==================== spi_target_flat
Fig. 1: spi_target_flat, floorplan with the power grid
Pins as bars on the die edge. Tap cells in grey.
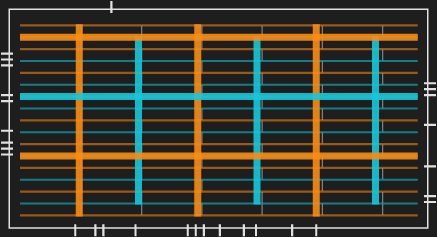
Fig. 2: spi_target_flat, placed cells, one colour a class
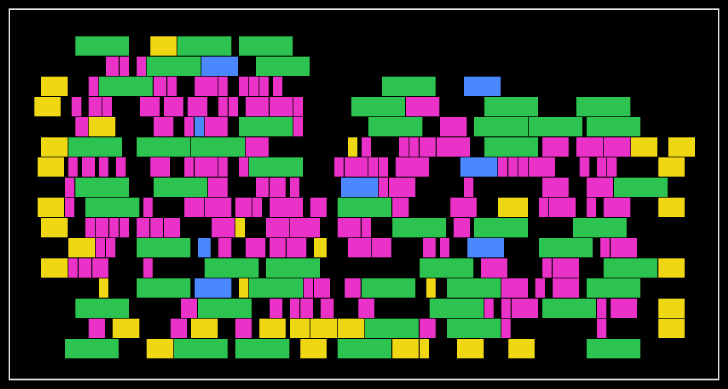
**src/rtl/spi_target_if.sv**
```systemverilog
// Bus bundle for spi_target: the SPI pins plus the byte-stream side toward the core.
interface spi_target_if;
    logic       spi_sck;
    logic       spi_ss;
    logic       spi_mosi;
    logic       spi_miso;
    logic       spi_miso_oe;
    logic [7:0] rx_data;
    logic       rx_valid;
    logic [7:0] tx_data;
    logic       tx_valid;
    logic       tx_ready;
    logic       frame_start;
    logic       frame_end;

    // tx: a byte moves on a clk edge where tx_valid and tx_ready are both high; tx_valid
    // and tx_data hold until then. rx_valid is a one-clk strobe and is never back-pressured.
    modport slave (
        input  spi_sck, spi_ss, spi_mosi, tx_data, tx_valid,
        output spi_miso, spi_miso_oe, rx_data, rx_valid, tx_ready, frame_start, frame_end
    );

    modport master (
        output spi_sck, spi_ss, spi_mosi, tx_data, tx_valid,
        input  spi_miso, spi_miso_oe, rx_data, rx_valid, tx_ready, frame_start, frame_end
    );
endinterface

```
**src/rtl/spi_target.sv**
```systemverilog
// SPI mode-0 responder, MSB first. Pins are oversampled in the clk domain; received
// bytes come out as strobes, transmit bytes go through a 1-deep holding register.
module spi_target #(
    parameter logic [7:0] FILL     = 8'hFF,
    parameter int         SYNC_LEN = 2
) (
    input  logic        clk,
    input  logic        rst,
    spi_target_if.slave bus,
    output logic        dbg_active
);
    typedef enum logic {IDLE, ACTIVE} state_t;

    state_t              state;
    logic [SYNC_LEN-1:0] sck_sync, ss_sync, mosi_sync, ok_sync;
    logic                sck_prev, ss_prev, armed;
    logic [2:0]          bit_cnt;
    logic [6:0]          rx_shift, tx_shift;
    logic [7:0]          hold_data, rx_data_q;
    logic                hold_full;
    logic                miso_q, oe_q, rx_valid_q, fs_q, fe_q;

    logic       sck_s, ss_s, mosi_s;
    logic       sck_rise, sck_fall, ss_rise, ss_fall;
    logic       capture, load;
    logic [7:0] next_byte;

    assign sck_s  = sck_sync[SYNC_LEN-1];
    assign ss_s   = ss_sync[SYNC_LEN-1];
    assign mosi_s = mosi_sync[SYNC_LEN-1];

    assign sck_rise = sck_s & ~sck_prev;
    assign sck_fall = ~sck_s & sck_prev;
    // ss edges count only once a genuine high ss has been seen since reset, so the
    // preset synchronizer value cannot fake a frame while the pin is still low.
    assign ss_fall  = armed & ss_prev & ~ss_s;
    assign ss_rise  = armed & ~ss_prev & ss_s;

    assign capture   = bus.tx_valid & ~hold_full;
    assign load      = ss_fall | ((state == ACTIVE) & ~ss_rise & sck_fall & (bit_cnt == 3'd0));
    assign next_byte = hold_full ? hold_data : FILL;

    always_ff @(posedge clk) begin
        if (rst) begin
            state      <= IDLE;
            sck_sync   <= '0;
            ss_sync    <= '1;
            mosi_sync  <= '0;
            ok_sync    <= '0;
            sck_prev   <= 1'b0;
            ss_prev    <= 1'b1;
            armed      <= 1'b0;
            bit_cnt    <= '0;
            rx_shift   <= '0;
            tx_shift   <= '0;
            hold_data  <= '0;
            hold_full  <= 1'b0;
            rx_data_q  <= '0;
            miso_q     <= 1'b1;
            oe_q       <= 1'b0;
            rx_valid_q <= 1'b0;
            fs_q       <= 1'b0;
            fe_q       <= 1'b0;
        end else begin
            sck_sync  <= {sck_sync[SYNC_LEN-2:0], bus.spi_sck};
            ss_sync   <= {ss_sync[SYNC_LEN-2:0], bus.spi_ss};
            mosi_sync <= {mosi_sync[SYNC_LEN-2:0], bus.spi_mosi};
            ok_sync   <= {ok_sync[SYNC_LEN-2:0], 1'b1};
            sck_prev  <= sck_s;
            ss_prev   <= ss_s;
            armed     <= armed | (ok_sync[SYNC_LEN-1] & ss_s);

            rx_valid_q <= 1'b0;
            fs_q       <= 1'b0;
            fe_q       <= 1'b0;

            // A capture can only happen while empty, so a same-cycle load takes FILL.
            if (capture) begin
                hold_data <= bus.tx_data;
                hold_full <= 1'b1;
            end else if (load) begin
                hold_full <= 1'b0;
            end

            if (ss_rise) begin
                state   <= IDLE;
                fe_q    <= 1'b1;
                bit_cnt <= '0;
                miso_q  <= 1'b1;
                oe_q    <= 1'b0;
            end else if (ss_fall) begin
                state    <= ACTIVE;
                fs_q     <= 1'b1;
                oe_q     <= 1'b1;
                bit_cnt  <= '0;
                rx_shift <= '0;
                tx_shift <= next_byte[6:0];
                miso_q   <= next_byte[7];
            end else if (state == ACTIVE) begin
                if (sck_rise) begin
                    rx_shift <= {rx_shift[5:0], mosi_s};
                    if (bit_cnt == 3'd7) begin
                        rx_data_q  <= {rx_shift, mosi_s};
                        rx_valid_q <= 1'b1;
                    end
                    bit_cnt <= bit_cnt + 3'd1;
                end else if (sck_fall) begin
                    if (bit_cnt == 3'd0) begin
                        tx_shift <= next_byte[6:0];
                        miso_q   <= next_byte[7];
                    end else begin
                        miso_q   <= tx_shift[6];
                        tx_shift <= {tx_shift[5:0], 1'b0};
                    end
                end
            end
        end
    end

    assign bus.spi_miso    = miso_q;
    assign bus.spi_miso_oe = oe_q;
    assign bus.rx_data     = rx_data_q;
    assign bus.rx_valid    = rx_valid_q;
    assign bus.tx_ready    = ~hold_full;
    assign bus.frame_start = fs_q;
    assign bus.frame_end   = fe_q;
    assign dbg_active      = (state == ACTIVE);
endmodule

```
**src/flat_wrapper.sv**
```systemverilog
// flat-port wrapper written by rule: the top's interface ports become plain ports
module spi_target_flat 
#(
    parameter logic [7:0] FILL     = 8'hFF,
    parameter int         SYNC_LEN = 2
)
  (clk, rst, dbg_active, bus_spi_sck, bus_spi_ss, bus_spi_mosi, bus_tx_data, bus_tx_valid, bus_spi_miso, bus_spi_miso_oe, bus_rx_data, bus_rx_valid, bus_tx_ready, bus_frame_start, bus_frame_end);
  spi_target_if bus_i ();
  input  logic clk;
  input  logic rst;
  output logic dbg_active;
  input wire logic [$bits(bus_i.spi_sck)-1:0] bus_spi_sck;
  input wire logic [$bits(bus_i.spi_ss)-1:0] bus_spi_ss;
  input wire logic [$bits(bus_i.spi_mosi)-1:0] bus_spi_mosi;
  input wire logic [$bits(bus_i.tx_data)-1:0] bus_tx_data;
  input wire logic [$bits(bus_i.tx_valid)-1:0] bus_tx_valid;
  output wire logic [$bits(bus_i.spi_miso)-1:0] bus_spi_miso;
  output wire logic [$bits(bus_i.spi_miso_oe)-1:0] bus_spi_miso_oe;
  output wire logic [$bits(bus_i.rx_data)-1:0] bus_rx_data;
  output wire logic [$bits(bus_i.rx_valid)-1:0] bus_rx_valid;
  output wire logic [$bits(bus_i.tx_ready)-1:0] bus_tx_ready;
  output wire logic [$bits(bus_i.frame_start)-1:0] bus_frame_start;
  output wire logic [$bits(bus_i.frame_end)-1:0] bus_frame_end;
  assign bus_i.spi_sck = bus_spi_sck;
  assign bus_i.spi_ss = bus_spi_ss;
  assign bus_i.spi_mosi = bus_spi_mosi;
  assign bus_i.tx_data = bus_tx_data;
  assign bus_i.tx_valid = bus_tx_valid;
  assign bus_spi_miso = bus_i.spi_miso;
  assign bus_spi_miso_oe = bus_i.spi_miso_oe;
  assign bus_rx_data = bus_i.rx_data;
  assign bus_rx_valid = bus_i.rx_valid;
  assign bus_tx_ready = bus_i.tx_ready;
  assign bus_frame_start = bus_i.frame_start;
  assign bus_frame_end = bus_i.frame_end;
  spi_target #(.FILL(FILL), .SYNC_LEN(SYNC_LEN)) u_core (.clk(clk), .rst(rst), .bus(bus_i), .dbg_active(dbg_active));
endmodule
```
**config.mk**
```make
export PLATFORM = sky130hd
export DESIGN_NAME = spi_target_flat
export DESIGN_NICKNAME = d
export VERILOG_FILES = /design/src/rtl/spi_target_if.sv /design/src/rtl/spi_target.sv /design/src/flat_wrapper.sv
export SDC_FILE = /design/constraint.sdc
export NUM_CORES = 1
export LEC_CHECK = 0
export CORE_ASPECT_RATIO = 0.5
export CORE_MARGIN = 2
export CORE_UTILIZATION = 45
export DETAILED_ROUTE_END_ITERATION = 16
export GPL_TIMING_DRIVEN = 0
export PLACE_DENSITY = 0.75
export SYNTH_ARGS = -nofsm -noshare
export SYNTH_HDL_FRONTEND = slang
export SYNTH_SLANG_ARGS = --single-unit
```
**constraint.sdc**
```tcl
create_clock -name clk -period 3.2 [get_ports clk]
set_input_delay 0.48 -clock clk [delete_from_list [all_inputs] [get_ports clk]]
set_output_delay 0.48 -clock clk [all_outputs]
set_load 0.1 [all_outputs]
```
==> summary.rpt <==
STATUS
--------------------------------------------------------------------------
Status                                                        finished, final reports clean

SYNTHESIS
--------------------------------------------------------------------------
Async set-or-reset flop fraction in the synthesized netlist             0%

FLOW RUN
--------------------------------------------------------------------------
Max_cap viols                                                            0

FINISH
--------------------------------------------------------------------------
Plain + repair buffers                                                  36

PLACE
--------------------------------------------------------------------------
Post-detailed-placement half-perimeter wirelength                  2370 um
Post-placement cell count                                              279

DIE
--------------------------------------------------------------------------
I/O pin total                                                           29

STA
--------------------------------------------------------------------------
Final hold vios                                                          0
Highest Clock Rate                                                 406 MHz

WORST SETUP PATH
--------------------------------------------------------------------------
Crit Path Category                                              reg -> out
Timing startpoint of the critical path                        u_core.dbg_active
Critical path's largest stage delay                                1.11 ns

PWR
--------------------------------------------------------------------------
Net switching component of the power                                275 uW
Cell Int Power                                                      856 uW

CTS
--------------------------------------------------------------------------
Number of levels the H-tree was split into                               2
Max clock buf depth                                                      2

DETAILED ROUTING
--------------------------------------------------------------------------
Remaining design rule violation count                                    0
Topmost layer with routed signal wires                                met4

## Picture notes: Fig. 1
[VSS] orange
[VDD] cyan
met1 rails: 17
tap cells: 54
rows: 16
met4 straps: 6

## Picture notes: Fig. 2
[sequential cells] green | cells: 50 | share of their area: 45%
[remaining buffers and delay cells] yellow | cells: 36 | share of their area: 14%
[clock drivers and dummy loads] blue | cells: 8 | share of their area: 4.1%
[combinational and other logic] magenta | cells: 139 | share of their area: 37%
Final Cell Area: 2310 um^2
Post-Route Utilization: 58.4%
Core Footprint: 3960 um^2
number of standard-cell rows in the floorplan: 16
Seq/total area: 43.3%


==================== pipe_stage_reg
Fig. 3: pipe_stage_reg, floorplan with the power grid
Pins as bars on the die edge. Tap cells in grey.
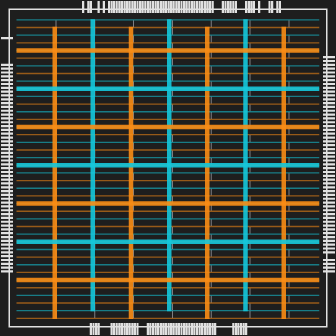
Fig. 4: pipe_stage_reg, placed cells, one colour a class
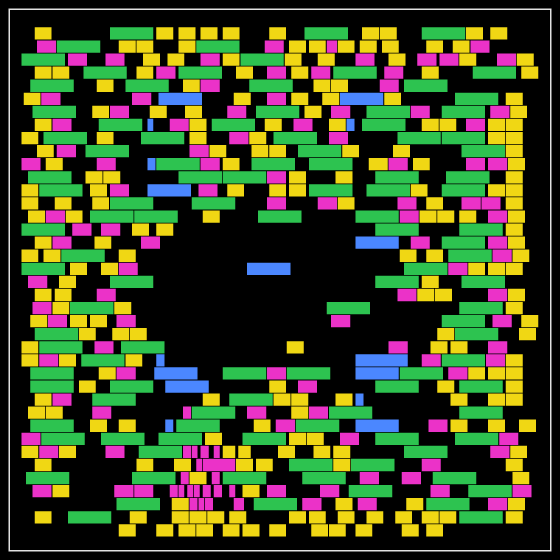
--- src/rtl/pipe_pkg.sv ---
// Shared constants for pipeline stage registers: default bundle widths and
// control-bit positions within the control bundle.
package pipe_pkg;

  localparam int CTRL_W_DEF = 5;
  localparam int DATA_W_DEF = 102;

  localparam int BRANCH   = 0;
  localparam int MEMREAD  = 1;
  localparam int MEMTOREG = 2;
  localparam int MEMWRITE = 3;
  localparam int REGWRITE = 4;

endpackage

--- src/rtl/pipe_skid_slot.sv ---
// One-beat holding register (valid + ctrl + data) with load and clear.
// Clear wins over load and zeroes the whole slot.
module pipe_skid_slot
  import pipe_pkg::*;
#(
  parameter int CTRL_W = CTRL_W_DEF,
  parameter int DATA_W = DATA_W_DEF
) (
  input  logic              clk,
  input  logic              rst,
  input  logic              clear,
  input  logic              load,
  input  logic [CTRL_W-1:0] in_ctrl,
  input  logic [DATA_W-1:0] in_data,
  output logic              valid,
  output logic [CTRL_W-1:0] ctrl,
  output logic [DATA_W-1:0] data
);

  always_ff @(posedge clk or posedge rst) begin
    if (rst) begin
      valid <= 1'b0;
      ctrl  <= '0;
      data  <= '0;
    end else if (clear) begin
      valid <= 1'b0;
      ctrl  <= '0;
      data  <= '0;
    end else if (load) begin
      valid <= 1'b1;
      ctrl  <= in_ctrl;
      data  <= in_data;
    end
  end

endmodule

--- src/rtl/pipe_stage_reg.sv ---
// Valid/ready pipeline stage register for a control + payload bundle.
// Define PIPE_STAGE_SKID_EN to add a skid slot and register in_ready.
module pipe_stage_reg
  import pipe_pkg::*;
#(
  parameter int CTRL_W = CTRL_W_DEF,
  parameter int DATA_W = DATA_W_DEF
) (
  input  logic              clk,
  input  logic              rst,
  input  logic              flush,
  input  logic              in_valid,
  output logic              in_ready,
  input  logic [CTRL_W-1:0] in_ctrl,
  input  logic [DATA_W-1:0] in_data,
  output logic              out_valid,
  input  logic              out_ready,
  output logic [CTRL_W-1:0] out_ctrl,
  output logic [DATA_W-1:0] out_data
);

  logic              out_free;
  logic              in_xfer;
  logic              skid_valid;
  logic [CTRL_W-1:0] skid_ctrl;
  logic [DATA_W-1:0] skid_data;

  // Output slot can take a new beat this cycle: empty or being drained.
  assign out_free = ~out_valid | out_ready;
  assign in_xfer  = in_valid & in_ready;

`ifdef PIPE_STAGE_SKID_EN
  logic skid_load;
  logic skid_clear;

  // skid_valid is a flop, so in_ready has no path from out_ready.
  assign in_ready   = ~skid_valid;
  assign skid_load  = in_xfer & ~out_free & ~flush;
  assign skid_clear = flush | (out_free & skid_valid);

  pipe_skid_slot #(
    .CTRL_W (CTRL_W),
    .DATA_W (DATA_W)
  ) u_skid (
    .clk     (clk),
    .rst     (rst),
    .clear   (skid_clear),
    .load    (skid_load),
    .in_ctrl (in_ctrl),
    .in_data (in_data),
    .valid   (skid_valid),
    .ctrl    (skid_ctrl),
    .data    (skid_data)
  );
`else
  assign in_ready   = out_free;
  assign skid_valid = 1'b0;
  assign skid_ctrl  = '0;
  assign skid_data  = '0;
`endif

  // The skid beat is always older than anything on the input, so it goes first.
  always_ff @(posedge clk or posedge rst) begin
    if (rst) begin
      out_valid <= 1'b0;
      out_ctrl  <= '0;
      out_data  <= '0;
    end else if (flush) begin
      out_valid <= 1'b0;
      out_ctrl  <= '0;
    end else if (out_free) begin
      if (skid_valid) begin
        out_valid <= 1'b1;
        out_ctrl  <= skid_ctrl;
        out_data  <= skid_data;
      end else if (in_xfer) begin
        out_valid <= 1'b1;
        out_ctrl  <= in_ctrl;
        out_data  <= in_data;
      end else begin
        out_valid <= 1'b0;
        out_ctrl  <= '0;
      end
    end
  end

endmodule

--- config.mk ---
export PLATFORM = sky130hd
export DESIGN_NAME = pipe_stage_reg
export DESIGN_NICKNAME = d
export VERILOG_FILES = /design/src/rtl/pipe_pkg.sv /design/src/rtl/pipe_skid_slot.sv /design/src/rtl/pipe_stage_reg.sv
export SDC_FILE = /design/constraint.sdc
export NUM_CORES = 1
export LEC_CHECK = 0
export CAP_MARGIN = 10
export CORE_MARGIN = 2
export CORE_UTILIZATION = 35
export CTS_CLUSTER_SIZE = 10
export DETAILED_ROUTE_END_ITERATION = 8
export PLACE_DENSITY_LB_ADDON = 0.25
export SLEW_MARGIN = 20
export SYNTH_ARGS = -nofsm -noshare
export SYNTH_HDL_FRONTEND = slang
export SYNTH_HIERARCHICAL = 1
export SYNTH_SLANG_ARGS = --single-unit
--- constraint.sdc ---
create_clock -name clk -period 6.8 [get_ports clk]
set_input_delay 1.02 -clock clk [delete_from_list [all_inputs] [get_ports clk]]
set_output_delay 1.02 -clock clk [all_outputs]
set_load 0.02 [all_outputs]
==> summary.rpt <==
STATUS
---------------------------------------------------------------------------
Status                                                         finished, final reports clean

FINISH
---------------------------------------------------------------------------
Layout sequential cell count                                            108

DIE
---------------------------------------------------------------------------
Taps Inserted                                                           143
Chip Height                                                          112 um

CTS
---------------------------------------------------------------------------
Clock tree from TritonCTS                                             built

WORST SETUP PATH
---------------------------------------------------------------------------
Worst-path cell chain                                          clkdlybuf4s50_1 > nor2b_1 > inv_1 > clkdlybuf4s50_1
CP Data Arrival Time                                                2.75 ns

PLACE
---------------------------------------------------------------------------
Setup slack at placement                                            3.05 ns

SYNTHESIS
---------------------------------------------------------------------------
Combinational family with the most area after synthesis        multiplexers
Count of instantiated cells in the yosys netlist                        243
Most repeated cell in the gate-level netlist after synthesis        dfrtp_1

FLOW RUN
---------------------------------------------------------------------------
OpenROAD warnings                                                        26

STA
---------------------------------------------------------------------------
Slew at the pin with the worst max-slew slack                      0.765 ns

MIN PATH
---------------------------------------------------------------------------
Hold path start                                                 out_data[6]

GLOBAL ROUTING
---------------------------------------------------------------------------
Met1 GRT Util                                                         17.9%

Notes on Fig. 3 above:
[VDD] cyan
[VSS] orange
signal pins: 221
met5 straps: 7

Notes on Fig. 4 above:
[remaining buffers and delay cells] yellow | cells: 223 | share of their area: 34%
[clock drivers and dummy loads] blue | cells: 16 | share of their area: 4.4%
[sequential cells] green | cells: 108 | share of their area: 42%
[combinational and other logic] magenta | cells: 123 | share of their area: 19%


==================== filter_test_sequencer
Fig. 5: filter_test_sequencer, floorplan with the power grid
Pins as bars on the die edge. Tap cells in grey.
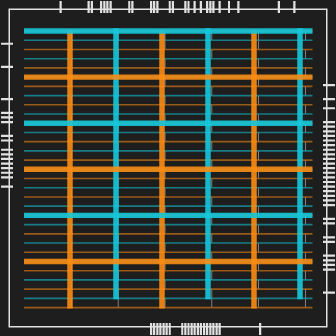
Fig. 6: filter_test_sequencer, placed cells, one colour a class
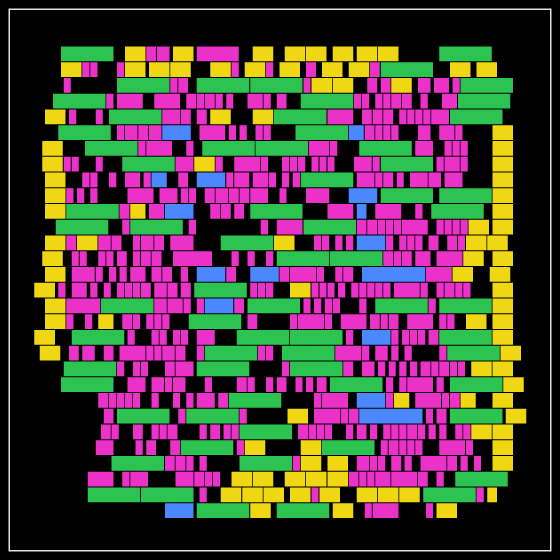
## src/rtl/filter_test_sequencer.sv

```systemverilog
// Delay-sweep stimulus sequencer for the exp_sig_gen -> v2_filter test chain.
// Each step settles quietly, then measures the signed peak of the filter output and reports it.
module filter_test_sequencer #(
    parameter int SIZE_DELAY       = 8,
    parameter int SIZE_FILTER_DATA = 16,
    parameter int NUM_STEPS        = 4,
    parameter int SETTLE_CYCLES    = 64,
    parameter int MEASURE_CYCLES   = 1024,
    parameter int SIZE_POS         = 10
) (
    input  logic                               clk,
    input  logic                               reset,
    input  logic                               start,
    input  logic                               abort,
    input  logic                               cfg_overlay,
    input  logic [SIZE_DELAY-1:0]              cfg_delay_start,
    input  logic [SIZE_DELAY-1:0]              cfg_delay_step,
    input  logic signed [SIZE_FILTER_DATA+2:0] filter_data,
    output logic                               test_overlay,
    output logic                               test_rate,
    output logic [SIZE_DELAY-1:0]              test_delay,
    output logic                               busy,
    output logic                               done,
    output logic                               result_valid,
    input  logic                               result_ready,
    output logic [7:0]                         result_step,
    output logic signed [SIZE_FILTER_DATA+2:0] result_peak,
    output logic [SIZE_POS-1:0]                result_pos,
    output logic [2:0]                         state_dbg
);

    localparam int FD_W    = SIZE_FILTER_DATA + 3;
    localparam int CNT_MAX = (SETTLE_CYCLES > MEASURE_CYCLES) ? SETTLE_CYCLES : MEASURE_CYCLES;
    localparam int CNT_W   = (CNT_MAX > 1) ? $clog2(CNT_MAX) : 1;

    localparam logic [CNT_W-1:0] SETTLE_LAST  = CNT_W'(SETTLE_CYCLES - 1);
    localparam logic [CNT_W-1:0] MEASURE_LAST = CNT_W'(MEASURE_CYCLES - 1);
    localparam logic [7:0]       STEP_LAST    = 8'(NUM_STEPS - 1);

    typedef enum logic [2:0] {
        S_IDLE    = 3'd0,
        S_SETTLE  = 3'd1,
        S_MEASURE = 3'd2,
        S_REPORT  = 3'd3,
        S_DONE    = 3'd4
    } state_t;

    state_t                  state;
    state_t                  next_state;
    logic [CNT_W-1:0]        cnt;
    logic [7:0]              step;
    logic [SIZE_DELAY-1:0]   delay;
    logic [SIZE_DELAY-1:0]   delay_inc;
    logic                    overlay_lat;
    logic signed [FD_W-1:0]  peak;
    logic [SIZE_POS-1:0]     pos;
    logic                    handshake;

    // Result handshake: result_valid is high for the whole REPORT state and result_*
    // hold steady; a result transfers on the clk edge where result_valid && result_ready.
    // abort on that same edge wins and the result is discarded.
    assign handshake = result_valid && result_ready;

    always_ff @(posedge clk or negedge reset) begin
        if (!reset) begin
            state <= S_IDLE;
        end else begin
            state <= next_state;
        end
    end

    always_comb begin
        next_state = state;
        if (abort && state != S_IDLE) begin
            next_state = S_IDLE;
        end else begin
            case (state)
                S_IDLE:    if (start && !abort)     next_state = S_SETTLE;
                S_SETTLE:  if (cnt == SETTLE_LAST)  next_state = S_MEASURE;
                S_MEASURE: if (cnt == MEASURE_LAST) next_state = S_REPORT;
                S_REPORT:  if (handshake)           next_state = (step == STEP_LAST) ? S_DONE : S_SETTLE;
                S_DONE:                             next_state = S_IDLE;
                default:                            next_state = S_IDLE;
            endcase
        end
    end

    always_comb begin
        test_rate    = (state == S_MEASURE);
        test_overlay = (state == S_MEASURE) && overlay_lat;
        busy         = (state != S_IDLE);
        done         = (state == S_DONE);
        result_valid = (state == S_REPORT);
    end

    // Window counter wraps to zero at the end of each phase, so every phase starts from 0.
    always_ff @(posedge clk or negedge reset) begin
        if (!reset) begin
            cnt         <= '0;
            step        <= '0;
            delay       <= '0;
            delay_inc   <= '0;
            overlay_lat <= 1'b0;
            peak        <= '0;
            pos         <= '0;
        end else begin
            case (state)
                S_IDLE: begin
                    if (start && !abort) begin
                        cnt         <= '0;
                        step        <= '0;
                        delay       <= cfg_delay_start;
                        delay_inc   <= cfg_delay_step;
                        overlay_lat <= cfg_overlay;
                    end
                end
                S_SETTLE: begin
                    cnt <= (cnt == SETTLE_LAST) ? '0 : cnt + 1'b1;
                end
                S_MEASURE: begin
                    cnt <= (cnt == MEASURE_LAST) ? '0 : cnt + 1'b1;
                    // Strictly-greater update keeps the first occurrence of the maximum.
                    if (cnt == '0 || filter_data > peak) begin
                        peak <= filter_data;
                        pos  <= SIZE_POS'(cnt);
                    end
                end
                S_REPORT: begin
                    if (handshake && !abort && step != STEP_LAST) begin
                        step  <= step + 8'd1;
                        delay <= delay + delay_inc;
                    end
                end
                default: ;
            endcase
            if (abort) begin
                cnt <= '0;
            end
        end
    end

    assign test_delay  = delay;
    assign result_step = step;
    assign result_peak = peak;
    assign result_pos  = pos;
    assign state_dbg   = state;

endmodule

```

## config.mk

```make
export PLATFORM = sky130hd
export DESIGN_NAME = filter_test_sequencer
export DESIGN_NICKNAME = d
export VERILOG_FILES = /design/src/rtl/filter_test_sequencer.sv
export SDC_FILE = /design/constraint.sdc
export NUM_CORES = 1
export LEC_CHECK = 0
export ABC_AREA = 1
export CAP_MARGIN = 20
export CORE_MARGIN = 4
export CORE_UTILIZATION = 54
export CTS_BUF_LIST = sky130_fd_sc_hd__clkbuf_4 sky130_fd_sc_hd__clkbuf_8 sky130_fd_sc_hd__clkbuf_16
export DETAILED_ROUTE_END_ITERATION = 8
export HOLD_SLACK_MARGIN = 0.1
export PLACE_DENSITY_LB_ADDON = 0.25
export SETUP_SLACK_MARGIN = 0.4
export SYNTH_ARGS = -nofsm -noshare
export SYNTH_HDL_FRONTEND = slang
export SYNTH_SLANG_ARGS = --single-unit
```

## constraint.sdc

```tcl
create_clock -name clk -period 5.6 [get_ports clk]
set_clock_uncertainty 0.05 [all_clocks]
set_input_delay 1.68 -clock clk [delete_from_list [all_inputs] [get_ports clk]]
set_output_delay 1.68 -clock clk [all_outputs]
set_load 0.1 [all_outputs]
```

==> summary.rpt <==
FINISH
----------------------------------------------------------------------------------------
Max-area cell class                                                         multi-input combinational cells
Post-route insts no fill                                                             693
Count of filler cells inserted in the layout                                         513
Largest register FFs                                                                  19

GLOBAL ROUTING
----------------------------------------------------------------------------------------
Met3 Use GR                                                                        3.62%

STA
----------------------------------------------------------------------------------------
Final hold vios                                                                        0
Worst-case headroom to the max-slew limit                                          32.7%
Slew at the pin with the worst max-slew slack                                    1.01 ns

SYNTHESIS
----------------------------------------------------------------------------------------
List of most frequent post-synthesis cells                                  nand2_1, dfrtp_1, inv_1
FF+latch count, synth                                                                 67
Count of instantiated cells in the yosys netlist                                     497
Mean instance size in the synthesized netlist                                  7.90 um^2
Yosys top cell by area                                                           dfrtp_1

DETAILED ROUTING
----------------------------------------------------------------------------------------
Topmost layer with routed signal wires                                              met4
Antenna Nets Post-Route                                                                0
Number of search-and-repair iterations in the first detailed-routing pass              5
Remaining design rule violation count                                                  0

PWR
----------------------------------------------------------------------------------------
Power density over the cells                                                 618 nW/um^2
Sequential group power                                                            759 uW
Power share of the clock group                                                     14.7%

DIE
----------------------------------------------------------------------------------------
Chip Height                                                                      93.3 um

CTS
----------------------------------------------------------------------------------------
Root Buffer                                                                     clkbuf_8
Total CTS buffers                                                                      9

MIN PATH
----------------------------------------------------------------------------------------
Hold path start                                                             result_pos[4]

WORST SETUP PATH
----------------------------------------------------------------------------------------
Maximum net fanout on the critical path                                               34
Kind of start point of the critical path                                            flop

STATUS
----------------------------------------------------------------------------------------
Status                                                                      finished, final reports clean

Notes on Fig. 5 above:
[VDD] cyan
[VSS] orange
rows: 30
signal pins: 94
met1 rails: 31

Notes on Fig. 6 above:
[remaining buffers and delay cells] yellow | cells: 97 | share of their area: 19%
[sequential cells] green | cells: 67 | share of their area: 33%
[clock drivers and dummy loads] blue | cells: 16 | share of their area: 4.6%
[combinational and other logic] magenta | cells: 417 | share of their area: 43%


==================== mmio_uart_tx
`src/rtl/mmio_pkg.sv`:
```
// Shared definitions for the memory-mapped UART transmitter: register offsets, STATUS layout,
// transmitter FSM states.
package mmio_pkg;

  localparam logic [31:0] OffTxdata = 32'h0;
  localparam logic [31:0] OffStatus = 32'h4;
  localparam logic [31:0] OffDiv    = 32'h8;

  localparam int unsigned StatusBusyBit  = 0;
  localparam int unsigned StatusFullBit  = 1;
  localparam int unsigned StatusEmptyBit = 2;
  localparam int unsigned StatusOvfBit   = 3;
  localparam int unsigned StatusCountLsb = 4;

  typedef enum logic [1:0] {StIdle, StStart, StData, StStop} uart_tx_state_t;

  // A programmed divisor of zero runs at one clock per bit.
  function automatic logic [15:0] eff_div(input logic [15:0] div);
    return (div == 16'd0) ? 16'd1 : div;
  endfunction

endpackage

```
`src/rtl/mmio_fifo.sv`:
```
// Synchronous FIFO with occupancy count; DEPTH must be a power of two (>= 2) so pointers wrap.
module mmio_fifo #(
  parameter int unsigned WIDTH = 8,
  parameter int unsigned DEPTH = 4,
  localparam int unsigned AW = (DEPTH > 1) ? $clog2(DEPTH) : 1,
  localparam int unsigned CW = $clog2(DEPTH + 1)
) (
  input  logic             i_clk,
  input  logic             i_rst,
  input  logic             i_push,
  input  logic             i_pop,
  input  logic [WIDTH-1:0] i_wdata,
  output logic [WIDTH-1:0] o_rdata,
  output logic             o_full,
  output logic             o_empty,
  output logic [CW-1:0]    o_count
);

  logic [WIDTH-1:0] r_mem [DEPTH];
  logic [AW-1:0]    r_wptr;
  logic [AW-1:0]    r_rptr;
  logic [CW-1:0]    r_count;

  always_ff @(posedge i_clk or posedge i_rst) begin
    if (i_rst) begin
      r_wptr  <= '0;
      r_rptr  <= '0;
      r_count <= '0;
    end else begin
      if (i_push) r_wptr <= r_wptr + 1'b1;
      if (i_pop)  r_rptr <= r_rptr + 1'b1;
      if (i_push && !i_pop) begin
        r_count <= r_count + 1'b1;
      end else if (!i_push && i_pop) begin
        r_count <= r_count - 1'b1;
      end
    end
  end

  always_ff @(posedge i_clk) begin
    if (i_push) r_mem[r_wptr] <= i_wdata;
  end

  assign o_rdata = r_mem[r_rptr];
  assign o_full  = (r_count == CW'(DEPTH));
  assign o_empty = (r_count == '0);
  assign o_count = r_count;

endmodule

```
`src/rtl/mmio_uart_tx.sv`:
```
// CPU-visible UART transmitter: TXDATA/STATUS/DIV register window, transmit FIFO and an
// 8N1 serializer whose bit time is latched per frame.
module mmio_uart_tx
  import mmio_pkg::*;
#(
  parameter logic [31:0] BASE_ADDR   = 32'hFFFF0000,
  parameter int unsigned FIFO_DEPTH  = 4,
  parameter int unsigned DEFAULT_DIV = 16
) (
  input  logic        clk,
  input  logic        reset,
  input  logic        memwrite,
  input  logic [31:0] dataadr,
  input  logic [31:0] writedata,
  output logic [31:0] readdata,
  output logic        txd
);

  localparam int unsigned CW = $clog2(FIFO_DEPTH + 1);
  localparam logic [31:0] TxdataAddr = BASE_ADDR + OffTxdata;
  localparam logic [31:0] StatusAddr = BASE_ADDR + OffStatus;
  localparam logic [31:0] DivAddr    = BASE_ADDR + OffDiv;
  localparam logic [15:0] DefaultDiv = 16'(DEFAULT_DIV);

  uart_tx_state_t r_state;
  logic [7:0]     r_shift;
  logic [2:0]     r_bit_cnt;
  logic [15:0]    r_cyc_cnt;
  logic [15:0]    r_div_lat;
  logic [15:0]    r_div;
  logic           r_ovf;
  logic           r_txd;

  logic           w_sel_txdata, w_sel_status, w_sel_div;
  logic           w_fifo_full, w_fifo_empty;
  logic [CW-1:0]  w_fifo_count;
  logic [7:0]     w_fifo_rdata;
  logic           w_bit_done, w_pop, w_push, w_busy;
  logic           w_unused_bits;

  assign w_sel_txdata  = (dataadr[31:2] == TxdataAddr[31:2]);
  assign w_sel_status  = (dataadr[31:2] == StatusAddr[31:2]);
  assign w_sel_div     = (dataadr[31:2] == DivAddr[31:2]);
  assign w_unused_bits = ^{dataadr[1:0], writedata[31:16]};

  assign w_busy     = (r_state != StIdle);
  assign w_bit_done = (r_cyc_cnt == r_div_lat - 16'd1);
  // Pop from idle, or at the last clock of STOP so frames run back-to-back.
  assign w_pop  = !w_fifo_empty && ((r_state == StIdle) || ((r_state == StStop) && w_bit_done));
  assign w_push = memwrite && w_sel_txdata && (!w_fifo_full || w_pop);

  mmio_fifo #(
    .WIDTH (8),
    .DEPTH (FIFO_DEPTH)
  ) u_fifo (
    .i_clk   (clk),
    .i_rst   (reset),
    .i_push  (w_push),
    .i_pop   (w_pop),
    .i_wdata (writedata[7:0]),
    .o_rdata (w_fifo_rdata),
    .o_full  (w_fifo_full),
    .o_empty (w_fifo_empty),
    .o_count (w_fifo_count)
  );

  always_ff @(posedge clk or posedge reset) begin
    if (reset) begin
      r_ovf <= 1'b0;
      r_div <= DefaultDiv;
    end else if (memwrite) begin
      if (w_sel_txdata && w_fifo_full && !w_pop) r_ovf <= 1'b1;
      if (w_sel_status) r_ovf <= 1'b0;
      if (w_sel_div)    r_div <= writedata[15:0];
    end
  end

  always_ff @(posedge clk or posedge reset) begin
    if (reset) begin
      r_state   <= StIdle;
      r_shift   <= '0;
      r_bit_cnt <= '0;
      r_cyc_cnt <= '0;
      r_div_lat <= eff_div(DefaultDiv);
      r_txd     <= 1'b1;
    end else if (w_pop) begin
      r_state   <= StStart;
      r_shift   <= w_fifo_rdata;
      r_div_lat <= eff_div(r_div);
      r_bit_cnt <= '0;
      r_cyc_cnt <= '0;
      r_txd     <= 1'b0;
    end else begin
      unique case (r_state)
        StIdle: r_txd <= 1'b1;
        StStart: begin
          if (w_bit_done) begin
            r_state   <= StData;
            r_cyc_cnt <= '0;
            r_txd     <= r_shift[0];
          end else begin
            r_cyc_cnt <= r_cyc_cnt + 16'd1;
          end
        end
        StData: begin
          if (w_bit_done) begin
            r_cyc_cnt <= '0;
            if (r_bit_cnt == 3'd7) begin
              r_state <= StStop;
              r_txd   <= 1'b1;
            end else begin
              r_bit_cnt <= r_bit_cnt + 3'd1;
              r_shift   <= r_shift >> 1;
              r_txd     <= r_shift[1];
            end
          end else begin
            r_cyc_cnt <= r_cyc_cnt + 16'd1;
          end
        end
        StStop: begin
          if (w_bit_done) begin
            r_state   <= StIdle;
            r_cyc_cnt <= '0;
          end else begin
            r_cyc_cnt <= r_cyc_cnt + 16'd1;
          end
        end
        default: r_state <= StIdle;
      endcase
    end
  end

  always_comb begin
    readdata = '0;
    if (w_sel_status) begin
      readdata[StatusBusyBit]       = w_busy;
      readdata[StatusFullBit]       = w_fifo_full;
      readdata[StatusEmptyBit]      = w_fifo_empty;
      readdata[StatusOvfBit]        = r_ovf;
      readdata[StatusCountLsb +: 3] = 3'(w_fifo_count);
    end else if (w_sel_div) begin
      readdata[15:0] = r_div;
    end
  end

  assign txd = r_txd;

endmodule

```
`config.mk`:
```
export PLATFORM = sky130hd
export DESIGN_NAME = mmio_uart_tx
export DESIGN_NICKNAME = d
export VERILOG_FILES = /design/src/rtl/mmio_pkg.sv /design/src/rtl/mmio_fifo.sv /design/src/rtl/mmio_uart_tx.sv
export SDC_FILE = /design/constraint.sdc
export NUM_CORES = 1
export LEC_CHECK = 0
export ABC_AREA = 0
export CORE_ASPECT_RATIO = 1.25
export CORE_MARGIN = 3
export CORE_UTILIZATION = 45
export CTS_BUF_LIST = sky130_fd_sc_hd__clkbuf_4 sky130_fd_sc_hd__clkbuf_8
export DETAILED_ROUTE_END_ITERATION = 8
export GPL_TIMING_DRIVEN = 0
export PLACE_DENSITY = 0.79
export RECOVER_POWER = 100
export SLEW_MARGIN = 20
export SYNTH_ARGS = -nofsm -noshare
export SYNTH_HDL_FRONTEND = slang
export SYNTH_SLANG_ARGS = --single-unit
```
`constraint.sdc`:
```
create_clock -name clk -period 4.6 [get_ports clk]
set_input_delay 1.38 -clock clk [delete_from_list [all_inputs] [get_ports clk]]
set_output_delay 1.38 -clock clk [all_outputs]
set_load 0.01 [all_outputs]
```
==> summary.rpt <==
FINISH
-----------------------------------------------------------------------
Layout sequential cell count                                        102
Multi-Input Combinational                                           368
Highest-count cells in the layout ignoring fill and taps   dfrtp_1, nand2_1, nor2_1
Logic gate fraction of the total cell area                        39.4%
Total of clock buffers placed in the layout                           9
Number of diodes                                                      0

GLOBAL ROUTING
-----------------------------------------------------------------------
Leftover overflow at the end of global routing                        0

WORST SETUP PATH
-----------------------------------------------------------------------
Timing startpoint of the critical path                      dataadr[17]
Crit Path Category                                            in -> out

SYNTHESIS
-----------------------------------------------------------------------
Top area cell types                                        dfrtp_1, edfxtp_1, mux2_2
Flip-flop cell with the highest count after synthesis           dfrtp_1
FF+latch count, synth                                               102

DETAILED ROUTING
-----------------------------------------------------------------------
Remaining design rule violation count                                 0
Total wire length                                              12900 um
Antenna Nets Post-Route                                               0

STA
-----------------------------------------------------------------------
Final Slew Violations                                                44

FLOW RUN
-----------------------------------------------------------------------
Max_cap viols                                                         1

PWR
-----------------------------------------------------------------------
Reported clock group power                                       599 uW

STATUS
-----------------------------------------------------------------------
Status                                                     finished with violations
Violations in the final reports                            capacitance limit, slew limit

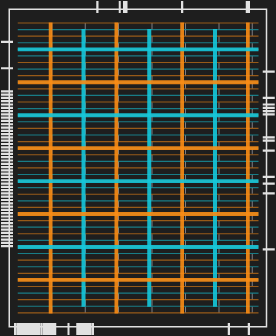
Fig. 7. Floorplan with the power grid (mmio_uart_tx).
Pins as bars on the die edge. Tap cells in grey.
[VDD] cyan
[VSS] orange
met1 rails: 45
rows: 44
tap cells: 161
met4 straps: 7
met5 straps: 8


==================== stopwatch_ctrl
Fig. 8: stopwatch_ctrl, floorplan with the power grid
Pins as bars on the die edge. Tap cells in grey.
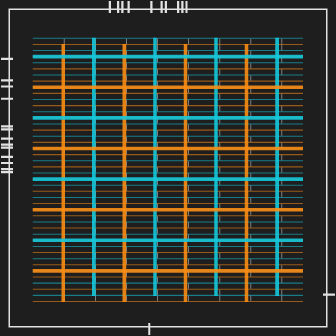
Fig. 9: stopwatch_ctrl, placed cells, one colour a class
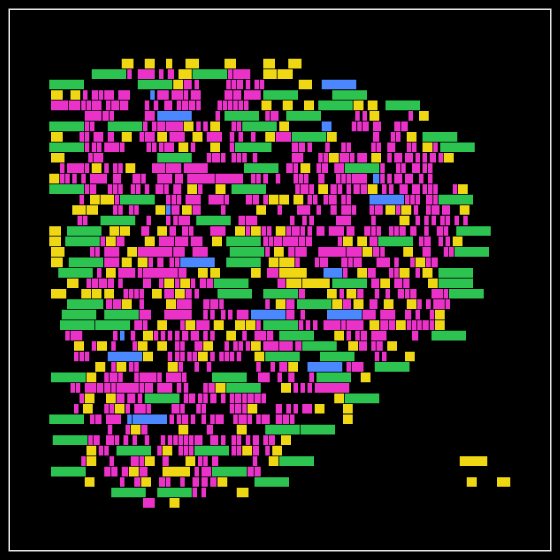
$ cat config.mk
export PLATFORM = sky130hd
export DESIGN_NAME = stopwatch_ctrl
export DESIGN_NICKNAME = d
export VERILOG_FILES = /design/src/rtl/stopwatch_ctrl.sv
export SDC_FILE = /design/constraint.sdc
export NUM_CORES = 1
export LEC_CHECK = 0
export ABC_AREA = 1
export ABC_CLOCK_PERIOD_IN_PS = 1510
export CORE_MARGIN = 10
export CORE_UTILIZATION = 35
export CTS_CLUSTER_SIZE = 10
export DETAILED_ROUTE_END_ITERATION = 6
export GPL_ROUTABILITY_DRIVEN = 0
export HOLD_SLACK_MARGIN = 0.15
export SYNTH_ARGS = -nofsm -noshare
export SYNTH_HDL_FRONTEND = slang
export SYNTH_SLANG_ARGS = --single-unit
export TNS_END_PERCENT = 1
$ cat constraint.sdc
create_clock -name clk -period 1.51 [get_ports clk]
set_input_delay 0.302 -clock clk [delete_from_list [all_inputs] [get_ports clk]]
set_output_delay 0.302 -clock clk [all_outputs]
set_load 0.02 [all_outputs]
$ cat src/rtl/stopwatch_ctrl.sv
// Stopwatch controller: button edge detection, PAUSED/RUNNING/ADJUST control,
// 1 Hz and adjust prescalers, and MM:SS time kept as four registered BCD digits.
module stopwatch_ctrl #(
    parameter int unsigned SEC_DIV = 100000000,
    parameter int unsigned ADJ_DIV = 50000000
) (
    input  logic       clk,
    input  logic       rst_n,
    input  logic       pause_state,
    input  logic       reset_state,
    input  logic       adj_state,
    input  logic       sel_state,
    output logic [3:0] min_tens,
    output logic [3:0] min_ones,
    output logic [3:0] sec_tens,
    output logic [3:0] sec_ones,
    output logic       running,
    output logic       adjusting,
    output logic       blink
);

    localparam int unsigned SW = (SEC_DIV > 1) ? $clog2(SEC_DIV) : 1;
    localparam int unsigned AW = (ADJ_DIV > 1) ? $clog2(ADJ_DIV) : 1;
    localparam logic [SW-1:0] SEC_LAST = SW'(SEC_DIV - 1);
    localparam logic [AW-1:0] ADJ_LAST = AW'(ADJ_DIV - 1);

    typedef enum logic [1:0] {
        PAUSED,
        RUNNING,
        ADJUST
    } state_t;

    state_t        state;
    logic [SW-1:0] sec_presc;
    logic [AW-1:0] adj_presc;
    logic          pause_q;
    logic          reset_q;
    logic          pause_press;
    logic          reset_press;

    assign pause_press = pause_state & ~pause_q;
    assign reset_press = reset_state & ~reset_q;

    // Two-digit BCD increment modulo 60 ({tens, ones}).
    function automatic logic [7:0] inc60(input logic [7:0] bcd);
        logic [7:0] r;
        if (bcd[3:0] == 4'd9) begin
            r[3:0] = 4'd0;
            r[7:4] = (bcd[7:4] == 4'd5) ? 4'd0 : bcd[7:4] + 4'd1;
        end else begin
            r[3:0] = bcd[3:0] + 4'd1;
            r[7:4] = bcd[7:4];
        end
        return r;
    endfunction

    always_ff @(posedge clk or negedge rst_n) begin
        if (!rst_n) begin
            state     <= PAUSED;
            sec_presc <= '0;
            adj_presc <= '0;
            pause_q   <= 1'b0;
            reset_q   <= 1'b0;
            min_tens  <= '0;
            min_ones  <= '0;
            sec_tens  <= '0;
            sec_ones  <= '0;
            running   <= 1'b0;
            adjusting <= 1'b0;
            blink     <= 1'b0;
        end else begin
            pause_q <= pause_state;
            reset_q <= reset_state;

            if (reset_press) begin
                // Clear wins over everything, including a coincident pause press
                // and a sec tick that would otherwise fire on this edge.
                min_tens  <= '0;
                min_ones  <= '0;
                sec_tens  <= '0;
                sec_ones  <= '0;
                sec_presc <= '0;
                adj_presc <= '0;
                blink     <= 1'b0;
                state     <= adj_state ? ADJUST : PAUSED;
                running   <= 1'b0;
                adjusting <= adj_state;
            end else if (adj_state && state != ADJUST) begin
                state     <= ADJUST;
                adj_presc <= '0;
                blink     <= 1'b0;
                running   <= 1'b0;
                adjusting <= 1'b1;
            end else if (!adj_state && state == ADJUST) begin
                state     <= PAUSED;
                blink     <= 1'b0;
                running   <= 1'b0;
                adjusting <= 1'b0;
            end else begin
                case (state)
                    PAUSED: begin
                        if (pause_press) begin
                            state   <= RUNNING;
                            running <= 1'b1;
                        end
                    end
                    RUNNING: begin
                        // The pausing edge does not advance the prescaler, so a
                        // resumed partial second keeps its exact remaining length.
                        if (pause_press) begin
                            state   <= PAUSED;
                            running <= 1'b0;
                        end else if (sec_presc == SEC_LAST) begin
                            sec_presc <= '0;
                            {sec_tens, sec_ones} <= inc60({sec_tens, sec_ones});
                            if ({sec_tens, sec_ones} == 8'h59) begin
                                {min_tens, min_ones} <= inc60({min_tens, min_ones});
                            end
                        end else begin
                            sec_presc <= sec_presc + SW'(1);
                        end
                    end
                    ADJUST: begin
                        if (adj_presc == ADJ_LAST) begin
                            adj_presc <= '0;
                            blink     <= ~blink;
                            if (sel_state) begin
                                {min_tens, min_ones} <= inc60({min_tens, min_ones});
                            end else begin
                                {sec_tens, sec_ones} <= inc60({sec_tens, sec_ones});
                            end
                        end else begin
                            adj_presc <= adj_presc + AW'(1);
                        end
                    end
                    default: begin
                        state     <= PAUSED;
                        running   <= 1'b0;
                        adjusting <= 1'b0;
                        blink     <= 1'b0;
                    end
                endcase
            end
        end
    end

endmodule

==> summary.rpt <==
STA
------------------------------------------------------------------------------------
Final setup violating endpoints                                                   66
Setup TNS                                                                   -5.64 ns
Fin worst setup slack                                                      -0.156 ns
Highest Clock Rate                                                           600 MHz
Final hold vios                                                                    0

STATUS
------------------------------------------------------------------------------------
Status                                                                  finished with violations
Violations in the final reports                                         setup timing

CTS
------------------------------------------------------------------------------------
Insertion delay to the later sink of the worst-skew pair                     0.34 ns

GLOBAL ROUTING
------------------------------------------------------------------------------------
Total GRT Usage                                                                13.5%
Met3 Use GR                                                                    3.01%
First-pass GRT wire length                                                  22300 um

FINISH
------------------------------------------------------------------------------------
Non-clock inverter instance count of the final layout                            109
Area Overhead vs Synth                                                         41.7%
Total of clock buffers placed in the layout                                       14
Highest-count cells in the layout ignoring fill and taps                nand2_1, buf_4, inv_1

MIN PATH
------------------------------------------------------------------------------------
Hold path cells                                                                    1
Hold path start                                                          pause_state
Tightest Hold Check Type                                                   in -> reg

DETAILED ROUTING
------------------------------------------------------------------------------------
Remaining design rule violation count                                              0
Detailed-routed wire length on met3                                           510 um

SYNTHESIS
------------------------------------------------------------------------------------
Parity-gate share of the synthesized area counting xor and xnor cells          2.42%
Total cell area reported by yosys after synthesis                          5070 um^2
Synth warn                                                                         0

DIE
------------------------------------------------------------------------------------
Initial core utilization                                                       36.1%

PLACE
------------------------------------------------------------------------------------
Count of buffers inserted at the top-level ports                                  24
Post-detailed-placement half-perimeter wirelength                            9860 um

PWR
------------------------------------------------------------------------------------
Power share of the clock group                                                 23.1%

## Picture notes: Fig. 8
[VDD] cyan
[VSS] orange
met5 straps: 8
rows: 43
met4 straps: 8
tap cells: 180
signal pins: 25
Core Footprint: 14000 um^2
Die W: 140 um
largest voltage drop on the vdd net: 0.756 mV
Chip Height: 140 um

## Picture notes: Fig. 9
[clock drivers and dummy loads] blue | cells: 16 | share of their area: 3.8%
[combinational and other logic] magenta | cells: 644 | share of their area: 48%
[remaining buffers and delay cells] yellow | cells: 179 | share of their area: 21%
[sequential cells] green | cells: 75 | share of their area: 27%
Final Cell Area: 7190 um^2
Seq/total area: 26.1%
Post-Route Utilization: 51.2%
number of standard-cell rows in the floorplan: 43


==================== mem_port_arbiter_flat
**config.mk**
```make
export PLATFORM = sky130hd
export DESIGN_NAME = mem_port_arbiter_flat
export DESIGN_NICKNAME = d
export VERILOG_FILES = /design/src/rtl/mem_port_arbiter_if.sv /design/src/rtl/mem_port_arbiter.sv /design/src/flat_wrapper.sv
export SDC_FILE = /design/constraint.sdc
export NUM_CORES = 1
export LEC_CHECK = 0
export ABC_CLOCK_PERIOD_IN_PS = 2390
export CORE_UTILIZATION = 42
export CTS_CLUSTER_SIZE = 8
export DETAILED_ROUTE_END_ITERATION = 12
export GPL_TIMING_DRIVEN = 0
export PLACE_DENSITY = 0.91
export REMOVE_ABC_BUFFERS = 1
export SLEW_MARGIN = 20
export SYNTH_ARGS = -nofsm -noshare
export SYNTH_HDL_FRONTEND = slang
export SYNTH_SLANG_ARGS = --single-unit
```
**constraint.sdc**
```tcl
create_clock -name clk -period 2.39 [get_ports clk]
set_input_delay 0.478 -clock clk [delete_from_list [all_inputs] [get_ports clk]]
set_output_delay 0.478 -clock clk [all_outputs]
set_load 0.01 [all_outputs]
```
**src/rtl/mem_port_arbiter_if.sv**
```systemverilog
`default_nettype none
// +------------------------------------------------------------------------+
// | mem_port_arbiter_if                                                    |
// | Fetch, data and memory-side signals of the unified memory port.        |
// | Revision: 1.0                                                          |
// +------------------------------------------------------------------------+
interface mem_port_arbiter_if #(
  parameter int ADDR_W = 16,
  parameter int DATA_W = 16
);
  logic              if_req;
  logic [ADDR_W-1:0] if_addr;
  logic              if_ready;
  logic [DATA_W-1:0] if_rdata;
  logic              d_rd_en;
  logic              d_wr_en;
  logic [ADDR_W-1:0] d_addr;
  logic [DATA_W-1:0] d_wdata;
  logic              d_ready;
  logic [DATA_W-1:0] d_rdata;
  logic              if_stall;
  logic              d_stall;
  logic              mem_en;
  logic              mem_wr;
  logic [ADDR_W-1:0] mem_addr;
  logic [DATA_W-1:0] mem_wdata;
  logic [DATA_W-1:0] mem_rdata;

  // Pipeline and memory side
  modport master (
    output if_req, if_addr, d_rd_en, d_wr_en, d_addr, d_wdata, mem_rdata,
    input  if_ready, if_rdata, d_ready, d_rdata, if_stall, d_stall,
           mem_en, mem_wr, mem_addr, mem_wdata
  );

  // Arbiter side
  modport slave (
    input  if_req, if_addr, d_rd_en, d_wr_en, d_addr, d_wdata, mem_rdata,
    output if_ready, if_rdata, d_ready, d_rdata, if_stall, d_stall,
           mem_en, mem_wr, mem_addr, mem_wdata
  );
endinterface
`default_nettype wire

```
**src/rtl/mem_port_arbiter.sv**
```systemverilog
`default_nettype none
// +------------------------------------------------------------------------+
// | mem_port_arbiter                                                       |
// | Shares one fixed-latency memory between fetch and data, data first.    |
// | Optional macro ARB_STARVE_GUARD_EN: lets fetch win after STARVE_MAX    |
// | consecutive data grants made while fetch was waiting.                  |
// | Revision: 1.0                                                          |
// +------------------------------------------------------------------------+
module mem_port_arbiter #(
  parameter int MEM_LAT    = 4,
  parameter int ADDR_W     = 16,
  parameter int DATA_W     = 16,
  parameter int STARVE_MAX = 2
) (
  input logic               clk,
  input logic               rst_n,
  mem_port_arbiter_if.slave bus
);

  if (MEM_LAT < 1 || MEM_LAT > 15 || STARVE_MAX < 1 || STARVE_MAX > 7) begin : g_param_check
    $error("mem_port_arbiter: MEM_LAT or STARVE_MAX out of range");
  end

  localparam logic [3:0] LAT_M1 = 4'(MEM_LAT - 1);

  typedef enum logic [1:0] {
    S_IDLE  = 2'd0,
    S_ISSUE = 2'd1,
    S_WAIT  = 2'd2,
    S_DONE  = 2'd3
  } state_t;

  typedef enum logic [1:0] {
    OWN_NONE = 2'd0,
    OWN_IF   = 2'd1,
    OWN_DATA = 2'd2
  } owner_t;

  state_t            r_state;
  state_t            w_next;
  owner_t            r_owner;
  logic              r_wr;
  logic [3:0]        r_cnt;
  logic [ADDR_W-1:0] r_mem_addr;
  logic [DATA_W-1:0] r_mem_wdata;
  logic [DATA_W-1:0] r_if_rdata;
  logic [DATA_W-1:0] r_d_rdata;
  logic              r_if_ready;
  logic              r_d_ready;
  logic              w_data_req;
  logic              w_grant_if;
  logic              w_grant_d;

`ifdef ARB_STARVE_GUARD_EN
  localparam logic [2:0] STARVE_LIM = 3'(STARVE_MAX);
  logic [2:0] r_starve;
`endif

  always_ff @(posedge clk or negedge rst_n) begin
    if (!rst_n) r_state <= S_IDLE;
    else        r_state <= w_next;
  end

  always_comb begin
    w_data_req = bus.d_rd_en | bus.d_wr_en;
`ifdef ARB_STARVE_GUARD_EN
    w_grant_if = bus.if_req & (~w_data_req | (r_starve == STARVE_LIM));
`else
    w_grant_if = bus.if_req & ~w_data_req;
`endif
    w_grant_d  = w_data_req & ~w_grant_if;
    w_next     = r_state;
    case (r_state)
      S_IDLE:  if (w_grant_d | w_grant_if) w_next = S_ISSUE;
      S_ISSUE: w_next = S_WAIT;
      S_WAIT:  if (r_cnt == 4'd0) w_next = S_DONE;
      S_DONE:  w_next = S_IDLE;
      default: w_next = S_IDLE;
    endcase
  end

  always_ff @(posedge clk or negedge rst_n) begin
    if (!rst_n) begin
      r_owner     <= OWN_NONE;
      r_wr        <= 1'b0;
      r_cnt       <= 4'd0;
      r_mem_addr  <= '0;
      r_mem_wdata <= '0;
      r_if_rdata  <= '0;
      r_d_rdata   <= '0;
      r_if_ready  <= 1'b0;
      r_d_ready   <= 1'b0;
    end else begin
      r_if_ready <= 1'b0;
      r_d_ready  <= 1'b0;
      case (r_state)
        S_IDLE: begin
          if (w_grant_d) begin
            r_owner     <= OWN_DATA;
            r_wr        <= bus.d_wr_en;
            r_mem_addr  <= bus.d_addr;
            r_mem_wdata <= bus.d_wdata;
          end else if (w_grant_if) begin
            r_owner    <= OWN_IF;
            r_wr       <= 1'b0;
            r_mem_addr <= bus.if_addr;
          end
        end
        S_ISSUE: r_cnt <= LAT_M1;
        S_WAIT: begin
          if (r_cnt == 4'd0) begin
            // Memory data is valid this cycle; ready goes out in DONE.
            if (r_owner == OWN_IF) begin
              r_if_ready <= 1'b1;
              r_if_rdata <= bus.mem_rdata;
            end else begin
              r_d_ready <= 1'b1;
              if (!r_wr) r_d_rdata <= bus.mem_rdata;
            end
          end else begin
            r_cnt <= r_cnt - 4'd1;
          end
        end
        S_DONE:  r_owner <= OWN_NONE;
        default: r_owner <= OWN_NONE;
      endcase
    end
  end

`ifdef ARB_STARVE_GUARD_EN
  // Counts data grants that overtook a waiting fetch.
  always_ff @(posedge clk or negedge rst_n) begin
    if (!rst_n) begin
      r_starve <= 3'd0;
    end else if (r_state == S_IDLE) begin
      if (w_grant_if)     r_starve <= 3'd0;
      else if (w_grant_d) r_starve <= bus.if_req ? r_starve + 3'd1 : 3'd0;
    end
  end
`endif

  assign bus.mem_en    = (r_state == S_ISSUE);
  assign bus.mem_wr    = (r_state == S_ISSUE) & r_wr;
  assign bus.mem_addr  = r_mem_addr;
  assign bus.mem_wdata = r_mem_wdata;
  assign bus.if_ready  = r_if_ready;
  assign bus.if_rdata  = r_if_rdata;
  assign bus.d_ready   = r_d_ready;
  assign bus.d_rdata   = r_d_rdata;
  assign bus.if_stall  = bus.if_req & ~r_if_ready;
  assign bus.d_stall   = (bus.d_rd_en | bus.d_wr_en) & ~r_d_ready;

endmodule
`default_nettype wire

```
**src/flat_wrapper.sv**
```systemverilog
// flat-port wrapper written by rule: the top's interface ports become plain ports
module mem_port_arbiter_flat 
#(
  parameter int MEM_LAT    = 4,
  parameter int ADDR_W     = 16,
  parameter int DATA_W     = 16,
  parameter int STARVE_MAX = 2
)
  (clk, rst_n, bus_if_req, bus_if_addr, bus_d_rd_en, bus_d_wr_en, bus_d_addr, bus_d_wdata, bus_mem_rdata, bus_if_ready, bus_if_rdata, bus_d_ready, bus_d_rdata, bus_if_stall, bus_d_stall, bus_mem_en, bus_mem_wr, bus_mem_addr, bus_mem_wdata);
  mem_port_arbiter_if #(.ADDR_W(ADDR_W), .DATA_W(DATA_W)) bus_i ();
  input logic clk;
  input logic rst_n;
  input wire logic [$bits(bus_i.if_req)-1:0] bus_if_req;
  input wire logic [$bits(bus_i.if_addr)-1:0] bus_if_addr;
  input wire logic [$bits(bus_i.d_rd_en)-1:0] bus_d_rd_en;
  input wire logic [$bits(bus_i.d_wr_en)-1:0] bus_d_wr_en;
  input wire logic [$bits(bus_i.d_addr)-1:0] bus_d_addr;
  input wire logic [$bits(bus_i.d_wdata)-1:0] bus_d_wdata;
  input wire logic [$bits(bus_i.mem_rdata)-1:0] bus_mem_rdata;
  output wire logic [$bits(bus_i.if_ready)-1:0] bus_if_ready;
  output wire logic [$bits(bus_i.if_rdata)-1:0] bus_if_rdata;
  output wire logic [$bits(bus_i.d_ready)-1:0] bus_d_ready;
  output wire logic [$bits(bus_i.d_rdata)-1:0] bus_d_rdata;
  output wire logic [$bits(bus_i.if_stall)-1:0] bus_if_stall;
  output wire logic [$bits(bus_i.d_stall)-1:0] bus_d_stall;
  output wire logic [$bits(bus_i.mem_en)-1:0] bus_mem_en;
  output wire logic [$bits(bus_i.mem_wr)-1:0] bus_mem_wr;
  output wire logic [$bits(bus_i.mem_addr)-1:0] bus_mem_addr;
  output wire logic [$bits(bus_i.mem_wdata)-1:0] bus_mem_wdata;
  assign bus_i.if_req = bus_if_req;
  assign bus_i.if_addr = bus_if_addr;
  assign bus_i.d_rd_en = bus_d_rd_en;
  assign bus_i.d_wr_en = bus_d_wr_en;
  assign bus_i.d_addr = bus_d_addr;
  assign bus_i.d_wdata = bus_d_wdata;
  assign bus_i.mem_rdata = bus_mem_rdata;
  assign bus_if_ready = bus_i.if_ready;
  assign bus_if_rdata = bus_i.if_rdata;
  assign bus_d_ready = bus_i.d_ready;
  assign bus_d_rdata = bus_i.d_rdata;
  assign bus_if_stall = bus_i.if_stall;
  assign bus_d_stall = bus_i.d_stall;
  assign bus_mem_en = bus_i.mem_en;
  assign bus_mem_wr = bus_i.mem_wr;
  assign bus_mem_addr = bus_i.mem_addr;
  assign bus_mem_wdata = bus_i.mem_wdata;
  mem_port_arbiter #(.MEM_LAT(MEM_LAT), .ADDR_W(ADDR_W), .DATA_W(DATA_W), .STARVE_MAX(STARVE_MAX)) u_core (.clk(clk), .rst_n(rst_n), .bus(bus_i));
endmodule
```
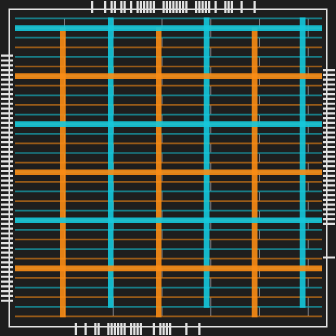
Fig. 10. Floorplan with the power grid (mem_port_arbiter_flat).
Pins as bars on the die edge. Tap cells in grey.
[VDD] cyan
[VSS] orange
met1 rails: 32
tap cells: 99

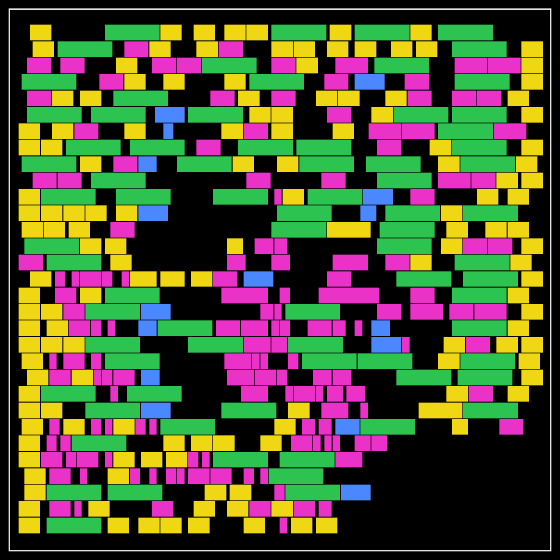
Fig. 11. Placed cells, one colour a class (mem_port_arbiter_flat).
[sequential cells] green | cells: 75 | share of their area: 39%
[clock drivers and dummy loads] blue | cells: 16 | share of their area: 3.8%
[remaining buffers and delay cells] yellow | cells: 142 | share of their area: 30%
[combinational and other logic] magenta | cells: 146 | share of their area: 27%

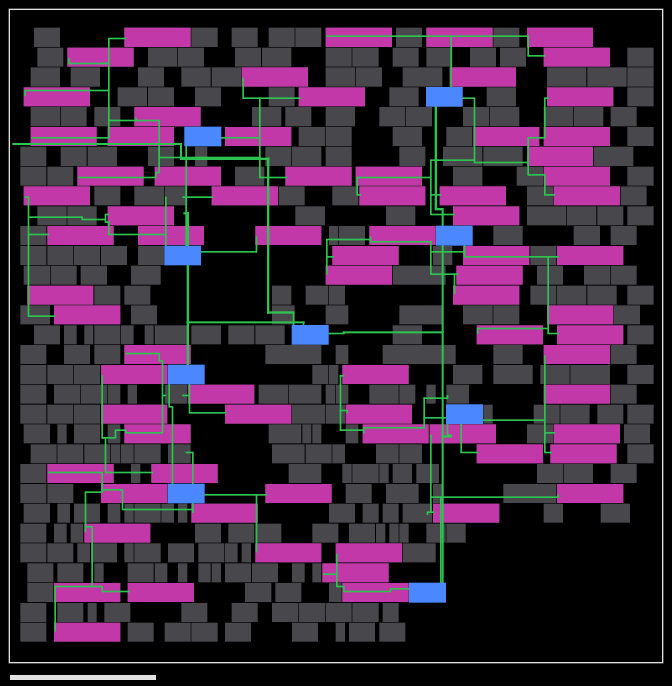
Fig. 12. Routed clock nets over the placement (mem_port_arbiter_flat).
Bar = 20 um.
[clock drivers] blue | count: 9
[flip-flops] magenta | count: 75
[clock wires] green | length: 893 um
routed clock nets: 10
flops lie: widely spread
maximum clock skew at final layout: 0.0118 ns
power share of the clock group: 15.3%
insertion delay to the later sink of the worst-skew pair: 0.35 ns
reported clock group power: 904 uW

==> summary.rpt <==
PLACE
--------------------------------------------------------------------
Final Wtd Congestion                                           0.743
Setup slack at placement                                   -0.378 ns

MIN PATH
--------------------------------------------------------------------
Tightest Hold Check Type                                 in -> async

SYNTHESIS
--------------------------------------------------------------------
Flip-flop cell with the highest count after synthesis        dfrtp_1
Post-synth mux share                                           23.9%

WORST SETUP PATH
--------------------------------------------------------------------
CP Data Arrival Time                                         1.83 ns
Minimum setup slack among reg-to-reg paths                   0.25 ns
RR Endpoint                                             u_core.bus.if_rdata[9]

FLOW RUN
--------------------------------------------------------------------
OpenROAD warnings                                                 30
Max_cap viols                                                      0

GLOBAL ROUTING
--------------------------------------------------------------------
Global Route met2 Usage                                        34.4%
Layer with the highest usage                                    met2

STATUS
--------------------------------------------------------------------
Status                                                  finished, final reports clean

DETAILED ROUTING
--------------------------------------------------------------------
Antenna Nets Post-Route                                            0
Total wire length                                            7240 um
Detailed-routed wire length on met3                           660 um

STA
--------------------------------------------------------------------
Final hold vios                                                    0

FINISH
--------------------------------------------------------------------
Plain + repair buffers                                           142
Post-route insts no fill                                         478

CTS
--------------------------------------------------------------------
Clock tree from TritonCTS                                      built


==================== cla_bist_4bit
Fig. 13: cla_bist_4bit, floorplan with the power grid
Pins as bars on the die edge. Tap cells in grey.
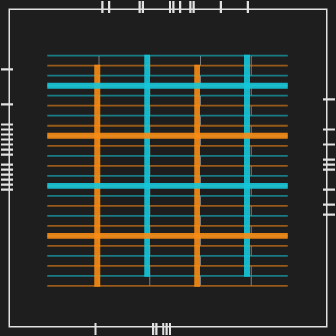
Fig. 14: cla_bist_4bit, placed cells, one colour a class
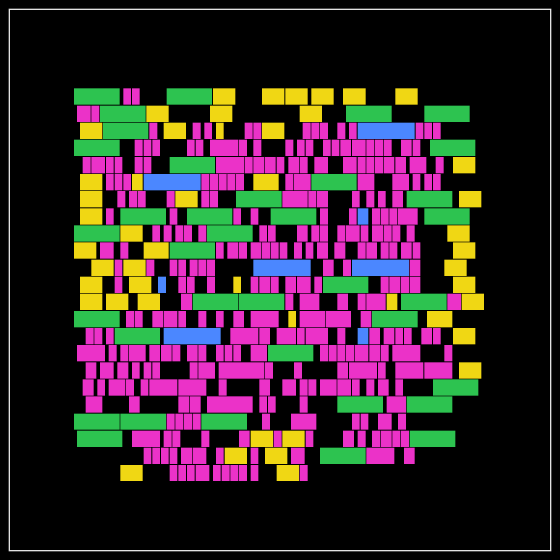
`config.mk`:
```
export PLATFORM = sky130hd
export DESIGN_NAME = cla_bist_4bit
export DESIGN_NICKNAME = d
export VERILOG_FILES = /design/src/rtl/cla_bist_pkg.sv /design/src/rtl/cla_golden_ref.sv /design/src/rtl/cla_bist_4bit.sv
export SDC_FILE = /design/constraint.sdc
export NUM_CORES = 1
export LEC_CHECK = 0
export ABC_AREA = 1
export CAP_MARGIN = 10
export CORE_MARGIN = 10
export CORE_UTILIZATION = 52
export CTS_BUF_LIST = sky130_fd_sc_hd__clkbuf_16
export DETAILED_ROUTE_END_ITERATION = 8
export GPL_TIMING_DRIVEN = 0
export PLACE_DENSITY = 0.79
export SETUP_SLACK_MARGIN = 0.05
export SLEW_MARGIN = 25
export SYNTH_ARGS = -nofsm -noshare
export SYNTH_HDL_FRONTEND = slang
export SYNTH_SLANG_ARGS = --single-unit
```
`constraint.sdc`:
```
create_clock -name clk -period 3.3 [get_ports clk]
set_clock_uncertainty 0.1 [all_clocks]
set_input_delay 0.66 -clock clk [delete_from_list [all_inputs] [get_ports clk]]
set_output_delay 0.66 -clock clk [all_outputs]
set_load 0.005 [all_outputs]
```
`src/rtl/cla_bist_pkg.sv`:
```
// Shared types and constants for the 4-bit carry-lookahead adder self-test.
package cla_bist_pkg;

   // Sweep controller states.
   typedef enum logic [1:0] {
      ST_IDLE   = 2'd0,
      ST_SETTLE = 2'd1,
      ST_CHECK  = 2'd2,
      ST_DONE   = 2'd3
   } state_t;

   // Vector index: A = vec[8:5], B = vec[4:1], c_in = vec[0].
   localparam int VEC_W = 9;
   localparam logic [VEC_W-1:0] LAST_VEC = 9'd511;

   // Error counter must hold 0..512 without saturating.
   localparam int ERR_W = 10;

   // Settle counter width; covers the legal settle range 1..15.
   localparam int CNT_W = 4;

endpackage

```
`src/rtl/cla_golden_ref.sv`:
```
// Combinational behavioural reference: 5-bit result of A + B + c_in.
module cla_golden_ref (
   input  logic [3:0] i_a,
   input  logic [3:0] i_b,
   input  logic       i_cin,
   output logic [4:0] o_sum
);

   // Plain arithmetic sum; bit 4 is the expected carry-out.
   always_comb begin
      o_sum = {1'b0, i_a} + {1'b0, i_b} + {4'd0, i_cin};
   end

endmodule

```
`src/rtl/cla_bist_4bit.sv`:
```
// Self-test driver/checker for the 4-bit carry-lookahead adder.
// Sweeps all 512 operand combinations, holds each for SETTLE_CYCLES
// cycles, then compares the adder result with a golden sum.
//
// start protocol: start is a level, sampled on every rising edge while
// the block is not busy (IDLE or DONE). A high sample launches a sweep on
// that edge. While busy, start is ignored. done is held until the next
// accepted start or rst, so a start still high at the end of a sweep
// launches the next sweep one edge after done rises.
module cla_bist_4bit
   import cla_bist_pkg::*;
#(
   parameter int SETTLE_CYCLES = 1  // legal range 1..15
) (
   input  logic             clk,
   input  logic             rst,
   input  logic             start,
   output logic [3:0]       dut_a,
   output logic [3:0]       dut_b,
   output logic             dut_cin,
   input  logic [3:0]       dut_sum,
   input  logic             dut_cout,
   output logic             busy,
   output logic             done,
   output logic             pass,
   output logic [ERR_W-1:0] err_count,
   output logic [VEC_W-1:0] fail_vec,
   output state_t           o_dbg_state
);

   // Last settle count value before moving to CHECK.
   localparam logic [CNT_W-1:0] SETTLE_LAST = CNT_W'(SETTLE_CYCLES - 1);

   state_t             r_state;
   state_t             w_state_nxt;
   logic [VEC_W-1:0]   r_vec;
   logic [VEC_W-1:0]   w_vec_nxt;
   logic [CNT_W-1:0]   r_settle;
   logic [CNT_W-1:0]   w_settle_nxt;
   logic [ERR_W-1:0]   r_err;
   logic [ERR_W-1:0]   w_err_nxt;
   logic [VEC_W-1:0]   r_fail;
   logic [VEC_W-1:0]   w_fail_nxt;
   logic               r_busy;
   logic               w_busy_nxt;
   logic               r_done;
   logic               w_done_nxt;

   logic [4:0]         w_gold;
   logic               w_mismatch;

   // Golden result for the operands currently driven to the adder.
   cla_golden_ref u_golden (
      .i_a   (r_vec[8:5]),
      .i_b   (r_vec[4:1]),
      .i_cin (r_vec[0]),
      .o_sum (w_gold)
   );

   // Any difference in sum or carry-out counts as a failing vector.
   always_comb begin
      w_mismatch = ({dut_cout, dut_sum} != w_gold);
   end

   // Next-state and next-value logic for the sweep controller.
   always_comb begin
      w_state_nxt  = r_state;
      w_vec_nxt    = r_vec;
      w_settle_nxt = r_settle;
      w_err_nxt    = r_err;
      w_fail_nxt   = r_fail;
      w_busy_nxt   = r_busy;
      w_done_nxt   = r_done;

      case (r_state)
         ST_IDLE, ST_DONE: begin
            if (start) begin
               w_state_nxt  = ST_SETTLE;
               w_vec_nxt    = '0;
               w_settle_nxt = '0;
               w_err_nxt    = '0;
               w_fail_nxt   = '0;
               w_busy_nxt   = 1'b1;
               w_done_nxt   = 1'b0;
            end
         end

         ST_SETTLE: begin
            // Counter starts at 0 on entry, so SETTLE lasts SETTLE_CYCLES edges.
            if (r_settle == SETTLE_LAST) begin
               w_state_nxt  = ST_CHECK;
               w_settle_nxt = '0;
            end else begin
               w_settle_nxt = r_settle + 1'b1;
            end
         end

         ST_CHECK: begin
            if (w_mismatch) begin
               w_err_nxt = r_err + 1'b1;
               // Only the first failing index is recorded.
               if (r_err == '0) begin
                  w_fail_nxt = r_vec;
               end
            end
            if (r_vec == LAST_VEC) begin
               w_state_nxt = ST_DONE;
               w_busy_nxt  = 1'b0;
               w_done_nxt  = 1'b1;
            end else begin
               w_state_nxt  = ST_SETTLE;
               w_vec_nxt    = r_vec + 1'b1;
               w_settle_nxt = '0;
            end
         end

         default: begin
            w_state_nxt = ST_IDLE;
         end
      endcase
   end

   // State and datapath registers; rst wins over everything.
   always_ff @(posedge clk) begin
      if (rst) begin
         r_state  <= ST_IDLE;
         r_vec    <= '0;
         r_settle <= '0;
         r_err    <= '0;
         r_fail   <= '0;
         r_busy   <= 1'b0;
         r_done   <= 1'b0;
      end else begin
         r_state  <= w_state_nxt;
         r_vec    <= w_vec_nxt;
         r_settle <= w_settle_nxt;
         r_err    <= w_err_nxt;
         r_fail   <= w_fail_nxt;
         r_busy   <= w_busy_nxt;
         r_done   <= w_done_nxt;
      end
   end

   // Operands come straight from the vector register.
   always_comb begin
      dut_a       = r_vec[8:5];
      dut_b       = r_vec[4:1];
      dut_cin     = r_vec[0];
      busy        = r_busy;
      done        = r_done;
      pass        = r_done & (r_err == '0);
      err_count   = r_err;
      fail_vec    = r_fail;
      o_dbg_state = r_state;
   end

endmodule

```
==> summary.rpt <==
PWR
---------------------------------------------------------------------------
Top contributor to total power                                 combinational cells
Largest voltage drop on the vdd net                                0.394 mV
Power share of the clock group                                        26.8%

FINISH
---------------------------------------------------------------------------
Plain + repair buffers                                                   48
Post-Route Utilization                                                69.9%

CTS
---------------------------------------------------------------------------
Total of cells resized after clock tree synthesis                         0

WORST SETUP PATH
---------------------------------------------------------------------------
Critical path data required time                                    2.54 ns
Minimum setup slack among reg-to-reg paths                          0.69 ns

GLOBAL ROUTING
---------------------------------------------------------------------------
Maximum number of pins on one net before global-route repair             12

FLOW RUN
---------------------------------------------------------------------------
Max_cap viols                                                             0

STA
---------------------------------------------------------------------------
Final hold vios                                                           0
Final Slew Violations                                                     0

DIE
---------------------------------------------------------------------------
Number of standard-cell rows in the floorplan                            23
Die W                                                               85.8 um

MIN PATH
---------------------------------------------------------------------------
Tightest Hold Check Type                                         reg -> reg

SYNTHESIS
---------------------------------------------------------------------------
Area fraction in full adders, half adders and majority gates          8.44%
Simple-Gate Fraction of Synth Area                                    39.4%

STATUS
---------------------------------------------------------------------------
Status                                                         finished, final reports clean

About Fig. 13:
[VSS] orange
[VDD] cyan
tap cells: 50
rows: 23
met5 straps: 4
signal pins: 41

About Fig. 14:
[remaining buffers and delay cells] yellow | cells: 48 | share of their area: 16%
[sequential cells] green | cells: 36 | share of their area: 26%
[clock drivers and dummy loads] blue | cells: 8 | share of their area: 5.0%
[combinational and other logic] magenta | cells: 300 | share of their area: 53%


==================== rf_write_sched_flat
Fig. 15: rf_write_sched_flat, floorplan with the power grid
Pins as bars on the die edge. Tap cells in grey.
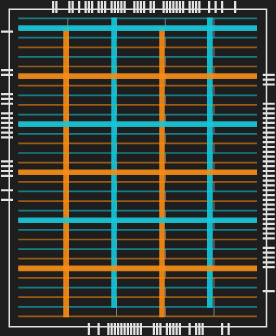
Fig. 16: rf_write_sched_flat, placed cells, one colour a class
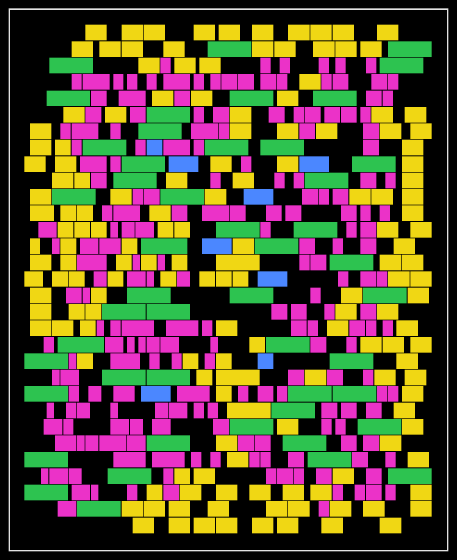
## config.mk

```make
export PLATFORM = sky130hd
export DESIGN_NAME = rf_write_sched_flat
export DESIGN_NICKNAME = d
export VERILOG_FILES = /design/src/rtl/rf_write_sched_if.sv /design/src/rtl/rf_write_sched.sv /design/src/flat_wrapper.sv
export SDC_FILE = /design/constraint.sdc
export NUM_CORES = 1
export LEC_CHECK = 0
export CORE_ASPECT_RATIO = 1.25
export CORE_MARGIN = 2
export CORE_UTILIZATION = 42
export CTS_BUF_LIST = sky130_fd_sc_hd__clkbuf_4 sky130_fd_sc_hd__clkbuf_8
export DETAILED_ROUTE_END_ITERATION = 8
export PLACE_DENSITY_LB_ADDON = 0.1
export SLEW_MARGIN = 15
export SYNTH_ARGS = -nofsm -noshare
export SYNTH_HDL_FRONTEND = slang
export SYNTH_SLANG_ARGS = --single-unit
```

## constraint.sdc

```tcl
create_clock -name clk -period 1.7 [get_ports clk]
set_input_delay 0.425 -clock clk [delete_from_list [all_inputs] [get_ports clk]]
set_output_delay 0.425 -clock clk [all_outputs]
set_load 0.01 [all_outputs]
```

## src/rtl/rf_write_sched_if.sv

```systemverilog
// Write-port bundle for rf_write_sched: two requester handshakes plus the
// registered register-file write port and status outputs.
interface rf_write_sched_if #(
    parameter int ADDR_W = 5,
    parameter int DATA_W = 32
);
    logic              a_valid;
    logic [ADDR_W-1:0] a_addr;
    logic [DATA_W-1:0] a_data;
    logic              a_ready;
    logic              b_valid;
    logic [ADDR_W-1:0] b_addr;
    logic [DATA_W-1:0] b_data;
    logic              b_ready;
    logic              wr_en;
    logic [ADDR_W-1:0] wr_addr;
    logic [DATA_W-1:0] wr_data;
    logic              z_drop;
    logic              init_done;

    modport master (
        output a_valid, a_addr, a_data, b_valid, b_addr, b_data,
        input  a_ready, b_ready, wr_en, wr_addr, wr_data, z_drop, init_done
    );

    modport slave (
        input  a_valid, a_addr, a_data, b_valid, b_addr, b_data,
        output a_ready, b_ready, wr_en, wr_addr, wr_data, z_drop, init_done
    );
endinterface

```

## src/rtl/rf_write_sched.sv

```systemverilog
// Shares the register file's single write port between requesters A and B with
// round-robin arbitration, R0 write discard, and an optional post-reset clear.
module rf_write_sched #(
    parameter int ADDR_W         = 5,
    parameter int DATA_W         = 32,
    parameter bit CLEAR_ON_RESET = 1'b1
) (
    input  logic              clk,
    input  logic              rst,
    rf_write_sched_if.slave   bus
);
    typedef enum logic {INIT, RUN} state_t;
    typedef enum logic {PRI_A, PRI_B} pri_t;

    localparam logic [ADDR_W:0] LAST_ADDR = {1'b0, {ADDR_W{1'b1}}};

    state_t            state;
    pri_t              pri;
    logic [ADDR_W:0]   cnt;
    logic              wr_en_q;
    logic [ADDR_W-1:0] wr_addr_q;
    logic [DATA_W-1:0] wr_data_q;
    logic              z_drop_q;
    logic              init_done_q;
    logic              a_grant;
    logic              b_grant;

    // PRI only matters under contention; reset and INIT suppress both grants.
    always_comb begin
        a_grant = 1'b0;
        b_grant = 1'b0;
        if (!rst && state == RUN) begin
            a_grant = bus.a_valid && (!bus.b_valid || pri == PRI_A);
            b_grant = bus.b_valid && (!bus.a_valid || pri == PRI_B);
        end
    end

    always_ff @(posedge clk) begin
        if (rst) begin
            state       <= CLEAR_ON_RESET ? INIT : RUN;
            pri         <= PRI_A;
            cnt         <= {{ADDR_W{1'b0}}, 1'b1};
            wr_en_q     <= 1'b0;
            wr_addr_q   <= '0;
            wr_data_q   <= '0;
            z_drop_q    <= 1'b0;
            init_done_q <= 1'b0;
        end else begin
            case (state)
                INIT: begin
                    wr_en_q   <= 1'b1;
                    wr_addr_q <= cnt[ADDR_W-1:0];
                    wr_data_q <= '0;
                    z_drop_q  <= 1'b0;
                    cnt       <= cnt + 1'b1;
                    if (cnt == LAST_ADDR) begin
                        state       <= RUN;
                        init_done_q <= 1'b1;
                    end
                end
                RUN: begin
                    init_done_q <= 1'b1;
                    if (a_grant) begin
                        wr_addr_q <= bus.a_addr;
                        wr_data_q <= bus.a_data;
                        wr_en_q   <= (bus.a_addr != '0);
                        z_drop_q  <= (bus.a_addr == '0);
                        pri       <= PRI_B;
                    end else if (b_grant) begin
                        wr_addr_q <= bus.b_addr;
                        wr_data_q <= bus.b_data;
                        wr_en_q   <= (bus.b_addr != '0);
                        z_drop_q  <= (bus.b_addr == '0);
                        pri       <= PRI_A;
                    end else begin
                        wr_en_q  <= 1'b0;
                        z_drop_q <= 1'b0;
                    end
                end
                default: state <= RUN;
            endcase
        end
    end

    assign bus.a_ready   = a_grant;
    assign bus.b_ready   = b_grant;
    assign bus.wr_en     = wr_en_q;
    assign bus.wr_addr   = wr_addr_q;
    assign bus.wr_data   = wr_data_q;
    assign bus.z_drop    = z_drop_q;
    assign bus.init_done = init_done_q;
endmodule

```

## src/flat_wrapper.sv

```systemverilog
// flat-port wrapper written by rule: the top's interface ports become plain ports
module rf_write_sched_flat 
#(
    parameter int ADDR_W         = 5,
    parameter int DATA_W         = 32,
    parameter bit CLEAR_ON_RESET = 1'b1
)
  (clk, rst, bus_a_valid, bus_a_addr, bus_a_data, bus_b_valid, bus_b_addr, bus_b_data, bus_a_ready, bus_b_ready, bus_wr_en, bus_wr_addr, bus_wr_data, bus_z_drop, bus_init_done);
  rf_write_sched_if #(.ADDR_W(ADDR_W), .DATA_W(DATA_W)) bus_i ();
  input  logic clk;
  input  logic rst;
  input wire logic [$bits(bus_i.a_valid)-1:0] bus_a_valid;
  input wire logic [$bits(bus_i.a_addr)-1:0] bus_a_addr;
  input wire logic [$bits(bus_i.a_data)-1:0] bus_a_data;
  input wire logic [$bits(bus_i.b_valid)-1:0] bus_b_valid;
  input wire logic [$bits(bus_i.b_addr)-1:0] bus_b_addr;
  input wire logic [$bits(bus_i.b_data)-1:0] bus_b_data;
  output wire logic [$bits(bus_i.a_ready)-1:0] bus_a_ready;
  output wire logic [$bits(bus_i.b_ready)-1:0] bus_b_ready;
  output wire logic [$bits(bus_i.wr_en)-1:0] bus_wr_en;
  output wire logic [$bits(bus_i.wr_addr)-1:0] bus_wr_addr;
  output wire logic [$bits(bus_i.wr_data)-1:0] bus_wr_data;
  output wire logic [$bits(bus_i.z_drop)-1:0] bus_z_drop;
  output wire logic [$bits(bus_i.init_done)-1:0] bus_init_done;
  assign bus_i.a_valid = bus_a_valid;
  assign bus_i.a_addr = bus_a_addr;
  assign bus_i.a_data = bus_a_data;
  assign bus_i.b_valid = bus_b_valid;
  assign bus_i.b_addr = bus_b_addr;
  assign bus_i.b_data = bus_b_data;
  assign bus_a_ready = bus_i.a_ready;
  assign bus_b_ready = bus_i.b_ready;
  assign bus_wr_en = bus_i.wr_en;
  assign bus_wr_addr = bus_i.wr_addr;
  assign bus_wr_data = bus_i.wr_data;
  assign bus_z_drop = bus_i.z_drop;
  assign bus_init_done = bus_i.init_done;
  rf_write_sched #(.ADDR_W(ADDR_W), .DATA_W(DATA_W), .CLEAR_ON_RESET(CLEAR_ON_RESET)) u_core (.clk(clk), .rst(rst), .bus(bus_i));
endmodule
```

==> summary.rpt <==
DETAILED ROUTING
-----------------------------------------------------------------------------
Iter 0 DRT Violations                                                     237
WL/cell                                                               17.0 um
Total via count after detailed routing                                   2761

FINISH
-----------------------------------------------------------------------------
Clock-cell share                                                        2.45%
Largest register FFs                                                       32
Non-clock inverter instance count of the final layout                       4
Total of clock buffers placed in the layout                                 8

SYNTHESIS
-----------------------------------------------------------------------------
EDFF count, synth                                                           0
Area share of the leading cell type in the synthesized netlist          39.2%
Flip-flop cell with the highest count after synthesis                 dfxtp_1
Synthesized instance count                                                279
Sequential share of the synthesized area                                39.2%
Area fraction in full adders, half adders and majority gates           0.510%
FF+latch count, synth                                                      48

GLOBAL ROUTING
-----------------------------------------------------------------------------
Number of global-route vias before repair                                2590
Maximum number of pins on one net before global-route repair               39

WORST SETUP PATH
-----------------------------------------------------------------------------
Worst-path cell chain                                            buf_4 > nand2b_4 > nand3_2 > inv_1 > buf_4 > buf_4 > buf_4 > buf_4 > buf_4 > a22o_1
Minimum setup slack among reg-to-reg paths                            0.05 ns
Critical path's largest stage delay                                   0.34 ns
Critical path depth                                                        10

STA
-----------------------------------------------------------------------------
Final Slew Violations                                                       0
Shortest clock period the worst path allows after layout              1.65 ns
Final setup violating endpoints                                             0

PWR
-----------------------------------------------------------------------------
Part of the power in combinational logic                                15.5%
Top contributor to total power                                      registers
Reported clock group power                                             741 uW

STATUS
-----------------------------------------------------------------------------
Status                                                           finished, final reports clean

PLACE
-----------------------------------------------------------------------------
Post-placement cell count                                                 463
Post-detailed-placement half-perimeter wirelength                     5360 um

CTS
-----------------------------------------------------------------------------
Max clock buf depth                                                         2

About Fig. 15:
[VSS] orange
[VDD] cyan
signal pins: 120
rows: 31
met4 straps: 4
met5 straps: 6
tap cells: 66
Die W: 72.3 um
Chip Height: 89.4 um
largest voltage drop on the vdd net: 0.454 mV
Core Footprint: 5700 um^2

About Fig. 16:
[clock drivers and dummy loads] blue | cells: 8 | share of their area: 2.5%
[sequential cells] green | cells: 48 | share of their area: 25%
[remaining buffers and delay cells] yellow | cells: 156 | share of their area: 38%
[combinational and other logic] magenta | cells: 199 | share of their area: 34%
Final Cell Area: 3990 um^2
Seq/total area: 24.1%
number of standard-cell rows in the floorplan: 31
Post-Route Utilization: 70.0%


==================== seq_det_ctrl
Fig. 17: seq_det_ctrl, floorplan with the power grid
Pins as bars on the die edge. Tap cells in grey.
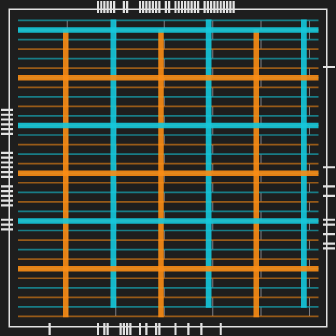
Fig. 18: seq_det_ctrl, placed cells, one colour a class
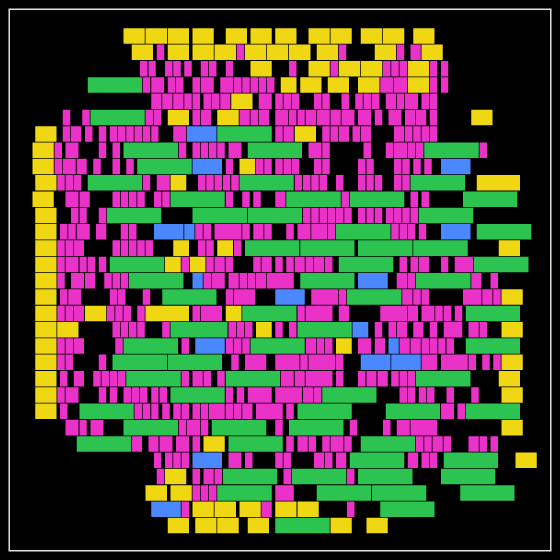
Fig. 19: seq_det_ctrl, routed clock nets over the placement
Bar = 20 um.
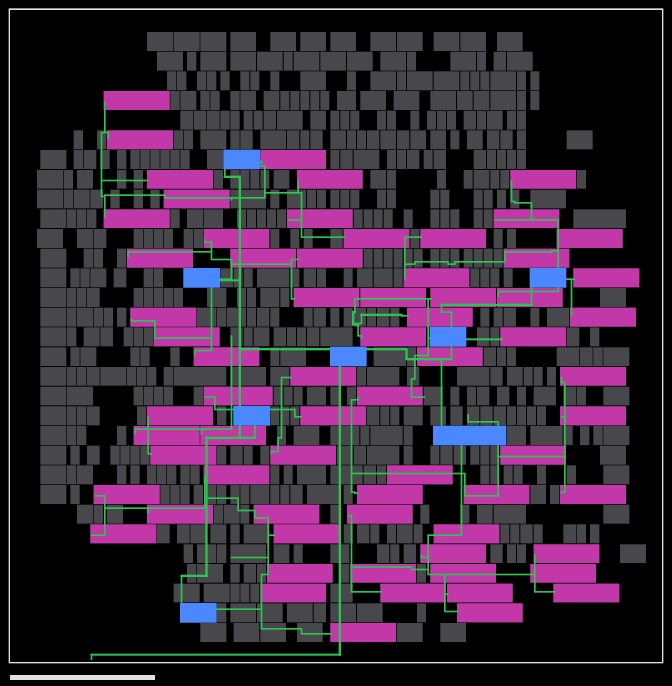
===== src/rtl/seq_det_pkg.sv =====
// seq_det_pkg: shared constants for the serial pattern detector controller.
//   WORD_W / CNT_W : job word width and per-job match counter width
//   PAT_W_DEF / PATTERN_DEF : default detected pattern (MSB received first)
//   ST_* : controller FSM state encoding
package seq_det_pkg;

  localparam int unsigned WORD_W    = 32;
  localparam int unsigned CNT_W     = 6;
  localparam int unsigned BIT_IDX_W = 5;

  localparam int unsigned          PAT_W_DEF   = 7;
  localparam logic [PAT_W_DEF-1:0] PATTERN_DEF = 7'b1011001;

  localparam logic [1:0] ST_IDLE   = 2'd0;
  localparam logic [1:0] ST_SHIFT  = 2'd1;
  localparam logic [1:0] ST_FLUSH  = 2'd2;
  localparam logic [1:0] ST_REPORT = 2'd3;

endpackage


===== src/rtl/seq_det.sv =====
// seq_det: overlapping serial pattern detector with a registered match pulse.
//   clk, rst : clock, async active-high reset
//   clr      : synchronous clear of history (job start)
//   i_val    : serial input bit, one per clock
//   o_match  : one-cycle pulse the cycle after the bit completing PATTERN
module seq_det
  import seq_det_pkg::*;
#(
  parameter int unsigned      PAT_W   = PAT_W_DEF,
  parameter logic [PAT_W-1:0] PATTERN = PAT_W'(PATTERN_DEF)
) (
  input  logic clk,
  input  logic rst,
  input  logic clr,
  input  logic i_val,
  output logic o_match
);

  localparam int unsigned FILL_W = $clog2(PAT_W + 1);

  logic [PAT_W-2:0]  r_sh;
  logic [FILL_W-1:0] r_fill;
  logic              r_match;
  logic [PAT_W-1:0]  w_window;
  logic              w_full;

  assign w_window = {r_sh, i_val};
  // Window only counts once PAT_W real bits arrived since clr, so cleared
  // history can never complete a pattern that starts with zeros.
  assign w_full   = (r_fill >= FILL_W'(PAT_W - 1));
  assign o_match  = r_match;

  // History shift register, fill tracker and registered compare
  always_ff @(posedge clk or posedge rst) begin
    if (rst) begin
      r_sh    <= '0;
      r_fill  <= '0;
      r_match <= 1'b0;
    end else if (clr) begin
      r_sh    <= '0;
      r_fill  <= '0;
      r_match <= 1'b0;
    end else begin
      r_sh    <= w_window[PAT_W-2:0];
      r_match <= w_full && (w_window == PATTERN);
      if (r_fill != FILL_W'(PAT_W)) begin
        r_fill <= r_fill + FILL_W'(1);
      end
    end
  end

endmodule


===== src/rtl/seq_det_ctrl.sv =====
// seq_det_ctrl: two-requester round-robin job controller. A granted word is
// serialized MSB first into seq_det and the matches are counted per job.
//   clk, rst        : clock, async active-high reset
//   req[1:0]        : request level per requester
//   word0, word1    : job words, sampled only at grant
//   ack[1:0]        : one-cycle grant pulse
//   busy            : grant cycle through done cycle
//   ser_bit         : bit currently fed to the detector (0 outside SHIFT)
//   done            : one-cycle job-complete pulse
//   done_id         : requester of completed job (held)
//   match_cnt       : detections in completed job (held)
module seq_det_ctrl
  import seq_det_pkg::*;
#(
  parameter int unsigned      PAT_W   = PAT_W_DEF,
  parameter logic [PAT_W-1:0] PATTERN = PAT_W'(PATTERN_DEF)
) (
  input  logic              clk,
  input  logic              rst,
  input  logic [1:0]        req,
  input  logic [WORD_W-1:0] word0,
  input  logic [WORD_W-1:0] word1,
  output logic [1:0]        ack,
  output logic              busy,
  output logic              ser_bit,
  output logic              done,
  output logic              done_id,
  output logic [CNT_W-1:0]  match_cnt
);

  logic [1:0]           r_state;
  logic [1:0]           w_state_nxt;
  logic                 w_grant;
  logic                 w_win_id;
  logic [WORD_W-1:0]    w_win_word;
  logic                 w_last_bit;
  logic                 w_match;

  logic                 r_last;
  logic                 r_id;
  logic [WORD_W-1:0]    r_shreg;
  logic [BIT_IDX_W-1:0] r_bit_idx;
  logic [CNT_W-1:0]     r_cnt;
  logic [1:0]           r_ack;
  logic                 r_busy;
  logic                 r_ser_bit;
  logic                 r_done;
  logic                 r_done_id;
  logic [CNT_W-1:0]     r_match_cnt;

  assign w_last_bit = (r_bit_idx == BIT_IDX_W'(WORD_W - 1));
  assign w_win_word = w_win_id ? word1 : word0;

  assign ack       = r_ack;
  assign busy      = r_busy;
  assign ser_bit   = r_ser_bit;
  assign done      = r_done;
  assign done_id   = r_done_id;
  assign match_cnt = r_match_cnt;

  // Next-state and round-robin arbitration
  always_comb begin
    w_state_nxt = r_state;
    w_grant     = 1'b0;
    w_win_id    = 1'b0;
    case (r_state)
      ST_IDLE: begin
        if (req != 2'b00) begin
          w_grant     = 1'b1;
          w_state_nxt = ST_SHIFT;
          // On contention the requester not served last wins
          w_win_id    = (req == 2'b11) ? ~r_last : req[1];
        end
      end
      ST_SHIFT: begin
        if (w_last_bit) begin
          w_state_nxt = ST_FLUSH;
        end
      end
      ST_FLUSH:  w_state_nxt = ST_REPORT;
      ST_REPORT: w_state_nxt = ST_IDLE;
      default:   w_state_nxt = ST_IDLE;
    endcase
  end

  // State register
  always_ff @(posedge clk or posedge rst) begin
    if (rst) begin
      r_state <= ST_IDLE;
    end else begin
      r_state <= w_state_nxt;
    end
  end

  // Capture, serializer, match counter and registered outputs
  always_ff @(posedge clk or posedge rst) begin
    if (rst) begin
      r_last      <= 1'b1;  // requester 0 favoured after reset
      r_id        <= 1'b0;
      r_shreg     <= '0;
      r_bit_idx   <= '0;
      r_cnt       <= '0;
      r_ack       <= 2'b00;
      r_busy      <= 1'b0;
      r_ser_bit   <= 1'b0;
      r_done      <= 1'b0;
      r_done_id   <= 1'b0;
      r_match_cnt <= '0;
    end else begin
      r_ack     <= 2'b00;
      r_done    <= 1'b0;
      r_ser_bit <= 1'b0;
      case (r_state)
        ST_IDLE: begin
          if (w_grant) begin
            r_ack     <= w_win_id ? 2'b10 : 2'b01;
            r_busy    <= 1'b1;
            r_id      <= w_win_id;
            r_last    <= w_win_id;
            r_ser_bit <= w_win_word[WORD_W-1];
            r_shreg   <= {w_win_word[WORD_W-2:0], 1'b0};
            r_bit_idx <= '0;
            r_cnt     <= '0;
          end
        end
        ST_SHIFT: begin
          if (w_match) begin
            r_cnt <= r_cnt + CNT_W'(1);
          end
          if (!w_last_bit) begin
            r_ser_bit <= r_shreg[WORD_W-1];
            r_shreg   <= {r_shreg[WORD_W-2:0], 1'b0};
            r_bit_idx <= r_bit_idx + BIT_IDX_W'(1);
          end
        end
        ST_FLUSH: begin
          // Match pulse for bit 31 lands here; fold it into the result
          r_done      <= 1'b1;
          r_done_id   <= r_id;
          r_match_cnt <= r_cnt + CNT_W'(w_match);
        end
        ST_REPORT: begin
          r_busy <= 1'b0;
        end
        default: begin
        end
      endcase
    end
  end

  seq_det #(
    .PAT_W   (PAT_W),
    .PATTERN (PATTERN)
  ) u_seq_det (
    .clk     (clk),
    .rst     (rst),
    .clr     (w_grant),
    .i_val   (r_ser_bit),
    .o_match (w_match)
  );

endmodule

===== config.mk =====
export PLATFORM = sky130hd
export DESIGN_NAME = seq_det_ctrl
export DESIGN_NICKNAME = d
export VERILOG_FILES = /design/src/rtl/seq_det_pkg.sv /design/src/rtl/seq_det.sv /design/src/rtl/seq_det_ctrl.sv
export SDC_FILE = /design/constraint.sdc
export NUM_CORES = 1
export LEC_CHECK = 0
export ABC_AREA = 1
export CORE_MARGIN = 2
export CORE_UTILIZATION = 53
export CTS_BUF_LIST = sky130_fd_sc_hd__clkbuf_4 sky130_fd_sc_hd__clkbuf_8
export CTS_CLUSTER_SIZE = 12
export DETAILED_ROUTE_END_ITERATION = 10
export GPL_ROUTABILITY_DRIVEN = 1
export PLACE_DENSITY = 0.9
export SYNTH_ARGS = -nofsm -noshare
export SYNTH_HDL_FRONTEND = slang
export SYNTH_SLANG_ARGS = --single-unit

===== constraint.sdc =====
create_clock -name clk -period 2.1 [get_ports clk]
set_input_delay 0.21 -clock clk [delete_from_list [all_inputs] [get_ports clk]]
set_output_delay 0.21 -clock clk [all_outputs]
set_load 0.01 [all_outputs]

==> summary.rpt <==
DETAILED ROUTING
---------------------------------------------------------------------------
Remaining design rule violation count                                     0
Iter 0 DRT Violations                                                   189

SYNTHESIS
---------------------------------------------------------------------------
Yosys top cell by area                                              dfrtp_1
Post-synth mux share                                                 0.574%
Flip-flop cell with the highest count after synthesis               dfrtp_1
And-or/or-and share of the synthesized area                           2.97%
Count of instantiated cells in the yosys netlist                        557
Simple-Gate Fraction of Synth Area                                    36.3%

WORST SETUP PATH
---------------------------------------------------------------------------
Timing startpoint of the critical path                           r_state[1]
Kind of start point of the critical path                               flop
Crit path max-delay family                                     buffers and inverters
RR Endpoint                                                    r_bit_idx[2]
Worst-path cell chain                                          inv_1 > ha_1 > buf_4 > nand2_1 > nand3_2 > buf_4 > nand2_1 > o21ai_0
Critical path buffer and inverter count                                   3
Critical path endpoint category                                        flop

FINISH
---------------------------------------------------------------------------
Clock-cell share                                                      3.76%
Count of filler cells inserted in the layout                            541
Non-clock inverter instance count of the final layout                    89
Area taken by multi-input logic gates                             1740 um^2

STATUS
---------------------------------------------------------------------------
Status                                                         finished, final reports clean

DIE
---------------------------------------------------------------------------
Number of standard-cell rows in the floorplan                            31

PLACE
---------------------------------------------------------------------------
Final Wtd Congestion                                                  0.860

STA
---------------------------------------------------------------------------
Final Slew Violations                                                     0
Highest Clock Rate                                                  538 MHz
Setup TNS                                                              0 ns

GLOBAL ROUTING
---------------------------------------------------------------------------
Leftover overflow at the end of global routing                            0
Maximum number of pins on one net before global-route repair             41

PWR
---------------------------------------------------------------------------
Reported clock group power                                          1010 uW

MIN PATH
---------------------------------------------------------------------------
Tightest Hold Check Type                                        in -> async

CTS
---------------------------------------------------------------------------
Clk slew on worst S/H paths                                         0.07 ns

## Picture notes: Fig. 17
[VSS] orange
[VDD] cyan
met5 straps: 6
rows: 31
met1 rails: 32
tap cells: 99
met4 straps: 6

## Picture notes: Fig. 18
[combinational and other logic] magenta | cells: 461 | share of their area: 43%
[sequential cells] green | cells: 68 | share of their area: 35%
[remaining buffers and delay cells] yellow | cells: 91 | share of their area: 19%
[clock drivers and dummy loads] blue | cells: 16 | share of their area: 3.9%
Final Cell Area: 4990 um^2
Post-Route Utilization: 69.2%

## Picture notes: Fig. 19
[clock wires] green | length: 818 um
[clock drivers] blue | count: 9
[flip-flops] magenta | count: 68
routed clock nets: 10


==================== alu_mdu_seq
Fig. 20: alu_mdu_seq, congestion heat map
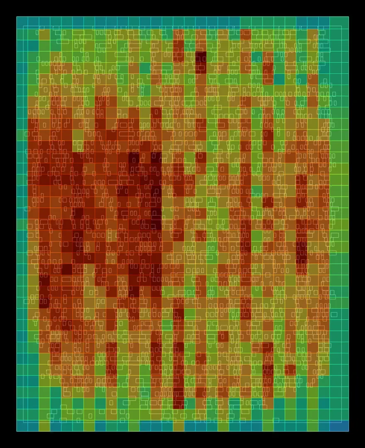
Fig. 21: alu_mdu_seq, routed clock nets over the placement
Bar = 50 um.
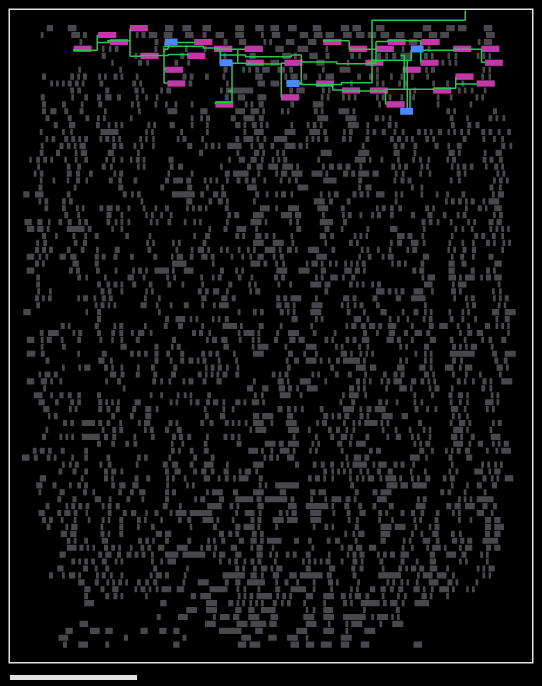
Fig. 22: alu_mdu_seq, placed cells, one colour a class
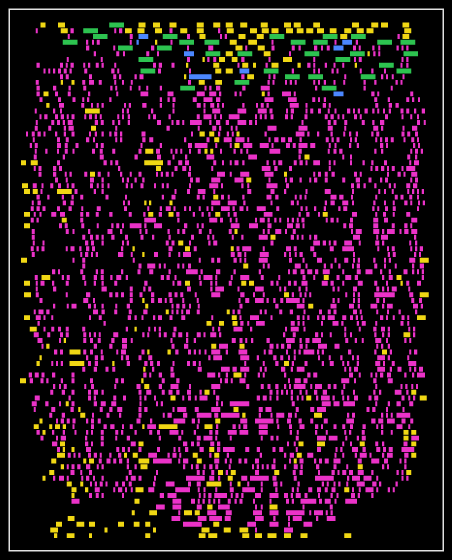
**src/rtl/alu_pkg.sv**
```systemverilog
// Shared types for alu_mdu_seq: SEL encodings, iterative-unit FSM states and
// the filler pattern returned for unsupported operation codes.
package alu_pkg;

  typedef enum logic [4:0] {
    SEL_ADD    = 5'b00000,
    SEL_SLL    = 5'b00001,
    SEL_SLT    = 5'b00010,
    SEL_SLTU   = 5'b00011,
    SEL_XOR    = 5'b00100,
    SEL_SRL    = 5'b00101,
    SEL_OR     = 5'b00110,
    SEL_AND    = 5'b00111,
    SEL_SUB    = 5'b01000,
    SEL_LUI    = 5'b01001,
    SEL_SRA    = 5'b01101,
    SEL_MUL    = 5'b10000,
    SEL_MULH   = 5'b10001,
    SEL_MULHSU = 5'b10010,
    SEL_MULHU  = 5'b10011,
    SEL_DIV    = 5'b10100,
    SEL_DIVU   = 5'b10101,
    SEL_REM    = 5'b10110,
    SEL_REMU   = 5'b10111
  } alu_sel_t;

  typedef enum logic [1:0] {IDLE, ITER, FIX, DONE} mdu_state_t;

  localparam logic [31:0] ALU_BAD_PATTERN = 32'hDEADBEEF;

endpackage

```
**src/rtl/iter_muldiv.sv**
```systemverilog
// Radix-2 iterative multiply / restoring divide on a 2*WIDTH accumulator.
// Works on operand magnitudes; res applies sign correction once iteration ends.
module iter_muldiv import alu_pkg::*; #(
  parameter int WIDTH = 32
) (
  input  logic             clk,
  input  logic             rst_n,
  input  logic             start,
  input  logic [2:0]       op,
  input  logic [WIDTH-1:0] a,
  input  logic [WIDTH-1:0] b,
  output logic             done,
  output logic [WIDTH-1:0] res
);
  localparam int CW = $clog2(WIDTH);

  logic [2*WIDTH-1:0] acc, mul_nxt, div_nxt, prod;
  logic [WIDTH-1:0]   mb, ma_in, mb_in, quo, rem;
  logic [WIDTH:0]     sum, r_sh, r_sub;
  logic [CW-1:0]      count;
  logic [1:0]         fn;
  logic               run, is_div, neg_q, neg_r, a_sgn, b_sgn, sa, sb, ge;

  // funct3: MULH/MULHSU sign op1, MULH signs op2; DIV/REM sign both
  assign a_sgn = op[2] ? ~op[0] : (op[1:0] == 2'b01 || op[1:0] == 2'b10);
  assign b_sgn = op[2] ? ~op[0] : (op[1:0] == 2'b01);
  assign sa    = a_sgn & a[WIDTH-1];
  assign sb    = b_sgn & b[WIDTH-1];
  assign ma_in = sa ? -a : a;
  assign mb_in = sb ? -b : b;

  assign sum     = {1'b0, acc[2*WIDTH-1:WIDTH]} + (acc[0] ? {1'b0, mb} : '0);
  assign mul_nxt = {sum, acc[WIDTH-1:1]};

  assign r_sh    = acc[2*WIDTH-1:WIDTH-1];
  assign ge      = r_sh >= {1'b0, mb};
  assign r_sub   = r_sh - {1'b0, mb};
  assign div_nxt = ge ? {r_sub[WIDTH-1:0], acc[WIDTH-2:0], 1'b1}
                      : {r_sh[WIDTH-1:0],  acc[WIDTH-2:0], 1'b0};

  assign done = run && (count == CW'(WIDTH-1));

  always_ff @(posedge clk) begin
    if (!rst_n) begin
      acc <= '0; mb <= '0; count <= '0; fn <= '0;
      run <= 1'b0; is_div <= 1'b0; neg_q <= 1'b0; neg_r <= 1'b0;
    end else if (start) begin
      acc    <= {{WIDTH{1'b0}}, ma_in};
      mb     <= mb_in;
      count  <= '0;
      fn     <= op[1:0];
      is_div <= op[2];
      neg_q  <= sa ^ sb;
      neg_r  <= sa;
      run    <= 1'b1;
    end else if (run) begin
      acc   <= is_div ? div_nxt : mul_nxt;
      count <= count + 1'b1;
      if (done) run <= 1'b0;
    end
  end

  // remainder follows the dividend's sign; quotient/product the sign xor
  assign prod = neg_q ? -acc : acc;
  assign quo  = neg_q ? -acc[WIDTH-1:0] : acc[WIDTH-1:0];
  assign rem  = neg_r ? -acc[2*WIDTH-1:WIDTH] : acc[2*WIDTH-1:WIDTH];
  assign res  = is_div ? (fn[1] ? rem : quo)
                       : ((fn == 2'b00) ? prod[WIDTH-1:0] : prod[2*WIDTH-1:WIDTH]);

endmodule

```
**src/rtl/alu_mdu_seq.sv**
```systemverilog
// Registered RV32I ALU with optional iterative RV32M unit behind a valid/ready
// handshake. Define ALU_MDU_EN to build the multiply/divide datapath.
module alu_mdu_seq import alu_pkg::*; #(
  parameter int WIDTH   = 32,
  parameter int SHAMT_W = $clog2(WIDTH)
) (
  input  logic             CLK,
  input  logic             RST_N,
  input  logic             in_valid,
  output logic             in_ready,
  input  logic [WIDTH-1:0] op1,
  input  logic [WIDTH-1:0] op2,
  input  logic [4:0]       SEL,
  output logic             out_valid,
  input  logic             out_ready,
  output logic [WIDTH-1:0] result,
  output logic             busy
);
  mdu_state_t         state, nxt_state;
  alu_sel_t           sel;
  logic [WIDTH-1:0]   bad, base_res, nxt_result;
  logic [SHAMT_W-1:0] shamt;

  assign sel   = alu_sel_t'(SEL);
  assign shamt = op2[SHAMT_W-1:0];

  always_comb begin
    bad = '0;
    for (int i = 0; i < WIDTH; i++) bad[i] = ALU_BAD_PATTERN[i % 32];
  end

  always_comb begin
    base_res = bad;
    case (sel)
      SEL_ADD:  base_res = op1 + op2;
      SEL_SUB:  base_res = op1 - op2;
      SEL_SLL:  base_res = op1 << shamt;
      SEL_SRL:  base_res = op1 >> shamt;
      SEL_SRA:  base_res = $signed(op1) >>> shamt;
      SEL_SLT:  base_res = {{(WIDTH-1){1'b0}}, $signed(op1) < $signed(op2)};
      SEL_SLTU: base_res = {{(WIDTH-1){1'b0}}, op1 < op2};
      SEL_XOR:  base_res = op1 ^ op2;
      SEL_OR:   base_res = op1 | op2;
      SEL_AND:  base_res = op1 & op2;
      SEL_LUI:  base_res = op1;
      default:  base_res = bad;
    endcase
  end

`ifdef ALU_MDU_EN
  logic             mdu_start, mdu_done, div_zero, div_ovf, special;
  logic [WIDTH-1:0] mdu_res, spec_res;

  // divide-by-zero and signed overflow bypass the iteration
  assign div_zero = (op2 == '0);
  assign div_ovf  = !SEL[0] && (op1 == {1'b1, {(WIDTH-1){1'b0}}}) && (op2 == '1);
  assign special  = SEL[2] && (div_zero || div_ovf);
  assign spec_res = div_zero ? (SEL[1] ? op1 : '1) : (SEL[1] ? '0 : op1);

  iter_muldiv #(.WIDTH(WIDTH)) u_mdu (
    .clk   (CLK),
    .rst_n (RST_N),
    .start (mdu_start),
    .op    (SEL[2:0]),
    .a     (op1),
    .b     (op2),
    .done  (mdu_done),
    .res   (mdu_res)
  );
`endif

  always_comb begin
    nxt_state  = state;
    nxt_result = result;
`ifdef ALU_MDU_EN
    mdu_start  = 1'b0;
`endif
    case (state)
      IDLE: if (in_valid) begin
        nxt_state  = DONE;
        nxt_result = base_res;
`ifdef ALU_MDU_EN
        if (SEL[4]) begin
          if (special) nxt_result = spec_res;
          else begin
            nxt_result = result;
            nxt_state  = ITER;
            mdu_start  = 1'b1;
          end
        end
`endif
      end
`ifdef ALU_MDU_EN
      ITER: if (mdu_done) nxt_state = FIX;
      FIX: begin
        nxt_result = mdu_res;
        nxt_state  = DONE;
      end
`endif
      DONE: if (out_ready) nxt_state = IDLE;
      default: nxt_state = IDLE;
    endcase
  end

  always_ff @(posedge CLK) begin
    if (!RST_N) begin
      state  <= IDLE;
      result <= '0;
    end else begin
      state  <= nxt_state;
      result <= nxt_result;
    end
  end

  assign in_ready  = (state == IDLE);
  assign out_valid = (state == DONE);
`ifdef ALU_MDU_EN
  assign busy = (state == ITER) || (state == FIX);
`else
  assign busy = 1'b0;
`endif

endmodule
```
**config.mk**
```make
export PLATFORM = sky130hd
export DESIGN_NAME = alu_mdu_seq
export DESIGN_NICKNAME = d
export VERILOG_FILES = /design/src/rtl/alu_pkg.sv /design/src/rtl/iter_muldiv.sv /design/src/rtl/alu_mdu_seq.sv
export SDC_FILE = /design/constraint.sdc
export NUM_CORES = 1
export LEC_CHECK = 0
export ABC_AREA = 1
export CELL_PAD_IN_SITES_DETAIL_PLACEMENT = 1
export CELL_PAD_IN_SITES_GLOBAL_PLACEMENT = 2
export CORE_AREA = 4 4 201 252
export CTS_BUF_LIST = sky130_fd_sc_hd__clkbuf_8
export DETAILED_ROUTE_END_ITERATION = 8
export DIE_AREA = 0 0 205 256
export GPL_TIMING_DRIVEN = 0
export PLACE_DENSITY_LB_ADDON = 0.1
export SYNTH_ARGS = -nofsm -noshare
export SYNTH_HDL_FRONTEND = slang
export SYNTH_HIERARCHICAL = 1
export SYNTH_SLANG_ARGS = --single-unit
```
**constraint.sdc**
```tcl
create_clock -name CLK -period 2.79 [get_ports CLK]
set_clock_uncertainty 0.15 [all_clocks]
set_input_delay 0.279 -clock CLK [delete_from_list [all_inputs] [get_ports CLK]]
set_output_delay 0.279 -clock CLK [all_outputs]
set_load 0.01 [all_outputs]
```
==> summary.rpt <==
GLOBAL ROUTING
------------------------------------------------------------------------------------
Met3 Use GR                                                                    2.05%
Total GRT Usage                                                                30.9%

FINISH
------------------------------------------------------------------------------------
Area Overhead vs Synth                                                         31.7%
Plain + repair buffers                                                           255

PWR
------------------------------------------------------------------------------------
Part of the power in combinational logic                                       73.4%
Largest voltage drop on the vdd net                                         0.159 mV
Static leakage power                                                      0.00691 uW
Power dissipated in combinational cells                                      2780 uW

DIE
------------------------------------------------------------------------------------
Chip Height                                                                   256 um

SYNTHESIS
------------------------------------------------------------------------------------
Most repeated cell in the gate-level netlist after synthesis                 nand2_1
Parity-gate share of the synthesized area counting xor and xnor cells         0.159%
Total cell area reported by yosys after synthesis                         11000 um^2

WORST SETUP PATH
------------------------------------------------------------------------------------
Critical path buffer and inverter count                                            6
Kind of start point of the critical path                                   input pin
Critical path depth                                                               14
Timing startpoint of the critical path                                        op2[1]
Critical path capture point                                               result[25]

CTS
------------------------------------------------------------------------------------
Sink Count                                                                        33

STA
------------------------------------------------------------------------------------
Setup TNS                                                                -0.00151 ns
Final setup violating endpoints                                                    1
Fin worst setup slack                                                    -0.00151 ns
Shortest clock period the worst path allows after layout                     2.79 ns

STATUS
------------------------------------------------------------------------------------
Violations in the final reports                                         setup timing
Status                                                                  finished with violations

DETAILED ROUTING
------------------------------------------------------------------------------------
Routed length on met1                                                       33200 um

MIN PATH
------------------------------------------------------------------------------------
Hold path start                                                           result[20]

About Fig. 20:
met1 GRT Util: 35.8%
Global Route met2 Usage: 55.7%
WL/cell: 28.3 um
Post-Route Utilization: 30.2%

About Fig. 21:
[flip-flops] magenta | count: 33
[clock wires] green | length: 615 um
[clock drivers] blue | count: 5
routed clock nets: 6
flops lie: a horizontal strip, top
insertion delay to the later sink of the worst-skew pair: 0.30 ns
power share of the clock group: 12.6%
reported clock group power: 477 uW

About Fig. 22:
[clock drivers and dummy loads] blue | cells: 8 | share of their area: 0.85%
[sequential cells] green | cells: 33 | share of their area: 4.8%
[combinational and other logic] magenta | cells: 2023 | share of their area: 79%
[remaining buffers and delay cells] yellow | cells: 255 | share of their area: 15%
Core Footprint: 48100 um^2
Seq/total area: 4.55%


==================== alu_op_sequencer_flat
Fig. 23: alu_op_sequencer_flat, floorplan with the power grid
Pins as bars on the die edge. Tap cells in grey.
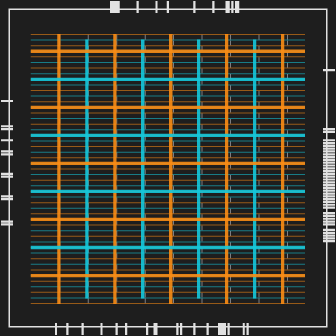
Fig. 24: alu_op_sequencer_flat, placed cells, one colour a class
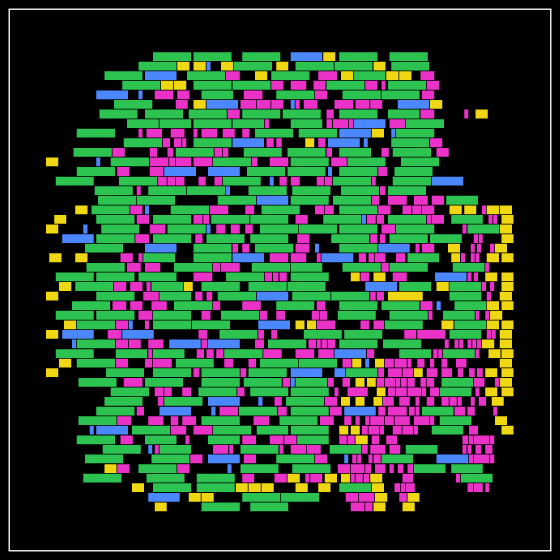
Fig. 25: alu_op_sequencer_flat, routed clock nets over the placement
Bar = 50 um.
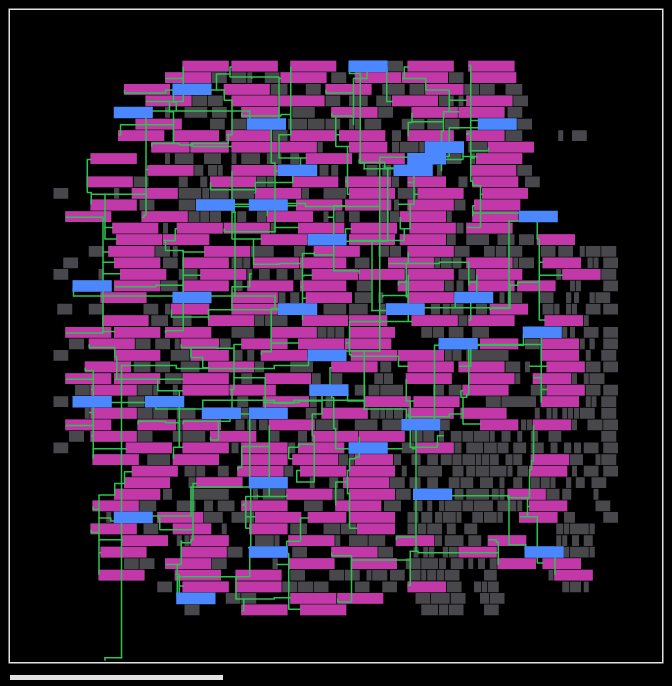
--- config.mk ---
export PLATFORM = sky130hd
export DESIGN_NAME = alu_op_sequencer_flat
export DESIGN_NICKNAME = d
export VERILOG_FILES = /design/src/rtl/alu_op_sequencer_if.sv /design/src/rtl/alu_op_sequencer.sv /design/src/flat_wrapper.sv
export SDC_FILE = /design/constraint.sdc
export NUM_CORES = 1
export LEC_CHECK = 0
export CORE_MARGIN = 10
export CORE_UTILIZATION = 55
export CTS_CLUSTER_SIZE = 8
export DETAILED_ROUTE_END_ITERATION = 10
export HOLD_SLACK_MARGIN = 0.1
export PLACE_DENSITY = 0.77
export SLEW_MARGIN = 20
export SYNTH_ARGS = -nofsm -noshare
export SYNTH_HDL_FRONTEND = slang
export SYNTH_SLANG_ARGS = --single-unit
export TNS_END_PERCENT = 30
--- constraint.sdc ---
create_clock -name clk -period 5.1 [get_ports clk]
set_input_delay 1.275 -clock clk [delete_from_list [all_inputs] [get_ports clk]]
set_output_delay 1.275 -clock clk [all_outputs]
set_load 0.1 [all_outputs]
--- src/rtl/alu_op_sequencer_if.sv ---
// Bus bundle for alu_op_sequencer: program load, run control, ALU drive/return and result report.
// The err line exists only when ALU_SEQ_ONEHOT_CHECK_EN is defined.
interface alu_op_sequencer_if #(
    parameter int DEPTH = 8
);
    localparam int IDX_W = $clog2(DEPTH);

    // wr_en, prog_clr and start are single-cycle requests without a ready: they take
    // effect only when the sequencer is idle (wr_en also needs !prog_full); res_valid
    // and done are one-cycle pulses with no backpressure.
    logic             wr_en;
    logic [7:0]       wr_num1;
    logic [7:0]       wr_num2;
    logic [6:0]       wr_op;
    logic             prog_clr;
    logic             start;
    logic [7:0]       alu_out;
    logic             on;
    logic [2:0]       in_sel;
    logic [7:0]       num1;
    logic [7:0]       num2;
    logic [6:0]       out_sel;
    logic             res_valid;
    logic [7:0]       res_data;
    logic [IDX_W-1:0] res_idx;
    logic             busy;
    logic             done;
    logic             prog_full;
    logic [IDX_W:0]   prog_cnt;
`ifdef ALU_SEQ_ONEHOT_CHECK_EN
    logic             err;

    modport master (
        output wr_en, wr_num1, wr_num2, wr_op, prog_clr, start, alu_out,
        input  on, in_sel, num1, num2, out_sel, res_valid, res_data, res_idx,
               busy, done, prog_full, prog_cnt, err
    );
    modport slave (
        input  wr_en, wr_num1, wr_num2, wr_op, prog_clr, start, alu_out,
        output on, in_sel, num1, num2, out_sel, res_valid, res_data, res_idx,
               busy, done, prog_full, prog_cnt, err
    );
`else
    modport master (
        output wr_en, wr_num1, wr_num2, wr_op, prog_clr, start, alu_out,
        input  on, in_sel, num1, num2, out_sel, res_valid, res_data, res_idx,
               busy, done, prog_full, prog_cnt
    );
    modport slave (
        input  wr_en, wr_num1, wr_num2, wr_op, prog_clr, start, alu_out,
        output on, in_sel, num1, num2, out_sel, res_valid, res_data, res_idx,
               busy, done, prog_full, prog_cnt
    );
`endif
endinterface

--- src/rtl/alu_op_sequencer.sv ---
// Stores a program of {num1,num2,op} entries and replays it through an external ALU,
// capturing one result per entry. Define ALU_SEQ_ONEHOT_CHECK_EN to reject non-one-hot ops via err.
module alu_op_sequencer #(
    parameter int DEPTH   = 8,
    parameter int ALU_LAT = 1
) (
    input  logic              clk,
    input  logic              rst,
    alu_op_sequencer_if.slave bus,
    output logic [2:0]        dbg_state
);
    localparam int IDX_W = $clog2(DEPTH);
    localparam int CNT_W = IDX_W + 1;
    localparam int ENT_W = 8 + 8 + 7;

    localparam logic [2:0] SEL_PERSIST = 3'b100;
    localparam logic [2:0] SEL_LOAD    = 3'b010;
    localparam logic [2:0] SEL_RESET   = 3'b001;

    typedef enum logic [2:0] {
        S_IDLE    = 3'd0,
        S_CLEAR   = 3'd1,
        S_ISSUE   = 3'd2,
        S_WAIT    = 3'd3,
        S_CAPTURE = 3'd4,
        S_FIN     = 3'd5
    } state_t;

    state_t           state_q, state_d;
    logic [ENT_W-1:0] mem_q [DEPTH];
    logic [CNT_W-1:0] prog_cnt_q, prog_cnt_d;
    logic [IDX_W-1:0] idx_q, idx_d;
    logic [2:0]       wait_q, wait_d;
    logic [7:0]       num1_q, num1_d;
    logic [7:0]       num2_q, num2_d;
    logic [6:0]       out_sel_q, out_sel_d;
    logic             res_valid_q, res_valid_d;
    logic [7:0]       res_data_q, res_data_d;
    logic [IDX_W-1:0] res_idx_q, res_idx_d;

    logic             run_active;
    logic             prog_full_w;
    logic             clr_accept;
    logic             wr_accept;
    logic             mem_we;
    logic             last_entry;
    logic [ENT_W-1:0] next_entry;

    assign run_active  = (state_q != S_IDLE);
    assign prog_full_w = (prog_cnt_q == CNT_W'(DEPTH));
    assign clr_accept  = bus.prog_clr && !run_active;
    assign wr_accept   = bus.wr_en && !run_active && !prog_full_w && !clr_accept;
    assign last_entry  = ({1'b0, idx_q} == (prog_cnt_q - CNT_W'(1)));

`ifdef ALU_SEQ_ONEHOT_CHECK_EN
    logic op_onehot;
    logic err_q, err_d;

    assign op_onehot = (bus.wr_op != 7'd0) && ((bus.wr_op & (bus.wr_op - 7'd1)) == 7'd0);
    assign mem_we    = wr_accept && op_onehot;

    always_comb begin
        err_d = err_q;
        if (clr_accept) begin
            err_d = 1'b0;
        end else if (wr_accept && !op_onehot) begin
            err_d = 1'b1;
        end
    end

    always_ff @(posedge clk or posedge rst) begin
        if (rst) begin
            err_q <= 1'b0;
        end else begin
            err_q <= err_d;
        end
    end

    assign bus.err = err_q;
`else
    assign mem_we = wr_accept;
`endif

    // Program storage carries no reset; only prog_cnt decides which entries are live.
    always_ff @(posedge clk) begin
        if (mem_we) begin
            mem_q[prog_cnt_q[IDX_W-1:0]] <= {bus.wr_num1, bus.wr_num2, bus.wr_op};
        end
    end

    always_ff @(posedge clk or posedge rst) begin
        if (rst) begin
            state_q <= S_IDLE;
        end else begin
            state_q <= state_d;
        end
    end

    always_comb begin
        state_d = state_q;
        case (state_q)
            S_IDLE: begin
                if (bus.start) begin
                    state_d = (prog_cnt_q == '0) ? S_FIN : S_CLEAR;
                end
            end
            S_CLEAR:   state_d = S_ISSUE;
            S_ISSUE:   state_d = S_WAIT;
            S_WAIT: begin
                if (wait_q == 3'(ALU_LAT - 1)) begin
                    state_d = S_CAPTURE;
                end
            end
            S_CAPTURE: state_d = last_entry ? S_FIN : S_ISSUE;
            S_FIN:     state_d = S_IDLE;
            default:   state_d = S_IDLE;
        endcase
    end

    always_comb begin
        bus.on     = 1'b0;
        bus.in_sel = SEL_PERSIST;
        bus.done   = 1'b0;
        bus.busy   = 1'b1;
        case (state_q)
            S_IDLE:  bus.busy = 1'b0;
            S_CLEAR: begin
                bus.on     = 1'b1;
                bus.in_sel = SEL_RESET;
            end
            S_ISSUE: begin
                bus.on     = 1'b1;
                bus.in_sel = SEL_LOAD;
            end
            S_WAIT, S_CAPTURE: bus.on = 1'b1;
            S_FIN:   bus.done = 1'b1;
            default: bus.busy = 1'b0;
        endcase
    end

    // Operands are registered on the way into ISSUE so they are stable for the whole load/wait window.
    always_comb begin
        prog_cnt_d  = prog_cnt_q;
        idx_d       = idx_q;
        wait_d      = wait_q;
        num1_d      = num1_q;
        num2_d      = num2_q;
        out_sel_d   = out_sel_q;
        res_valid_d = 1'b0;
        res_data_d  = res_data_q;
        res_idx_d   = res_idx_q;

        if (clr_accept) begin
            prog_cnt_d = '0;
        end else if (mem_we) begin
            prog_cnt_d = prog_cnt_q + CNT_W'(1);
        end

        if (state_q == S_CLEAR) begin
            idx_d = '0;
        end else if (state_q == S_CAPTURE && !last_entry) begin
            idx_d = idx_q + IDX_W'(1);
        end

        if (state_q == S_ISSUE) begin
            wait_d = 3'd0;
        end else if (state_q == S_WAIT) begin
            wait_d = wait_q + 3'd1;
        end

        next_entry = mem_q[idx_d];
        if (state_d == S_ISSUE) begin
            num1_d    = next_entry[22:15];
            num2_d    = next_entry[14:7];
            out_sel_d = next_entry[6:0];
        end

        if (state_q == S_CAPTURE) begin
            res_valid_d = 1'b1;
            res_data_d  = bus.alu_out;
            res_idx_d   = idx_q;
        end
    end

    always_ff @(posedge clk or posedge rst) begin
        if (rst) begin
            prog_cnt_q  <= '0;
            idx_q       <= '0;
            wait_q      <= 3'd0;
            num1_q      <= 8'd0;
            num2_q      <= 8'd0;
            out_sel_q   <= 7'd0;
            res_valid_q <= 1'b0;
            res_data_q  <= 8'd0;
            res_idx_q   <= '0;
        end else begin
            prog_cnt_q  <= prog_cnt_d;
            idx_q       <= idx_d;
            wait_q      <= wait_d;
            num1_q      <= num1_d;
            num2_q      <= num2_d;
            out_sel_q   <= out_sel_d;
            res_valid_q <= res_valid_d;
            res_data_q  <= res_data_d;
            res_idx_q   <= res_idx_d;
        end
    end

    assign bus.num1      = num1_q;
    assign bus.num2      = num2_q;
    assign bus.out_sel   = out_sel_q;
    assign bus.res_valid = res_valid_q;
    assign bus.res_data  = res_data_q;
    assign bus.res_idx   = res_idx_q;
    assign bus.prog_cnt  = prog_cnt_q;
    assign bus.prog_full = prog_full_w;
    assign dbg_state     = state_q;
endmodule

--- src/flat_wrapper.sv ---
// flat-port wrapper written by rule: the top's interface ports become plain ports
module alu_op_sequencer_flat 
#(
    parameter int DEPTH   = 8,
    parameter int ALU_LAT = 1
)
  (clk, rst, dbg_state, bus_wr_en, bus_wr_num1, bus_wr_num2, bus_wr_op, bus_prog_clr, bus_start, bus_alu_out, bus_on, bus_in_sel, bus_num1, bus_num2, bus_out_sel, bus_res_valid, bus_res_data, bus_res_idx, bus_busy, bus_done, bus_prog_full, bus_prog_cnt);
  alu_op_sequencer_if #(.DEPTH(DEPTH)) bus_i ();
  input  logic clk;
  input  logic rst;
  output logic [2:0] dbg_state;
  input wire logic [$bits(bus_i.wr_en)-1:0] bus_wr_en;
  input wire logic [$bits(bus_i.wr_num1)-1:0] bus_wr_num1;
  input wire logic [$bits(bus_i.wr_num2)-1:0] bus_wr_num2;
  input wire logic [$bits(bus_i.wr_op)-1:0] bus_wr_op;
  input wire logic [$bits(bus_i.prog_clr)-1:0] bus_prog_clr;
  input wire logic [$bits(bus_i.start)-1:0] bus_start;
  input wire logic [$bits(bus_i.alu_out)-1:0] bus_alu_out;
  output wire logic [$bits(bus_i.on)-1:0] bus_on;
  output wire logic [$bits(bus_i.in_sel)-1:0] bus_in_sel;
  output wire logic [$bits(bus_i.num1)-1:0] bus_num1;
  output wire logic [$bits(bus_i.num2)-1:0] bus_num2;
  output wire logic [$bits(bus_i.out_sel)-1:0] bus_out_sel;
  output wire logic [$bits(bus_i.res_valid)-1:0] bus_res_valid;
  output wire logic [$bits(bus_i.res_data)-1:0] bus_res_data;
  output wire logic [$bits(bus_i.res_idx)-1:0] bus_res_idx;
  output wire logic [$bits(bus_i.busy)-1:0] bus_busy;
  output wire logic [$bits(bus_i.done)-1:0] bus_done;
  output wire logic [$bits(bus_i.prog_full)-1:0] bus_prog_full;
  output wire logic [$bits(bus_i.prog_cnt)-1:0] bus_prog_cnt;
  assign bus_i.wr_en = bus_wr_en;
  assign bus_i.wr_num1 = bus_wr_num1;
  assign bus_i.wr_num2 = bus_wr_num2;
  assign bus_i.wr_op = bus_wr_op;
  assign bus_i.prog_clr = bus_prog_clr;
  assign bus_i.start = bus_start;
  assign bus_i.alu_out = bus_alu_out;
  assign bus_on = bus_i.on;
  assign bus_in_sel = bus_i.in_sel;
  assign bus_num1 = bus_i.num1;
  assign bus_num2 = bus_i.num2;
  assign bus_out_sel = bus_i.out_sel;
  assign bus_res_valid = bus_i.res_valid;
  assign bus_res_data = bus_i.res_data;
  assign bus_res_idx = bus_i.res_idx;
  assign bus_busy = bus_i.busy;
  assign bus_done = bus_i.done;
  assign bus_prog_full = bus_i.prog_full;
  assign bus_prog_cnt = bus_i.prog_cnt;
  alu_op_sequencer #(.DEPTH(DEPTH), .ALU_LAT(ALU_LAT)) u_core (.clk(clk), .rst(rst), .bus(bus_i), .dbg_state(dbg_state));
endmodule
==> summary.rpt <==
STATUS
---------------------------------------------------------------------------
Status                                                         finished, final reports clean

WORST SETUP PATH
---------------------------------------------------------------------------
Worst-path cell chain                                          or3b_1 > clkinv_4 > clkdlybuf4s50_1
Critical path capture point                                    bus_in_sel[0]
Cell at the slowest stage of the critical path                 clkdlybuf4s50_1

MIN PATH
---------------------------------------------------------------------------
Tightest Hold Check Type                                         reg -> reg

PLACE
---------------------------------------------------------------------------
Count of buffers inserted at the top-level ports                         84
Placed inst area                                                 10900 um^2

STA
---------------------------------------------------------------------------
Setup TNS                                                              0 ns
Minimum hold slack                                                 0.472 ns
Slew at the pin with the worst max-slew slack                       1.02 ns

DIE
---------------------------------------------------------------------------
Chip Height                                                          153 um

PWR
---------------------------------------------------------------------------
Switching Fraction                                                    42.7%
Static leakage power                                             0.00437 uW
Reported clock group power                                          2030 uW

FINISH
---------------------------------------------------------------------------
Post-Route Utilization                                                68.2%
Max-area cell class                                               registers
Highest-count cells in the layout ignoring fill and taps       edfxtp_1, clkdlybuf4s50_1, dfrtp_1
Total area of sequential cells                                    6730 um^2
Number of diodes                                                          0

SYNTHESIS
---------------------------------------------------------------------------
Async set-or-reset flop fraction in the synthesized netlist           20.7%
Top area cell types                                            edfxtp_1, dfrtp_1, mux2i_1
Most repeated cell in the gate-level netlist after synthesis       edfxtp_1
Simple-Gate Fraction of Synth Area                                    8.46%

GLOBAL ROUTING
---------------------------------------------------------------------------
Initial antenna violation count                                           0
Leftover overflow at the end of global routing                            0

CTS
---------------------------------------------------------------------------
Total CTS buffers                                                        34

DETAILED ROUTING
---------------------------------------------------------------------------
Iter 0 DRT Violations                                                   667

FLOW RUN
---------------------------------------------------------------------------
OpenROAD warnings                                                        29

Notes on Fig. 23 above:
[VSS] orange
[VDD] cyan
signal pins: 85
met5 straps: 9
tap cells: 225
met4 straps: 9

Notes on Fig. 24 above:
[remaining buffers and delay cells] yellow | cells: 103 | share of their area: 8.7%
[sequential cells] green | cells: 232 | share of their area: 58%
[clock drivers and dummy loads] blue | cells: 61 | share of their area: 8.5%
[combinational and other logic] magenta | cells: 372 | share of their area: 25%

Notes on Fig. 25 above:
[clock drivers] blue | count: 34
[clock wires] green | length: 2750 um
[flip-flops] magenta | count: 232
routed clock nets: 35
insertion delay to the later sink of the worst-skew pair: 0.50 ns
power share of the clock group: 26.1%


==================== keypad_input_ctrl_flat
## src/rtl/keypad_input_ctrl_pkg.sv

```systemverilog
// Shared definitions for the keypad decimal-entry controller: state encoding,
// digit limits and a digit-validity helper.
package keypad_input_ctrl_pkg;

    typedef enum logic [1:0] {
        ST_IDLE    = 2'd0,
        ST_COLLECT = 2'd1,
        ST_DONE    = 2'd2
    } state_e;

    localparam logic [3:0] MAX_DIGIT = 4'd9;
    localparam int         DEC_BASE  = 10;

    function automatic logic digit_ok(input logic [3:0] d);
        return (d <= MAX_DIGIT);
    endfunction

endpackage

```

## src/rtl/keypad_input_ctrl_if.sv

```systemverilog
// Bundle of request, key-event, echo and result-handshake signals between the
// CPU/decoder side (master) and the keypad entry controller (slave).
interface keypad_input_ctrl_if #(
    parameter int WIDTH = 16
) ();

    logic             req;
    logic             cancel;
    logic             key_evt;
    logic [3:0]       key_num;
    logic             busy;
    logic [2:0]       cnt;
    logic [WIDTH-1:0] partial;
    logic             out_valid;
    logic [WIDTH-1:0] out_data;
    logic             out_ack;

    modport master (
        output req, cancel, key_evt, key_num, out_ack,
        input  busy, cnt, partial, out_valid, out_data
    );

    modport slave (
        input  req, cancel, key_evt, key_num, out_ack,
        output busy, cnt, partial, out_valid, out_data
    );

endinterface

```

## src/rtl/keypad_input_ctrl_dec_accum.sv

```systemverilog
// Combinational decimal shift-in: acc_out = sat(acc_in * 10 + digit) at WIDTH bits.
module keypad_input_ctrl_dec_accum
    import keypad_input_ctrl_pkg::*;
#(
    parameter int WIDTH = 16
) (
    input  logic [WIDTH-1:0] acc_in,
    input  logic [3:0]       digit,
    output logic [WIDTH-1:0] acc_out
);

    // Four guard bits cover the worst case (2**WIDTH-1)*10+9 without overflow.
    logic [WIDTH+3:0] wide_sum;
    logic [WIDTH+3:0] sat_limit;

    always_comb begin
        sat_limit = {4'b0000, {WIDTH{1'b1}}};
        wide_sum  = ({4'b0000, acc_in} * (WIDTH+4)'(DEC_BASE)) + {{WIDTH{1'b0}}, digit};
        if (wide_sum > sat_limit) begin
            acc_out = {WIDTH{1'b1}};
        end else begin
            acc_out = wide_sum[WIDTH-1:0];
        end
    end

endmodule

```

## src/rtl/keypad_input_ctrl.sv

```systemverilog
// Collects DIGITS decimal key presses per CPU request, accumulates them into a
// saturating WIDTH-bit value and hands the result over on a valid/ack handshake.
module keypad_input_ctrl
    import keypad_input_ctrl_pkg::*;
#(
    parameter int DIGITS = 4,
    parameter int WIDTH  = 16
) (
    input  logic                clk,
    input  logic                rst,
    keypad_input_ctrl_if.slave  bus
);

    localparam logic [2:0] DIGITS_CNT = 3'(DIGITS);

    state_e           state_q,     state_d;
    logic             key_evt_q,   key_evt_d;
    logic [2:0]       cnt_q,       cnt_d;
    logic [WIDTH-1:0] partial_q,   partial_d;
    logic             out_valid_q, out_valid_d;
    logic [WIDTH-1:0] out_data_q,  out_data_d;

    logic             evt;
    logic [2:0]       cnt_inc;
    logic [WIDTH-1:0] accum_next;

    assign evt     = bus.key_evt & ~key_evt_q;
    assign cnt_inc = cnt_q + 3'd1;

    keypad_input_ctrl_dec_accum #(
        .WIDTH (WIDTH)
    ) u_dec_accum (
        .acc_in  (partial_q),
        .digit   (bus.key_num),
        .acc_out (accum_next)
    );

    always_comb begin
        state_d     = state_q;
        key_evt_d   = bus.key_evt;
        cnt_d       = cnt_q;
        partial_d   = partial_q;
        out_valid_d = out_valid_q;
        out_data_d  = out_data_q;

        case (state_q)
            ST_IDLE: begin
                if (bus.req) begin
                    state_d   = ST_COLLECT;
                    cnt_d     = 3'd0;
                    partial_d = '0;
                end
            end
            ST_COLLECT: begin
                if (evt && digit_ok(bus.key_num)) begin
                    partial_d = accum_next;
                    cnt_d     = cnt_inc;
                    if (cnt_inc == DIGITS_CNT) begin
                        state_d     = ST_DONE;
                        out_data_d  = accum_next;
                        out_valid_d = 1'b1;
                    end
                end
            end
            ST_DONE: begin
                // partial is left alone so the echo keeps showing the result.
                if (bus.out_ack) begin
                    state_d     = ST_IDLE;
                    out_valid_d = 1'b0;
                    cnt_d       = 3'd0;
                end
            end
            default: begin
                state_d = ST_IDLE;
            end
        endcase

        if (bus.cancel) begin
            state_d     = ST_IDLE;
            out_valid_d = 1'b0;
            cnt_d       = 3'd0;
            partial_d   = '0;
        end
    end

    always_ff @(posedge clk) begin
        if (rst) begin
            state_q     <= ST_IDLE;
            key_evt_q   <= 1'b0;
            cnt_q       <= 3'd0;
            partial_q   <= '0;
            out_valid_q <= 1'b0;
            out_data_q  <= '0;
        end else begin
            state_q     <= state_d;
            key_evt_q   <= key_evt_d;
            cnt_q       <= cnt_d;
            partial_q   <= partial_d;
            out_valid_q <= out_valid_d;
            out_data_q  <= out_data_d;
        end
    end

    assign bus.busy      = (state_q != ST_IDLE);
    assign bus.cnt       = cnt_q;
    assign bus.partial   = partial_q;
    assign bus.out_valid = out_valid_q;
    assign bus.out_data  = out_data_q;

endmodule

```

## src/flat_wrapper.sv

```systemverilog
// flat-port wrapper written by rule: the top's interface ports become plain ports
module keypad_input_ctrl_flat import keypad_input_ctrl_pkg::*;
#(
    parameter int DIGITS = 4,
    parameter int WIDTH  = 16
)
  (clk, rst, bus_req, bus_cancel, bus_key_evt, bus_key_num, bus_out_ack, bus_busy, bus_cnt, bus_partial, bus_out_valid, bus_out_data);
  keypad_input_ctrl_if #(.WIDTH(WIDTH)) bus_i ();
  input  logic clk;
  input  logic rst;
  input wire logic [$bits(bus_i.req)-1:0] bus_req;
  input wire logic [$bits(bus_i.cancel)-1:0] bus_cancel;
  input wire logic [$bits(bus_i.key_evt)-1:0] bus_key_evt;
  input wire logic [$bits(bus_i.key_num)-1:0] bus_key_num;
  input wire logic [$bits(bus_i.out_ack)-1:0] bus_out_ack;
  output wire logic [$bits(bus_i.busy)-1:0] bus_busy;
  output wire logic [$bits(bus_i.cnt)-1:0] bus_cnt;
  output wire logic [$bits(bus_i.partial)-1:0] bus_partial;
  output wire logic [$bits(bus_i.out_valid)-1:0] bus_out_valid;
  output wire logic [$bits(bus_i.out_data)-1:0] bus_out_data;
  assign bus_i.req = bus_req;
  assign bus_i.cancel = bus_cancel;
  assign bus_i.key_evt = bus_key_evt;
  assign bus_i.key_num = bus_key_num;
  assign bus_i.out_ack = bus_out_ack;
  assign bus_busy = bus_i.busy;
  assign bus_cnt = bus_i.cnt;
  assign bus_partial = bus_i.partial;
  assign bus_out_valid = bus_i.out_valid;
  assign bus_out_data = bus_i.out_data;
  keypad_input_ctrl #(.DIGITS(DIGITS), .WIDTH(WIDTH)) u_core (.clk(clk), .rst(rst), .bus(bus_i));
endmodule
```

## config.mk

```make
export PLATFORM = sky130hd
export DESIGN_NAME = keypad_input_ctrl_flat
export DESIGN_NICKNAME = d
export VERILOG_FILES = /design/src/rtl/keypad_input_ctrl_pkg.sv /design/src/rtl/keypad_input_ctrl_if.sv /design/src/rtl/keypad_input_ctrl_dec_accum.sv /design/src/rtl/keypad_input_ctrl.sv /design/src/flat_wrapper.sv
export SDC_FILE = /design/constraint.sdc
export NUM_CORES = 1
export LEC_CHECK = 0
export CAP_MARGIN = 40
export CELL_PAD_IN_SITES_DETAIL_PLACEMENT = 1
export CELL_PAD_IN_SITES_GLOBAL_PLACEMENT = 1
export CORE_MARGIN = 3
export CORE_UTILIZATION = 37
export DETAILED_ROUTE_END_ITERATION = 8
export GPL_TIMING_DRIVEN = 0
export PLACE_DENSITY = 0.88
export SLEW_MARGIN = 20
export SYNTH_ARGS = -nofsm -noshare
export SYNTH_HDL_FRONTEND = slang
export SYNTH_SLANG_ARGS = --single-unit
```

## constraint.sdc

```tcl
create_clock -name clk -period 3.32 [get_ports clk]
set_input_delay 0.996 -clock clk [delete_from_list [all_inputs] [get_ports clk]]
set_output_delay 0.996 -clock clk [all_outputs]
set_load 0.005 [all_outputs]
```

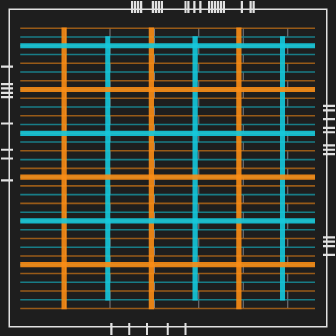
Fig. 26. Floorplan with the power grid (keypad_input_ctrl_flat).
Pins as bars on the die edge. Tap cells in grey.
[VSS] orange
[VDD] cyan
met1 rails: 33
rows: 32
signal pins: 47

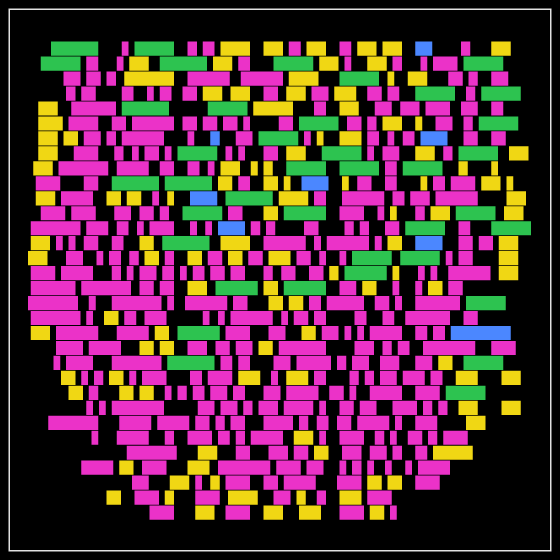
Fig. 27. Placed cells, one colour a class (keypad_input_ctrl_flat).
[combinational and other logic] magenta | cells: 320 | share of their area: 60%
[clock drivers and dummy loads] blue | cells: 8 | share of their area: 2.3%
[remaining buffers and delay cells] yellow | cells: 114 | share of their area: 21%
[sequential cells] green | cells: 39 | share of their area: 17%

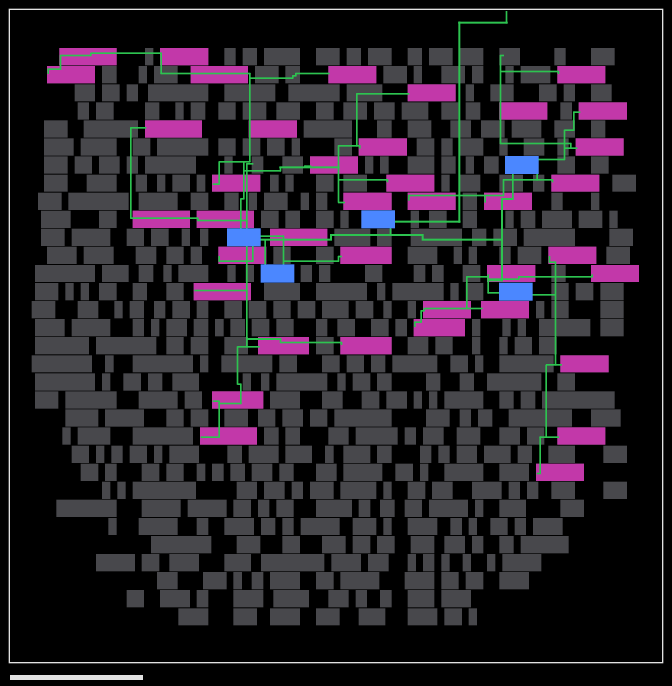
Fig. 28. Routed clock nets over the placement (keypad_input_ctrl_flat).
Bar = 20 um.
[clock wires] green | length: 566 um
[clock drivers] blue | count: 5
[flip-flops] magenta | count: 39
routed clock nets: 6
power share of the clock group: 44.2%
maximum clock skew at final layout: 0.0169 ns

==> summary.rpt <==
STATUS
--------------------------------------------------------------------------
Status                                                        finished with violations
Violations in the final reports                               setup timing

DIE
--------------------------------------------------------------------------
Die W                                                              98.1 um

STA
--------------------------------------------------------------------------
Highest Clock Rate                                                 283 MHz
Final hold vios                                                          0
Fin worst setup slack                                            -0.218 ns
Final setup violating endpoints                                         31

PWR
--------------------------------------------------------------------------
Sequential group power                                              463 uW
Top contributor to total power                                   registers
Power after layout                                                  954 uW
Net switching component of the power                                240 uW

SYNTHESIS
--------------------------------------------------------------------------
Async set-or-reset flop fraction in the synthesized netlist             0%
And-or/or-and share of the synthesized area                          29.4%
Total cell area reported by yosys after synthesis                3140 um^2
Flip-flop cell with the highest count after synthesis              dfxtp_1
Top area cell types                                           dfxtp_1, ha_1, a31oi_1

MIN PATH
--------------------------------------------------------------------------
Hold Crit Endpoint                                            u_core.bus.out_valid

GLOBAL ROUTING
--------------------------------------------------------------------------
Layer with the highest usage                                          met2

CTS
--------------------------------------------------------------------------
Sink Count                                                              39
Clock tree from TritonCTS                                            built

FINISH
--------------------------------------------------------------------------
Logic gate fraction of the total cell area                           57.6%
Total area of sequential cells                                    817 um^2
Final Cell Area                                                  4970 um^2


==================== wb_stage
### config.mk
export PLATFORM = sky130hd
export DESIGN_NAME = wb_stage
export DESIGN_NICKNAME = d
export VERILOG_FILES = /design/src/rtl/wb_stage.sv
export SDC_FILE = /design/constraint.sdc
export NUM_CORES = 1
export LEC_CHECK = 0
export ABC_AREA = 0
export CAP_MARGIN = 20
export CORE_MARGIN = 2
export CORE_UTILIZATION = 25
export CTS_CLUSTER_DIAMETER = 30
export DETAILED_ROUTE_END_ITERATION = 16
export HOLD_SLACK_MARGIN = 0.1
export PLACE_DENSITY = 0.5
export SLEW_MARGIN = 20
export SYNTH_ARGS = -nofsm -noshare
export SYNTH_HDL_FRONTEND = slang
export SYNTH_SLANG_ARGS = --single-unit
### constraint.sdc
create_clock -name clk -period 12.85 [get_ports clk]
set_input_delay 3.2125 -clock clk [delete_from_list [all_inputs] [get_ports clk]]
set_output_delay 3.2125 -clock clk [all_outputs]
set_load 0.05 [all_outputs]
### src/rtl/wb_stage.sv
// wb_stage: writeback stage in front of the register file write port.
// Merges load responses (cannot stall) and execute results (valid/ready).
// Execute results are buffered in a small FIFO while loads hold the port.
// Load data is sign/zero-extended here, and register writes are counted.
module wb_stage #(
  parameter int DATA_WIDTH = 64,
  parameter int RF_SIZE    = 5,
  parameter int FIFO_DEPTH = 2
) (
  input  logic                  clk,
  input  logic                  rst,

  input  logic                  ex_valid_i,
  output logic                  ex_ready_o,
  input  logic                  ex_we_i,
  input  logic [RF_SIZE-1:0]    ex_rd_i,
  input  logic [DATA_WIDTH-1:0] ex_data_i,

  input  logic                  lsu_valid_i,
  input  logic [RF_SIZE-1:0]    lsu_rd_i,
  input  logic [2:0]            lsu_funct3_i,
  input  logic [2:0]            lsu_offset_i,
  input  logic [DATA_WIDTH-1:0] lsu_data_i,

  output logic [RF_SIZE-1:0]    rd_o,
  output logic                  write_enable_o,
  output logic [DATA_WIDTH-1:0] data_o,
  output logic                  lsu_err_o,
  output logic [63:0]           wb_count_o
);

  localparam int PTR_W = (FIFO_DEPTH > 1) ? $clog2(FIFO_DEPTH) : 1;
  localparam int CNT_W = $clog2(FIFO_DEPTH + 1);

  // FIFO storage and bookkeeping
  logic [RF_SIZE-1:0]    fifo_rd_q   [FIFO_DEPTH];
  logic [DATA_WIDTH-1:0] fifo_data_q [FIFO_DEPTH];
  logic [PTR_W-1:0]      rd_ptr_q, rd_ptr_d;
  logic [PTR_W-1:0]      wr_ptr_q, wr_ptr_d;
  logic [CNT_W-1:0]      count_q, count_d;

  // Registered write port and status
  logic [RF_SIZE-1:0]    rd_q, rd_d;
  logic                  we_q, we_d;
  logic [DATA_WIDTH-1:0] data_q, data_d;
  logic                  err_q, err_d;
  logic [63:0]           wb_count_q;

  // Per-cycle decisions
  logic                  ex_fire;
  logic                  ex_useful;
  logic                  lsu_claim;
  logic                  fifo_empty;
  logic                  push;
  logic                  pop;
  logic [DATA_WIDTH-1:0] load_ext;

  logic [7:0]            lsu_byte;
  logic [15:0]           lsu_half;
  logic [31:0]           lsu_word;

  function automatic logic [PTR_W-1:0] ptr_inc(input logic [PTR_W-1:0] p);
    return (p == PTR_W'(FIFO_DEPTH - 1)) ? '0 : p + PTR_W'(1);
  endfunction

  assign fifo_empty = (count_q == '0);
  assign ex_ready_o = (count_q != CNT_W'(FIFO_DEPTH));
  assign ex_fire    = ex_valid_i & ex_ready_o;
  // Results to x0 or without a register write never need the port
  assign ex_useful  = ex_fire & ex_we_i & (ex_rd_i != '0);
  assign lsu_claim  = lsu_valid_i & (lsu_rd_i != '0) & (lsu_funct3_i != 3'b111);

  // Loads own the port first; otherwise the oldest buffered result drains
  // before any newer execute result, so execute results retire in order.
  assign pop  = ~lsu_claim & ~fifo_empty;
  assign push = ex_useful & (lsu_claim | ~fifo_empty);

  // Select the addressed byte/half/word from the doubleword and extend it
  always_comb begin
    lsu_byte = lsu_data_i[{lsu_offset_i, 3'b000} +: 8];
    lsu_half = lsu_data_i[{lsu_offset_i[2:1], 4'b0000} +: 16];
    lsu_word = lsu_data_i[{lsu_offset_i[2], 5'b00000} +: 32];
    load_ext = '0;
    case (lsu_funct3_i)
      3'b000:  load_ext = {{(DATA_WIDTH-8){lsu_byte[7]}}, lsu_byte};
      3'b001:  load_ext = {{(DATA_WIDTH-16){lsu_half[15]}}, lsu_half};
      3'b010:  load_ext = {{(DATA_WIDTH-32){lsu_word[31]}}, lsu_word};
      3'b011:  load_ext = lsu_data_i;
      3'b100:  load_ext = {{(DATA_WIDTH-8){1'b0}}, lsu_byte};
      3'b101:  load_ext = {{(DATA_WIDTH-16){1'b0}}, lsu_half};
      3'b110:  load_ext = {{(DATA_WIDTH-32){1'b0}}, lsu_word};
      default: load_ext = '0;
    endcase
  end

  // Choose this cycle's register write and the next FIFO bookkeeping
  always_comb begin
    we_d     = 1'b0;
    rd_d     = rd_q;
    data_d   = data_q;
    err_d    = lsu_valid_i & (lsu_funct3_i == 3'b111);
    rd_ptr_d = rd_ptr_q;
    wr_ptr_d = wr_ptr_q;
    count_d  = count_q;

    if (lsu_claim) begin
      we_d   = 1'b1;
      rd_d   = lsu_rd_i;
      data_d = load_ext;
    end else if (!fifo_empty) begin
      we_d   = 1'b1;
      rd_d   = fifo_rd_q[rd_ptr_q];
      data_d = fifo_data_q[rd_ptr_q];
    end else if (ex_useful) begin
      we_d   = 1'b1;
      rd_d   = ex_rd_i;
      data_d = ex_data_i;
    end

    if (pop) begin
      rd_ptr_d = ptr_inc(rd_ptr_q);
    end
    if (push) begin
      wr_ptr_d = ptr_inc(wr_ptr_q);
    end
    if (push && !pop) begin
      count_d = count_q + CNT_W'(1);
    end else if (pop && !push) begin
      count_d = count_q - CNT_W'(1);
    end
  end

  // Buffer entries need no reset; the count decides what is valid
  always_ff @(posedge clk) begin
    if (push) begin
      fifo_rd_q[wr_ptr_q]   <= ex_rd_i;
      fifo_data_q[wr_ptr_q] <= ex_data_i;
    end
  end

  // Register pointers, the write port, the error pulse and the write counter
  always_ff @(posedge clk or posedge rst) begin
    if (rst) begin
      rd_ptr_q   <= '0;
      wr_ptr_q   <= '0;
      count_q    <= '0;
      rd_q       <= '0;
      we_q       <= 1'b0;
      data_q     <= '0;
      err_q      <= 1'b0;
      wb_count_q <= '0;
    end else begin
      rd_ptr_q <= rd_ptr_d;
      wr_ptr_q <= wr_ptr_d;
      count_q  <= count_d;
      rd_q     <= rd_d;
      we_q     <= we_d;
      data_q   <= data_d;
      err_q    <= err_d;
      if (we_d) begin
        wb_count_q <= wb_count_q + 64'd1;
      end
    end
  end

  assign rd_o           = rd_q;
  assign write_enable_o = we_q;
  assign data_o         = data_q;
  assign lsu_err_o      = err_q;
  assign wb_count_o     = wb_count_q;

endmodule

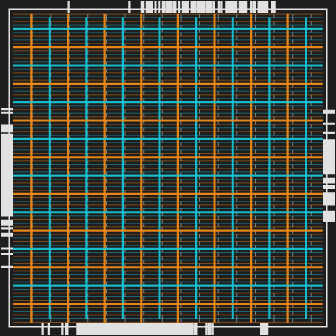
Fig. 29. Floorplan with the power grid (wb_stage).
Pins as bars on the die edge. Tap cells in grey.
[VSS] orange
[VDD] cyan
met4 straps: 16
tap cells: 688
Chip Height: 234 um
largest voltage drop on the vdd net: 0.164 mV
Core Footprint: 52400 um^2
Die W: 234 um

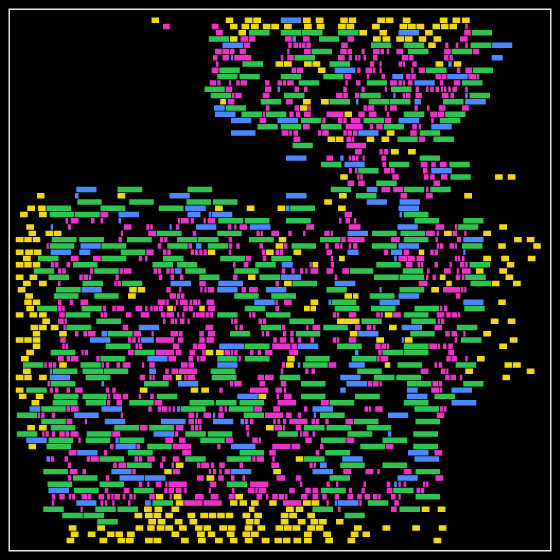
Fig. 30. Placed cells, one colour a class (wb_stage).
[combinational and other logic] magenta | cells: 808 | share of their area: 29%
[sequential cells] green | cells: 277 | share of their area: 41%
[clock drivers and dummy loads] blue | cells: 140 | share of their area: 14%
[remaining buffers and delay cells] yellow | cells: 300 | share of their area: 16%

==> summary.rpt <==
STATUS
---------------------------------------------------------------------------
Status                                                         finished, final reports clean

PWR
---------------------------------------------------------------------------
Power dissipated in combinational cells                             1420 uW
Switching Fraction                                                    36.0%
Power share of the clock group                                        41.3%

STA
---------------------------------------------------------------------------
Final Slew Violations                                                     0

FINISH
---------------------------------------------------------------------------
Plain + repair buffers                                                  300
Area Overhead vs Synth                                                46.5%
Area taken by multi-input logic gates                             5310 um^2

SYNTHESIS
---------------------------------------------------------------------------
And-or/or-and share of the synthesized area                           13.1%
Synth unique cells                                                       53
Most repeated cell in the gate-level netlist after synthesis        dfrtp_1
Top area cell types                                            edfxtp_1, dfrtp_1, mux2i_1

DIE
---------------------------------------------------------------------------
Initial core utilization                                              25.3%
I/O pin total                                                           285

CTS
---------------------------------------------------------------------------
Number of buffers added for setup after CTS                               0

GLOBAL ROUTING
---------------------------------------------------------------------------
Leftover overflow at the end of global routing                            0
Met1 GRT Util                                                         22.8%
Initial antenna violation count                                          11

DETAILED ROUTING
---------------------------------------------------------------------------
Total wire length                                                  48300 um


==================== gpu_cmd_dispatcher
Fig. 31: gpu_cmd_dispatcher, floorplan with the power grid
Pins as bars on the die edge. Tap cells in grey.
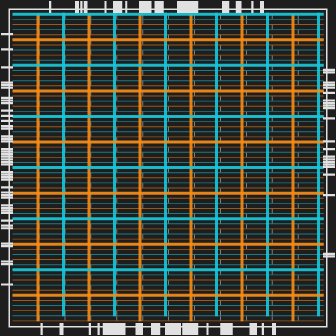
<file path="src/rtl/gpu_cmd_dispatcher.sv">
// Kernel-launch queue in front of the mini-GPU start/busy/done port.
// Buffers host commands, issues them one at a time, counts completions and aborts hung kernels.
module gpu_cmd_dispatcher #(
    parameter int DEPTH   = 4,
    parameter int CNT_W   = 16,
    parameter int TIMEOUT = 4096
) (
    input  logic                     clk,
    input  logic                     rst,
    input  logic                     cmd_valid,
    output logic                     cmd_ready,
    input  logic [31:0]              cmd_kernel_id,
    input  logic [31:0]              cmd_work_items,
    output logic                     gpu_start,
    output logic [31:0]              gpu_kernel_id,
    output logic [31:0]              gpu_work_items,
    input  logic                     gpu_busy,
    input  logic                     gpu_done,
    output logic                     idle,
    output logic [$clog2(DEPTH):0]   queue_level,
    output logic [CNT_W-1:0]         completed_count,
    output logic [CNT_W-1:0]         timeout_count,
    output logic                     irq,
    input  logic                     irq_clear
);

    localparam int AW = $clog2(DEPTH);
    localparam int LW = AW + 1;

    typedef enum logic [2:0] {
        S_IDLE,
        S_LAUNCH,
        S_WAIT_BUSY,
        S_RUN,
        S_DONE,
        S_ABORT
    } state_t;

    state_t            r_state;
    logic [31:0]       r_mem_id [DEPTH];
    logic [31:0]       r_mem_wi [DEPTH];
    logic [AW-1:0]     r_wr_ptr;
    logic [AW-1:0]     r_rd_ptr;
    logic [LW-1:0]     r_level;
    logic [31:0]       r_wd;
    logic              r_start;
    logic [31:0]       r_kid;
    logic [31:0]       r_wi;
    logic [CNT_W-1:0]  r_completed;
    logic [CNT_W-1:0]  r_timeouts;
    logic              r_irq;

    logic              w_full;
    logic              w_empty;
    logic              w_push;
    logic              w_pop;
    logic [31:0]       w_head_id;
    logic [31:0]       w_head_wi;
    logic              w_wd_hit;

    // Readiness depends on the level only, so a same-cycle pop never frees a slot for a push.
    assign w_full    = (r_level == LW'(DEPTH));
    assign w_empty   = (r_level == '0);
    assign w_push    = cmd_valid && !w_full;
    assign w_pop     = (r_state == S_IDLE) && !w_empty;
    assign w_head_id = r_mem_id[r_rd_ptr];
    assign w_head_wi = r_mem_wi[r_rd_ptr];

    // The watchdog counts the cycles after LAUNCH; the +2 places ABORT exactly TIMEOUT cycles after it.
    assign w_wd_hit  = (TIMEOUT != 0) && ((r_wd + 32'd2) >= 32'(TIMEOUT));

    assign cmd_ready       = !w_full;
    assign queue_level     = r_level;
    assign idle            = w_empty && (r_state == S_IDLE);
    assign gpu_start       = r_start;
    assign gpu_kernel_id   = r_kid;
    assign gpu_work_items  = r_wi;
    assign completed_count = r_completed;
    assign timeout_count   = r_timeouts;
    assign irq             = r_irq;

    // Command storage; the contents need no reset because the level guards every read.
    always_ff @(posedge clk) begin
        if (w_push) begin
            r_mem_id[r_wr_ptr] <= cmd_kernel_id;
            r_mem_wi[r_wr_ptr] <= cmd_work_items;
        end
    end

    // FIFO pointers and level; the pointers wrap naturally since DEPTH is a power of two.
    always_ff @(posedge clk or posedge rst) begin
        if (rst) begin
            r_wr_ptr <= '0;
            r_rd_ptr <= '0;
            r_level  <= '0;
        end else begin
            if (w_push) begin
                r_wr_ptr <= r_wr_ptr + AW'(1);
            end
            if (w_pop) begin
                r_rd_ptr <= r_rd_ptr + AW'(1);
            end
            if (w_push && !w_pop) begin
                r_level <= r_level + LW'(1);
            end else if (w_pop && !w_push) begin
                r_level <= r_level - LW'(1);
            end
        end
    end

    // Launch sequencer with watchdog, counters and the sticky interrupt (a set overrides a clear).
    always_ff @(posedge clk or posedge rst) begin
        if (rst) begin
            r_state     <= S_IDLE;
            r_wd        <= '0;
            r_start     <= 1'b0;
            r_kid       <= '0;
            r_wi        <= '0;
            r_completed <= '0;
            r_timeouts  <= '0;
            r_irq       <= 1'b0;
        end else begin
            r_start <= 1'b0;
            if (irq_clear) begin
                r_irq <= 1'b0;
            end
            unique case (r_state)
                S_IDLE: begin
                    if (w_pop) begin
                        r_kid <= w_head_id;
                        r_wi  <= w_head_wi;
                        if (w_head_wi == 32'd0) begin
                            r_completed <= r_completed + CNT_W'(1);
                            r_irq       <= 1'b1;
                        end else begin
                            r_start <= 1'b1;
                            r_state <= S_LAUNCH;
                        end
                    end
                end
                S_LAUNCH: begin
                    r_wd    <= '0;
                    r_state <= S_WAIT_BUSY;
                end
                S_WAIT_BUSY: begin
                    r_wd <= r_wd + 32'd1;
                    if (gpu_done) begin
                        r_state <= S_DONE;
                    end else if (w_wd_hit) begin
                        r_state <= S_ABORT;
                    end else if (gpu_busy) begin
                        r_state <= S_RUN;
                    end
                end
                S_RUN: begin
                    r_wd <= r_wd + 32'd1;
                    if (gpu_done) begin
                        r_state <= S_DONE;
                    end else if (w_wd_hit) begin
                        r_state <= S_ABORT;
                    end
                end
                S_DONE: begin
                    r_completed <= r_completed + CNT_W'(1);
                    r_irq       <= 1'b1;
                    r_state     <= S_IDLE;
                end
                S_ABORT: begin
                    if (r_timeouts != '1) begin
                        r_timeouts <= r_timeouts + CNT_W'(1);
                    end
                    r_irq   <= 1'b1;
                    r_state <= S_IDLE;
                end
                default: begin
                    r_state <= S_IDLE;
                end
            endcase
        end
    end

endmodule
</file>
<file path="config.mk">
export PLATFORM = sky130hd
export DESIGN_NAME = gpu_cmd_dispatcher
export DESIGN_NICKNAME = d
export VERILOG_FILES = /design/src/rtl/gpu_cmd_dispatcher.sv
export SDC_FILE = /design/constraint.sdc
export NUM_CORES = 1
export LEC_CHECK = 0
export ABC_AREA = 1
export CAP_MARGIN = 30
export CORE_UTILIZATION = 61
export CTS_CLUSTER_SIZE = 20
export DETAILED_ROUTE_END_ITERATION = 10
export PLACE_DENSITY = 0.85
export SYNTH_ARGS = -nofsm -noshare
export SYNTH_HDL_FRONTEND = slang
export SYNTH_SLANG_ARGS = --single-unit
</file>
<file path="constraint.sdc">
create_clock -name clk -period 7.7 [get_ports clk]
set_input_delay 0.77 -clock clk [delete_from_list [all_inputs] [get_ports clk]]
set_output_delay 0.77 -clock clk [all_outputs]
set_load 0.02 [all_outputs]
</file>
==> summary.rpt <==
STATUS
----------------------------------------------------------------
Status                                              finished, final reports clean

CTS
----------------------------------------------------------------
Total of cells resized after clock tree synthesis              0
Max clock buf depth                                            3

SYNTHESIS
----------------------------------------------------------------
Synthesized instance count                                  1659
FF+latch count, synth                                        396

STA
----------------------------------------------------------------
Final Slew Violations                                          0
Setup TNS                                                   0 ns

PWR
----------------------------------------------------------------
Part of the power in combinational logic                   34.7%
Top contributor to total power                         registers
Sequential group power                                   3100 uW

WORST SETUP PATH
----------------------------------------------------------------
Critical path endpoint category                             flop
Worst path most repeated cell                            nand2_1
Critical path depth                                           13

FINISH
----------------------------------------------------------------
Post-route insts no fill                                    2204

GLOBAL ROUTING
----------------------------------------------------------------
Met1 GRT Util                                              36.0%

DETAILED ROUTING
----------------------------------------------------------------
Vias per std cell                                           5.79

DIE
----------------------------------------------------------------
Chip Height                                               168 um

MIN PATH
----------------------------------------------------------------
Tightest Hold Check Type                              reg -> reg

## Picture notes: Fig. 31
[VSS] orange
[VDD] cyan
rows: 60
signal pins: 173


==================== alu_operand_loader
Fig. 32: alu_operand_loader, floorplan with the power grid
Pins as bars on the die edge. Tap cells in grey.
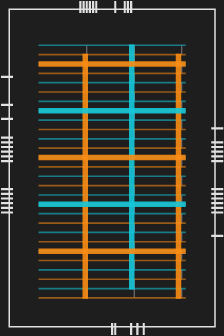
Fig. 33: alu_operand_loader, placed cells, one colour a class
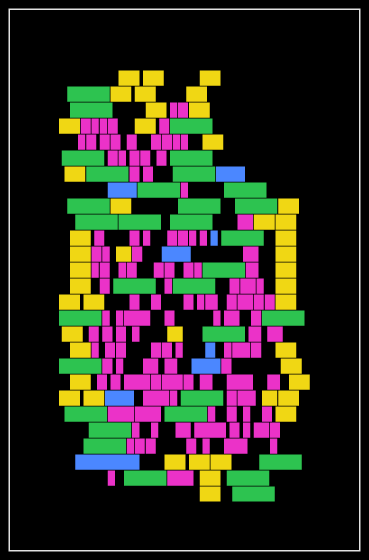
Fig. 34: alu_operand_loader, routed clock nets over the placement
Bar = 20 um.
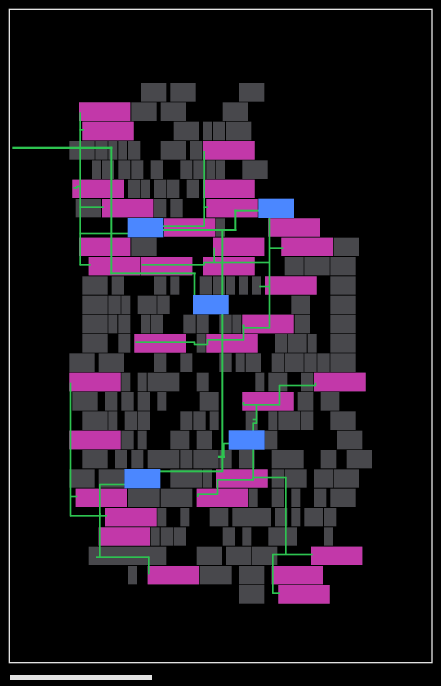
[src/rtl/alu_operand_loader.sv]
// alu_operand_loader: gathers A, B and opcode beats from an 8-bit bus and issues them as one operation.
// Latency: op_valid rises the cycle after the opcode beat is accepted; 4 cycles per op at full rate.
// Backpressure: in_ready drops while an op is pending; operands hold until op_ready is seen.
// Optional feature: define ALU_LOADER_KEEP_A_EN to add keep_a (retain operand A across ops).
module alu_operand_loader (
   input  logic       clk,
   input  logic       rst,
   input  logic [7:0] in_data,
   input  logic       in_valid,
   output logic       in_ready,
   input  logic       flush,
   output logic [7:0] a_out,
   output logic [7:0] b_out,
   output logic [3:0] opcode_out,
   output logic       op_valid,
   input  logic       op_ready,
`ifdef ALU_LOADER_KEEP_A_EN
   input  logic       keep_a,
`endif
   output logic [7:0] op_count
);

   typedef enum logic [1:0] {
      LOAD_A  = 2'd0,
      LOAD_B  = 2'd1,
      LOAD_OP = 2'd2,
      ISSUE   = 2'd3
   } state_t;

   state_t state;

   // Handshake qualifier, used so flush can still let a same-cycle issue complete.
   logic issue_hs;
   assign issue_hs = op_valid && op_ready;

   // Single FSM: state, operand registers, op counter and registered handshake outputs.
   always_ff @(posedge clk) begin
      if (rst) begin
         state      <= LOAD_A;
         a_out      <= 8'h00;
         b_out      <= 8'h00;
         opcode_out <= 4'h0;
         op_count   <= 8'h00;
         in_ready   <= 1'b1;
         op_valid   <= 1'b0;
      end else if (flush) begin
         // Flush discards any partial or pending op, but a handshake in the
         // same cycle has already been seen by the ALU, so it still counts.
         if (issue_hs) begin
            op_count <= op_count + 8'd1;
         end
         state      <= LOAD_A;
         a_out      <= 8'h00;
         b_out      <= 8'h00;
         opcode_out <= 4'h0;
         in_ready   <= 1'b1;
         op_valid   <= 1'b0;
      end else begin
         case (state)
            LOAD_A: begin
               if (in_valid) begin
                  a_out <= in_data;
                  state <= LOAD_B;
               end
            end
            LOAD_B: begin
               if (in_valid) begin
                  b_out <= in_data;
                  state <= LOAD_OP;
               end
            end
            LOAD_OP: begin
               if (in_valid) begin
                  opcode_out <= in_data[3:0];
                  state      <= ISSUE;
                  in_ready   <= 1'b0;
                  op_valid   <= 1'b1;
               end
            end
            ISSUE: begin
               // Operands are left as-is on issue; they only change on the next load.
               if (op_ready) begin
                  op_count <= op_count + 8'd1;
                  in_ready <= 1'b1;
                  op_valid <= 1'b0;
`ifdef ALU_LOADER_KEEP_A_EN
                  state    <= keep_a ? LOAD_B : LOAD_A;
`else
                  state    <= LOAD_A;
`endif
               end
            end
            default: begin
               state    <= LOAD_A;
               in_ready <= 1'b1;
               op_valid <= 1'b0;
            end
         endcase
      end
   end

endmodule

[config.mk]
export PLATFORM = sky130hd
export DESIGN_NAME = alu_operand_loader
export DESIGN_NICKNAME = d
export VERILOG_FILES = /design/src/rtl/alu_operand_loader.sv
export SDC_FILE = /design/constraint.sdc
export NUM_CORES = 1
export LEC_CHECK = 0
export CAP_MARGIN = 25
export CORE_ASPECT_RATIO = 1.75
export CORE_MARGIN = 8
export CORE_UTILIZATION = 41
export CTS_CLUSTER_DIAMETER = 100
export DETAILED_ROUTE_END_ITERATION = 7
export GPL_TIMING_DRIVEN = 1
export HOLD_SLACK_MARGIN = 0.05
export PLACE_DENSITY_LB_ADDON = 0.25
export SLEW_MARGIN = 30
export SYNTH_ARGS = -nofsm -noshare
export SYNTH_HDL_FRONTEND = slang
export SYNTH_SLANG_ARGS = --single-unit
[constraint.sdc]
create_clock -name clk -period 3.53 [get_ports clk]
set_input_delay 1.059 -clock clk [delete_from_list [all_inputs] [get_ports clk]]
set_output_delay 1.059 -clock clk [all_outputs]
set_load 0.02 [all_outputs]
==> summary.rpt <==
STATUS
---------------------------------------------------------------------------
Status                                                         finished, final reports clean

STA
---------------------------------------------------------------------------
Minimum hold slack                                                 0.457 ns

WORST SETUP PATH
---------------------------------------------------------------------------
Crit Path Category                                               reg -> out
Critical path data required time                                    2.47 ns
CP Data Arrival Time                                                1.37 ns
Cell at the slowest stage of the critical path                 clkdlybuf4s50_1

PWR
---------------------------------------------------------------------------
Top contributor to total power                                    registers
Power density over the cells                                    402 nW/um^2
Cell Int Power                                                       606 uW

SYNTHESIS
---------------------------------------------------------------------------
EDFF count, synth                                                         0
FF+latch count, synth                                                    32
Synthesized instance count                                              162
Area fraction in full adders, half adders and majority gates          6.50%

DETAILED ROUTING
---------------------------------------------------------------------------
Iter 0 DRT Violations                                                    25
Total wire length                                                   3500 um

FLOW RUN
---------------------------------------------------------------------------
OpenROAD warnings                                                        31
Max_cap viols                                                             0

FINISH
---------------------------------------------------------------------------
Max-area cell class                                            multi-input combinational cells
Clock-cell share                                                      5.60%

PLACE
---------------------------------------------------------------------------
Setup slack at placement                                           0.859 ns

GLOBAL ROUTING
---------------------------------------------------------------------------
Maximum number of pins on one net before global-route repair             25

About Fig. 32:
[VSS] orange
[VDD] cyan
rows: 27
signal pins: 43
met5 straps: 5
Die W: 59.3 um
Core Footprint: 3140 um^2
Chip Height: 91.8 um
largest voltage drop on the vdd net: 0.409 mV

About Fig. 33:
[clock drivers and dummy loads] blue | cells: 8 | share of their area: 5.8%
[combinational and other logic] magenta | cells: 122 | share of their area: 36%
[sequential cells] green | cells: 32 | share of their area: 34%
[remaining buffers and delay cells] yellow | cells: 45 | share of their area: 24%
number of standard-cell rows in the floorplan: 27
Final Cell Area: 1920 um^2
Seq/total area: 33.3%

About Fig. 34:
[clock wires] green | length: 358 um
[flip-flops] magenta | count: 32
[clock drivers] blue | count: 5
routed clock nets: 6
power share of the clock group: 43.0%
maximum clock skew at final layout: 0.00421 ns
insertion delay to the later sink of the worst-skew pair: 0.28 ns
reported clock group power: 333 uW


==================== ti_tone_noise_gen
`src/rtl/ti_tone_noise_gen.sv`:
```
// SN76489-compatible PSG core: CPU byte-write register file, three square-wave
// tone channels and one LFSR noise channel, all advanced by an internal prescaler tick.
module ti_tone_noise_gen #(
  parameter int                CLK_DIV   = 16,
  parameter int                LFSR_W    = 16,
  parameter logic [LFSR_W-1:0] LFSR_SEED = 16'h8000,
  parameter int                WHITE_TAP = 3
) (
  input  logic       CLK,
  input  logic       nRST,
  input  logic       wr_en,
  input  logic [7:0] wr_data,
  output logic [3:0] vol0,
  output logic [3:0] vol1,
  output logic [3:0] vol2,
  output logic [3:0] vol3,
  output logic       ch0out,
  output logic       ch1out,
  output logic       ch2out,
  output logic       ch3out,
  output logic       tick
);

  localparam int            PW           = $clog2(CLK_DIV);
  localparam logic [PW-1:0] PRESC_RELOAD = PW'(CLK_DIV - 1);

  logic [PW-1:0]       presc_q, presc_d;
  logic [3:0][3:0]     vol_q, vol_d;
  logic [2:0][9:0]     period_q, period_d;
  logic [2:0][9:0]     cnt_q, cnt_d;
  logic [2:0]          tone_q, tone_d;
  logic [2:0]          nctl_q, nctl_d;
  logic [6:0]          ncnt_q, ncnt_d;
  logic                nff_q, nff_d;
  logic [LFSR_W-1:0]   lfsr_q, lfsr_d;
  logic [1:0]          latch_ch_q, latch_ch_d;
  logic                latch_vol_q, latch_vol_d;

  logic                tick_now;
  logic [2:0]          tone_ev;
  logic                noise_ev;
  logic                fb;
  logic [6:0]          noise_reload;
  logic [1:0]          sel_ch;
  logic                sel_vol;

  assign tick_now     = (presc_q == '0);
  assign fb           = nctl_q[2] ? (lfsr_q[0] ^ lfsr_q[WHITE_TAP]) : lfsr_q[0];
  assign noise_reload = 7'd16 << nctl_q[1:0];

  always_comb begin
    presc_d     = tick_now ? PRESC_RELOAD : presc_q - PW'(1);
    vol_d       = vol_q;
    period_d    = period_q;
    cnt_d       = cnt_q;
    tone_d      = tone_q;
    nctl_d      = nctl_q;
    ncnt_d      = ncnt_q;
    nff_d       = nff_q;
    lfsr_d      = lfsr_q;
    latch_ch_d  = latch_ch_q;
    latch_vol_d = latch_vol_q;
    tone_ev     = '0;
    noise_ev    = 1'b0;
    sel_ch      = latch_ch_q;
    sel_vol     = latch_vol_q;

    // Generator step sees only the pre-write register values.
    if (tick_now) begin
      for (int i = 0; i < 3; i++) begin
        if (period_q[i] <= 10'd1) begin
          cnt_d[i]  = period_q[i];
          tone_d[i] = 1'b1;
        end else if (cnt_q[i] <= 10'd1) begin
          cnt_d[i]   = period_q[i];
          tone_d[i]  = ~tone_q[i];
          tone_ev[i] = 1'b1;
        end else begin
          cnt_d[i] = cnt_q[i] - 10'd1;
        end
      end
      if (nctl_q[1:0] == 2'd3) begin
        noise_ev = tone_ev[2];
      end else if (ncnt_q <= 7'd1) begin
        ncnt_d   = noise_reload;
        noise_ev = 1'b1;
      end else begin
        ncnt_d = ncnt_q - 7'd1;
      end
      if (noise_ev) begin
        nff_d = ~nff_q;
        if (!nff_q) lfsr_d = {fb, lfsr_q[LFSR_W-1:1]};
      end
    end

    if (wr_en && wr_data[7]) begin
      sel_ch      = wr_data[6:5];
      sel_vol     = wr_data[4];
      latch_ch_d  = wr_data[6:5];
      latch_vol_d = wr_data[4];
    end

    // A noise-control write overrides any LFSR shift in the same cycle.
    if (wr_en) begin
      if (sel_vol) begin
        vol_d[sel_ch] = wr_data[3:0];
      end else if (sel_ch == 2'd3) begin
        nctl_d = wr_data[2:0];
        lfsr_d = LFSR_SEED;
      end else begin
        for (int i = 0; i < 3; i++) begin
          if (sel_ch == 2'(i)) begin
            if (wr_data[7]) period_d[i][3:0] = wr_data[3:0];
            else            period_d[i][9:4] = wr_data[5:0];
          end
        end
      end
    end
  end

  always_ff @(posedge CLK or negedge nRST) begin
    if (!nRST) begin
      presc_q     <= PRESC_RELOAD;
      vol_q       <= {4{4'hF}};
      period_q    <= '0;
      cnt_q       <= '0;
      tone_q      <= '1;
      nctl_q      <= '0;
      ncnt_q      <= '0;
      nff_q       <= 1'b0;
      lfsr_q      <= LFSR_SEED;
      latch_ch_q  <= '0;
      latch_vol_q <= 1'b0;
    end else begin
      presc_q     <= presc_d;
      vol_q       <= vol_d;
      period_q    <= period_d;
      cnt_q       <= cnt_d;
      tone_q      <= tone_d;
      nctl_q      <= nctl_d;
      ncnt_q      <= ncnt_d;
      nff_q       <= nff_d;
      lfsr_q      <= lfsr_d;
      latch_ch_q  <= latch_ch_d;
      latch_vol_q <= latch_vol_d;
    end
  end

  assign vol0   = vol_q[0];
  assign vol1   = vol_q[1];
  assign vol2   = vol_q[2];
  assign vol3   = vol_q[3];
  assign ch0out = tone_q[0];
  assign ch1out = tone_q[1];
  assign ch2out = tone_q[2];
  assign ch3out = lfsr_q[0];
  assign tick   = tick_now;

endmodule

```
`config.mk`:
```
export PLATFORM = sky130hd
export DESIGN_NAME = ti_tone_noise_gen
export DESIGN_NICKNAME = d
export VERILOG_FILES = /design/src/rtl/ti_tone_noise_gen.sv
export SDC_FILE = /design/constraint.sdc
export NUM_CORES = 1
export LEC_CHECK = 0
export CAP_MARGIN = 20
export CELL_PAD_IN_SITES_DETAIL_PLACEMENT = 0
export CELL_PAD_IN_SITES_GLOBAL_PLACEMENT = 2
export CORE_ASPECT_RATIO = 1.25
export CORE_MARGIN = 2
export CORE_UTILIZATION = 41
export CTS_BUF_LIST = sky130_fd_sc_hd__clkbuf_4 sky130_fd_sc_hd__clkbuf_8
export CTS_CLUSTER_SIZE = 30
export DETAILED_ROUTE_END_ITERATION = 7
export GPL_TIMING_DRIVEN = 0
export PLACE_DENSITY_LB_ADDON = 0.1
export SLEW_MARGIN = 10
export SYNTH_ARGS = -nofsm -noshare
export SYNTH_HDL_FRONTEND = slang
export SYNTH_SLANG_ARGS = --single-unit
```
`constraint.sdc`:
```
create_clock -name CLK -period 2.7 [get_ports CLK]
set_clock_uncertainty 0.1 [all_clocks]
set_input_delay 0.27 -clock CLK [delete_from_list [all_inputs] [get_ports CLK]]
set_output_delay 0.27 -clock CLK [all_outputs]
set_load 0.02 [all_outputs]
```
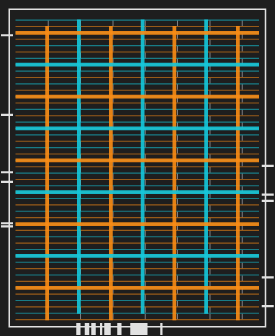
Fig. 35. Floorplan with the power grid (ti_tone_noise_gen).
Pins as bars on the die edge. Tap cells in grey.
[VSS] orange
[VDD] cyan
tap cells: 171
met4 straps: 7
met1 rails: 48
met5 straps: 9
Die W: 109 um
largest voltage drop on the vdd net: 0.481 mV
Core Footprint: 13300 um^2
Chip Height: 135 um

==> summary.rpt <==
STATUS
-----------------------------------------------------------------------------
Status                                                           finished, final reports clean

SYNTHESIS
-----------------------------------------------------------------------------
FF+latch count, synth                                                     113
Mean instance size in the synthesized netlist                       10.5 um^2
Number of nets produced by synthesis                                      557
Most repeated cell in the gate-level netlist after synthesis          dfrtp_1
Combinational family with the most area after synthesis          simple AND/OR/NAND/NOR gates
Area share of the leading cell type in the synthesized netlist          39.6%
EDFF count, synth                                                           0
Top area cell types                                              dfrtp_1, dfstp_2, mux2_2
Synth unique cells                                                         64

FINISH
-----------------------------------------------------------------------------
Highest-count cells in the layout ignoring fill and taps         dfrtp_1, nand2_1, mux2_2
Layout sequential cell count                                              113
Area Overhead vs Synth                                                  19.1%
Total area of sequential cells                                      2860 um^2
Total of clock buffers placed in the layout                                17

PLACE
-----------------------------------------------------------------------------
Post-detailed-placement half-perimeter wirelength                     9540 um

DETAILED ROUTING
-----------------------------------------------------------------------------
Topmost layer with routed signal wires                                   met4
Detailed-routed wire length on met3                                    321 um
Iter 0 DRT Violations                                                     218

DIE
-----------------------------------------------------------------------------
Number of standard-cell rows in the floorplan                              47
I/O pin total                                                              32

GLOBAL ROUTING
-----------------------------------------------------------------------------
Total GRT Usage                                                         20.6%

WORST SETUP PATH
-----------------------------------------------------------------------------
Cell at the slowest stage of the critical path                        dfstp_2
Minimum setup slack among reg-to-reg paths                            0.13 ns
Worst-path cell chain                                            inv_1 > ha_1 > or3b_4 > clkinvlp_4 > buf_6 > clkbuf_16 > clkdlybuf4s15_2
Critical path depth                                                         7

STA
-----------------------------------------------------------------------------
Worst-case headroom to the max-slew limit                               33.2%

CTS
-----------------------------------------------------------------------------
Clk slew on worst S/H paths                                           0.07 ns

PWR
-----------------------------------------------------------------------------
Net switching component of the power                                  2100 uW

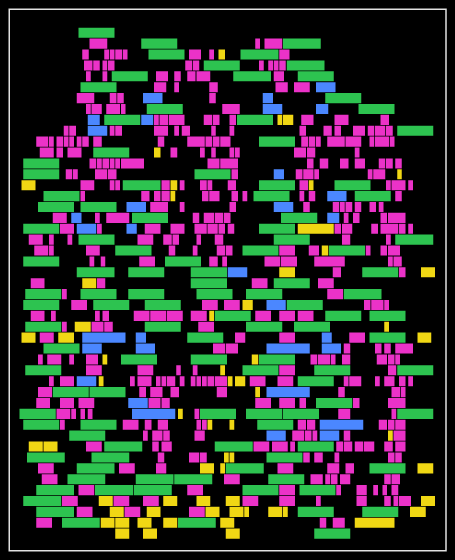
Fig. 36. Placed cells, one colour a class (ti_tone_noise_gen).
[clock drivers and dummy loads] blue | cells: 32 | share of their area: 7.2%
[combinational and other logic] magenta | cells: 394 | share of their area: 41%
[sequential cells] green | cells: 113 | share of their area: 44%
[remaining buffers and delay cells] yellow | cells: 61 | share of their area: 7.6%


==================== gray_codec_pipe
`src/rtl/gray_codec_pkg.sv`:
```
// Shared mode encoding and decode-partition helpers for gray_codec_pipe.
// Decode bits are resolved MSB-first in chunks of chunk_size() per stage.
package gray_codec_pkg;

  typedef logic mode_t;

  localparam mode_t MODE_ENC = 1'b0;
  localparam mode_t MODE_DEC = 1'b1;

  function automatic int chunk_size(int width, int stages);
    return (width + stages - 1) / stages;
  endfunction

  function automatic int stage_hi(int width, int stages, int s);
    return width - 1 - s * chunk_size(width, stages);
  endfunction

  function automatic int stage_lo(int width, int stages, int s);
    int lo;
    lo = width - (s + 1) * chunk_size(width, stages);
    return (lo < 0) ? 0 : lo;
  endfunction

  function automatic logic [63:0] bin2gray(logic [63:0] b);
    return b ^ (b >> 1);
  endfunction

endpackage

```
`src/rtl/gray_codec_stage.sv`:
```
// One pipeline register of gray_codec_pipe: resolves its decode chunk,
// and in stage 0 also performs the whole binary-to-Gray encode.
module gray_codec_stage
  import gray_codec_pkg::*;
#(
  parameter int WIDTH     = 8,
  parameter int STAGE_IDX = 0,
  parameter int STAGES    = 2
) (
  input  logic             clk,
  input  logic             rst_n,
  input  logic             adv_i,
  input  logic             valid_i,
  input  mode_t            mode_i,
  input  logic [WIDTH-1:0] data_i,
  output logic             valid_o,
  output mode_t            mode_o,
  output logic [WIDTH-1:0] data_o
);

  localparam int HI = stage_hi(WIDTH, STAGES, STAGE_IDX);
  localparam int LO = stage_lo(WIDTH, STAGES, STAGE_IDX);

  logic             valid_q;
  mode_t            mode_q;
  logic [WIDTH-1:0] data_q;
  logic [WIDTH-1:0] data_d;

  // Bit above the chunk is already binary; the MSB never changes.
  always_comb begin
    data_d = data_i;
    if (mode_i == MODE_DEC) begin
      for (int i = WIDTH - 2; i >= 0; i--) begin
        if (i <= HI && i >= LO) begin
          data_d[i] = data_d[i+1] ^ data_i[i];
        end
      end
    end else if (STAGE_IDX == 0) begin
      data_d = WIDTH'(bin2gray(64'(data_i)));
    end
  end

  always_ff @(posedge clk or negedge rst_n) begin
    if (!rst_n) begin
      valid_q <= 1'b0;
      mode_q  <= MODE_ENC;
      data_q  <= '0;
    end else if (adv_i) begin
      valid_q <= valid_i;
      mode_q  <= mode_i;
      data_q  <= data_d;
    end
  end

  assign valid_o = valid_q;
  assign mode_o  = mode_q;
  assign data_o  = data_q;

endmodule

```
`src/rtl/gray_codec_pipe.sv`:
```
// Pipelined binary<->Gray codec with valid/ready on both sides.
// Define GRAY_CODEC_STATS_EN to add saturating enc/dec handshake counters.
module gray_codec_pipe
  import gray_codec_pkg::*;
#(
  parameter int WIDTH  = 8,
  parameter int STAGES = 2
) (
  input  logic             clk,
  input  logic             rst_n,
  input  logic             in_valid,
  output logic             in_ready,
  input  logic             in_mode,
  input  logic [WIDTH-1:0] in_data,
  output logic             out_valid,
  input  logic             out_ready,
  output logic             out_mode,
`ifdef GRAY_CODEC_STATS_EN
  output logic [15:0]      enc_count,
  output logic [15:0]      dec_count,
`endif
  output logic [WIDTH-1:0] out_data
);

  if (WIDTH < 2 || WIDTH > 64 || STAGES < 1 || STAGES > WIDTH) begin : g_bad
    $error("gray_codec_pipe: illegal WIDTH/STAGES");
  end

  logic             adv;
  logic [STAGES:0]  v;
  logic [STAGES:0]  m;
  logic [WIDTH-1:0] d [STAGES+1];

  // Whole pipe moves in lockstep; no bubble squeezing.
  assign adv      = !out_valid | out_ready;
  assign in_ready = adv;

  assign v[0] = in_valid;
  assign m[0] = in_mode;
  assign d[0] = in_data;

  for (genvar s = 0; s < STAGES; s++) begin : g_stage
    gray_codec_stage #(
      .WIDTH    (WIDTH),
      .STAGE_IDX(s),
      .STAGES   (STAGES)
    ) u_stage (
      .clk    (clk),
      .rst_n  (rst_n),
      .adv_i  (adv),
      .valid_i(v[s]),
      .mode_i (m[s]),
      .data_i (d[s]),
      .valid_o(v[s+1]),
      .mode_o (m[s+1]),
      .data_o (d[s+1])
    );
  end

  assign out_valid = v[STAGES];
  assign out_mode  = m[STAGES];
  assign out_data  = d[STAGES];

`ifdef GRAY_CODEC_STATS_EN
  logic        out_fire;
  logic [15:0] enc_cnt_q;
  logic [15:0] dec_cnt_q;

  assign out_fire = out_valid & out_ready;

  always_ff @(posedge clk or negedge rst_n) begin
    if (!rst_n) begin
      enc_cnt_q <= '0;
      dec_cnt_q <= '0;
    end else if (out_fire) begin
      if (out_mode == MODE_ENC) begin
        if (enc_cnt_q != 16'hFFFF) enc_cnt_q <= enc_cnt_q + 16'd1;
      end else begin
        if (dec_cnt_q != 16'hFFFF) dec_cnt_q <= dec_cnt_q + 16'd1;
      end
    end
  end

  assign enc_count = enc_cnt_q;
  assign dec_count = dec_cnt_q;
`endif

endmodule

```
`config.mk`:
```
export PLATFORM = sky130hd
export DESIGN_NAME = gray_codec_pipe
export DESIGN_NICKNAME = d
export VERILOG_FILES = /design/src/rtl/gray_codec_pkg.sv /design/src/rtl/gray_codec_stage.sv /design/src/rtl/gray_codec_pipe.sv
export SDC_FILE = /design/constraint.sdc
export NUM_CORES = 1
export LEC_CHECK = 0
export CAP_MARGIN = 10
export CORE_MARGIN = 2
export CORE_UTILIZATION = 40
export CTS_BUF_LIST = sky130_fd_sc_hd__clkbuf_8
export DETAILED_ROUTE_END_ITERATION = 8
export GPL_TIMING_DRIVEN = 0
export PLACE_DENSITY_LB_ADDON = 0.1
export SLEW_MARGIN = 10
export SYNTH_ARGS = -nofsm -noshare
export SYNTH_HDL_FRONTEND = slang
export SYNTH_SLANG_ARGS = --single-unit
export TNS_END_PERCENT = 5
```
`constraint.sdc`:
```
create_clock -name clk -period 2.7 [get_ports clk]
set_input_delay 0.405 -clock clk [delete_from_list [all_inputs] [get_ports clk]]
set_output_delay 0.405 -clock clk [all_outputs]
set_load 0.03 [all_outputs]
```
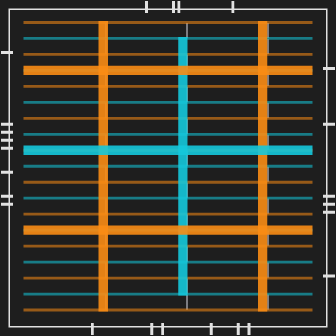
Fig. 37. Floorplan with the power grid (gray_codec_pipe).
Pins as bars on the die edge. Tap cells in grey.
[VDD] cyan
[VSS] orange
rows: 18
met4 straps: 3
tap cells: 30
met5 straps: 3
Chip Height: 53.8 um
Core Footprint: 2410 um^2
largest voltage drop on the vdd net: 0.345 mV
Die W: 53.8 um

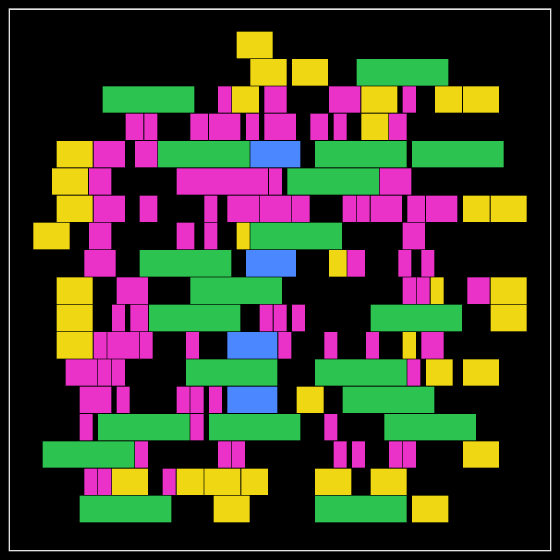
Fig. 38. Placed cells, one colour a class (gray_codec_pipe).
[sequential cells] green | cells: 20 | share of their area: 39%
[combinational and other logic] magenta | cells: 77 | share of their area: 33%
[remaining buffers and delay cells] yellow | cells: 35 | share of their area: 24%
[clock drivers and dummy loads] blue | cells: 4 | share of their area: 4.3%
number of standard-cell rows in the floorplan: 18
Final Cell Area: 1320 um^2
Post-Route Utilization: 54.6%
Seq/total area: 38.1%

==> summary.rpt <==
FINISH
---------------------------------------------------------------------------
Logic gate fraction of the total cell area                            31.3%
Total area of sequential cells                                     500 um^2
Multi-Input Combinational                                                76
Max-area cell class                                               registers

WORST SETUP PATH
---------------------------------------------------------------------------
Critical path data required time                                    2.30 ns
Worst path most repeated cell                                  clkdlybuf4s50_1
Timing startpoint of the critical path                            out_ready
Kind of start point of the critical path                          input pin
Critical path depth                                                       5
Critical path capture point                                        in_ready
CP Data Arrival Time                                                2.12 ns

SYNTHESIS
---------------------------------------------------------------------------
And-or/or-and share of the synthesized area                           5.93%
Sequential share of the synthesized area                              50.4%
Most repeated cell in the gate-level netlist after synthesis        nand2_1
Yosys top cell by area                                              dfrtp_1

DETAILED ROUTING
---------------------------------------------------------------------------
Iter 0 DRT Violations                                                     6
Vias per std cell                                                      4.43
Topmost layer with routed signal wires                                 met4
Total via count after detailed routing                                  736

STA
---------------------------------------------------------------------------
Final Slew Violations                                                     0
Shortest clock period the worst path allows after layout            2.53 ns

CTS
---------------------------------------------------------------------------
Clock tree from TritonCTS                                             built

PWR
---------------------------------------------------------------------------
Power share of the clock group                                        21.1%

MIN PATH
---------------------------------------------------------------------------
Hold Crit Endpoint                                             g_stage[1].u_stage.mode_o

PLACE
---------------------------------------------------------------------------
Count of buffers inserted at the top-level ports                         23
Setup slack at placement                                           0.173 ns

GLOBAL ROUTING
---------------------------------------------------------------------------
Met3 Use GR                                                           2.50%
Number of global-route vias before repair                               694

STATUS
---------------------------------------------------------------------------
Status                                                         finished, final reports clean


==================== rr_arb_mux
`src/rtl/rr_arb_mux.sv`:
```
// Round-robin arbiter that merges NUM_CH valid/ready channels onto one registered output.
// The channel granted last drops to lowest priority on the next round.
module rr_arb_mux #(
   parameter int unsigned WIDTH  = 32,
   parameter int unsigned NUM_CH = 4,
   parameter int unsigned SEL_W  = $clog2(NUM_CH)
) (
   input  logic                    clk_i,
   input  logic                    rst_i,
   input  logic [NUM_CH*WIDTH-1:0] data_i,
   input  logic [NUM_CH-1:0]       valid_i,
   output logic [NUM_CH-1:0]       ready_o,
   output logic [WIDTH-1:0]        data_o,
   output logic                    valid_o,
   output logic [SEL_W-1:0]        grant_o,
   input  logic                    ready_i
);

   localparam logic [SEL_W-1:0] PTR_RST = SEL_W'(NUM_CH - 1);

   logic [WIDTH-1:0] data_q,  data_d;
   logic             valid_q, valid_d;
   logic [SEL_W-1:0] grant_q, grant_d;
   logic [SEL_W-1:0] ptr_q,   ptr_d;

   logic             load_en;
   logic             win_found;
   logic [SEL_W-1:0] win_idx;
   logic [WIDTH-1:0] win_data;
   logic             in_xfer;
   logic             out_xfer;

   // Winner search starts just after the last grant and wraps modulo NUM_CH.
   always_comb begin
      win_found = 1'b0;
      win_idx   = '0;
      for (int unsigned i = 1; i <= NUM_CH; i++) begin
         int unsigned cand;
         cand = (32'(ptr_q) + i) % NUM_CH;
         if (!win_found && valid_i[SEL_W'(cand)]) begin
            win_found = 1'b1;
            win_idx   = SEL_W'(cand);
         end
      end
   end

   assign load_en  = !valid_q || ready_i;
   assign win_data = data_i[32'(win_idx)*WIDTH +: WIDTH];

   always_comb begin
      ready_o = '0;
      if (load_en && win_found && !rst_i) begin
         ready_o[win_idx] = 1'b1;
      end
   end

   assign in_xfer  = |ready_o;
   assign out_xfer = valid_q && ready_i;

   // A new beat always wins over draining the old one, so back-to-back beats have no bubble.
   always_comb begin
      data_d  = data_q;
      valid_d = valid_q;
      grant_d = grant_q;
      ptr_d   = ptr_q;
      if (in_xfer) begin
         data_d  = win_data;
         valid_d = 1'b1;
         grant_d = win_idx;
         ptr_d   = win_idx;
      end else if (out_xfer) begin
         valid_d = 1'b0;
      end
   end

   always_ff @(posedge clk_i) begin
      if (rst_i) begin
         data_q  <= '0;
         valid_q <= 1'b0;
         grant_q <= '0;
         ptr_q   <= PTR_RST;
      end else begin
         data_q  <= data_d;
         valid_q <= valid_d;
         grant_q <= grant_d;
         ptr_q   <= ptr_d;
      end
   end

   assign data_o  = data_q;
   assign valid_o = valid_q;
   assign grant_o = grant_q;

endmodule

```
`config.mk`:
```
export PLATFORM = sky130hd
export DESIGN_NAME = rr_arb_mux
export DESIGN_NICKNAME = d
export VERILOG_FILES = /design/src/rtl/rr_arb_mux.sv
export SDC_FILE = /design/constraint.sdc
export NUM_CORES = 1
export LEC_CHECK = 0
export CAP_MARGIN = 20
export CORE_ASPECT_RATIO = 1.5
export CORE_MARGIN = 1.5
export CORE_UTILIZATION = 32
export DETAILED_ROUTE_END_ITERATION = 12
export PLACE_DENSITY = 0.87
export SLEW_MARGIN = 20
export SYNTH_ARGS = -nofsm -noshare
export SYNTH_HDL_FRONTEND = slang
export SYNTH_SLANG_ARGS = --single-unit
```
`constraint.sdc`:
```
create_clock -name clk_i -period 1.59 [get_ports clk_i]
set_input_delay 0.159 -clock clk_i [delete_from_list [all_inputs] [get_ports clk_i]]
set_output_delay 0.159 -clock clk_i [all_outputs]
set_load 0.005 [all_outputs]
```
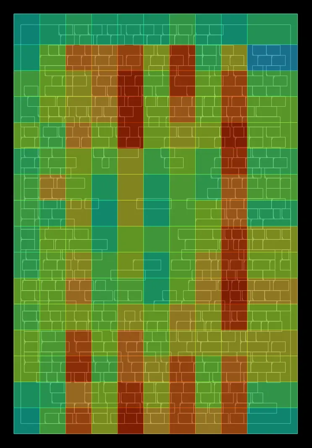
Fig. 39. Congestion heat map (rr_arb_mux).
WL/cell: 16.7 um
met1 GRT Util: 20.1%
Post-Route Utilization: 65.4%
layer with the highest usage: met2

==> summary.rpt <==
PLACE
-----------------------------------------------------------------------
Count of buffers inserted at the top-level ports                    173
Post-detailed-placement half-perimeter wirelength               6190 um
Final Wtd Congestion                                              0.885
Placed inst area                                              4430 um^2

PWR
-----------------------------------------------------------------------
Largest voltage drop on the vdd net                            0.501 mV
Static leakage power                                         0.00226 uW

FINISH
-----------------------------------------------------------------------
Seq/total area                                                    15.0%
Non-clock inverter instance count of the final layout                 1
Number of diodes                                                      0
Highest-count cells in the layout ignoring fill and taps   clkdlybuf4s50_1, mux2i_1, dfxtp_1

STA
-----------------------------------------------------------------------
Fin worst setup slack                                         -0.272 ns
Setup TNS                                                      -8.17 ns
Final setup violating endpoints                                      37

WORST SETUP PATH
-----------------------------------------------------------------------
Critical path data required time                                1.76 ns
Critical path capture point                                  data_o[12]

GLOBAL ROUTING
-----------------------------------------------------------------------
Leftover overflow at the end of global routing                        0

STATUS
-----------------------------------------------------------------------
Status                                                     finished with violations
Violations in the final reports                            setup timing

DETAILED ROUTING
-----------------------------------------------------------------------
Detailed-routed wire length on met3                              504 um
Total wire length                                               9130 um

SYNTHESIS
-----------------------------------------------------------------------
Simple-Gate Fraction of Synth Area                                14.3%
Yosys top cell by area                                          mux2i_1
Number of nets produced by synthesis                                387


==================== cam_sccb_sequencer
**src/rtl/cam_cfg_pkg.sv**
```systemverilog
// Shared types and constants for the OV7670 SCCB configuration sequencer.
package cam_cfg_pkg;

    typedef enum logic [3:0] {
        S_PWRUP,
        S_FETCH,
        S_DECODE,
        S_ISSUE,
        S_WAIT,
        S_DELAY,
        S_NEXT_CAM,
        S_IDLE,
        S_RT_ISSUE,
        S_RT_WAIT
    } seq_state_t;

    localparam logic [15:0] ROM_END   = 16'hFFFF;
    localparam logic [15:0] ROM_DELAY = 16'hFFF0;

    localparam logic CAM_DICE = 1'b0;
    localparam logic CAM_FACE = 1'b1;

    function automatic int unsigned max_u(input int unsigned a, input int unsigned b);
        return (a > b) ? a : b;
    endfunction

endpackage

```
**src/rtl/sccb_wait_counter.sv**
```systemverilog
// Loadable down-counter with zero flag; load wins over decrement, holds at zero.
module sccb_wait_counter #(
    parameter int unsigned W = 8
) (
    input  logic         clk,
    input  logic         reset,
    input  logic         load_i,
    input  logic [W-1:0] load_val_i,
    input  logic         en_i,
    output logic         zero_o
);

    logic [W-1:0] cnt_q;

    always_ff @(posedge clk) begin
        if (reset) begin
            cnt_q <= '0;
        end else if (load_i) begin
            cnt_q <= load_val_i;
        end else if (en_i && (cnt_q != '0)) begin
            cnt_q <= cnt_q - W'(1);
        end
    end

    assign zero_o = (cnt_q == '0);

endmodule

```
**src/rtl/cam_sccb_sequencer.sv**
```systemverilog
// Walks the init ROM once per camera (CAM1 then CAM2) through one SCCB write master, then
// serves run-time writes; requests are level-held until sccb_done, NACKs retried MAX_RETRY times.
module cam_sccb_sequencer
    import cam_cfg_pkg::*;
#(
    parameter int unsigned POWERUP_WAIT = 1_000_000,
    parameter int unsigned MARK_DELAY   = 1_000_000,
    parameter int unsigned ROM_AW       = 7,
    parameter int unsigned MAX_RETRY    = 3
) (
    input  logic              clk,
    input  logic              reset,
    input  logic              reinit_i,
    output logic [ROM_AW-1:0] rom_addr_o,
    input  logic [15:0]       rom_data_i,
    output logic              sccb_req_o,
    output logic              sccb_cam_o,
    output logic [7:0]        sccb_addr_o,
    output logic [7:0]        sccb_wdata_o,
    input  logic              sccb_done_i,
    input  logic              sccb_nack_i,
    input  logic              rt_req_i,
    input  logic              rt_cam_i,
    input  logic [7:0]        rt_addr_i,
    input  logic [7:0]        rt_data_i,
    output logic              rt_ack_o,
    output logic              rt_err_o,
    output logic [1:0]        cam_ready_o,
    output logic [1:0]        cam_err_o,
    output logic              busy_o
);

    localparam int unsigned CNT_W = $clog2(max_u(POWERUP_WAIT, MARK_DELAY)) + 1;
    localparam int unsigned RTY_W = (MAX_RETRY < 1) ? 1 : $clog2(MAX_RETRY + 1);
    localparam logic [RTY_W-1:0] RETRY_LAST = RTY_W'(MAX_RETRY);

    seq_state_t        state_q;
    logic [ROM_AW-1:0] rom_addr_q;
    logic [RTY_W-1:0]  retry_q;
    logic              cam_q;
    logic              pwr_armed_q;
    logic              sccb_req_q;
    logic              sccb_cam_q;
    logic [7:0]        sccb_addr_q;
    logic [7:0]        sccb_wdata_q;
    logic              rt_ack_q;
    logic              rt_err_q;
    logic [1:0]        cam_ready_q;
    logic [1:0]        cam_err_q;
    logic              busy_q;

    logic              cnt_load;
    logic [CNT_W-1:0]  cnt_load_val;
    logic              cnt_en;
    logic              cnt_zero;
    logic              rom_inc;

    // One counter serves both the power-up wait and ROM delay markers.
    always_comb begin
        cnt_load     = 1'b0;
        cnt_load_val = CNT_W'(MARK_DELAY - 1);
        cnt_en       = 1'b0;
        if (state_q == S_PWRUP) begin
            cnt_load     = !pwr_armed_q;
            cnt_load_val = CNT_W'(POWERUP_WAIT - 1);
            cnt_en       = 1'b1;
        end else if (state_q == S_DECODE) begin
            cnt_load = (rom_data_i == ROM_DELAY);
        end else if (state_q == S_DELAY) begin
            cnt_en = 1'b1;
        end
    end

    sccb_wait_counter #(.W(CNT_W)) u_wait_cnt (
        .clk        (clk),
        .reset      (reset),
        .load_i     (cnt_load),
        .load_val_i (cnt_load_val),
        .en_i       (cnt_en),
        .zero_o     (cnt_zero)
    );

    always_ff @(posedge clk) begin
        if (reset) begin
            state_q      <= S_PWRUP;
            rom_addr_q   <= '0;
            retry_q      <= '0;
            cam_q        <= CAM_DICE;
            pwr_armed_q  <= 1'b0;
            sccb_req_q   <= 1'b0;
            sccb_cam_q   <= CAM_DICE;
            sccb_addr_q  <= '0;
            sccb_wdata_q <= '0;
            rt_ack_q     <= 1'b0;
            rt_err_q     <= 1'b0;
            cam_ready_q  <= 2'b00;
            cam_err_q    <= 2'b00;
            busy_q       <= 1'b1;
        end else begin
            rt_ack_q <= 1'b0;
            rt_err_q <= 1'b0;
            unique case (state_q)
                S_PWRUP: begin
                    pwr_armed_q <= 1'b1;
                    if (pwr_armed_q && cnt_zero) state_q <= S_FETCH;
                end
                S_FETCH: state_q <= S_DECODE;
                S_DECODE: begin
                    if (rom_data_i == ROM_END) begin
                        state_q <= S_NEXT_CAM;
                    end else if (rom_data_i == ROM_DELAY) begin
                        state_q <= S_DELAY;
                    end else begin
                        sccb_cam_q   <= cam_q;
                        sccb_addr_q  <= rom_data_i[15:8];
                        sccb_wdata_q <= rom_data_i[7:0];
                        sccb_req_q   <= 1'b1;
                        state_q      <= S_ISSUE;
                    end
                end
                S_ISSUE: begin
                    sccb_req_q <= 1'b1;
                    state_q    <= S_WAIT;
                end
                S_WAIT: begin
                    if (sccb_done_i) begin
                        sccb_req_q <= 1'b0;
                        if (!sccb_nack_i) begin
                            rom_addr_q <= rom_addr_q + ROM_AW'(1);
                            retry_q    <= '0;
                            state_q    <= S_FETCH;
                        end else if (retry_q != RETRY_LAST) begin
                            retry_q <= retry_q + RTY_W'(1);
                            state_q <= S_ISSUE;
                        end else begin
                            retry_q          <= '0;
                            cam_err_q[cam_q] <= 1'b1;
                            state_q          <= S_NEXT_CAM;
                        end
                    end
                end
                S_DELAY: begin
                    if (cnt_zero) begin
                        rom_addr_q <= rom_addr_q + ROM_AW'(1);
                        state_q    <= S_FETCH;
                    end
                end
                S_NEXT_CAM: begin
                    if (!cam_err_q[cam_q]) cam_ready_q[cam_q] <= 1'b1;
                    if (cam_q == CAM_DICE) begin
                        cam_q      <= CAM_FACE;
                        rom_addr_q <= '0;
                        state_q    <= S_FETCH;
                    end else begin
                        busy_q  <= 1'b0;
                        state_q <= S_IDLE;
                    end
                end
                S_IDLE: begin
                    // rt_req stays high through the ack cycle; don't serve it twice.
                    if (reinit_i) begin
                        cam_ready_q <= 2'b00;
                        cam_err_q   <= 2'b00;
                        cam_q       <= CAM_DICE;
                        rom_addr_q  <= '0;
                        busy_q      <= 1'b1;
                        state_q     <= S_FETCH;
                    end else if (rt_req_i && !rt_ack_q) begin
                        sccb_cam_q   <= rt_cam_i;
                        sccb_addr_q  <= rt_addr_i;
                        sccb_wdata_q <= rt_data_i;
                        sccb_req_q   <= 1'b1;
                        busy_q       <= 1'b1;
                        state_q      <= S_RT_ISSUE;
                    end
                end
                S_RT_ISSUE: begin
                    sccb_req_q <= 1'b1;
                    state_q    <= S_RT_WAIT;
                end
                S_RT_WAIT: begin
                    if (sccb_done_i) begin
                        sccb_req_q <= 1'b0;
                        if (sccb_nack_i && (retry_q != RETRY_LAST)) begin
                            retry_q <= retry_q + RTY_W'(1);
                            state_q <= S_RT_ISSUE;
                        end else begin
                            retry_q  <= '0;
                            rt_ack_q <= 1'b1;
                            rt_err_q <= sccb_nack_i;
                            busy_q   <= 1'b0;
                            state_q  <= S_IDLE;
                        end
                    end
                end
                default: state_q <= S_PWRUP;
            endcase
        end
    end

    // A table missing its end marker would walk past the top of the ROM.
    assign rom_inc = ((state_q == S_WAIT) && sccb_done_i && !sccb_nack_i) ||
                     ((state_q == S_DELAY) && cnt_zero);

    a_rom_no_wrap: assert property (@(posedge clk) disable iff (reset) !(rom_inc && (&rom_addr_q)));

    assign rom_addr_o   = rom_addr_q;
    assign sccb_req_o   = sccb_req_q;
    assign sccb_cam_o   = sccb_cam_q;
    assign sccb_addr_o  = sccb_addr_q;
    assign sccb_wdata_o = sccb_wdata_q;
    assign rt_ack_o     = rt_ack_q;
    assign rt_err_o     = rt_err_q;
    assign cam_ready_o  = cam_ready_q;
    assign cam_err_o    = cam_err_q;
    assign busy_o       = busy_q;

endmodule

```
**config.mk**
```make
export PLATFORM = sky130hd
export DESIGN_NAME = cam_sccb_sequencer
export DESIGN_NICKNAME = d
export VERILOG_FILES = /design/src/rtl/cam_cfg_pkg.sv /design/src/rtl/sccb_wait_counter.sv /design/src/rtl/cam_sccb_sequencer.sv
export SDC_FILE = /design/constraint.sdc
export NUM_CORES = 1
export LEC_CHECK = 0
export ABC_AREA = 1
export CAP_MARGIN = 20
export CORE_MARGIN = 2
export CORE_UTILIZATION = 50
export CTS_CLUSTER_SIZE = 28
export DETAILED_ROUTE_END_ITERATION = 8
export GPL_TIMING_DRIVEN = 1
export PLACE_DENSITY_LB_ADDON = 0.1
export SLEW_MARGIN = 0
export SYNTH_ARGS = -nofsm -noshare
export SYNTH_HDL_FRONTEND = slang
export SYNTH_SLANG_ARGS = --single-unit
export TNS_END_PERCENT = 5
```
**constraint.sdc**
```tcl
create_clock -name clk -period 4.2 [get_ports clk]
set_clock_uncertainty 0.05 [all_clocks]
set_input_delay 0.84 -clock clk [delete_from_list [all_inputs] [get_ports clk]]
set_output_delay 0.84 -clock clk [all_outputs]
set_load 0.005 [all_outputs]
```
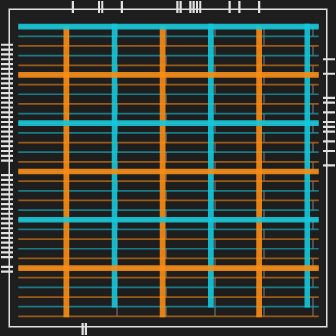
Fig. 40. Floorplan with the power grid (cam_sccb_sequencer).
Pins as bars on the die edge. Tap cells in grey.
[VDD] cyan
[VSS] orange
met4 straps: 6
met1 rails: 31
Core Footprint: 6910 um^2
largest voltage drop on the vdd net: 0.164 mV

==> summary.rpt <==
STATUS
------------------------------------------------------------------------------------
Status                                                                  finished, final reports clean

FINISH
------------------------------------------------------------------------------------
Count of filler cells inserted in the layout                                     652
Largest register FFs                                                              21
Area Overhead vs Synth                                                         26.1%
Most common library cell in the layout ignoring fill and taps                nand2_1

PWR
------------------------------------------------------------------------------------
Net switching component of the power                                          329 uW
Sequential group power                                                        605 uW
Power after layout                                                           1350 uW
Switching Fraction                                                             24.3%
Sequential fraction of design power                                            44.7%

SYNTHESIS
------------------------------------------------------------------------------------
Parity-gate share of the synthesized area counting xor and xnor cells          1.70%
Total cell area reported by yosys after synthesis                          3610 um^2
Area fraction in full adders, half adders and majority gates                   1.39%
Most repeated cell in the gate-level netlist after synthesis                 nand2_1
FF+latch count, synth                                                             61
Number of nets produced by synthesis                                             617

WORST SETUP PATH
------------------------------------------------------------------------------------
Critical path endpoint category                                                 flop
Crit path max-delay family                                              simple AND/OR/NAND/NOR gates

MIN PATH
------------------------------------------------------------------------------------
Tightest Hold Check Type                                                  reg -> reg

CTS
------------------------------------------------------------------------------------
Number of levels the H-tree was split into                                         3
Root Buffer                                                                 clkbuf_8
Number of buffers added for setup after CTS                                        0

STA
------------------------------------------------------------------------------------
Worst-case headroom to the max-slew limit                                      63.7%
Fin worst setup slack                                                        1.51 ns

DETAILED ROUTING
------------------------------------------------------------------------------------
WL/cell                                                                      12.5 um
Remaining design rule violation count                                              0
Total wire length                                                            9250 um

DIE
------------------------------------------------------------------------------------
Initial core utilization                                                       52.3%

GLOBAL ROUTING
------------------------------------------------------------------------------------
Leftover overflow at the end of global routing                                     0
Global Route met2 Usage                                                        37.5%


==================== sr_latch_monitor
Fig. 41: sr_latch_monitor, floorplan with the power grid
Pins as bars on the die edge. Tap cells in grey.
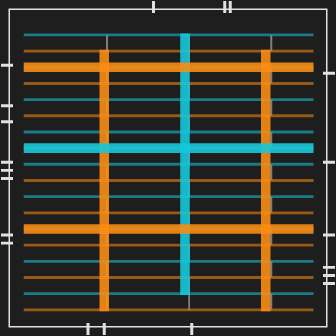
Fig. 42: sr_latch_monitor, placed cells, one colour a class
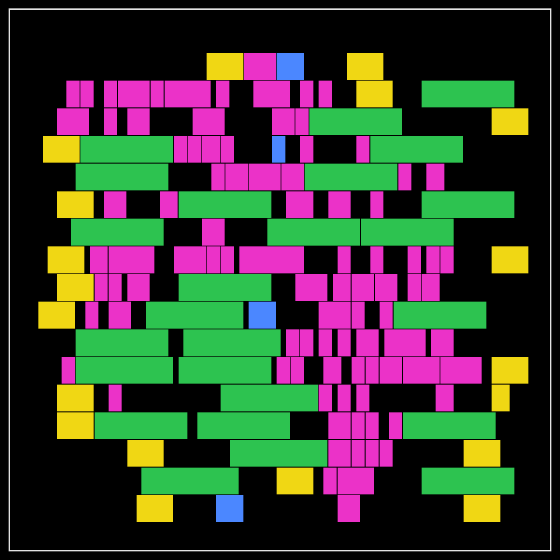
Fig. 43: sr_latch_monitor, routed clock nets over the placement
Bar = 20 um.
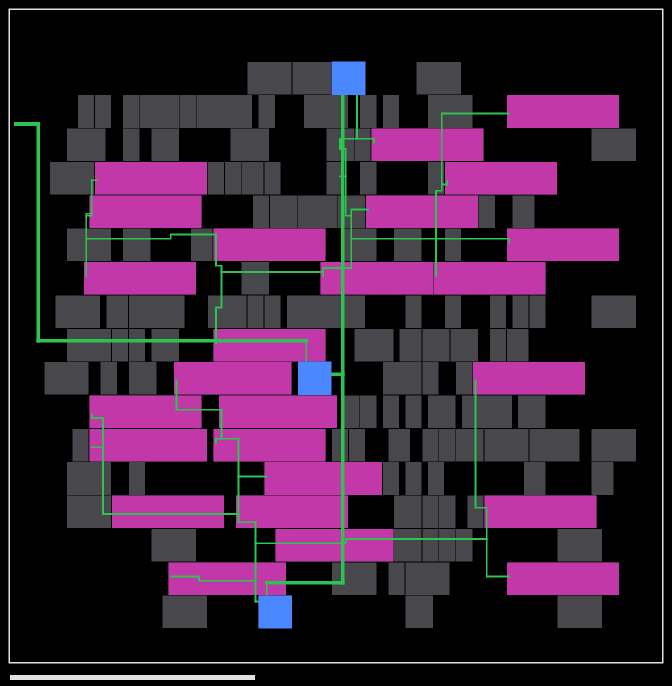
File: config.mk
export PLATFORM = sky130hd
export DESIGN_NAME = sr_latch_monitor
export DESIGN_NICKNAME = d
export VERILOG_FILES = /design/src/rtl/sr_latch_monitor.sv
export SDC_FILE = /design/constraint.sdc
export NUM_CORES = 1
export LEC_CHECK = 0
export ABC_AREA = 1
export CAP_MARGIN = 20
export CORE_MARGIN = 2
export CORE_UTILIZATION = 48
export DETAILED_ROUTE_END_ITERATION = 6
export PLACE_DENSITY_LB_ADDON = 0.2
export REMOVE_ABC_BUFFERS = 1
export SLEW_MARGIN = 20
export SYNTH_ARGS = -nofsm -noshare
export SYNTH_HDL_FRONTEND = slang
export SYNTH_SLANG_ARGS = --single-unit
File: constraint.sdc
create_clock -name clk -period 4.6 [get_ports clk]
set_clock_uncertainty 0.05 [all_clocks]
set_input_delay 0.92 -clock clk [delete_from_list [all_inputs] [get_ports clk]]
set_output_delay 0.92 -clock clk [all_outputs]
set_load 0.01 [all_outputs]
File: src/rtl/sr_latch_monitor.sv
// Purpose: clocked observer of an async active-low NAND SR latch; tracks expected state, flags mismatch/forbidden/race.
// Latency: a pin change reaches state SYNC_STAGES+1 clk edges later; every output is registered.
// Backpressure: none; passive monitor that samples its four pins every cycle.
module sr_latch_monitor #(
    parameter int SYNC_STAGES   = 2,
    parameter int SETTLE_CYCLES = 2,
    parameter int CNT_W         = 8
) (
    input  logic             clk,
    input  logic             rst_n,
    input  logic             set_n,
    input  logic             latch_rst_n,
    input  logic             q,
    input  logic             qbar,
    output logic [1:0]       state,
    output logic             exp_valid,
    output logic             mismatch,
    output logic             forbidden,
    output logic             race,
    output logic [CNT_W-1:0] err_count
);

    typedef enum logic [1:0] {
        ST_UNKNOWN = 2'b00,
        ST_RESET   = 2'b01,
        ST_SET     = 2'b10,
        ST_FORBID  = 2'b11
    } state_e;

    localparam int              SCNT_W      = $clog2(SETTLE_CYCLES + 1);
    localparam logic [SCNT_W-1:0] SETTLE_LOAD = SCNT_W'(SETTLE_CYCLES);
    // Chain bit order {set_n, latch_rst_n, q, qbar}; idle is an undriven latch in reset.
    localparam logic [3:0]      SYNC_IDLE   = 4'b1101;

    logic [3:0] sync_q [SYNC_STAGES];
    logic [3:0] sync_d [SYNC_STAGES];

    logic s_n, r_n, sq, sqb;

    state_e            state_q, state_d;
    logic [SCNT_W-1:0] settle_q, settle_d;
    logic              flag_q, flag_d;
    logic              exp_valid_q, exp_valid_d;
    logic              mismatch_q, mismatch_d;
    logic              forbidden_q, forbidden_d;
    logic              race_q, race_d;
    logic [CNT_W-1:0]  err_q, err_d;

    logic              learn;
    logic              change;
    logic [1:0]        exp_pair;

    // Shift the raw asynchronous pins one stage deeper into each synchronizer chain
    always_comb begin
        sync_d[0] = {set_n, latch_rst_n, q, qbar};
        for (int i = 1; i < SYNC_STAGES; i++) begin
            sync_d[i] = sync_q[i-1];
        end
    end

    // Synchronizer flops, returned to the idle pin pattern on reset
    always_ff @(posedge clk or negedge rst_n) begin
        if (!rst_n) begin
            for (int i = 0; i < SYNC_STAGES; i++) begin
                sync_q[i] <= SYNC_IDLE;
            end
        end else begin
            for (int i = 0; i < SYNC_STAGES; i++) begin
                sync_q[i] <= sync_d[i];
            end
        end
    end

    assign {s_n, r_n, sq, sqb} = sync_q[SYNC_STAGES-1];

    // Reference latch model, settle countdown, episode-based mismatch checking
    always_comb begin
        state_d  = state_q;
        learn    = 1'b0;
        race_d   = 1'b0;
        exp_pair = 2'b00;

        unique case ({s_n, r_n})
            2'b01:   state_d = ST_SET;
            2'b10:   state_d = ST_RESET;
            2'b00:   state_d = ST_FORBID;
            default: begin
                if (state_q == ST_FORBID) begin
                    // Simultaneous release: the real latch resolves unpredictably.
                    state_d = ST_UNKNOWN;
                    race_d  = 1'b1;
                end else if (state_q == ST_UNKNOWN && settle_q == '0 && sq != sqb) begin
                    // Adopt whatever stable state the latch is showing.
                    state_d = sq ? ST_SET : ST_RESET;
                    learn   = 1'b1;
                end
            end
        endcase

        change = (state_d != state_q) && !learn;

        unique case (state_q)
            ST_SET:    exp_pair = 2'b10;
            ST_RESET:  exp_pair = 2'b01;
            ST_FORBID: exp_pair = 2'b11;
            default:   exp_pair = 2'b00;
        endcase

        if (change) begin
            settle_d = SETTLE_LOAD;
        end else if (settle_q != '0) begin
            settle_d = settle_q - SCNT_W'(1);
        end else begin
            settle_d = settle_q;
        end

        // A state change on the same edge suppresses a check against the old state.
        mismatch_d = !change && exp_valid_q && ({sq, sqb} != exp_pair) && !flag_q;

        if (change) begin
            flag_d = 1'b0;
        end else if (mismatch_d) begin
            flag_d = 1'b1;
        end else begin
            flag_d = flag_q;
        end

        if (mismatch_d && err_q != {CNT_W{1'b1}}) begin
            err_d = err_q + CNT_W'(1);
        end else begin
            err_d = err_q;
        end

        exp_valid_d = (state_d != ST_UNKNOWN) && (settle_d == '0);
        forbidden_d = (state_d == ST_FORBID);
    end

    // Model state and registered outputs
    always_ff @(posedge clk or negedge rst_n) begin
        if (!rst_n) begin
            state_q     <= ST_UNKNOWN;
            settle_q    <= '0;
            flag_q      <= 1'b0;
            exp_valid_q <= 1'b0;
            mismatch_q  <= 1'b0;
            forbidden_q <= 1'b0;
            race_q      <= 1'b0;
            err_q       <= '0;
        end else begin
            state_q     <= state_d;
            settle_q    <= settle_d;
            flag_q      <= flag_d;
            exp_valid_q <= exp_valid_d;
            mismatch_q  <= mismatch_d;
            forbidden_q <= forbidden_d;
            race_q      <= race_d;
            err_q       <= err_d;
        end
    end

    assign state     = state_q;
    assign exp_valid = exp_valid_q;
    assign mismatch  = mismatch_q;
    assign forbidden = forbidden_q;
    assign race      = race_q;
    assign err_count = err_q;

endmodule

==> summary.rpt <==
STA
--------------------------------------------------------
Worst-case headroom to the max-slew limit          44.1%

GLOBAL ROUTING
--------------------------------------------------------
Met1 GRT Util                                      22.4%

STATUS
--------------------------------------------------------
Status                                      finished, final reports clean

MIN PATH
--------------------------------------------------------
Tightest Hold Check Type                      reg -> reg

CTS
--------------------------------------------------------
Sink Count                                            25
Clk slew on worst S/H paths                      0.12 ns

PWR
--------------------------------------------------------
Cell Int Power                                    308 uW

SYNTHESIS
--------------------------------------------------------
EDFF count, synth                                      0

DIE
--------------------------------------------------------
Core Footprint                                 2250 um^2
Initial core utilization                           51.4%

WORST SETUP PATH
--------------------------------------------------------
CP Data Arrival Time                             1.39 ns
Critical path depth                                    1

FINISH
--------------------------------------------------------
Final Cell Area                                1390 um^2

PLACE
--------------------------------------------------------
Placed inst area                               1370 um^2

DETAILED ROUTING
--------------------------------------------------------
Vias per std cell                                   5.15

## Picture notes: Fig. 41
[VSS] orange
[VDD] cyan
met4 straps: 3
signal pins: 20
met5 straps: 3

## Picture notes: Fig. 42
[clock drivers and dummy loads] blue | cells: 4 | share of their area: 1.9%
[combinational and other logic] magenta | cells: 92 | share of their area: 37%
[remaining buffers and delay cells] yellow | cells: 19 | share of their area: 14%
[sequential cells] green | cells: 25 | share of their area: 47%

## Picture notes: Fig. 43
[clock drivers] blue | count: 3
[clock wires] green | length: 286 um
[flip-flops] magenta | count: 25
routed clock nets: 4
power share of the clock group: 22.5%
reported clock group power: 96.6 uW
insertion delay to the later sink of the worst-skew pair: 0.32 ns


==================== wb_port_arbiter_flat
### config.mk
export PLATFORM = sky130hd
export DESIGN_NAME = wb_port_arbiter_flat
export DESIGN_NICKNAME = d
export VERILOG_FILES = /design/src/rtl/wb_port_arbiter_if.sv /design/src/rtl/wb_port_arbiter.sv /design/src/flat_wrapper.sv
export SDC_FILE = /design/constraint.sdc
export NUM_CORES = 1
export LEC_CHECK = 0
export ABC_AREA = 1
export ABC_CLOCK_PERIOD_IN_PS = 1200
export CAP_MARGIN = 20
export CORE_ASPECT_RATIO = 0.8
export CORE_MARGIN = 3
export CORE_UTILIZATION = 35
export DETAILED_ROUTE_END_ITERATION = 8
export PLACE_DENSITY = 0.81
export RECOVER_POWER = 25
export SYNTH_ARGS = -nofsm -noshare
export SYNTH_HDL_FRONTEND = slang
export SYNTH_SLANG_ARGS = --single-unit
### constraint.sdc
create_clock -name clk -period 1.2 [get_ports clk]
set_clock_uncertainty 0.15 [all_clocks]
set_input_delay 0.24 -clock clk [delete_from_list [all_inputs] [get_ports clk]]
set_output_delay 0.24 -clock clk [all_outputs]
set_load 0.01 [all_outputs]
### src/rtl/wb_port_arbiter_if.sv
// Bundle of the pipeline writeback, MDU result and register-file write signals
// shared between the write-port arbiter and its environment.
interface wb_port_arbiter_if;
    logic        p_we;
    logic        p_dst_sel;
    logic [4:0]  p_rt;
    logic [4:0]  p_rd;
    logic [31:0] p_wdata;
    logic        m_valid;
    logic [4:0]  m_addr;
    logic [31:0] m_wdata;
    logic        m_ready;
    logic        stall;
    logic        rf_we;
    logic [4:0]  rf_waddr;
    logic [31:0] rf_wdata;
    logic        rf_src;

    modport slave (
        input  p_we,
        input  p_dst_sel,
        input  p_rt,
        input  p_rd,
        input  p_wdata,
        input  m_valid,
        input  m_addr,
        input  m_wdata,
        output m_ready,
        output stall,
        output rf_we,
        output rf_waddr,
        output rf_wdata,
        output rf_src
    );

    modport master (
        output p_we,
        output p_dst_sel,
        output p_rt,
        output p_rd,
        output p_wdata,
        output m_valid,
        output m_addr,
        output m_wdata,
        input  m_ready,
        input  stall,
        input  rf_we,
        input  rf_waddr,
        input  rf_wdata,
        input  rf_src
    );
endinterface

### src/rtl/wb_port_arbiter.sv
// Arbitrates the single register-file write port between pipeline writeback and
// MDU results: pipeline has priority, a starvation counter forces an MDU slot.
module wb_port_arbiter #(
    parameter int unsigned STARVE_LIMIT = 4,
    parameter int unsigned CNT_W        = 4
) (
    input logic              clk,
    input logic              reset,
    wb_port_arbiter_if.slave bus
);
    localparam logic [0:0]       ST_NORMAL = 1'b0;
    localparam logic [0:0]       ST_FORCE  = 1'b1;
    localparam logic [CNT_W-1:0] LIMIT     = CNT_W'(STARVE_LIMIT);

    logic [0:0]       state_q, state_d;
    logic [CNT_W-1:0] cnt_q, cnt_d;
    logic [CNT_W-1:0] cnt_inc;

    logic        pipe_win;
    logic        mdu_win;
    logic        win_any;
    logic [4:0]  p_addr;
    logic [4:0]  win_addr;
    logic [31:0] win_data;
    logic        m_ready_c;
    logic        stall_c;

    logic        rf_we_q;
    logic [4:0]  rf_waddr_q;
    logic [31:0] rf_wdata_q;
    logic        rf_src_q;

    assign p_addr  = bus.p_dst_sel ? bus.p_rd : bus.p_rt;
    assign cnt_inc = cnt_q + 1'b1;

    always_comb begin
        pipe_win  = 1'b0;
        mdu_win   = 1'b0;
        m_ready_c = 1'b0;
        stall_c   = 1'b0;
        state_d   = state_q;
        cnt_d     = cnt_q;
        if (!reset) begin
            if (state_q == ST_FORCE) begin
                // Forced MDU slot: pipeline freezes and re-presents next cycle.
                stall_c   = 1'b1;
                m_ready_c = bus.m_valid;
                mdu_win   = bus.m_valid;
                state_d   = ST_NORMAL;
                cnt_d     = '0;
            end else if (bus.p_we) begin
                pipe_win = 1'b1;
                if (bus.m_valid) begin
                    if (cnt_q != LIMIT) begin
                        cnt_d = cnt_inc;
                    end
                    if (cnt_inc == LIMIT) begin
                        state_d = ST_FORCE;
                    end
                end
            end else if (bus.m_valid) begin
                mdu_win   = 1'b1;
                m_ready_c = 1'b1;
                cnt_d     = '0;
            end
        end
    end

    assign win_any  = pipe_win | mdu_win;
    assign win_addr = mdu_win ? bus.m_addr : p_addr;
    assign win_data = mdu_win ? bus.m_wdata : bus.p_wdata;

    always_ff @(posedge clk) begin
        if (reset) begin
            state_q    <= ST_NORMAL;
            cnt_q      <= '0;
            rf_we_q    <= 1'b0;
            rf_waddr_q <= '0;
            rf_wdata_q <= '0;
            rf_src_q   <= 1'b0;
        end else begin
            state_q <= state_d;
            cnt_q   <= cnt_d;
            // Writes to $0 still win arbitration but never enable the port.
            rf_we_q <= win_any && (win_addr != 5'd0);
            if (win_any) begin
                rf_waddr_q <= win_addr;
                rf_wdata_q <= win_data;
                rf_src_q   <= mdu_win;
            end
        end
    end

    assign bus.m_ready  = m_ready_c;
    assign bus.stall    = stall_c;
    assign bus.rf_we    = rf_we_q;
    assign bus.rf_waddr = rf_waddr_q;
    assign bus.rf_wdata = rf_wdata_q;
    assign bus.rf_src   = rf_src_q;
endmodule

### src/flat_wrapper.sv
// flat-port wrapper written by rule: the top's interface ports become plain ports
module wb_port_arbiter_flat 
#(
    parameter int unsigned STARVE_LIMIT = 4,
    parameter int unsigned CNT_W        = 4
)
  (clk, reset, bus_p_we, bus_p_dst_sel, bus_p_rt, bus_p_rd, bus_p_wdata, bus_m_valid, bus_m_addr, bus_m_wdata, bus_m_ready, bus_stall, bus_rf_we, bus_rf_waddr, bus_rf_wdata, bus_rf_src);
  wb_port_arbiter_if bus_i ();
  input logic clk;
  input logic reset;
  input wire logic [$bits(bus_i.p_we)-1:0] bus_p_we;
  input wire logic [$bits(bus_i.p_dst_sel)-1:0] bus_p_dst_sel;
  input wire logic [$bits(bus_i.p_rt)-1:0] bus_p_rt;
  input wire logic [$bits(bus_i.p_rd)-1:0] bus_p_rd;
  input wire logic [$bits(bus_i.p_wdata)-1:0] bus_p_wdata;
  input wire logic [$bits(bus_i.m_valid)-1:0] bus_m_valid;
  input wire logic [$bits(bus_i.m_addr)-1:0] bus_m_addr;
  input wire logic [$bits(bus_i.m_wdata)-1:0] bus_m_wdata;
  output wire logic [$bits(bus_i.m_ready)-1:0] bus_m_ready;
  output wire logic [$bits(bus_i.stall)-1:0] bus_stall;
  output wire logic [$bits(bus_i.rf_we)-1:0] bus_rf_we;
  output wire logic [$bits(bus_i.rf_waddr)-1:0] bus_rf_waddr;
  output wire logic [$bits(bus_i.rf_wdata)-1:0] bus_rf_wdata;
  output wire logic [$bits(bus_i.rf_src)-1:0] bus_rf_src;
  assign bus_i.p_we = bus_p_we;
  assign bus_i.p_dst_sel = bus_p_dst_sel;
  assign bus_i.p_rt = bus_p_rt;
  assign bus_i.p_rd = bus_p_rd;
  assign bus_i.p_wdata = bus_p_wdata;
  assign bus_i.m_valid = bus_m_valid;
  assign bus_i.m_addr = bus_m_addr;
  assign bus_i.m_wdata = bus_m_wdata;
  assign bus_m_ready = bus_i.m_ready;
  assign bus_stall = bus_i.stall;
  assign bus_rf_we = bus_i.rf_we;
  assign bus_rf_waddr = bus_i.rf_waddr;
  assign bus_rf_wdata = bus_i.rf_wdata;
  assign bus_rf_src = bus_i.rf_src;
  wb_port_arbiter #(.STARVE_LIMIT(STARVE_LIMIT), .CNT_W(CNT_W)) u_core (.clk(clk), .reset(reset), .bus(bus_i));
endmodule
==> summary.rpt <==
STATUS
-----------------------------------------------------------------------
Status                                                     finished with violations
Violations in the final reports                            setup timing

SYNTHESIS
-----------------------------------------------------------------------
Post-synth mux share                                                 0%
Combinational family with the most area after synthesis    simple AND/OR/NAND/NOR gates
Total cell area reported by yosys after synthesis             2210 um^2
And-or/or-and share of the synthesized area                       14.1%

FINISH
-----------------------------------------------------------------------
Max-area cell class                                        non-clock buffers
Area Overhead vs Synth                                            83.0%

PWR
-----------------------------------------------------------------------
Power after layout                                              3810 uW
Cell Int Power                                                  2790 uW

PLACE
-----------------------------------------------------------------------
Placed inst area                                              3640 um^2

FLOW RUN
-----------------------------------------------------------------------
Max_cap viols                                                         0

CTS
-----------------------------------------------------------------------
Number of buffers added for setup after CTS                           4

STA
-----------------------------------------------------------------------
Final setup violating endpoints                                      44
Final hold vios                                                       0
Fin worst setup slack                                         -0.261 ns
Shortest clock period the worst path allows after layout        1.46 ns
Setup TNS                                                      -9.07 ns

WORST SETUP PATH
-----------------------------------------------------------------------
Worst-path cell chain                                      inv_2 > nand2_4 > a21oi_4 > buf_12 > clkbuf_16 > nor2_4 > nor2_1 > o21ai_1 > inv_1
Maximum net fanout on the critical path                               7

DETAILED ROUTING
-----------------------------------------------------------------------
Vias per std cell                                                  4.73

GLOBAL ROUTING
-----------------------------------------------------------------------
Total GRT Usage                                                   18.6%
Number of global-route vias before repair                          2346

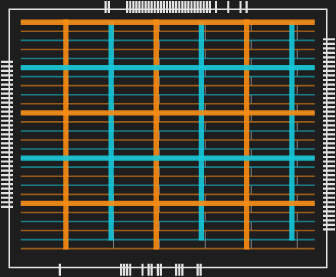
Fig. 44. Floorplan with the power grid (wb_port_arbiter_flat).
Pins as bars on the die edge. Tap cells in grey.
[VDD] cyan
[VSS] orange
met5 straps: 5
met1 rails: 26
rows: 25
tap cells: 81
largest voltage drop on the vdd net: 0.613 mV
Chip Height: 77.1 um
Core Footprint: 6010 um^2
Die W: 94.9 um

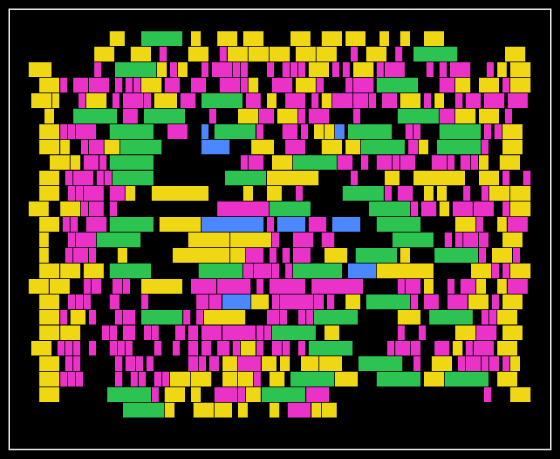
Fig. 45. Placed cells, one colour a class (wb_port_arbiter_flat).
[remaining buffers and delay cells] yellow | cells: 157 | share of their area: 37%
[clock drivers and dummy loads] blue | cells: 8 | share of their area: 2.7%
[sequential cells] green | cells: 44 | share of their area: 23%
[combinational and other logic] magenta | cells: 257 | share of their area: 37%


==================== systolic_array_2x2
Fig. 46: systolic_array_2x2, congestion heat map
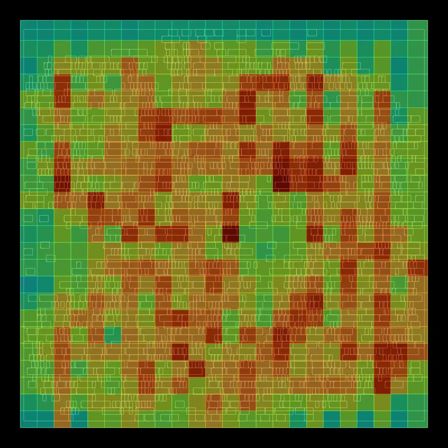
Fig. 47: systolic_array_2x2, routed clock nets over the placement
Bar = 50 um.
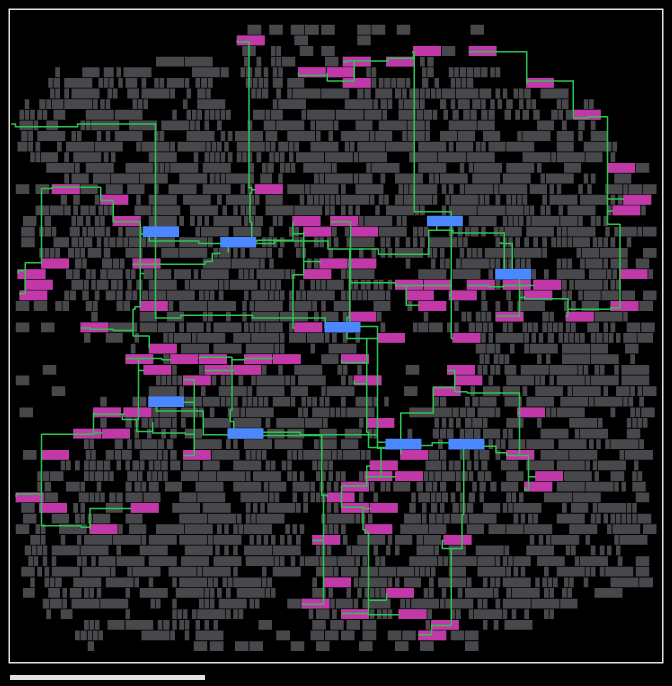
===== config.mk =====
export PLATFORM = sky130hd
export DESIGN_NAME = systolic_array_2x2
export DESIGN_NICKNAME = d
export VERILOG_FILES = /design/src/rtl/systolic_array_2x2.sv
export SDC_FILE = /design/constraint.sdc
export NUM_CORES = 1
export LEC_CHECK = 0
export ABC_AREA = 1
export CORE_MARGIN = 1
export CORE_UTILIZATION = 55
export CTS_CLUSTER_DIAMETER = 100
export DETAILED_ROUTE_END_ITERATION = 6
export PLACE_DENSITY = 0.75
export SYNTH_ARGS = -nofsm -noshare
export SYNTH_HDL_FRONTEND = slang
export SYNTH_SLANG_ARGS = --single-unit

===== constraint.sdc =====
create_clock -name clk -period 14.1 [get_ports clk]
set_clock_uncertainty 0.05 [all_clocks]
set_input_delay 2.115 -clock clk [delete_from_list [all_inputs] [get_ports clk]]
set_output_delay 2.115 -clock clk [all_outputs]
set_load 0.01 [all_outputs]

===== src/rtl/systolic_array_2x2.sv =====
// ----------------------------------------------------------------------------
// systolic_array_2x2
//
// Output-stationary 2x2 systolic matrix-multiply array. Row operands enter on
// the left and move right one PE per cycle; column operands enter on the top
// and move down one PE per cycle. Each PE accumulates the products of the
// operand pair passing through it, so with the skewed feed described below
// PE(i,j) ends up holding C[i][j] of C = A x B.
//
// Operand skew (T0 = first data cycle after clear drops):
//   T0: a0=A00, b0=B00
//   T1: a0=A01, a1=A10, b0=B10, b1=B01
//   T2: a1=A11, b1=B11
//   all other slots zero. c00 is final after edge T1, c01/c10 after T2 and
//   c11 after T3.
//
// Ports:
//   clk              single clock, rising edge
//   rst              synchronous active-high reset
//   clear            synchronous active-high clear, identical in effect to rst
//   a_data0/a_data1  signed row operand streams into PE(0,0) / PE(1,0)
//   b_data0/b_data1  signed column operand streams into PE(0,0) / PE(0,1)
//   c00..c11         signed accumulators, straight from the PE registers
//
// Accumulation wraps modulo 2^ACC_W; saturation is done downstream.
// ----------------------------------------------------------------------------

// One processing element: multiply-accumulate plus one-cycle forwarding of
// both operands to the right and downward neighbours.
//   a_in/b_in  operands arriving this cycle
//   a_q/b_q    registered copies forwarded to the neighbours
//   acc        running sum of sign-extended products
module processing_element #(
    parameter int DATA_W = 8,
    parameter int ACC_W  = 16
) (
    input  logic                     clk,
    input  logic                     rst,
    input  logic                     clear,
    input  logic signed [DATA_W-1:0] a_in,
    input  logic signed [DATA_W-1:0] b_in,
    output logic signed [DATA_W-1:0] a_q,
    output logic signed [DATA_W-1:0] b_q,
    output logic signed [ACC_W-1:0]  acc
);

    logic signed [2*DATA_W-1:0] prod;
    logic signed [ACC_W-1:0]    prod_ext;

    // Both operands signed, so the full-width product is a signed multiply;
    // the signed-to-signed assignment then sign-extends to ACC_W.
    assign prod     = a_in * b_in;
    assign prod_ext = prod;

    always_ff @(posedge clk) begin
        // rst and clear are interchangeable here and override accumulation;
        // operands seen on a clearing edge are dropped, not forwarded.
        if (rst || clear) begin
            acc <= '0;
            a_q <= '0;
            b_q <= '0;
        end else begin
            acc <= acc + prod_ext;
            a_q <= a_in;
            b_q <= b_in;
        end
    end

endmodule

module systolic_array_2x2 #(
    parameter int DATA_W = 8,
    parameter int ACC_W  = 16
) (
    input  logic                     clk,
    input  logic                     rst,
    input  logic                     clear,
    input  logic signed [DATA_W-1:0] a_data0,
    input  logic signed [DATA_W-1:0] a_data1,
    input  logic signed [DATA_W-1:0] b_data0,
    input  logic signed [DATA_W-1:0] b_data1,
    output logic signed [ACC_W-1:0]  c00,
    output logic signed [ACC_W-1:0]  c01,
    output logic signed [ACC_W-1:0]  c10,
    output logic signed [ACC_W-1:0]  c11
);

    // Forwarding links between PEs. The edge PEs' outgoing operands have no
    // consumer; they are kept as named sinks so every PE stays identical.
    logic signed [DATA_W-1:0] a_q00, b_q00;
    logic signed [DATA_W-1:0] b_q01, a_q10;
    logic signed [DATA_W-1:0] a_q01_unused, b_q10_unused;
    logic signed [DATA_W-1:0] a_q11_unused, b_q11_unused;

    processing_element #(.DATA_W(DATA_W), .ACC_W(ACC_W)) u_pe00 (
        .clk   (clk),
        .rst   (rst),
        .clear (clear),
        .a_in  (a_data0),
        .b_in  (b_data0),
        .a_q   (a_q00),
        .b_q   (b_q00),
        .acc   (c00)
    );

    processing_element #(.DATA_W(DATA_W), .ACC_W(ACC_W)) u_pe01 (
        .clk   (clk),
        .rst   (rst),
        .clear (clear),
        .a_in  (a_q00),
        .b_in  (b_data1),
        .a_q   (a_q01_unused),
        .b_q   (b_q01),
        .acc   (c01)
    );

    processing_element #(.DATA_W(DATA_W), .ACC_W(ACC_W)) u_pe10 (
        .clk   (clk),
        .rst   (rst),
        .clear (clear),
        .a_in  (a_data1),
        .b_in  (b_q00),
        .a_q   (a_q10),
        .b_q   (b_q10_unused),
        .acc   (c10)
    );

    processing_element #(.DATA_W(DATA_W), .ACC_W(ACC_W)) u_pe11 (
        .clk   (clk),
        .rst   (rst),
        .clear (clear),
        .a_in  (a_q10),
        .b_in  (b_q01),
        .a_q   (a_q11_unused),
        .b_q   (b_q11_unused),
        .acc   (c11)
    );

endmodule

==> summary.rpt <==
GLOBAL ROUTING
------------------------------------------------------------------------------------
Number of global-route vias before repair                                      11842

SYNTHESIS
------------------------------------------------------------------------------------
Parity-gate share of the synthesized area counting xor and xnor cells         0.996%
Async set-or-reset flop fraction in the synthesized netlist                       0%
Post-synth mux share                                                              0%

FINISH
------------------------------------------------------------------------------------
Max-area cell class                                                     multi-input combinational cells
Plain + repair buffers                                                            99

DIE
------------------------------------------------------------------------------------
Chip Height                                                                   167 um
Total die area                                                            27900 um^2

STATUS
------------------------------------------------------------------------------------
Status                                                                  finished, final reports clean

WORST SETUP PATH
------------------------------------------------------------------------------------
Startpoint of the worst-slack reg-to-reg timing path                    u_pe01.b_q[0]
Worst-path cell chain                                                   clkdlybuf4s50_1 > nand2_1 > inv_1 > fa_1 > fa_1 > fa_1 > fa_1 > ha_1 > ha_1 > a21oi_1 > o21ai_1 > a21o_1 > a21oi_1 > o21a_1
Minimum setup slack among reg-to-reg paths                                   9.22 ns
Worst path most repeated cell                                                   fa_1

CTS
------------------------------------------------------------------------------------
Number of buffers inserted by hold repair at cts                                   0
Sink Count                                                                        96
Total CTS buffers                                                                  9

DETAILED ROUTING
------------------------------------------------------------------------------------
Routed length on met1                                                       13700 um

About Fig. 46:
WL/cell: 14.1 um
Post-Route Utilization: 62.2%
met1 GRT Util: 32.9%
Total GRT Usage: 24.9%

About Fig. 47:
[clock drivers] blue | count: 9
[flip-flops] magenta | count: 96
[clock wires] green | length: 1680 um
routed clock nets: 10


==================== mux_nto1_pipe
`config.mk`:
```
export PLATFORM = sky130hd
export DESIGN_NAME = mux_nto1_pipe
export DESIGN_NICKNAME = d
export VERILOG_FILES = /design/src/rtl/mux_nto1_pipe.sv
export SDC_FILE = /design/constraint.sdc
export NUM_CORES = 1
export LEC_CHECK = 0
export CORE_MARGIN = 2
export CORE_UTILIZATION = 25
export CTS_BUF_LIST = sky130_fd_sc_hd__clkbuf_4 sky130_fd_sc_hd__clkbuf_8
export CTS_CLUSTER_SIZE = 25
export DETAILED_ROUTE_END_ITERATION = 10
export GPL_TIMING_DRIVEN = 0
export PLACE_DENSITY = 0.6
export SETUP_SLACK_MARGIN = 0.2
export SLEW_MARGIN = 20
export SYNTH_ARGS = -nofsm -noshare
export SYNTH_HDL_FRONTEND = slang
export SYNTH_SLANG_ARGS = --single-unit
export TNS_END_PERCENT = 30
```
`constraint.sdc`:
```
create_clock -name clk_i -period 2.8 [get_ports clk_i]
set_clock_uncertainty 0.1 [all_clocks]
set_input_delay 0.56 -clock clk_i [delete_from_list [all_inputs] [get_ports clk_i]]
set_output_delay 0.56 -clock clk_i [all_outputs]
set_load 0.005 [all_outputs]
```
`src/rtl/mux_nto1_pipe.sv`:
```
// N-input WIDTH-bit multiplexer with a single registered output stage,
// valid/ready on both sides, and explicit-select or round-robin arbitration.
module mux_nto1_pipe #(
  parameter int WIDTH  = 32,
  parameter int NUM_IN = 4,
  localparam int SEL_W = $clog2(NUM_IN)
) (
  input  logic                    clk_i,
  input  logic                    reset_i,
  input  logic [NUM_IN*WIDTH-1:0] in_data_i,
  input  logic [NUM_IN-1:0]       in_valid_i,
  output logic [NUM_IN-1:0]       in_ready_o,
  input  logic [SEL_W-1:0]        sel_i,
  input  logic                    rr_mode_i,
  output logic [WIDTH-1:0]        out_data_o,
  output logic [SEL_W-1:0]        out_sel_o,
  output logic                    out_valid_o,
  input  logic                    out_ready_i
);

  logic [WIDTH-1:0]  out_data_q, out_data_d;
  logic [SEL_W-1:0]  out_sel_q,  out_sel_d;
  logic              out_valid_q, out_valid_d;
  logic [SEL_W-1:0]  last_q,     last_d;

  logic              load_en;
  logic              gnt_any;
  logic [SEL_W-1:0]  gnt_idx;
  logic [SEL_W-1:0]  scan_idx;
  logic [NUM_IN-1:0] grant;
  logic [WIDTH-1:0]  gnt_data;

  assign load_en = !out_valid_q || out_ready_i;

  always_comb begin
    gnt_any  = 1'b0;
    gnt_idx  = '0;
    scan_idx = '0;
    if (!rr_mode_i) begin
      // An out-of-range select matches no channel, so it yields no grant.
      for (int i = 0; i < NUM_IN; i++) begin
        if (sel_i == SEL_W'(i) && in_valid_i[i]) begin
          gnt_any = 1'b1;
          gnt_idx = SEL_W'(i);
        end
      end
    end else begin
      for (int k = 1; k <= NUM_IN; k++) begin
        scan_idx = SEL_W'((int'(last_q) + k) % NUM_IN);
        if (!gnt_any && in_valid_i[scan_idx]) begin
          gnt_any = 1'b1;
          gnt_idx = scan_idx;
        end
      end
    end
  end

  always_comb begin
    grant    = '0;
    gnt_data = '0;
    for (int i = 0; i < NUM_IN; i++) begin
      if (gnt_any && gnt_idx == SEL_W'(i)) begin
        grant[i] = 1'b1;
        gnt_data = in_data_i[i*WIDTH +: WIDTH];
      end
    end
  end

  assign in_ready_o = (reset_i || !load_en) ? '0 : grant;

  always_comb begin
    out_data_d  = out_data_q;
    out_sel_d   = out_sel_q;
    out_valid_d = out_valid_q;
    last_d      = last_q;
    if (load_en) begin
      out_valid_d = gnt_any;
      if (gnt_any) begin
        out_data_d = gnt_data;
        out_sel_d  = gnt_idx;
        if (rr_mode_i) last_d = gnt_idx;
      end
    end
  end

  always_ff @(posedge clk_i) begin
    if (reset_i) begin
      out_data_q  <= '0;
      out_sel_q   <= '0;
      out_valid_q <= 1'b0;
      last_q      <= SEL_W'(NUM_IN - 1);
    end else begin
      out_data_q  <= out_data_d;
      out_sel_q   <= out_sel_d;
      out_valid_q <= out_valid_d;
      last_q      <= last_d;
    end
  end

  assign out_data_o  = out_data_q;
  assign out_sel_o   = out_sel_q;
  assign out_valid_o = out_valid_q;

endmodule

```
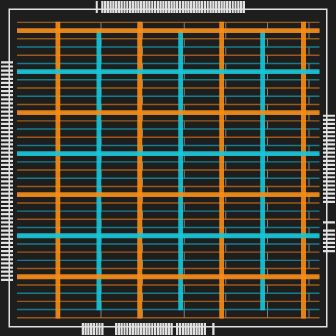
Fig. 48. Floorplan with the power grid (mux_nto1_pipe).
Pins as bars on the die edge. Tap cells in grey.
[VDD] cyan
[VSS] orange
met4 straps: 7
rows: 36
met5 straps: 7
met1 rails: 37
tap cells: 133
largest voltage drop on the vdd net: 0.212 mV
Chip Height: 105 um
Core Footprint: 9820 um^2
Die W: 105 um

==> summary.rpt <==
WORST SETUP PATH
------------------------------------------------------------------------------------
Worst-path cell chain                                                   buf_8 > o41a_1 > buf_4 > o32a_1 > buf_6 > buf_12 > and3_4 > buf_6
RR Endpoint                                                             out_data_o[26]
Critical path endpoint category                                          output port
Crit Path Category                                                         in -> out
Crit path max-delay family                                              buffers and inverters

STATUS
------------------------------------------------------------------------------------
Status                                                                  finished, final reports clean

SYNTHESIS
------------------------------------------------------------------------------------
Area fraction in full adders, half adders and majority gates                      0%
List of most frequent post-synthesis cells                              dfxtp_1, nand2_1, a22oi_1
Mean instance size in the synthesized netlist                              10.3 um^2
And-or/or-and share of the synthesized area                                    49.4%
Parity-gate share of the synthesized area counting xor and xnor cells             0%

STA
------------------------------------------------------------------------------------
Share of the clock period used by the worst path after layout                  92.8%
Minimum hold slack                                                          0.370 ns

MIN PATH
------------------------------------------------------------------------------------
Hold path cells                                                                    2
Tightest Hold Check Type                                                  reg -> reg

CTS
------------------------------------------------------------------------------------
Number of levels the H-tree was split into                                         2
Total CTS buffers                                                                  5

GLOBAL ROUTING
------------------------------------------------------------------------------------
Leftover overflow at the end of global routing                                     0

PLACE
------------------------------------------------------------------------------------
Post-detailed-placement half-perimeter wirelength                            7670 um

FINISH
------------------------------------------------------------------------------------
Largest register FFs                                                              32
Total of clock buffers placed in the layout                                        8


==================== vga_timing_ctrl
Fig. 49: vga_timing_ctrl, floorplan with the power grid
Pins as bars on the die edge. Tap cells in grey.
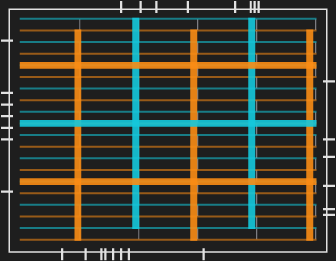
Fig. 50: vga_timing_ctrl, placed cells, one colour a class
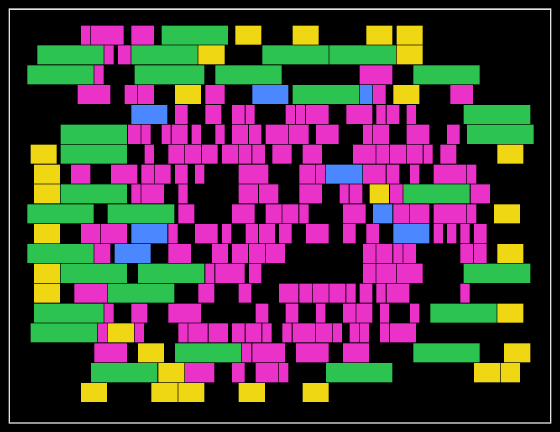
**src/rtl/vga_timing_pkg.sv**
```systemverilog
// Shared timing defaults, coordinate type and sequencer states for the VGA raster block.
package vga_timing_pkg;

    localparam int VGA_DIV      = 4;
    localparam int VGA_H_ACTIVE = 640;
    localparam int VGA_H_FP     = 16;
    localparam int VGA_H_SYNC   = 96;
    localparam int VGA_H_BP     = 48;
    localparam int VGA_V_ACTIVE = 480;
    localparam int VGA_V_FP     = 10;
    localparam int VGA_V_SYNC   = 2;
    localparam int VGA_V_BP     = 33;

    localparam int H_TOTAL = VGA_H_ACTIVE + VGA_H_FP + VGA_H_SYNC + VGA_H_BP;
    localparam int V_TOTAL = VGA_V_ACTIVE + VGA_V_FP + VGA_V_SYNC + VGA_V_BP;

    typedef logic [9:0] coord_t;

    typedef enum logic [1:0] {
        IDLE      = 2'd0,
        RUN       = 2'd1,
        STOP_PEND = 2'd2
    } state_t;

    // Inclusive window test used for both sync pulses.
    function automatic logic in_window(input coord_t c, input coord_t lo, input coord_t hi);
        return (c >= lo) && (c <= hi);
    endfunction

endpackage

```
**src/rtl/vga_timing_ctrl_pix_tick_gen.sv**
```systemverilog
// Free-running divide-by-DIV counter producing a registered one-cycle pixel enable.
module pix_tick_gen #(
    parameter int DIV = 4
) (
    input  logic i_clk,
    input  logic i_rst_n,
    output logic o_pix_tick
);

    localparam int CW = (DIV <= 2) ? 1 : $clog2(DIV);
    localparam logic [CW-1:0] LAST = CW'(DIV - 1);
    localparam logic [CW-1:0] PRE  = CW'(DIV - 2);

    logic [CW-1:0] r_cnt;
    logic          r_tick;

    // The tick is registered one count early so it is high exactly while r_cnt == DIV-1.
    always_ff @(posedge i_clk or negedge i_rst_n) begin
        if (!i_rst_n) begin
            r_cnt  <= '0;
            r_tick <= 1'b0;
        end else begin
            r_cnt  <= (r_cnt == LAST) ? '0 : r_cnt + CW'(1);
            r_tick <= (r_cnt == PRE);
        end
    end

    assign o_pix_tick = r_tick;

endmodule

```
**src/rtl/vga_timing_ctrl.sv**
```systemverilog
// VGA raster sequencer: pixel tick, h/v counters, syncs, blanking and run/stop FSM.
// Optional `VGA_FRAME_CNT_EN adds a 16-bit frame_cnt output counting frame_start pulses.
module vga_timing_ctrl
    import vga_timing_pkg::*;
#(
    parameter int DIV      = VGA_DIV,
    parameter int H_ACTIVE = VGA_H_ACTIVE,
    parameter int H_FP     = VGA_H_FP,
    parameter int H_SYNC   = VGA_H_SYNC,
    parameter int H_BP     = VGA_H_BP,
    parameter int V_ACTIVE = VGA_V_ACTIVE,
    parameter int V_FP     = VGA_V_FP,
    parameter int V_SYNC   = VGA_V_SYNC,
    parameter int V_BP     = VGA_V_BP
) (
    input  logic        clkIn,
    input  logic        reset,
    input  logic        en,
    output logic        pix_tick,
    output logic        hsync,
    output logic        vsync,
    output logic        video_on,
    output logic [9:0]  x,
    output logic [9:0]  y,
    output logic        frame_start,
    output logic        busy
`ifdef VGA_FRAME_CNT_EN
    ,
    output logic [15:0] frame_cnt
`endif
);

    localparam int H_TOT = H_ACTIVE + H_FP + H_SYNC + H_BP;
    localparam int V_TOT = V_ACTIVE + V_FP + V_SYNC + V_BP;

    localparam coord_t H_LAST   = coord_t'(H_TOT - 1);
    localparam coord_t V_LAST   = coord_t'(V_TOT - 1);
    localparam coord_t H_ACT_C  = coord_t'(H_ACTIVE);
    localparam coord_t V_ACT_C  = coord_t'(V_ACTIVE);
    localparam coord_t HS_FIRST = coord_t'(H_ACTIVE + H_FP);
    localparam coord_t HS_LAST  = coord_t'(H_ACTIVE + H_FP + H_SYNC - 1);
    localparam coord_t VS_FIRST = coord_t'(V_ACTIVE + V_FP);
    localparam coord_t VS_LAST  = coord_t'(V_ACTIVE + V_FP + V_SYNC - 1);

    logic   w_pix_tick;
    state_t r_state;
    coord_t r_h;
    coord_t r_v;
    logic   r_hsync;
    logic   r_vsync;
    logic   r_video_on;
    logic   r_frame_start;
    logic   r_busy;

    state_t w_state_nxt;
    coord_t w_h_nxt;
    coord_t w_v_nxt;
    coord_t w_h_adv;
    coord_t w_v_adv;
    logic   w_line_end;
    logic   w_frame_end;
    logic   w_fs_nxt;
    logic   w_active;

    pix_tick_gen #(
        .DIV (DIV)
    ) u_tick (
        .i_clk      (clkIn),
        .i_rst_n    (reset),
        .o_pix_tick (w_pix_tick)
    );

    assign w_line_end  = (r_h == H_LAST);
    assign w_frame_end = w_line_end && (r_v == V_LAST);
    assign w_h_adv     = w_line_end ? '0 : r_h + coord_t'(1);
    assign w_v_adv     = !w_line_end ? r_v : ((r_v == V_LAST) ? '0 : r_v + coord_t'(1));

    // en is only acted on at tick edges; between ticks everything holds.
    always_comb begin
        w_state_nxt = r_state;
        w_h_nxt     = r_h;
        w_v_nxt     = r_v;
        w_fs_nxt    = 1'b0;
        if (w_pix_tick) begin
            case (r_state)
                IDLE: begin
                    if (en) begin
                        w_state_nxt = RUN;
                        w_h_nxt     = '0;
                        w_v_nxt     = '0;
                        w_fs_nxt    = 1'b1;
                    end
                end
                RUN, STOP_PEND: begin
                    if (w_frame_end && !en) begin
                        w_state_nxt = IDLE;
                        w_h_nxt     = '0;
                        w_v_nxt     = '0;
                    end else begin
                        w_state_nxt = en ? RUN : STOP_PEND;
                        w_h_nxt     = w_h_adv;
                        w_v_nxt     = w_v_adv;
                        w_fs_nxt    = w_frame_end;
                    end
                end
                default: begin
                    w_state_nxt = IDLE;
                    w_h_nxt     = '0;
                    w_v_nxt     = '0;
                end
            endcase
        end
    end

    assign w_active = (w_state_nxt != IDLE);

    // Syncs and blanking are decoded from the next coordinates so they land with x/y.
    always_ff @(posedge clkIn or negedge reset) begin
        if (!reset) begin
            r_state       <= IDLE;
            r_h           <= '0;
            r_v           <= '0;
            r_hsync       <= 1'b1;
            r_vsync       <= 1'b1;
            r_video_on    <= 1'b0;
            r_frame_start <= 1'b0;
            r_busy        <= 1'b0;
        end else begin
            r_state       <= w_state_nxt;
            r_h           <= w_h_nxt;
            r_v           <= w_v_nxt;
            r_hsync       <= !(w_active && in_window(w_h_nxt, HS_FIRST, HS_LAST));
            r_vsync       <= !(w_active && in_window(w_v_nxt, VS_FIRST, VS_LAST));
            r_video_on    <= w_active && (w_h_nxt < H_ACT_C) && (w_v_nxt < V_ACT_C);
            r_frame_start <= w_fs_nxt;
            r_busy        <= w_active;
        end
    end

`ifdef VGA_FRAME_CNT_EN
    logic [15:0] r_frame_cnt;

    always_ff @(posedge clkIn or negedge reset) begin
        if (!reset) begin
            r_frame_cnt <= '0;
        end else if (w_fs_nxt) begin
            r_frame_cnt <= r_frame_cnt + 16'd1;
        end
    end

    assign frame_cnt = r_frame_cnt;
`endif

    assign pix_tick    = w_pix_tick;
    assign hsync       = r_hsync;
    assign vsync       = r_vsync;
    assign video_on    = r_video_on;
    assign x           = r_h;
    assign y           = r_v;
    assign frame_start = r_frame_start;
    assign busy        = r_busy;

endmodule

```
**config.mk**
```make
export PLATFORM = sky130hd
export DESIGN_NAME = vga_timing_ctrl
export DESIGN_NICKNAME = d
export VERILOG_FILES = /design/src/rtl/vga_timing_pkg.sv /design/src/rtl/vga_timing_ctrl_pix_tick_gen.sv /design/src/rtl/vga_timing_ctrl.sv
export SDC_FILE = /design/constraint.sdc
export NUM_CORES = 1
export LEC_CHECK = 0
export CAP_MARGIN = 20
export CORE_ASPECT_RATIO = 0.75
export CORE_MARGIN = 2
export CORE_UTILIZATION = 50
export DETAILED_ROUTE_END_ITERATION = 10
export PLACE_DENSITY = 0.75
export SYNTH_ARGS = -nofsm -noshare
export SYNTH_HDL_FRONTEND = slang
export SYNTH_SLANG_ARGS = --single-unit
```
**constraint.sdc**
```tcl
create_clock -name clkIn -period 4.5 [get_ports clkIn]
set_input_delay 0.675 -clock clkIn [delete_from_list [all_inputs] [get_ports clkIn]]
set_output_delay 0.675 -clock clkIn [all_outputs]
set_load 0.02 [all_outputs]
```
==> summary.rpt <==
PWR
--------------------------------------------------------------------------
Reported clock group power                                          227 uW

CTS
--------------------------------------------------------------------------
Number of buffers added for setup after CTS                              0
Clk slew on worst S/H paths                                        0.07 ns
Insertion delay to the later sink of the worst-skew pair           0.28 ns

WORST SETUP PATH
--------------------------------------------------------------------------
Critical path buffer and inverter count                                  0
Timing startpoint of the critical path                                x[0]

SYNTHESIS
--------------------------------------------------------------------------
EDFF count, synth                                                        0
Sequential share of the synthesized area                             41.0%
Mean instance size in the synthesized netlist                    8.95 um^2
List of most frequent post-synthesis cells                    dfrtp_1, nand2_1, inv_1
Async set-or-reset flop fraction in the synthesized netlist           100%

GLOBAL ROUTING
--------------------------------------------------------------------------
First-pass GRT wire length                                         7980 um
Leftover overflow at the end of global routing                           0

STATUS
--------------------------------------------------------------------------
Status                                                        finished, final reports clean

FINISH
--------------------------------------------------------------------------
Share of post-route cells with drive strength above 1                9.32%

PLACE
--------------------------------------------------------------------------
Count of buffers inserted at the top-level ports                        28

FLOW RUN
--------------------------------------------------------------------------
OpenROAD warnings                                                       29

DIE
--------------------------------------------------------------------------
Die W                                                              74.0 um

## Picture notes: Fig. 49
[VDD] cyan
[VSS] orange
met1 rails: 20
met5 straps: 3
met4 straps: 5

## Picture notes: Fig. 50
[remaining buffers and delay cells] yellow | cells: 30 | share of their area: 13%
[sequential cells] green | cells: 30 | share of their area: 34%
[clock drivers and dummy loads] blue | cells: 8 | share of their area: 4.3%
[combinational and other logic] magenta | cells: 168 | share of their area: 48%
Final Cell Area: 2260 um^2
number of standard-cell rows in the floorplan: 19
Post-Route Utilization: 62.8%
Core Footprint: 3590 um^2


==================== sort_stream
`src/rtl/sort_stream.sv`:
```
// Collects an 8-byte frame, sorts it ascending with an 8-phase odd-even
// transposition network (one phase per cycle), then streams it out.
//
// state   | meaning
// --------+-----------------------------------------------
// S_LOAD  | accepting input bytes into slot[cnt]
// S_SORT  | one compare-exchange phase per cycle, 8 phases
// S_DRAIN | presenting slot[idx] downstream until accepted
module sort_stream (
    input  logic       clk,
    input  logic       rst,
    input  logic       in_valid,
    output logic       in_ready,
    input  logic [7:0] in_data,
    output logic       out_valid,
    input  logic       out_ready,
    output logic [7:0] out_data,
    output logic       out_last,
    output logic       busy
);

    localparam logic [1:0] S_LOAD  = 2'd0;
    localparam logic [1:0] S_SORT  = 2'd1;
    localparam logic [1:0] S_DRAIN = 2'd2;

    logic [1:0] r_state;
    logic [2:0] r_cnt;
    logic [2:0] r_phase;
    logic [2:0] r_idx;
    logic [7:0] r_slot [8];

    logic [7:0] w_sorted [8];
    logic       w_in_xfer;
    logic       w_out_xfer;

    // Even phases pair (0,1)..(6,7); odd phases pair (1,2)..(5,6).
    always_comb begin
        w_sorted = r_slot;
        for (int p = 0; p < 7; p++) begin
            if ((p[0] == r_phase[0]) && (r_slot[p] > r_slot[p+1])) begin
                w_sorted[p]   = r_slot[p+1];
                w_sorted[p+1] = r_slot[p];
            end
        end
    end

    assign in_ready   = !rst && (r_state == S_LOAD);
    assign out_valid  = !rst && (r_state == S_DRAIN);
    assign busy       = !rst && (r_state != S_LOAD);
    assign out_data   = out_valid ? r_slot[r_idx] : 8'h00;
    assign out_last   = out_valid && (r_idx == 3'd7);
    assign w_in_xfer  = in_valid && in_ready;
    assign w_out_xfer = out_valid && out_ready;

    always_ff @(posedge clk) begin
        if (rst) begin
            r_state <= S_LOAD;
            r_cnt   <= 3'd0;
            r_phase <= 3'd0;
            r_idx   <= 3'd0;
        end else begin
            case (r_state)
                S_LOAD: begin
                    if (w_in_xfer) begin
                        r_slot[r_cnt] <= in_data;
                        r_cnt         <= r_cnt + 3'd1;
                        if (r_cnt == 3'd7) begin
                            r_state <= S_SORT;
                            r_phase <= 3'd0;
                        end
                    end
                end
                S_SORT: begin
                    r_slot  <= w_sorted;
                    r_phase <= r_phase + 3'd1;
                    if (r_phase == 3'd7) begin
                        r_state <= S_DRAIN;
                        r_idx   <= 3'd0;
                    end
                end
                S_DRAIN: begin
                    if (w_out_xfer) begin
                        r_idx <= r_idx + 3'd1;
                        if (r_idx == 3'd7) begin
                            r_state <= S_LOAD;
                            r_cnt   <= 3'd0;
                        end
                    end
                end
                default: begin
                    r_state <= S_LOAD;
                    r_cnt   <= 3'd0;
                end
            endcase
        end
    end

endmodule

```
`config.mk`:
```
export PLATFORM = sky130hd
export DESIGN_NAME = sort_stream
export DESIGN_NICKNAME = d
export VERILOG_FILES = /design/src/rtl/sort_stream.sv
export SDC_FILE = /design/constraint.sdc
export NUM_CORES = 1
export LEC_CHECK = 0
export CORE_ASPECT_RATIO = 0.8
export CORE_MARGIN = 2
export CORE_UTILIZATION = 55
export DETAILED_ROUTE_END_ITERATION = 7
export PLACE_DENSITY = 0.73
export RECOVER_POWER = 50
export SKIP_CTS_REPAIR_TIMING = 1
export SYNTH_ARGS = -nofsm -noshare
export SYNTH_HDL_FRONTEND = slang
export SYNTH_SLANG_ARGS = --single-unit
```
`constraint.sdc`:
```
create_clock -name clk -period 6.23 [get_ports clk]
set_clock_uncertainty 0.05 [all_clocks]
set_input_delay 0.623 -clock clk [delete_from_list [all_inputs] [get_ports clk]]
set_output_delay 0.623 -clock clk [all_outputs]
set_load 0.05 [all_outputs]
```
==> summary.rpt <==
FINISH
-----------------------------------------------------------------------
Plain + repair buffers                                               26
Logic gate fraction of the total cell area                        50.2%
Highest-count cells in the layout ignoring fill and taps   nor2_1, edfxtp_1, ha_1

STA
-----------------------------------------------------------------------
Fin worst setup slack                                           2.55 ns
Final Slew Violations                                                18

MIN PATH
-----------------------------------------------------------------------
Hold Crit Endpoint                                           r_phase[1]

DETAILED ROUTING
-----------------------------------------------------------------------
Total wire length                                              16700 um
Detailed-routed wire length on met3                             2110 um

WORST SETUP PATH
-----------------------------------------------------------------------
CP Data Arrival Time                                            3.60 ns
Minimum setup slack among reg-to-reg paths                      2.55 ns

PWR
-----------------------------------------------------------------------
Sequential fraction of design power                               45.5%

DIE
-----------------------------------------------------------------------
Core Footprint                                               10200 um^2

FLOW RUN
-----------------------------------------------------------------------
Max_cap viols                                                         1

STATUS
-----------------------------------------------------------------------
Violations in the final reports                            capacitance limit, slew limit
Status                                                     finished with violations

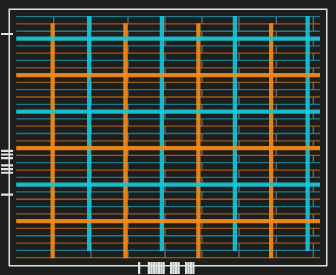
Fig. 51. Floorplan with the power grid (sort_stream).
Pins as bars on the die edge. Tap cells in grey.
[VDD] cyan
[VSS] orange
met5 straps: 6
signal pins: 24
met4 straps: 8
rows: 33
Die W: 118 um
largest voltage drop on the vdd net: 0.157 mV

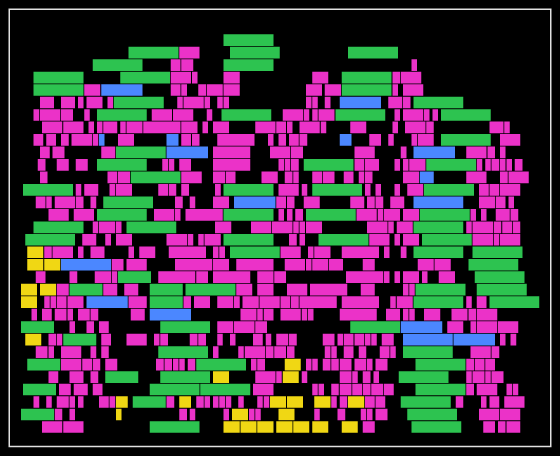
Fig. 52. Placed cells, one colour a class (sort_stream).
[sequential cells] green | cells: 75 | share of their area: 35%
[combinational and other logic] magenta | cells: 463 | share of their area: 55%
[clock drivers and dummy loads] blue | cells: 16 | share of their area: 5.6%
[remaining buffers and delay cells] yellow | cells: 26 | share of their area: 4.1%

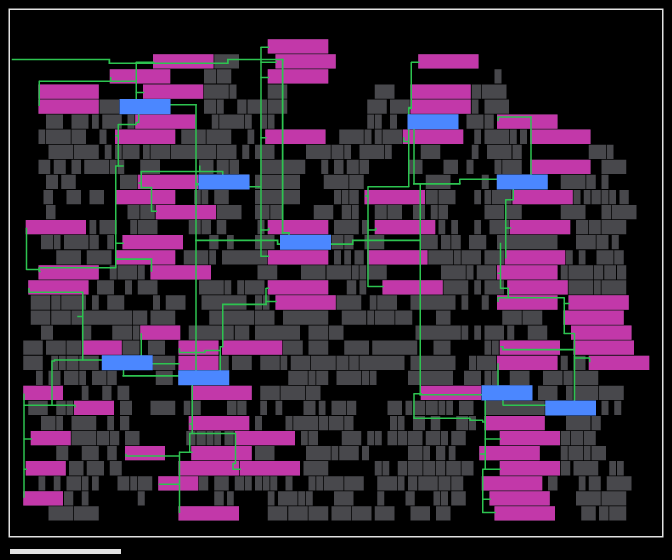
Fig. 53. Routed clock nets over the placement (sort_stream).
Bar = 20 um.
[clock wires] green | length: 904 um
[clock drivers] blue | count: 9
[flip-flops] magenta | count: 75
flops lie: widely spread



==> gallery <==
Routed clock nets over the placement.
(a)
Bar = 20 um.
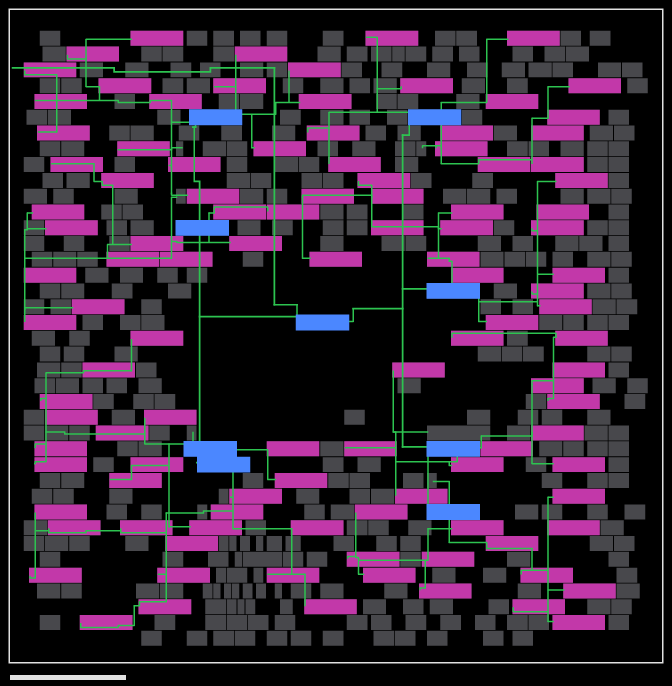
(b)
Bar = 20 um.
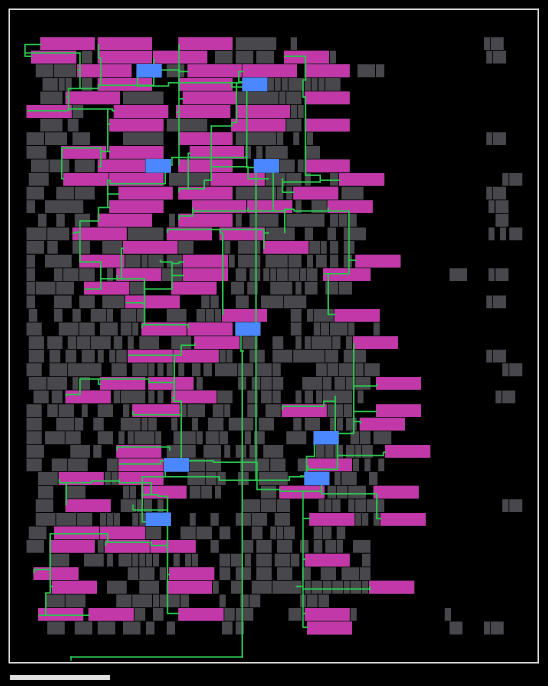
(c)
Bar = 20 um.
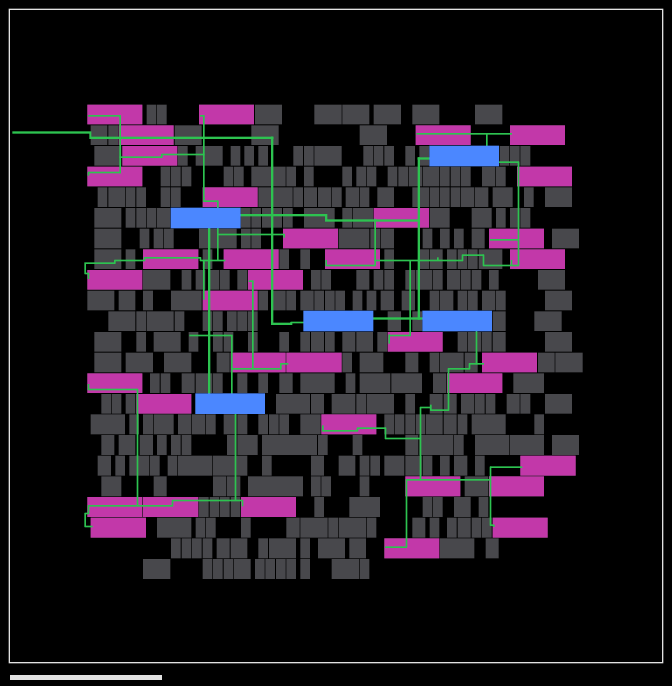
(d)
Bar = 20 um.
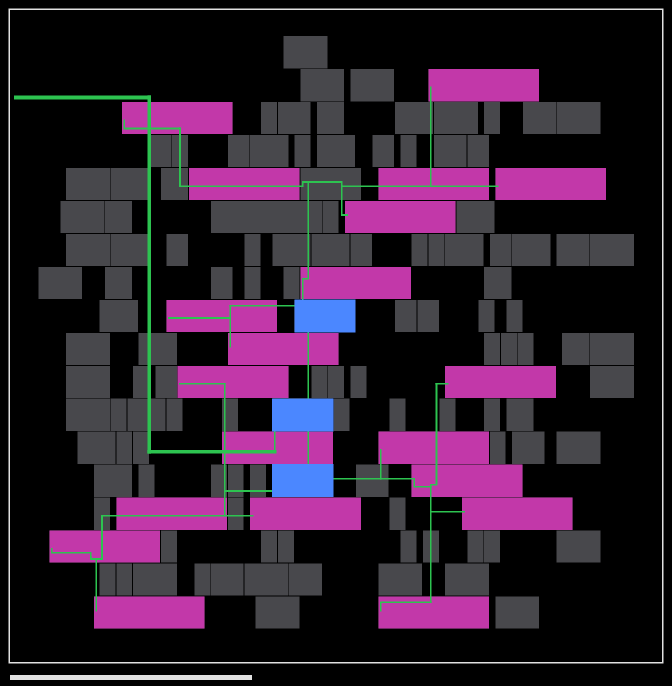
(e)
Bar = 50 um.
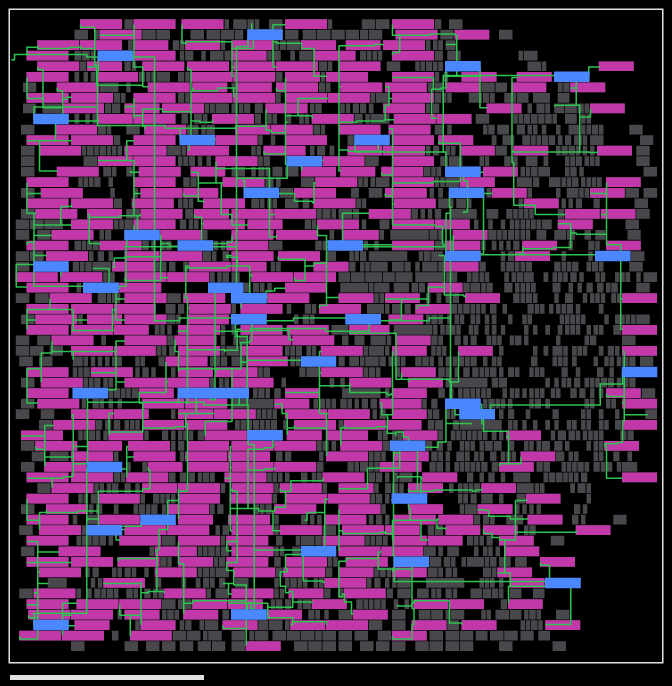
(f)
Bar = 50 um.
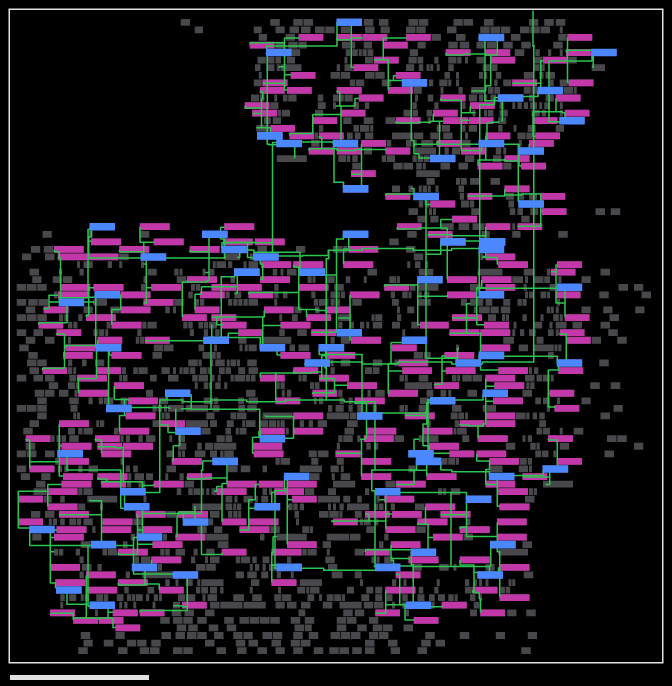
pipe_stage_reg is (a).
mmio_uart_tx is (b).
wb_stage is (f).
cla_bist_4bit is (c).
gpu_cmd_dispatcher is (e).
gray_codec_pipe is (d).
Of these, most sequential cells: (e)


==> layout pictures side by side <==
Routed clock nets over the placement.
Plate I
Bar = 20 um.
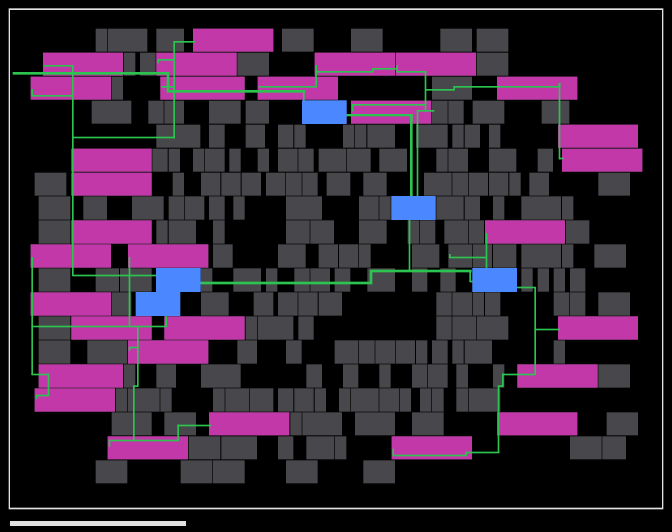
Plate II
Bar = 50 um.
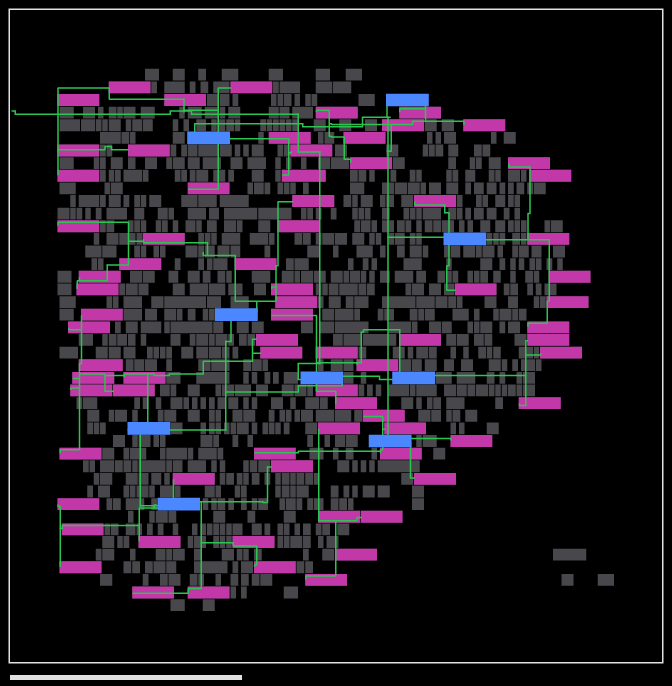
Plate III
Bar = 20 um.
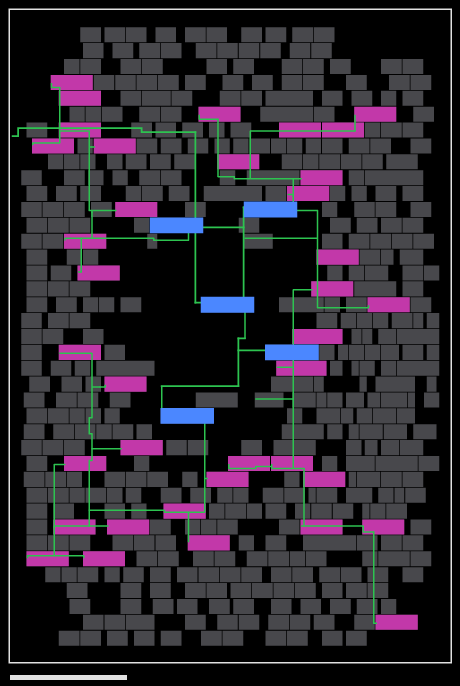
Plate IV
Bar = 20 um.
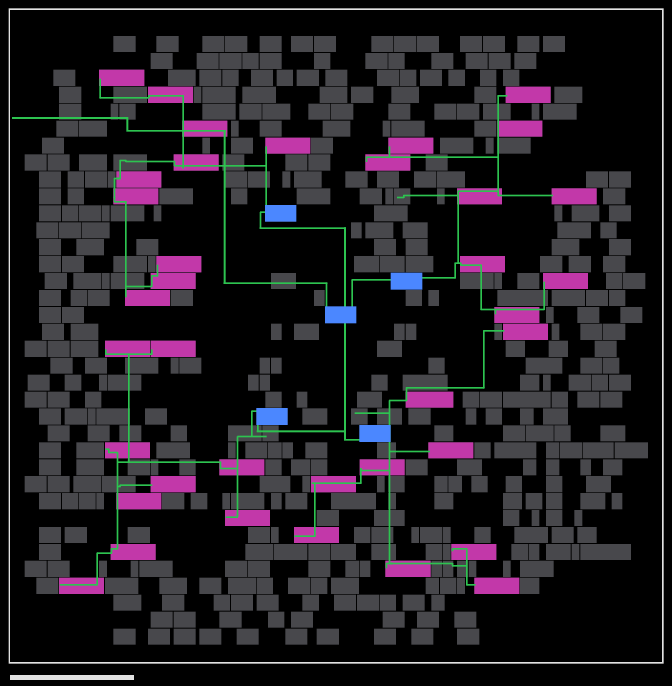
- vga_timing_ctrl = Plate I
- mux_nto1_pipe = Plate IV
- stopwatch_ctrl = Plate II
- rr_arb_mux = Plate III
Of these, largest die: Plate II
Of these, smallest die: Plate I

Power is estimated from default activity; no workload was simulated.
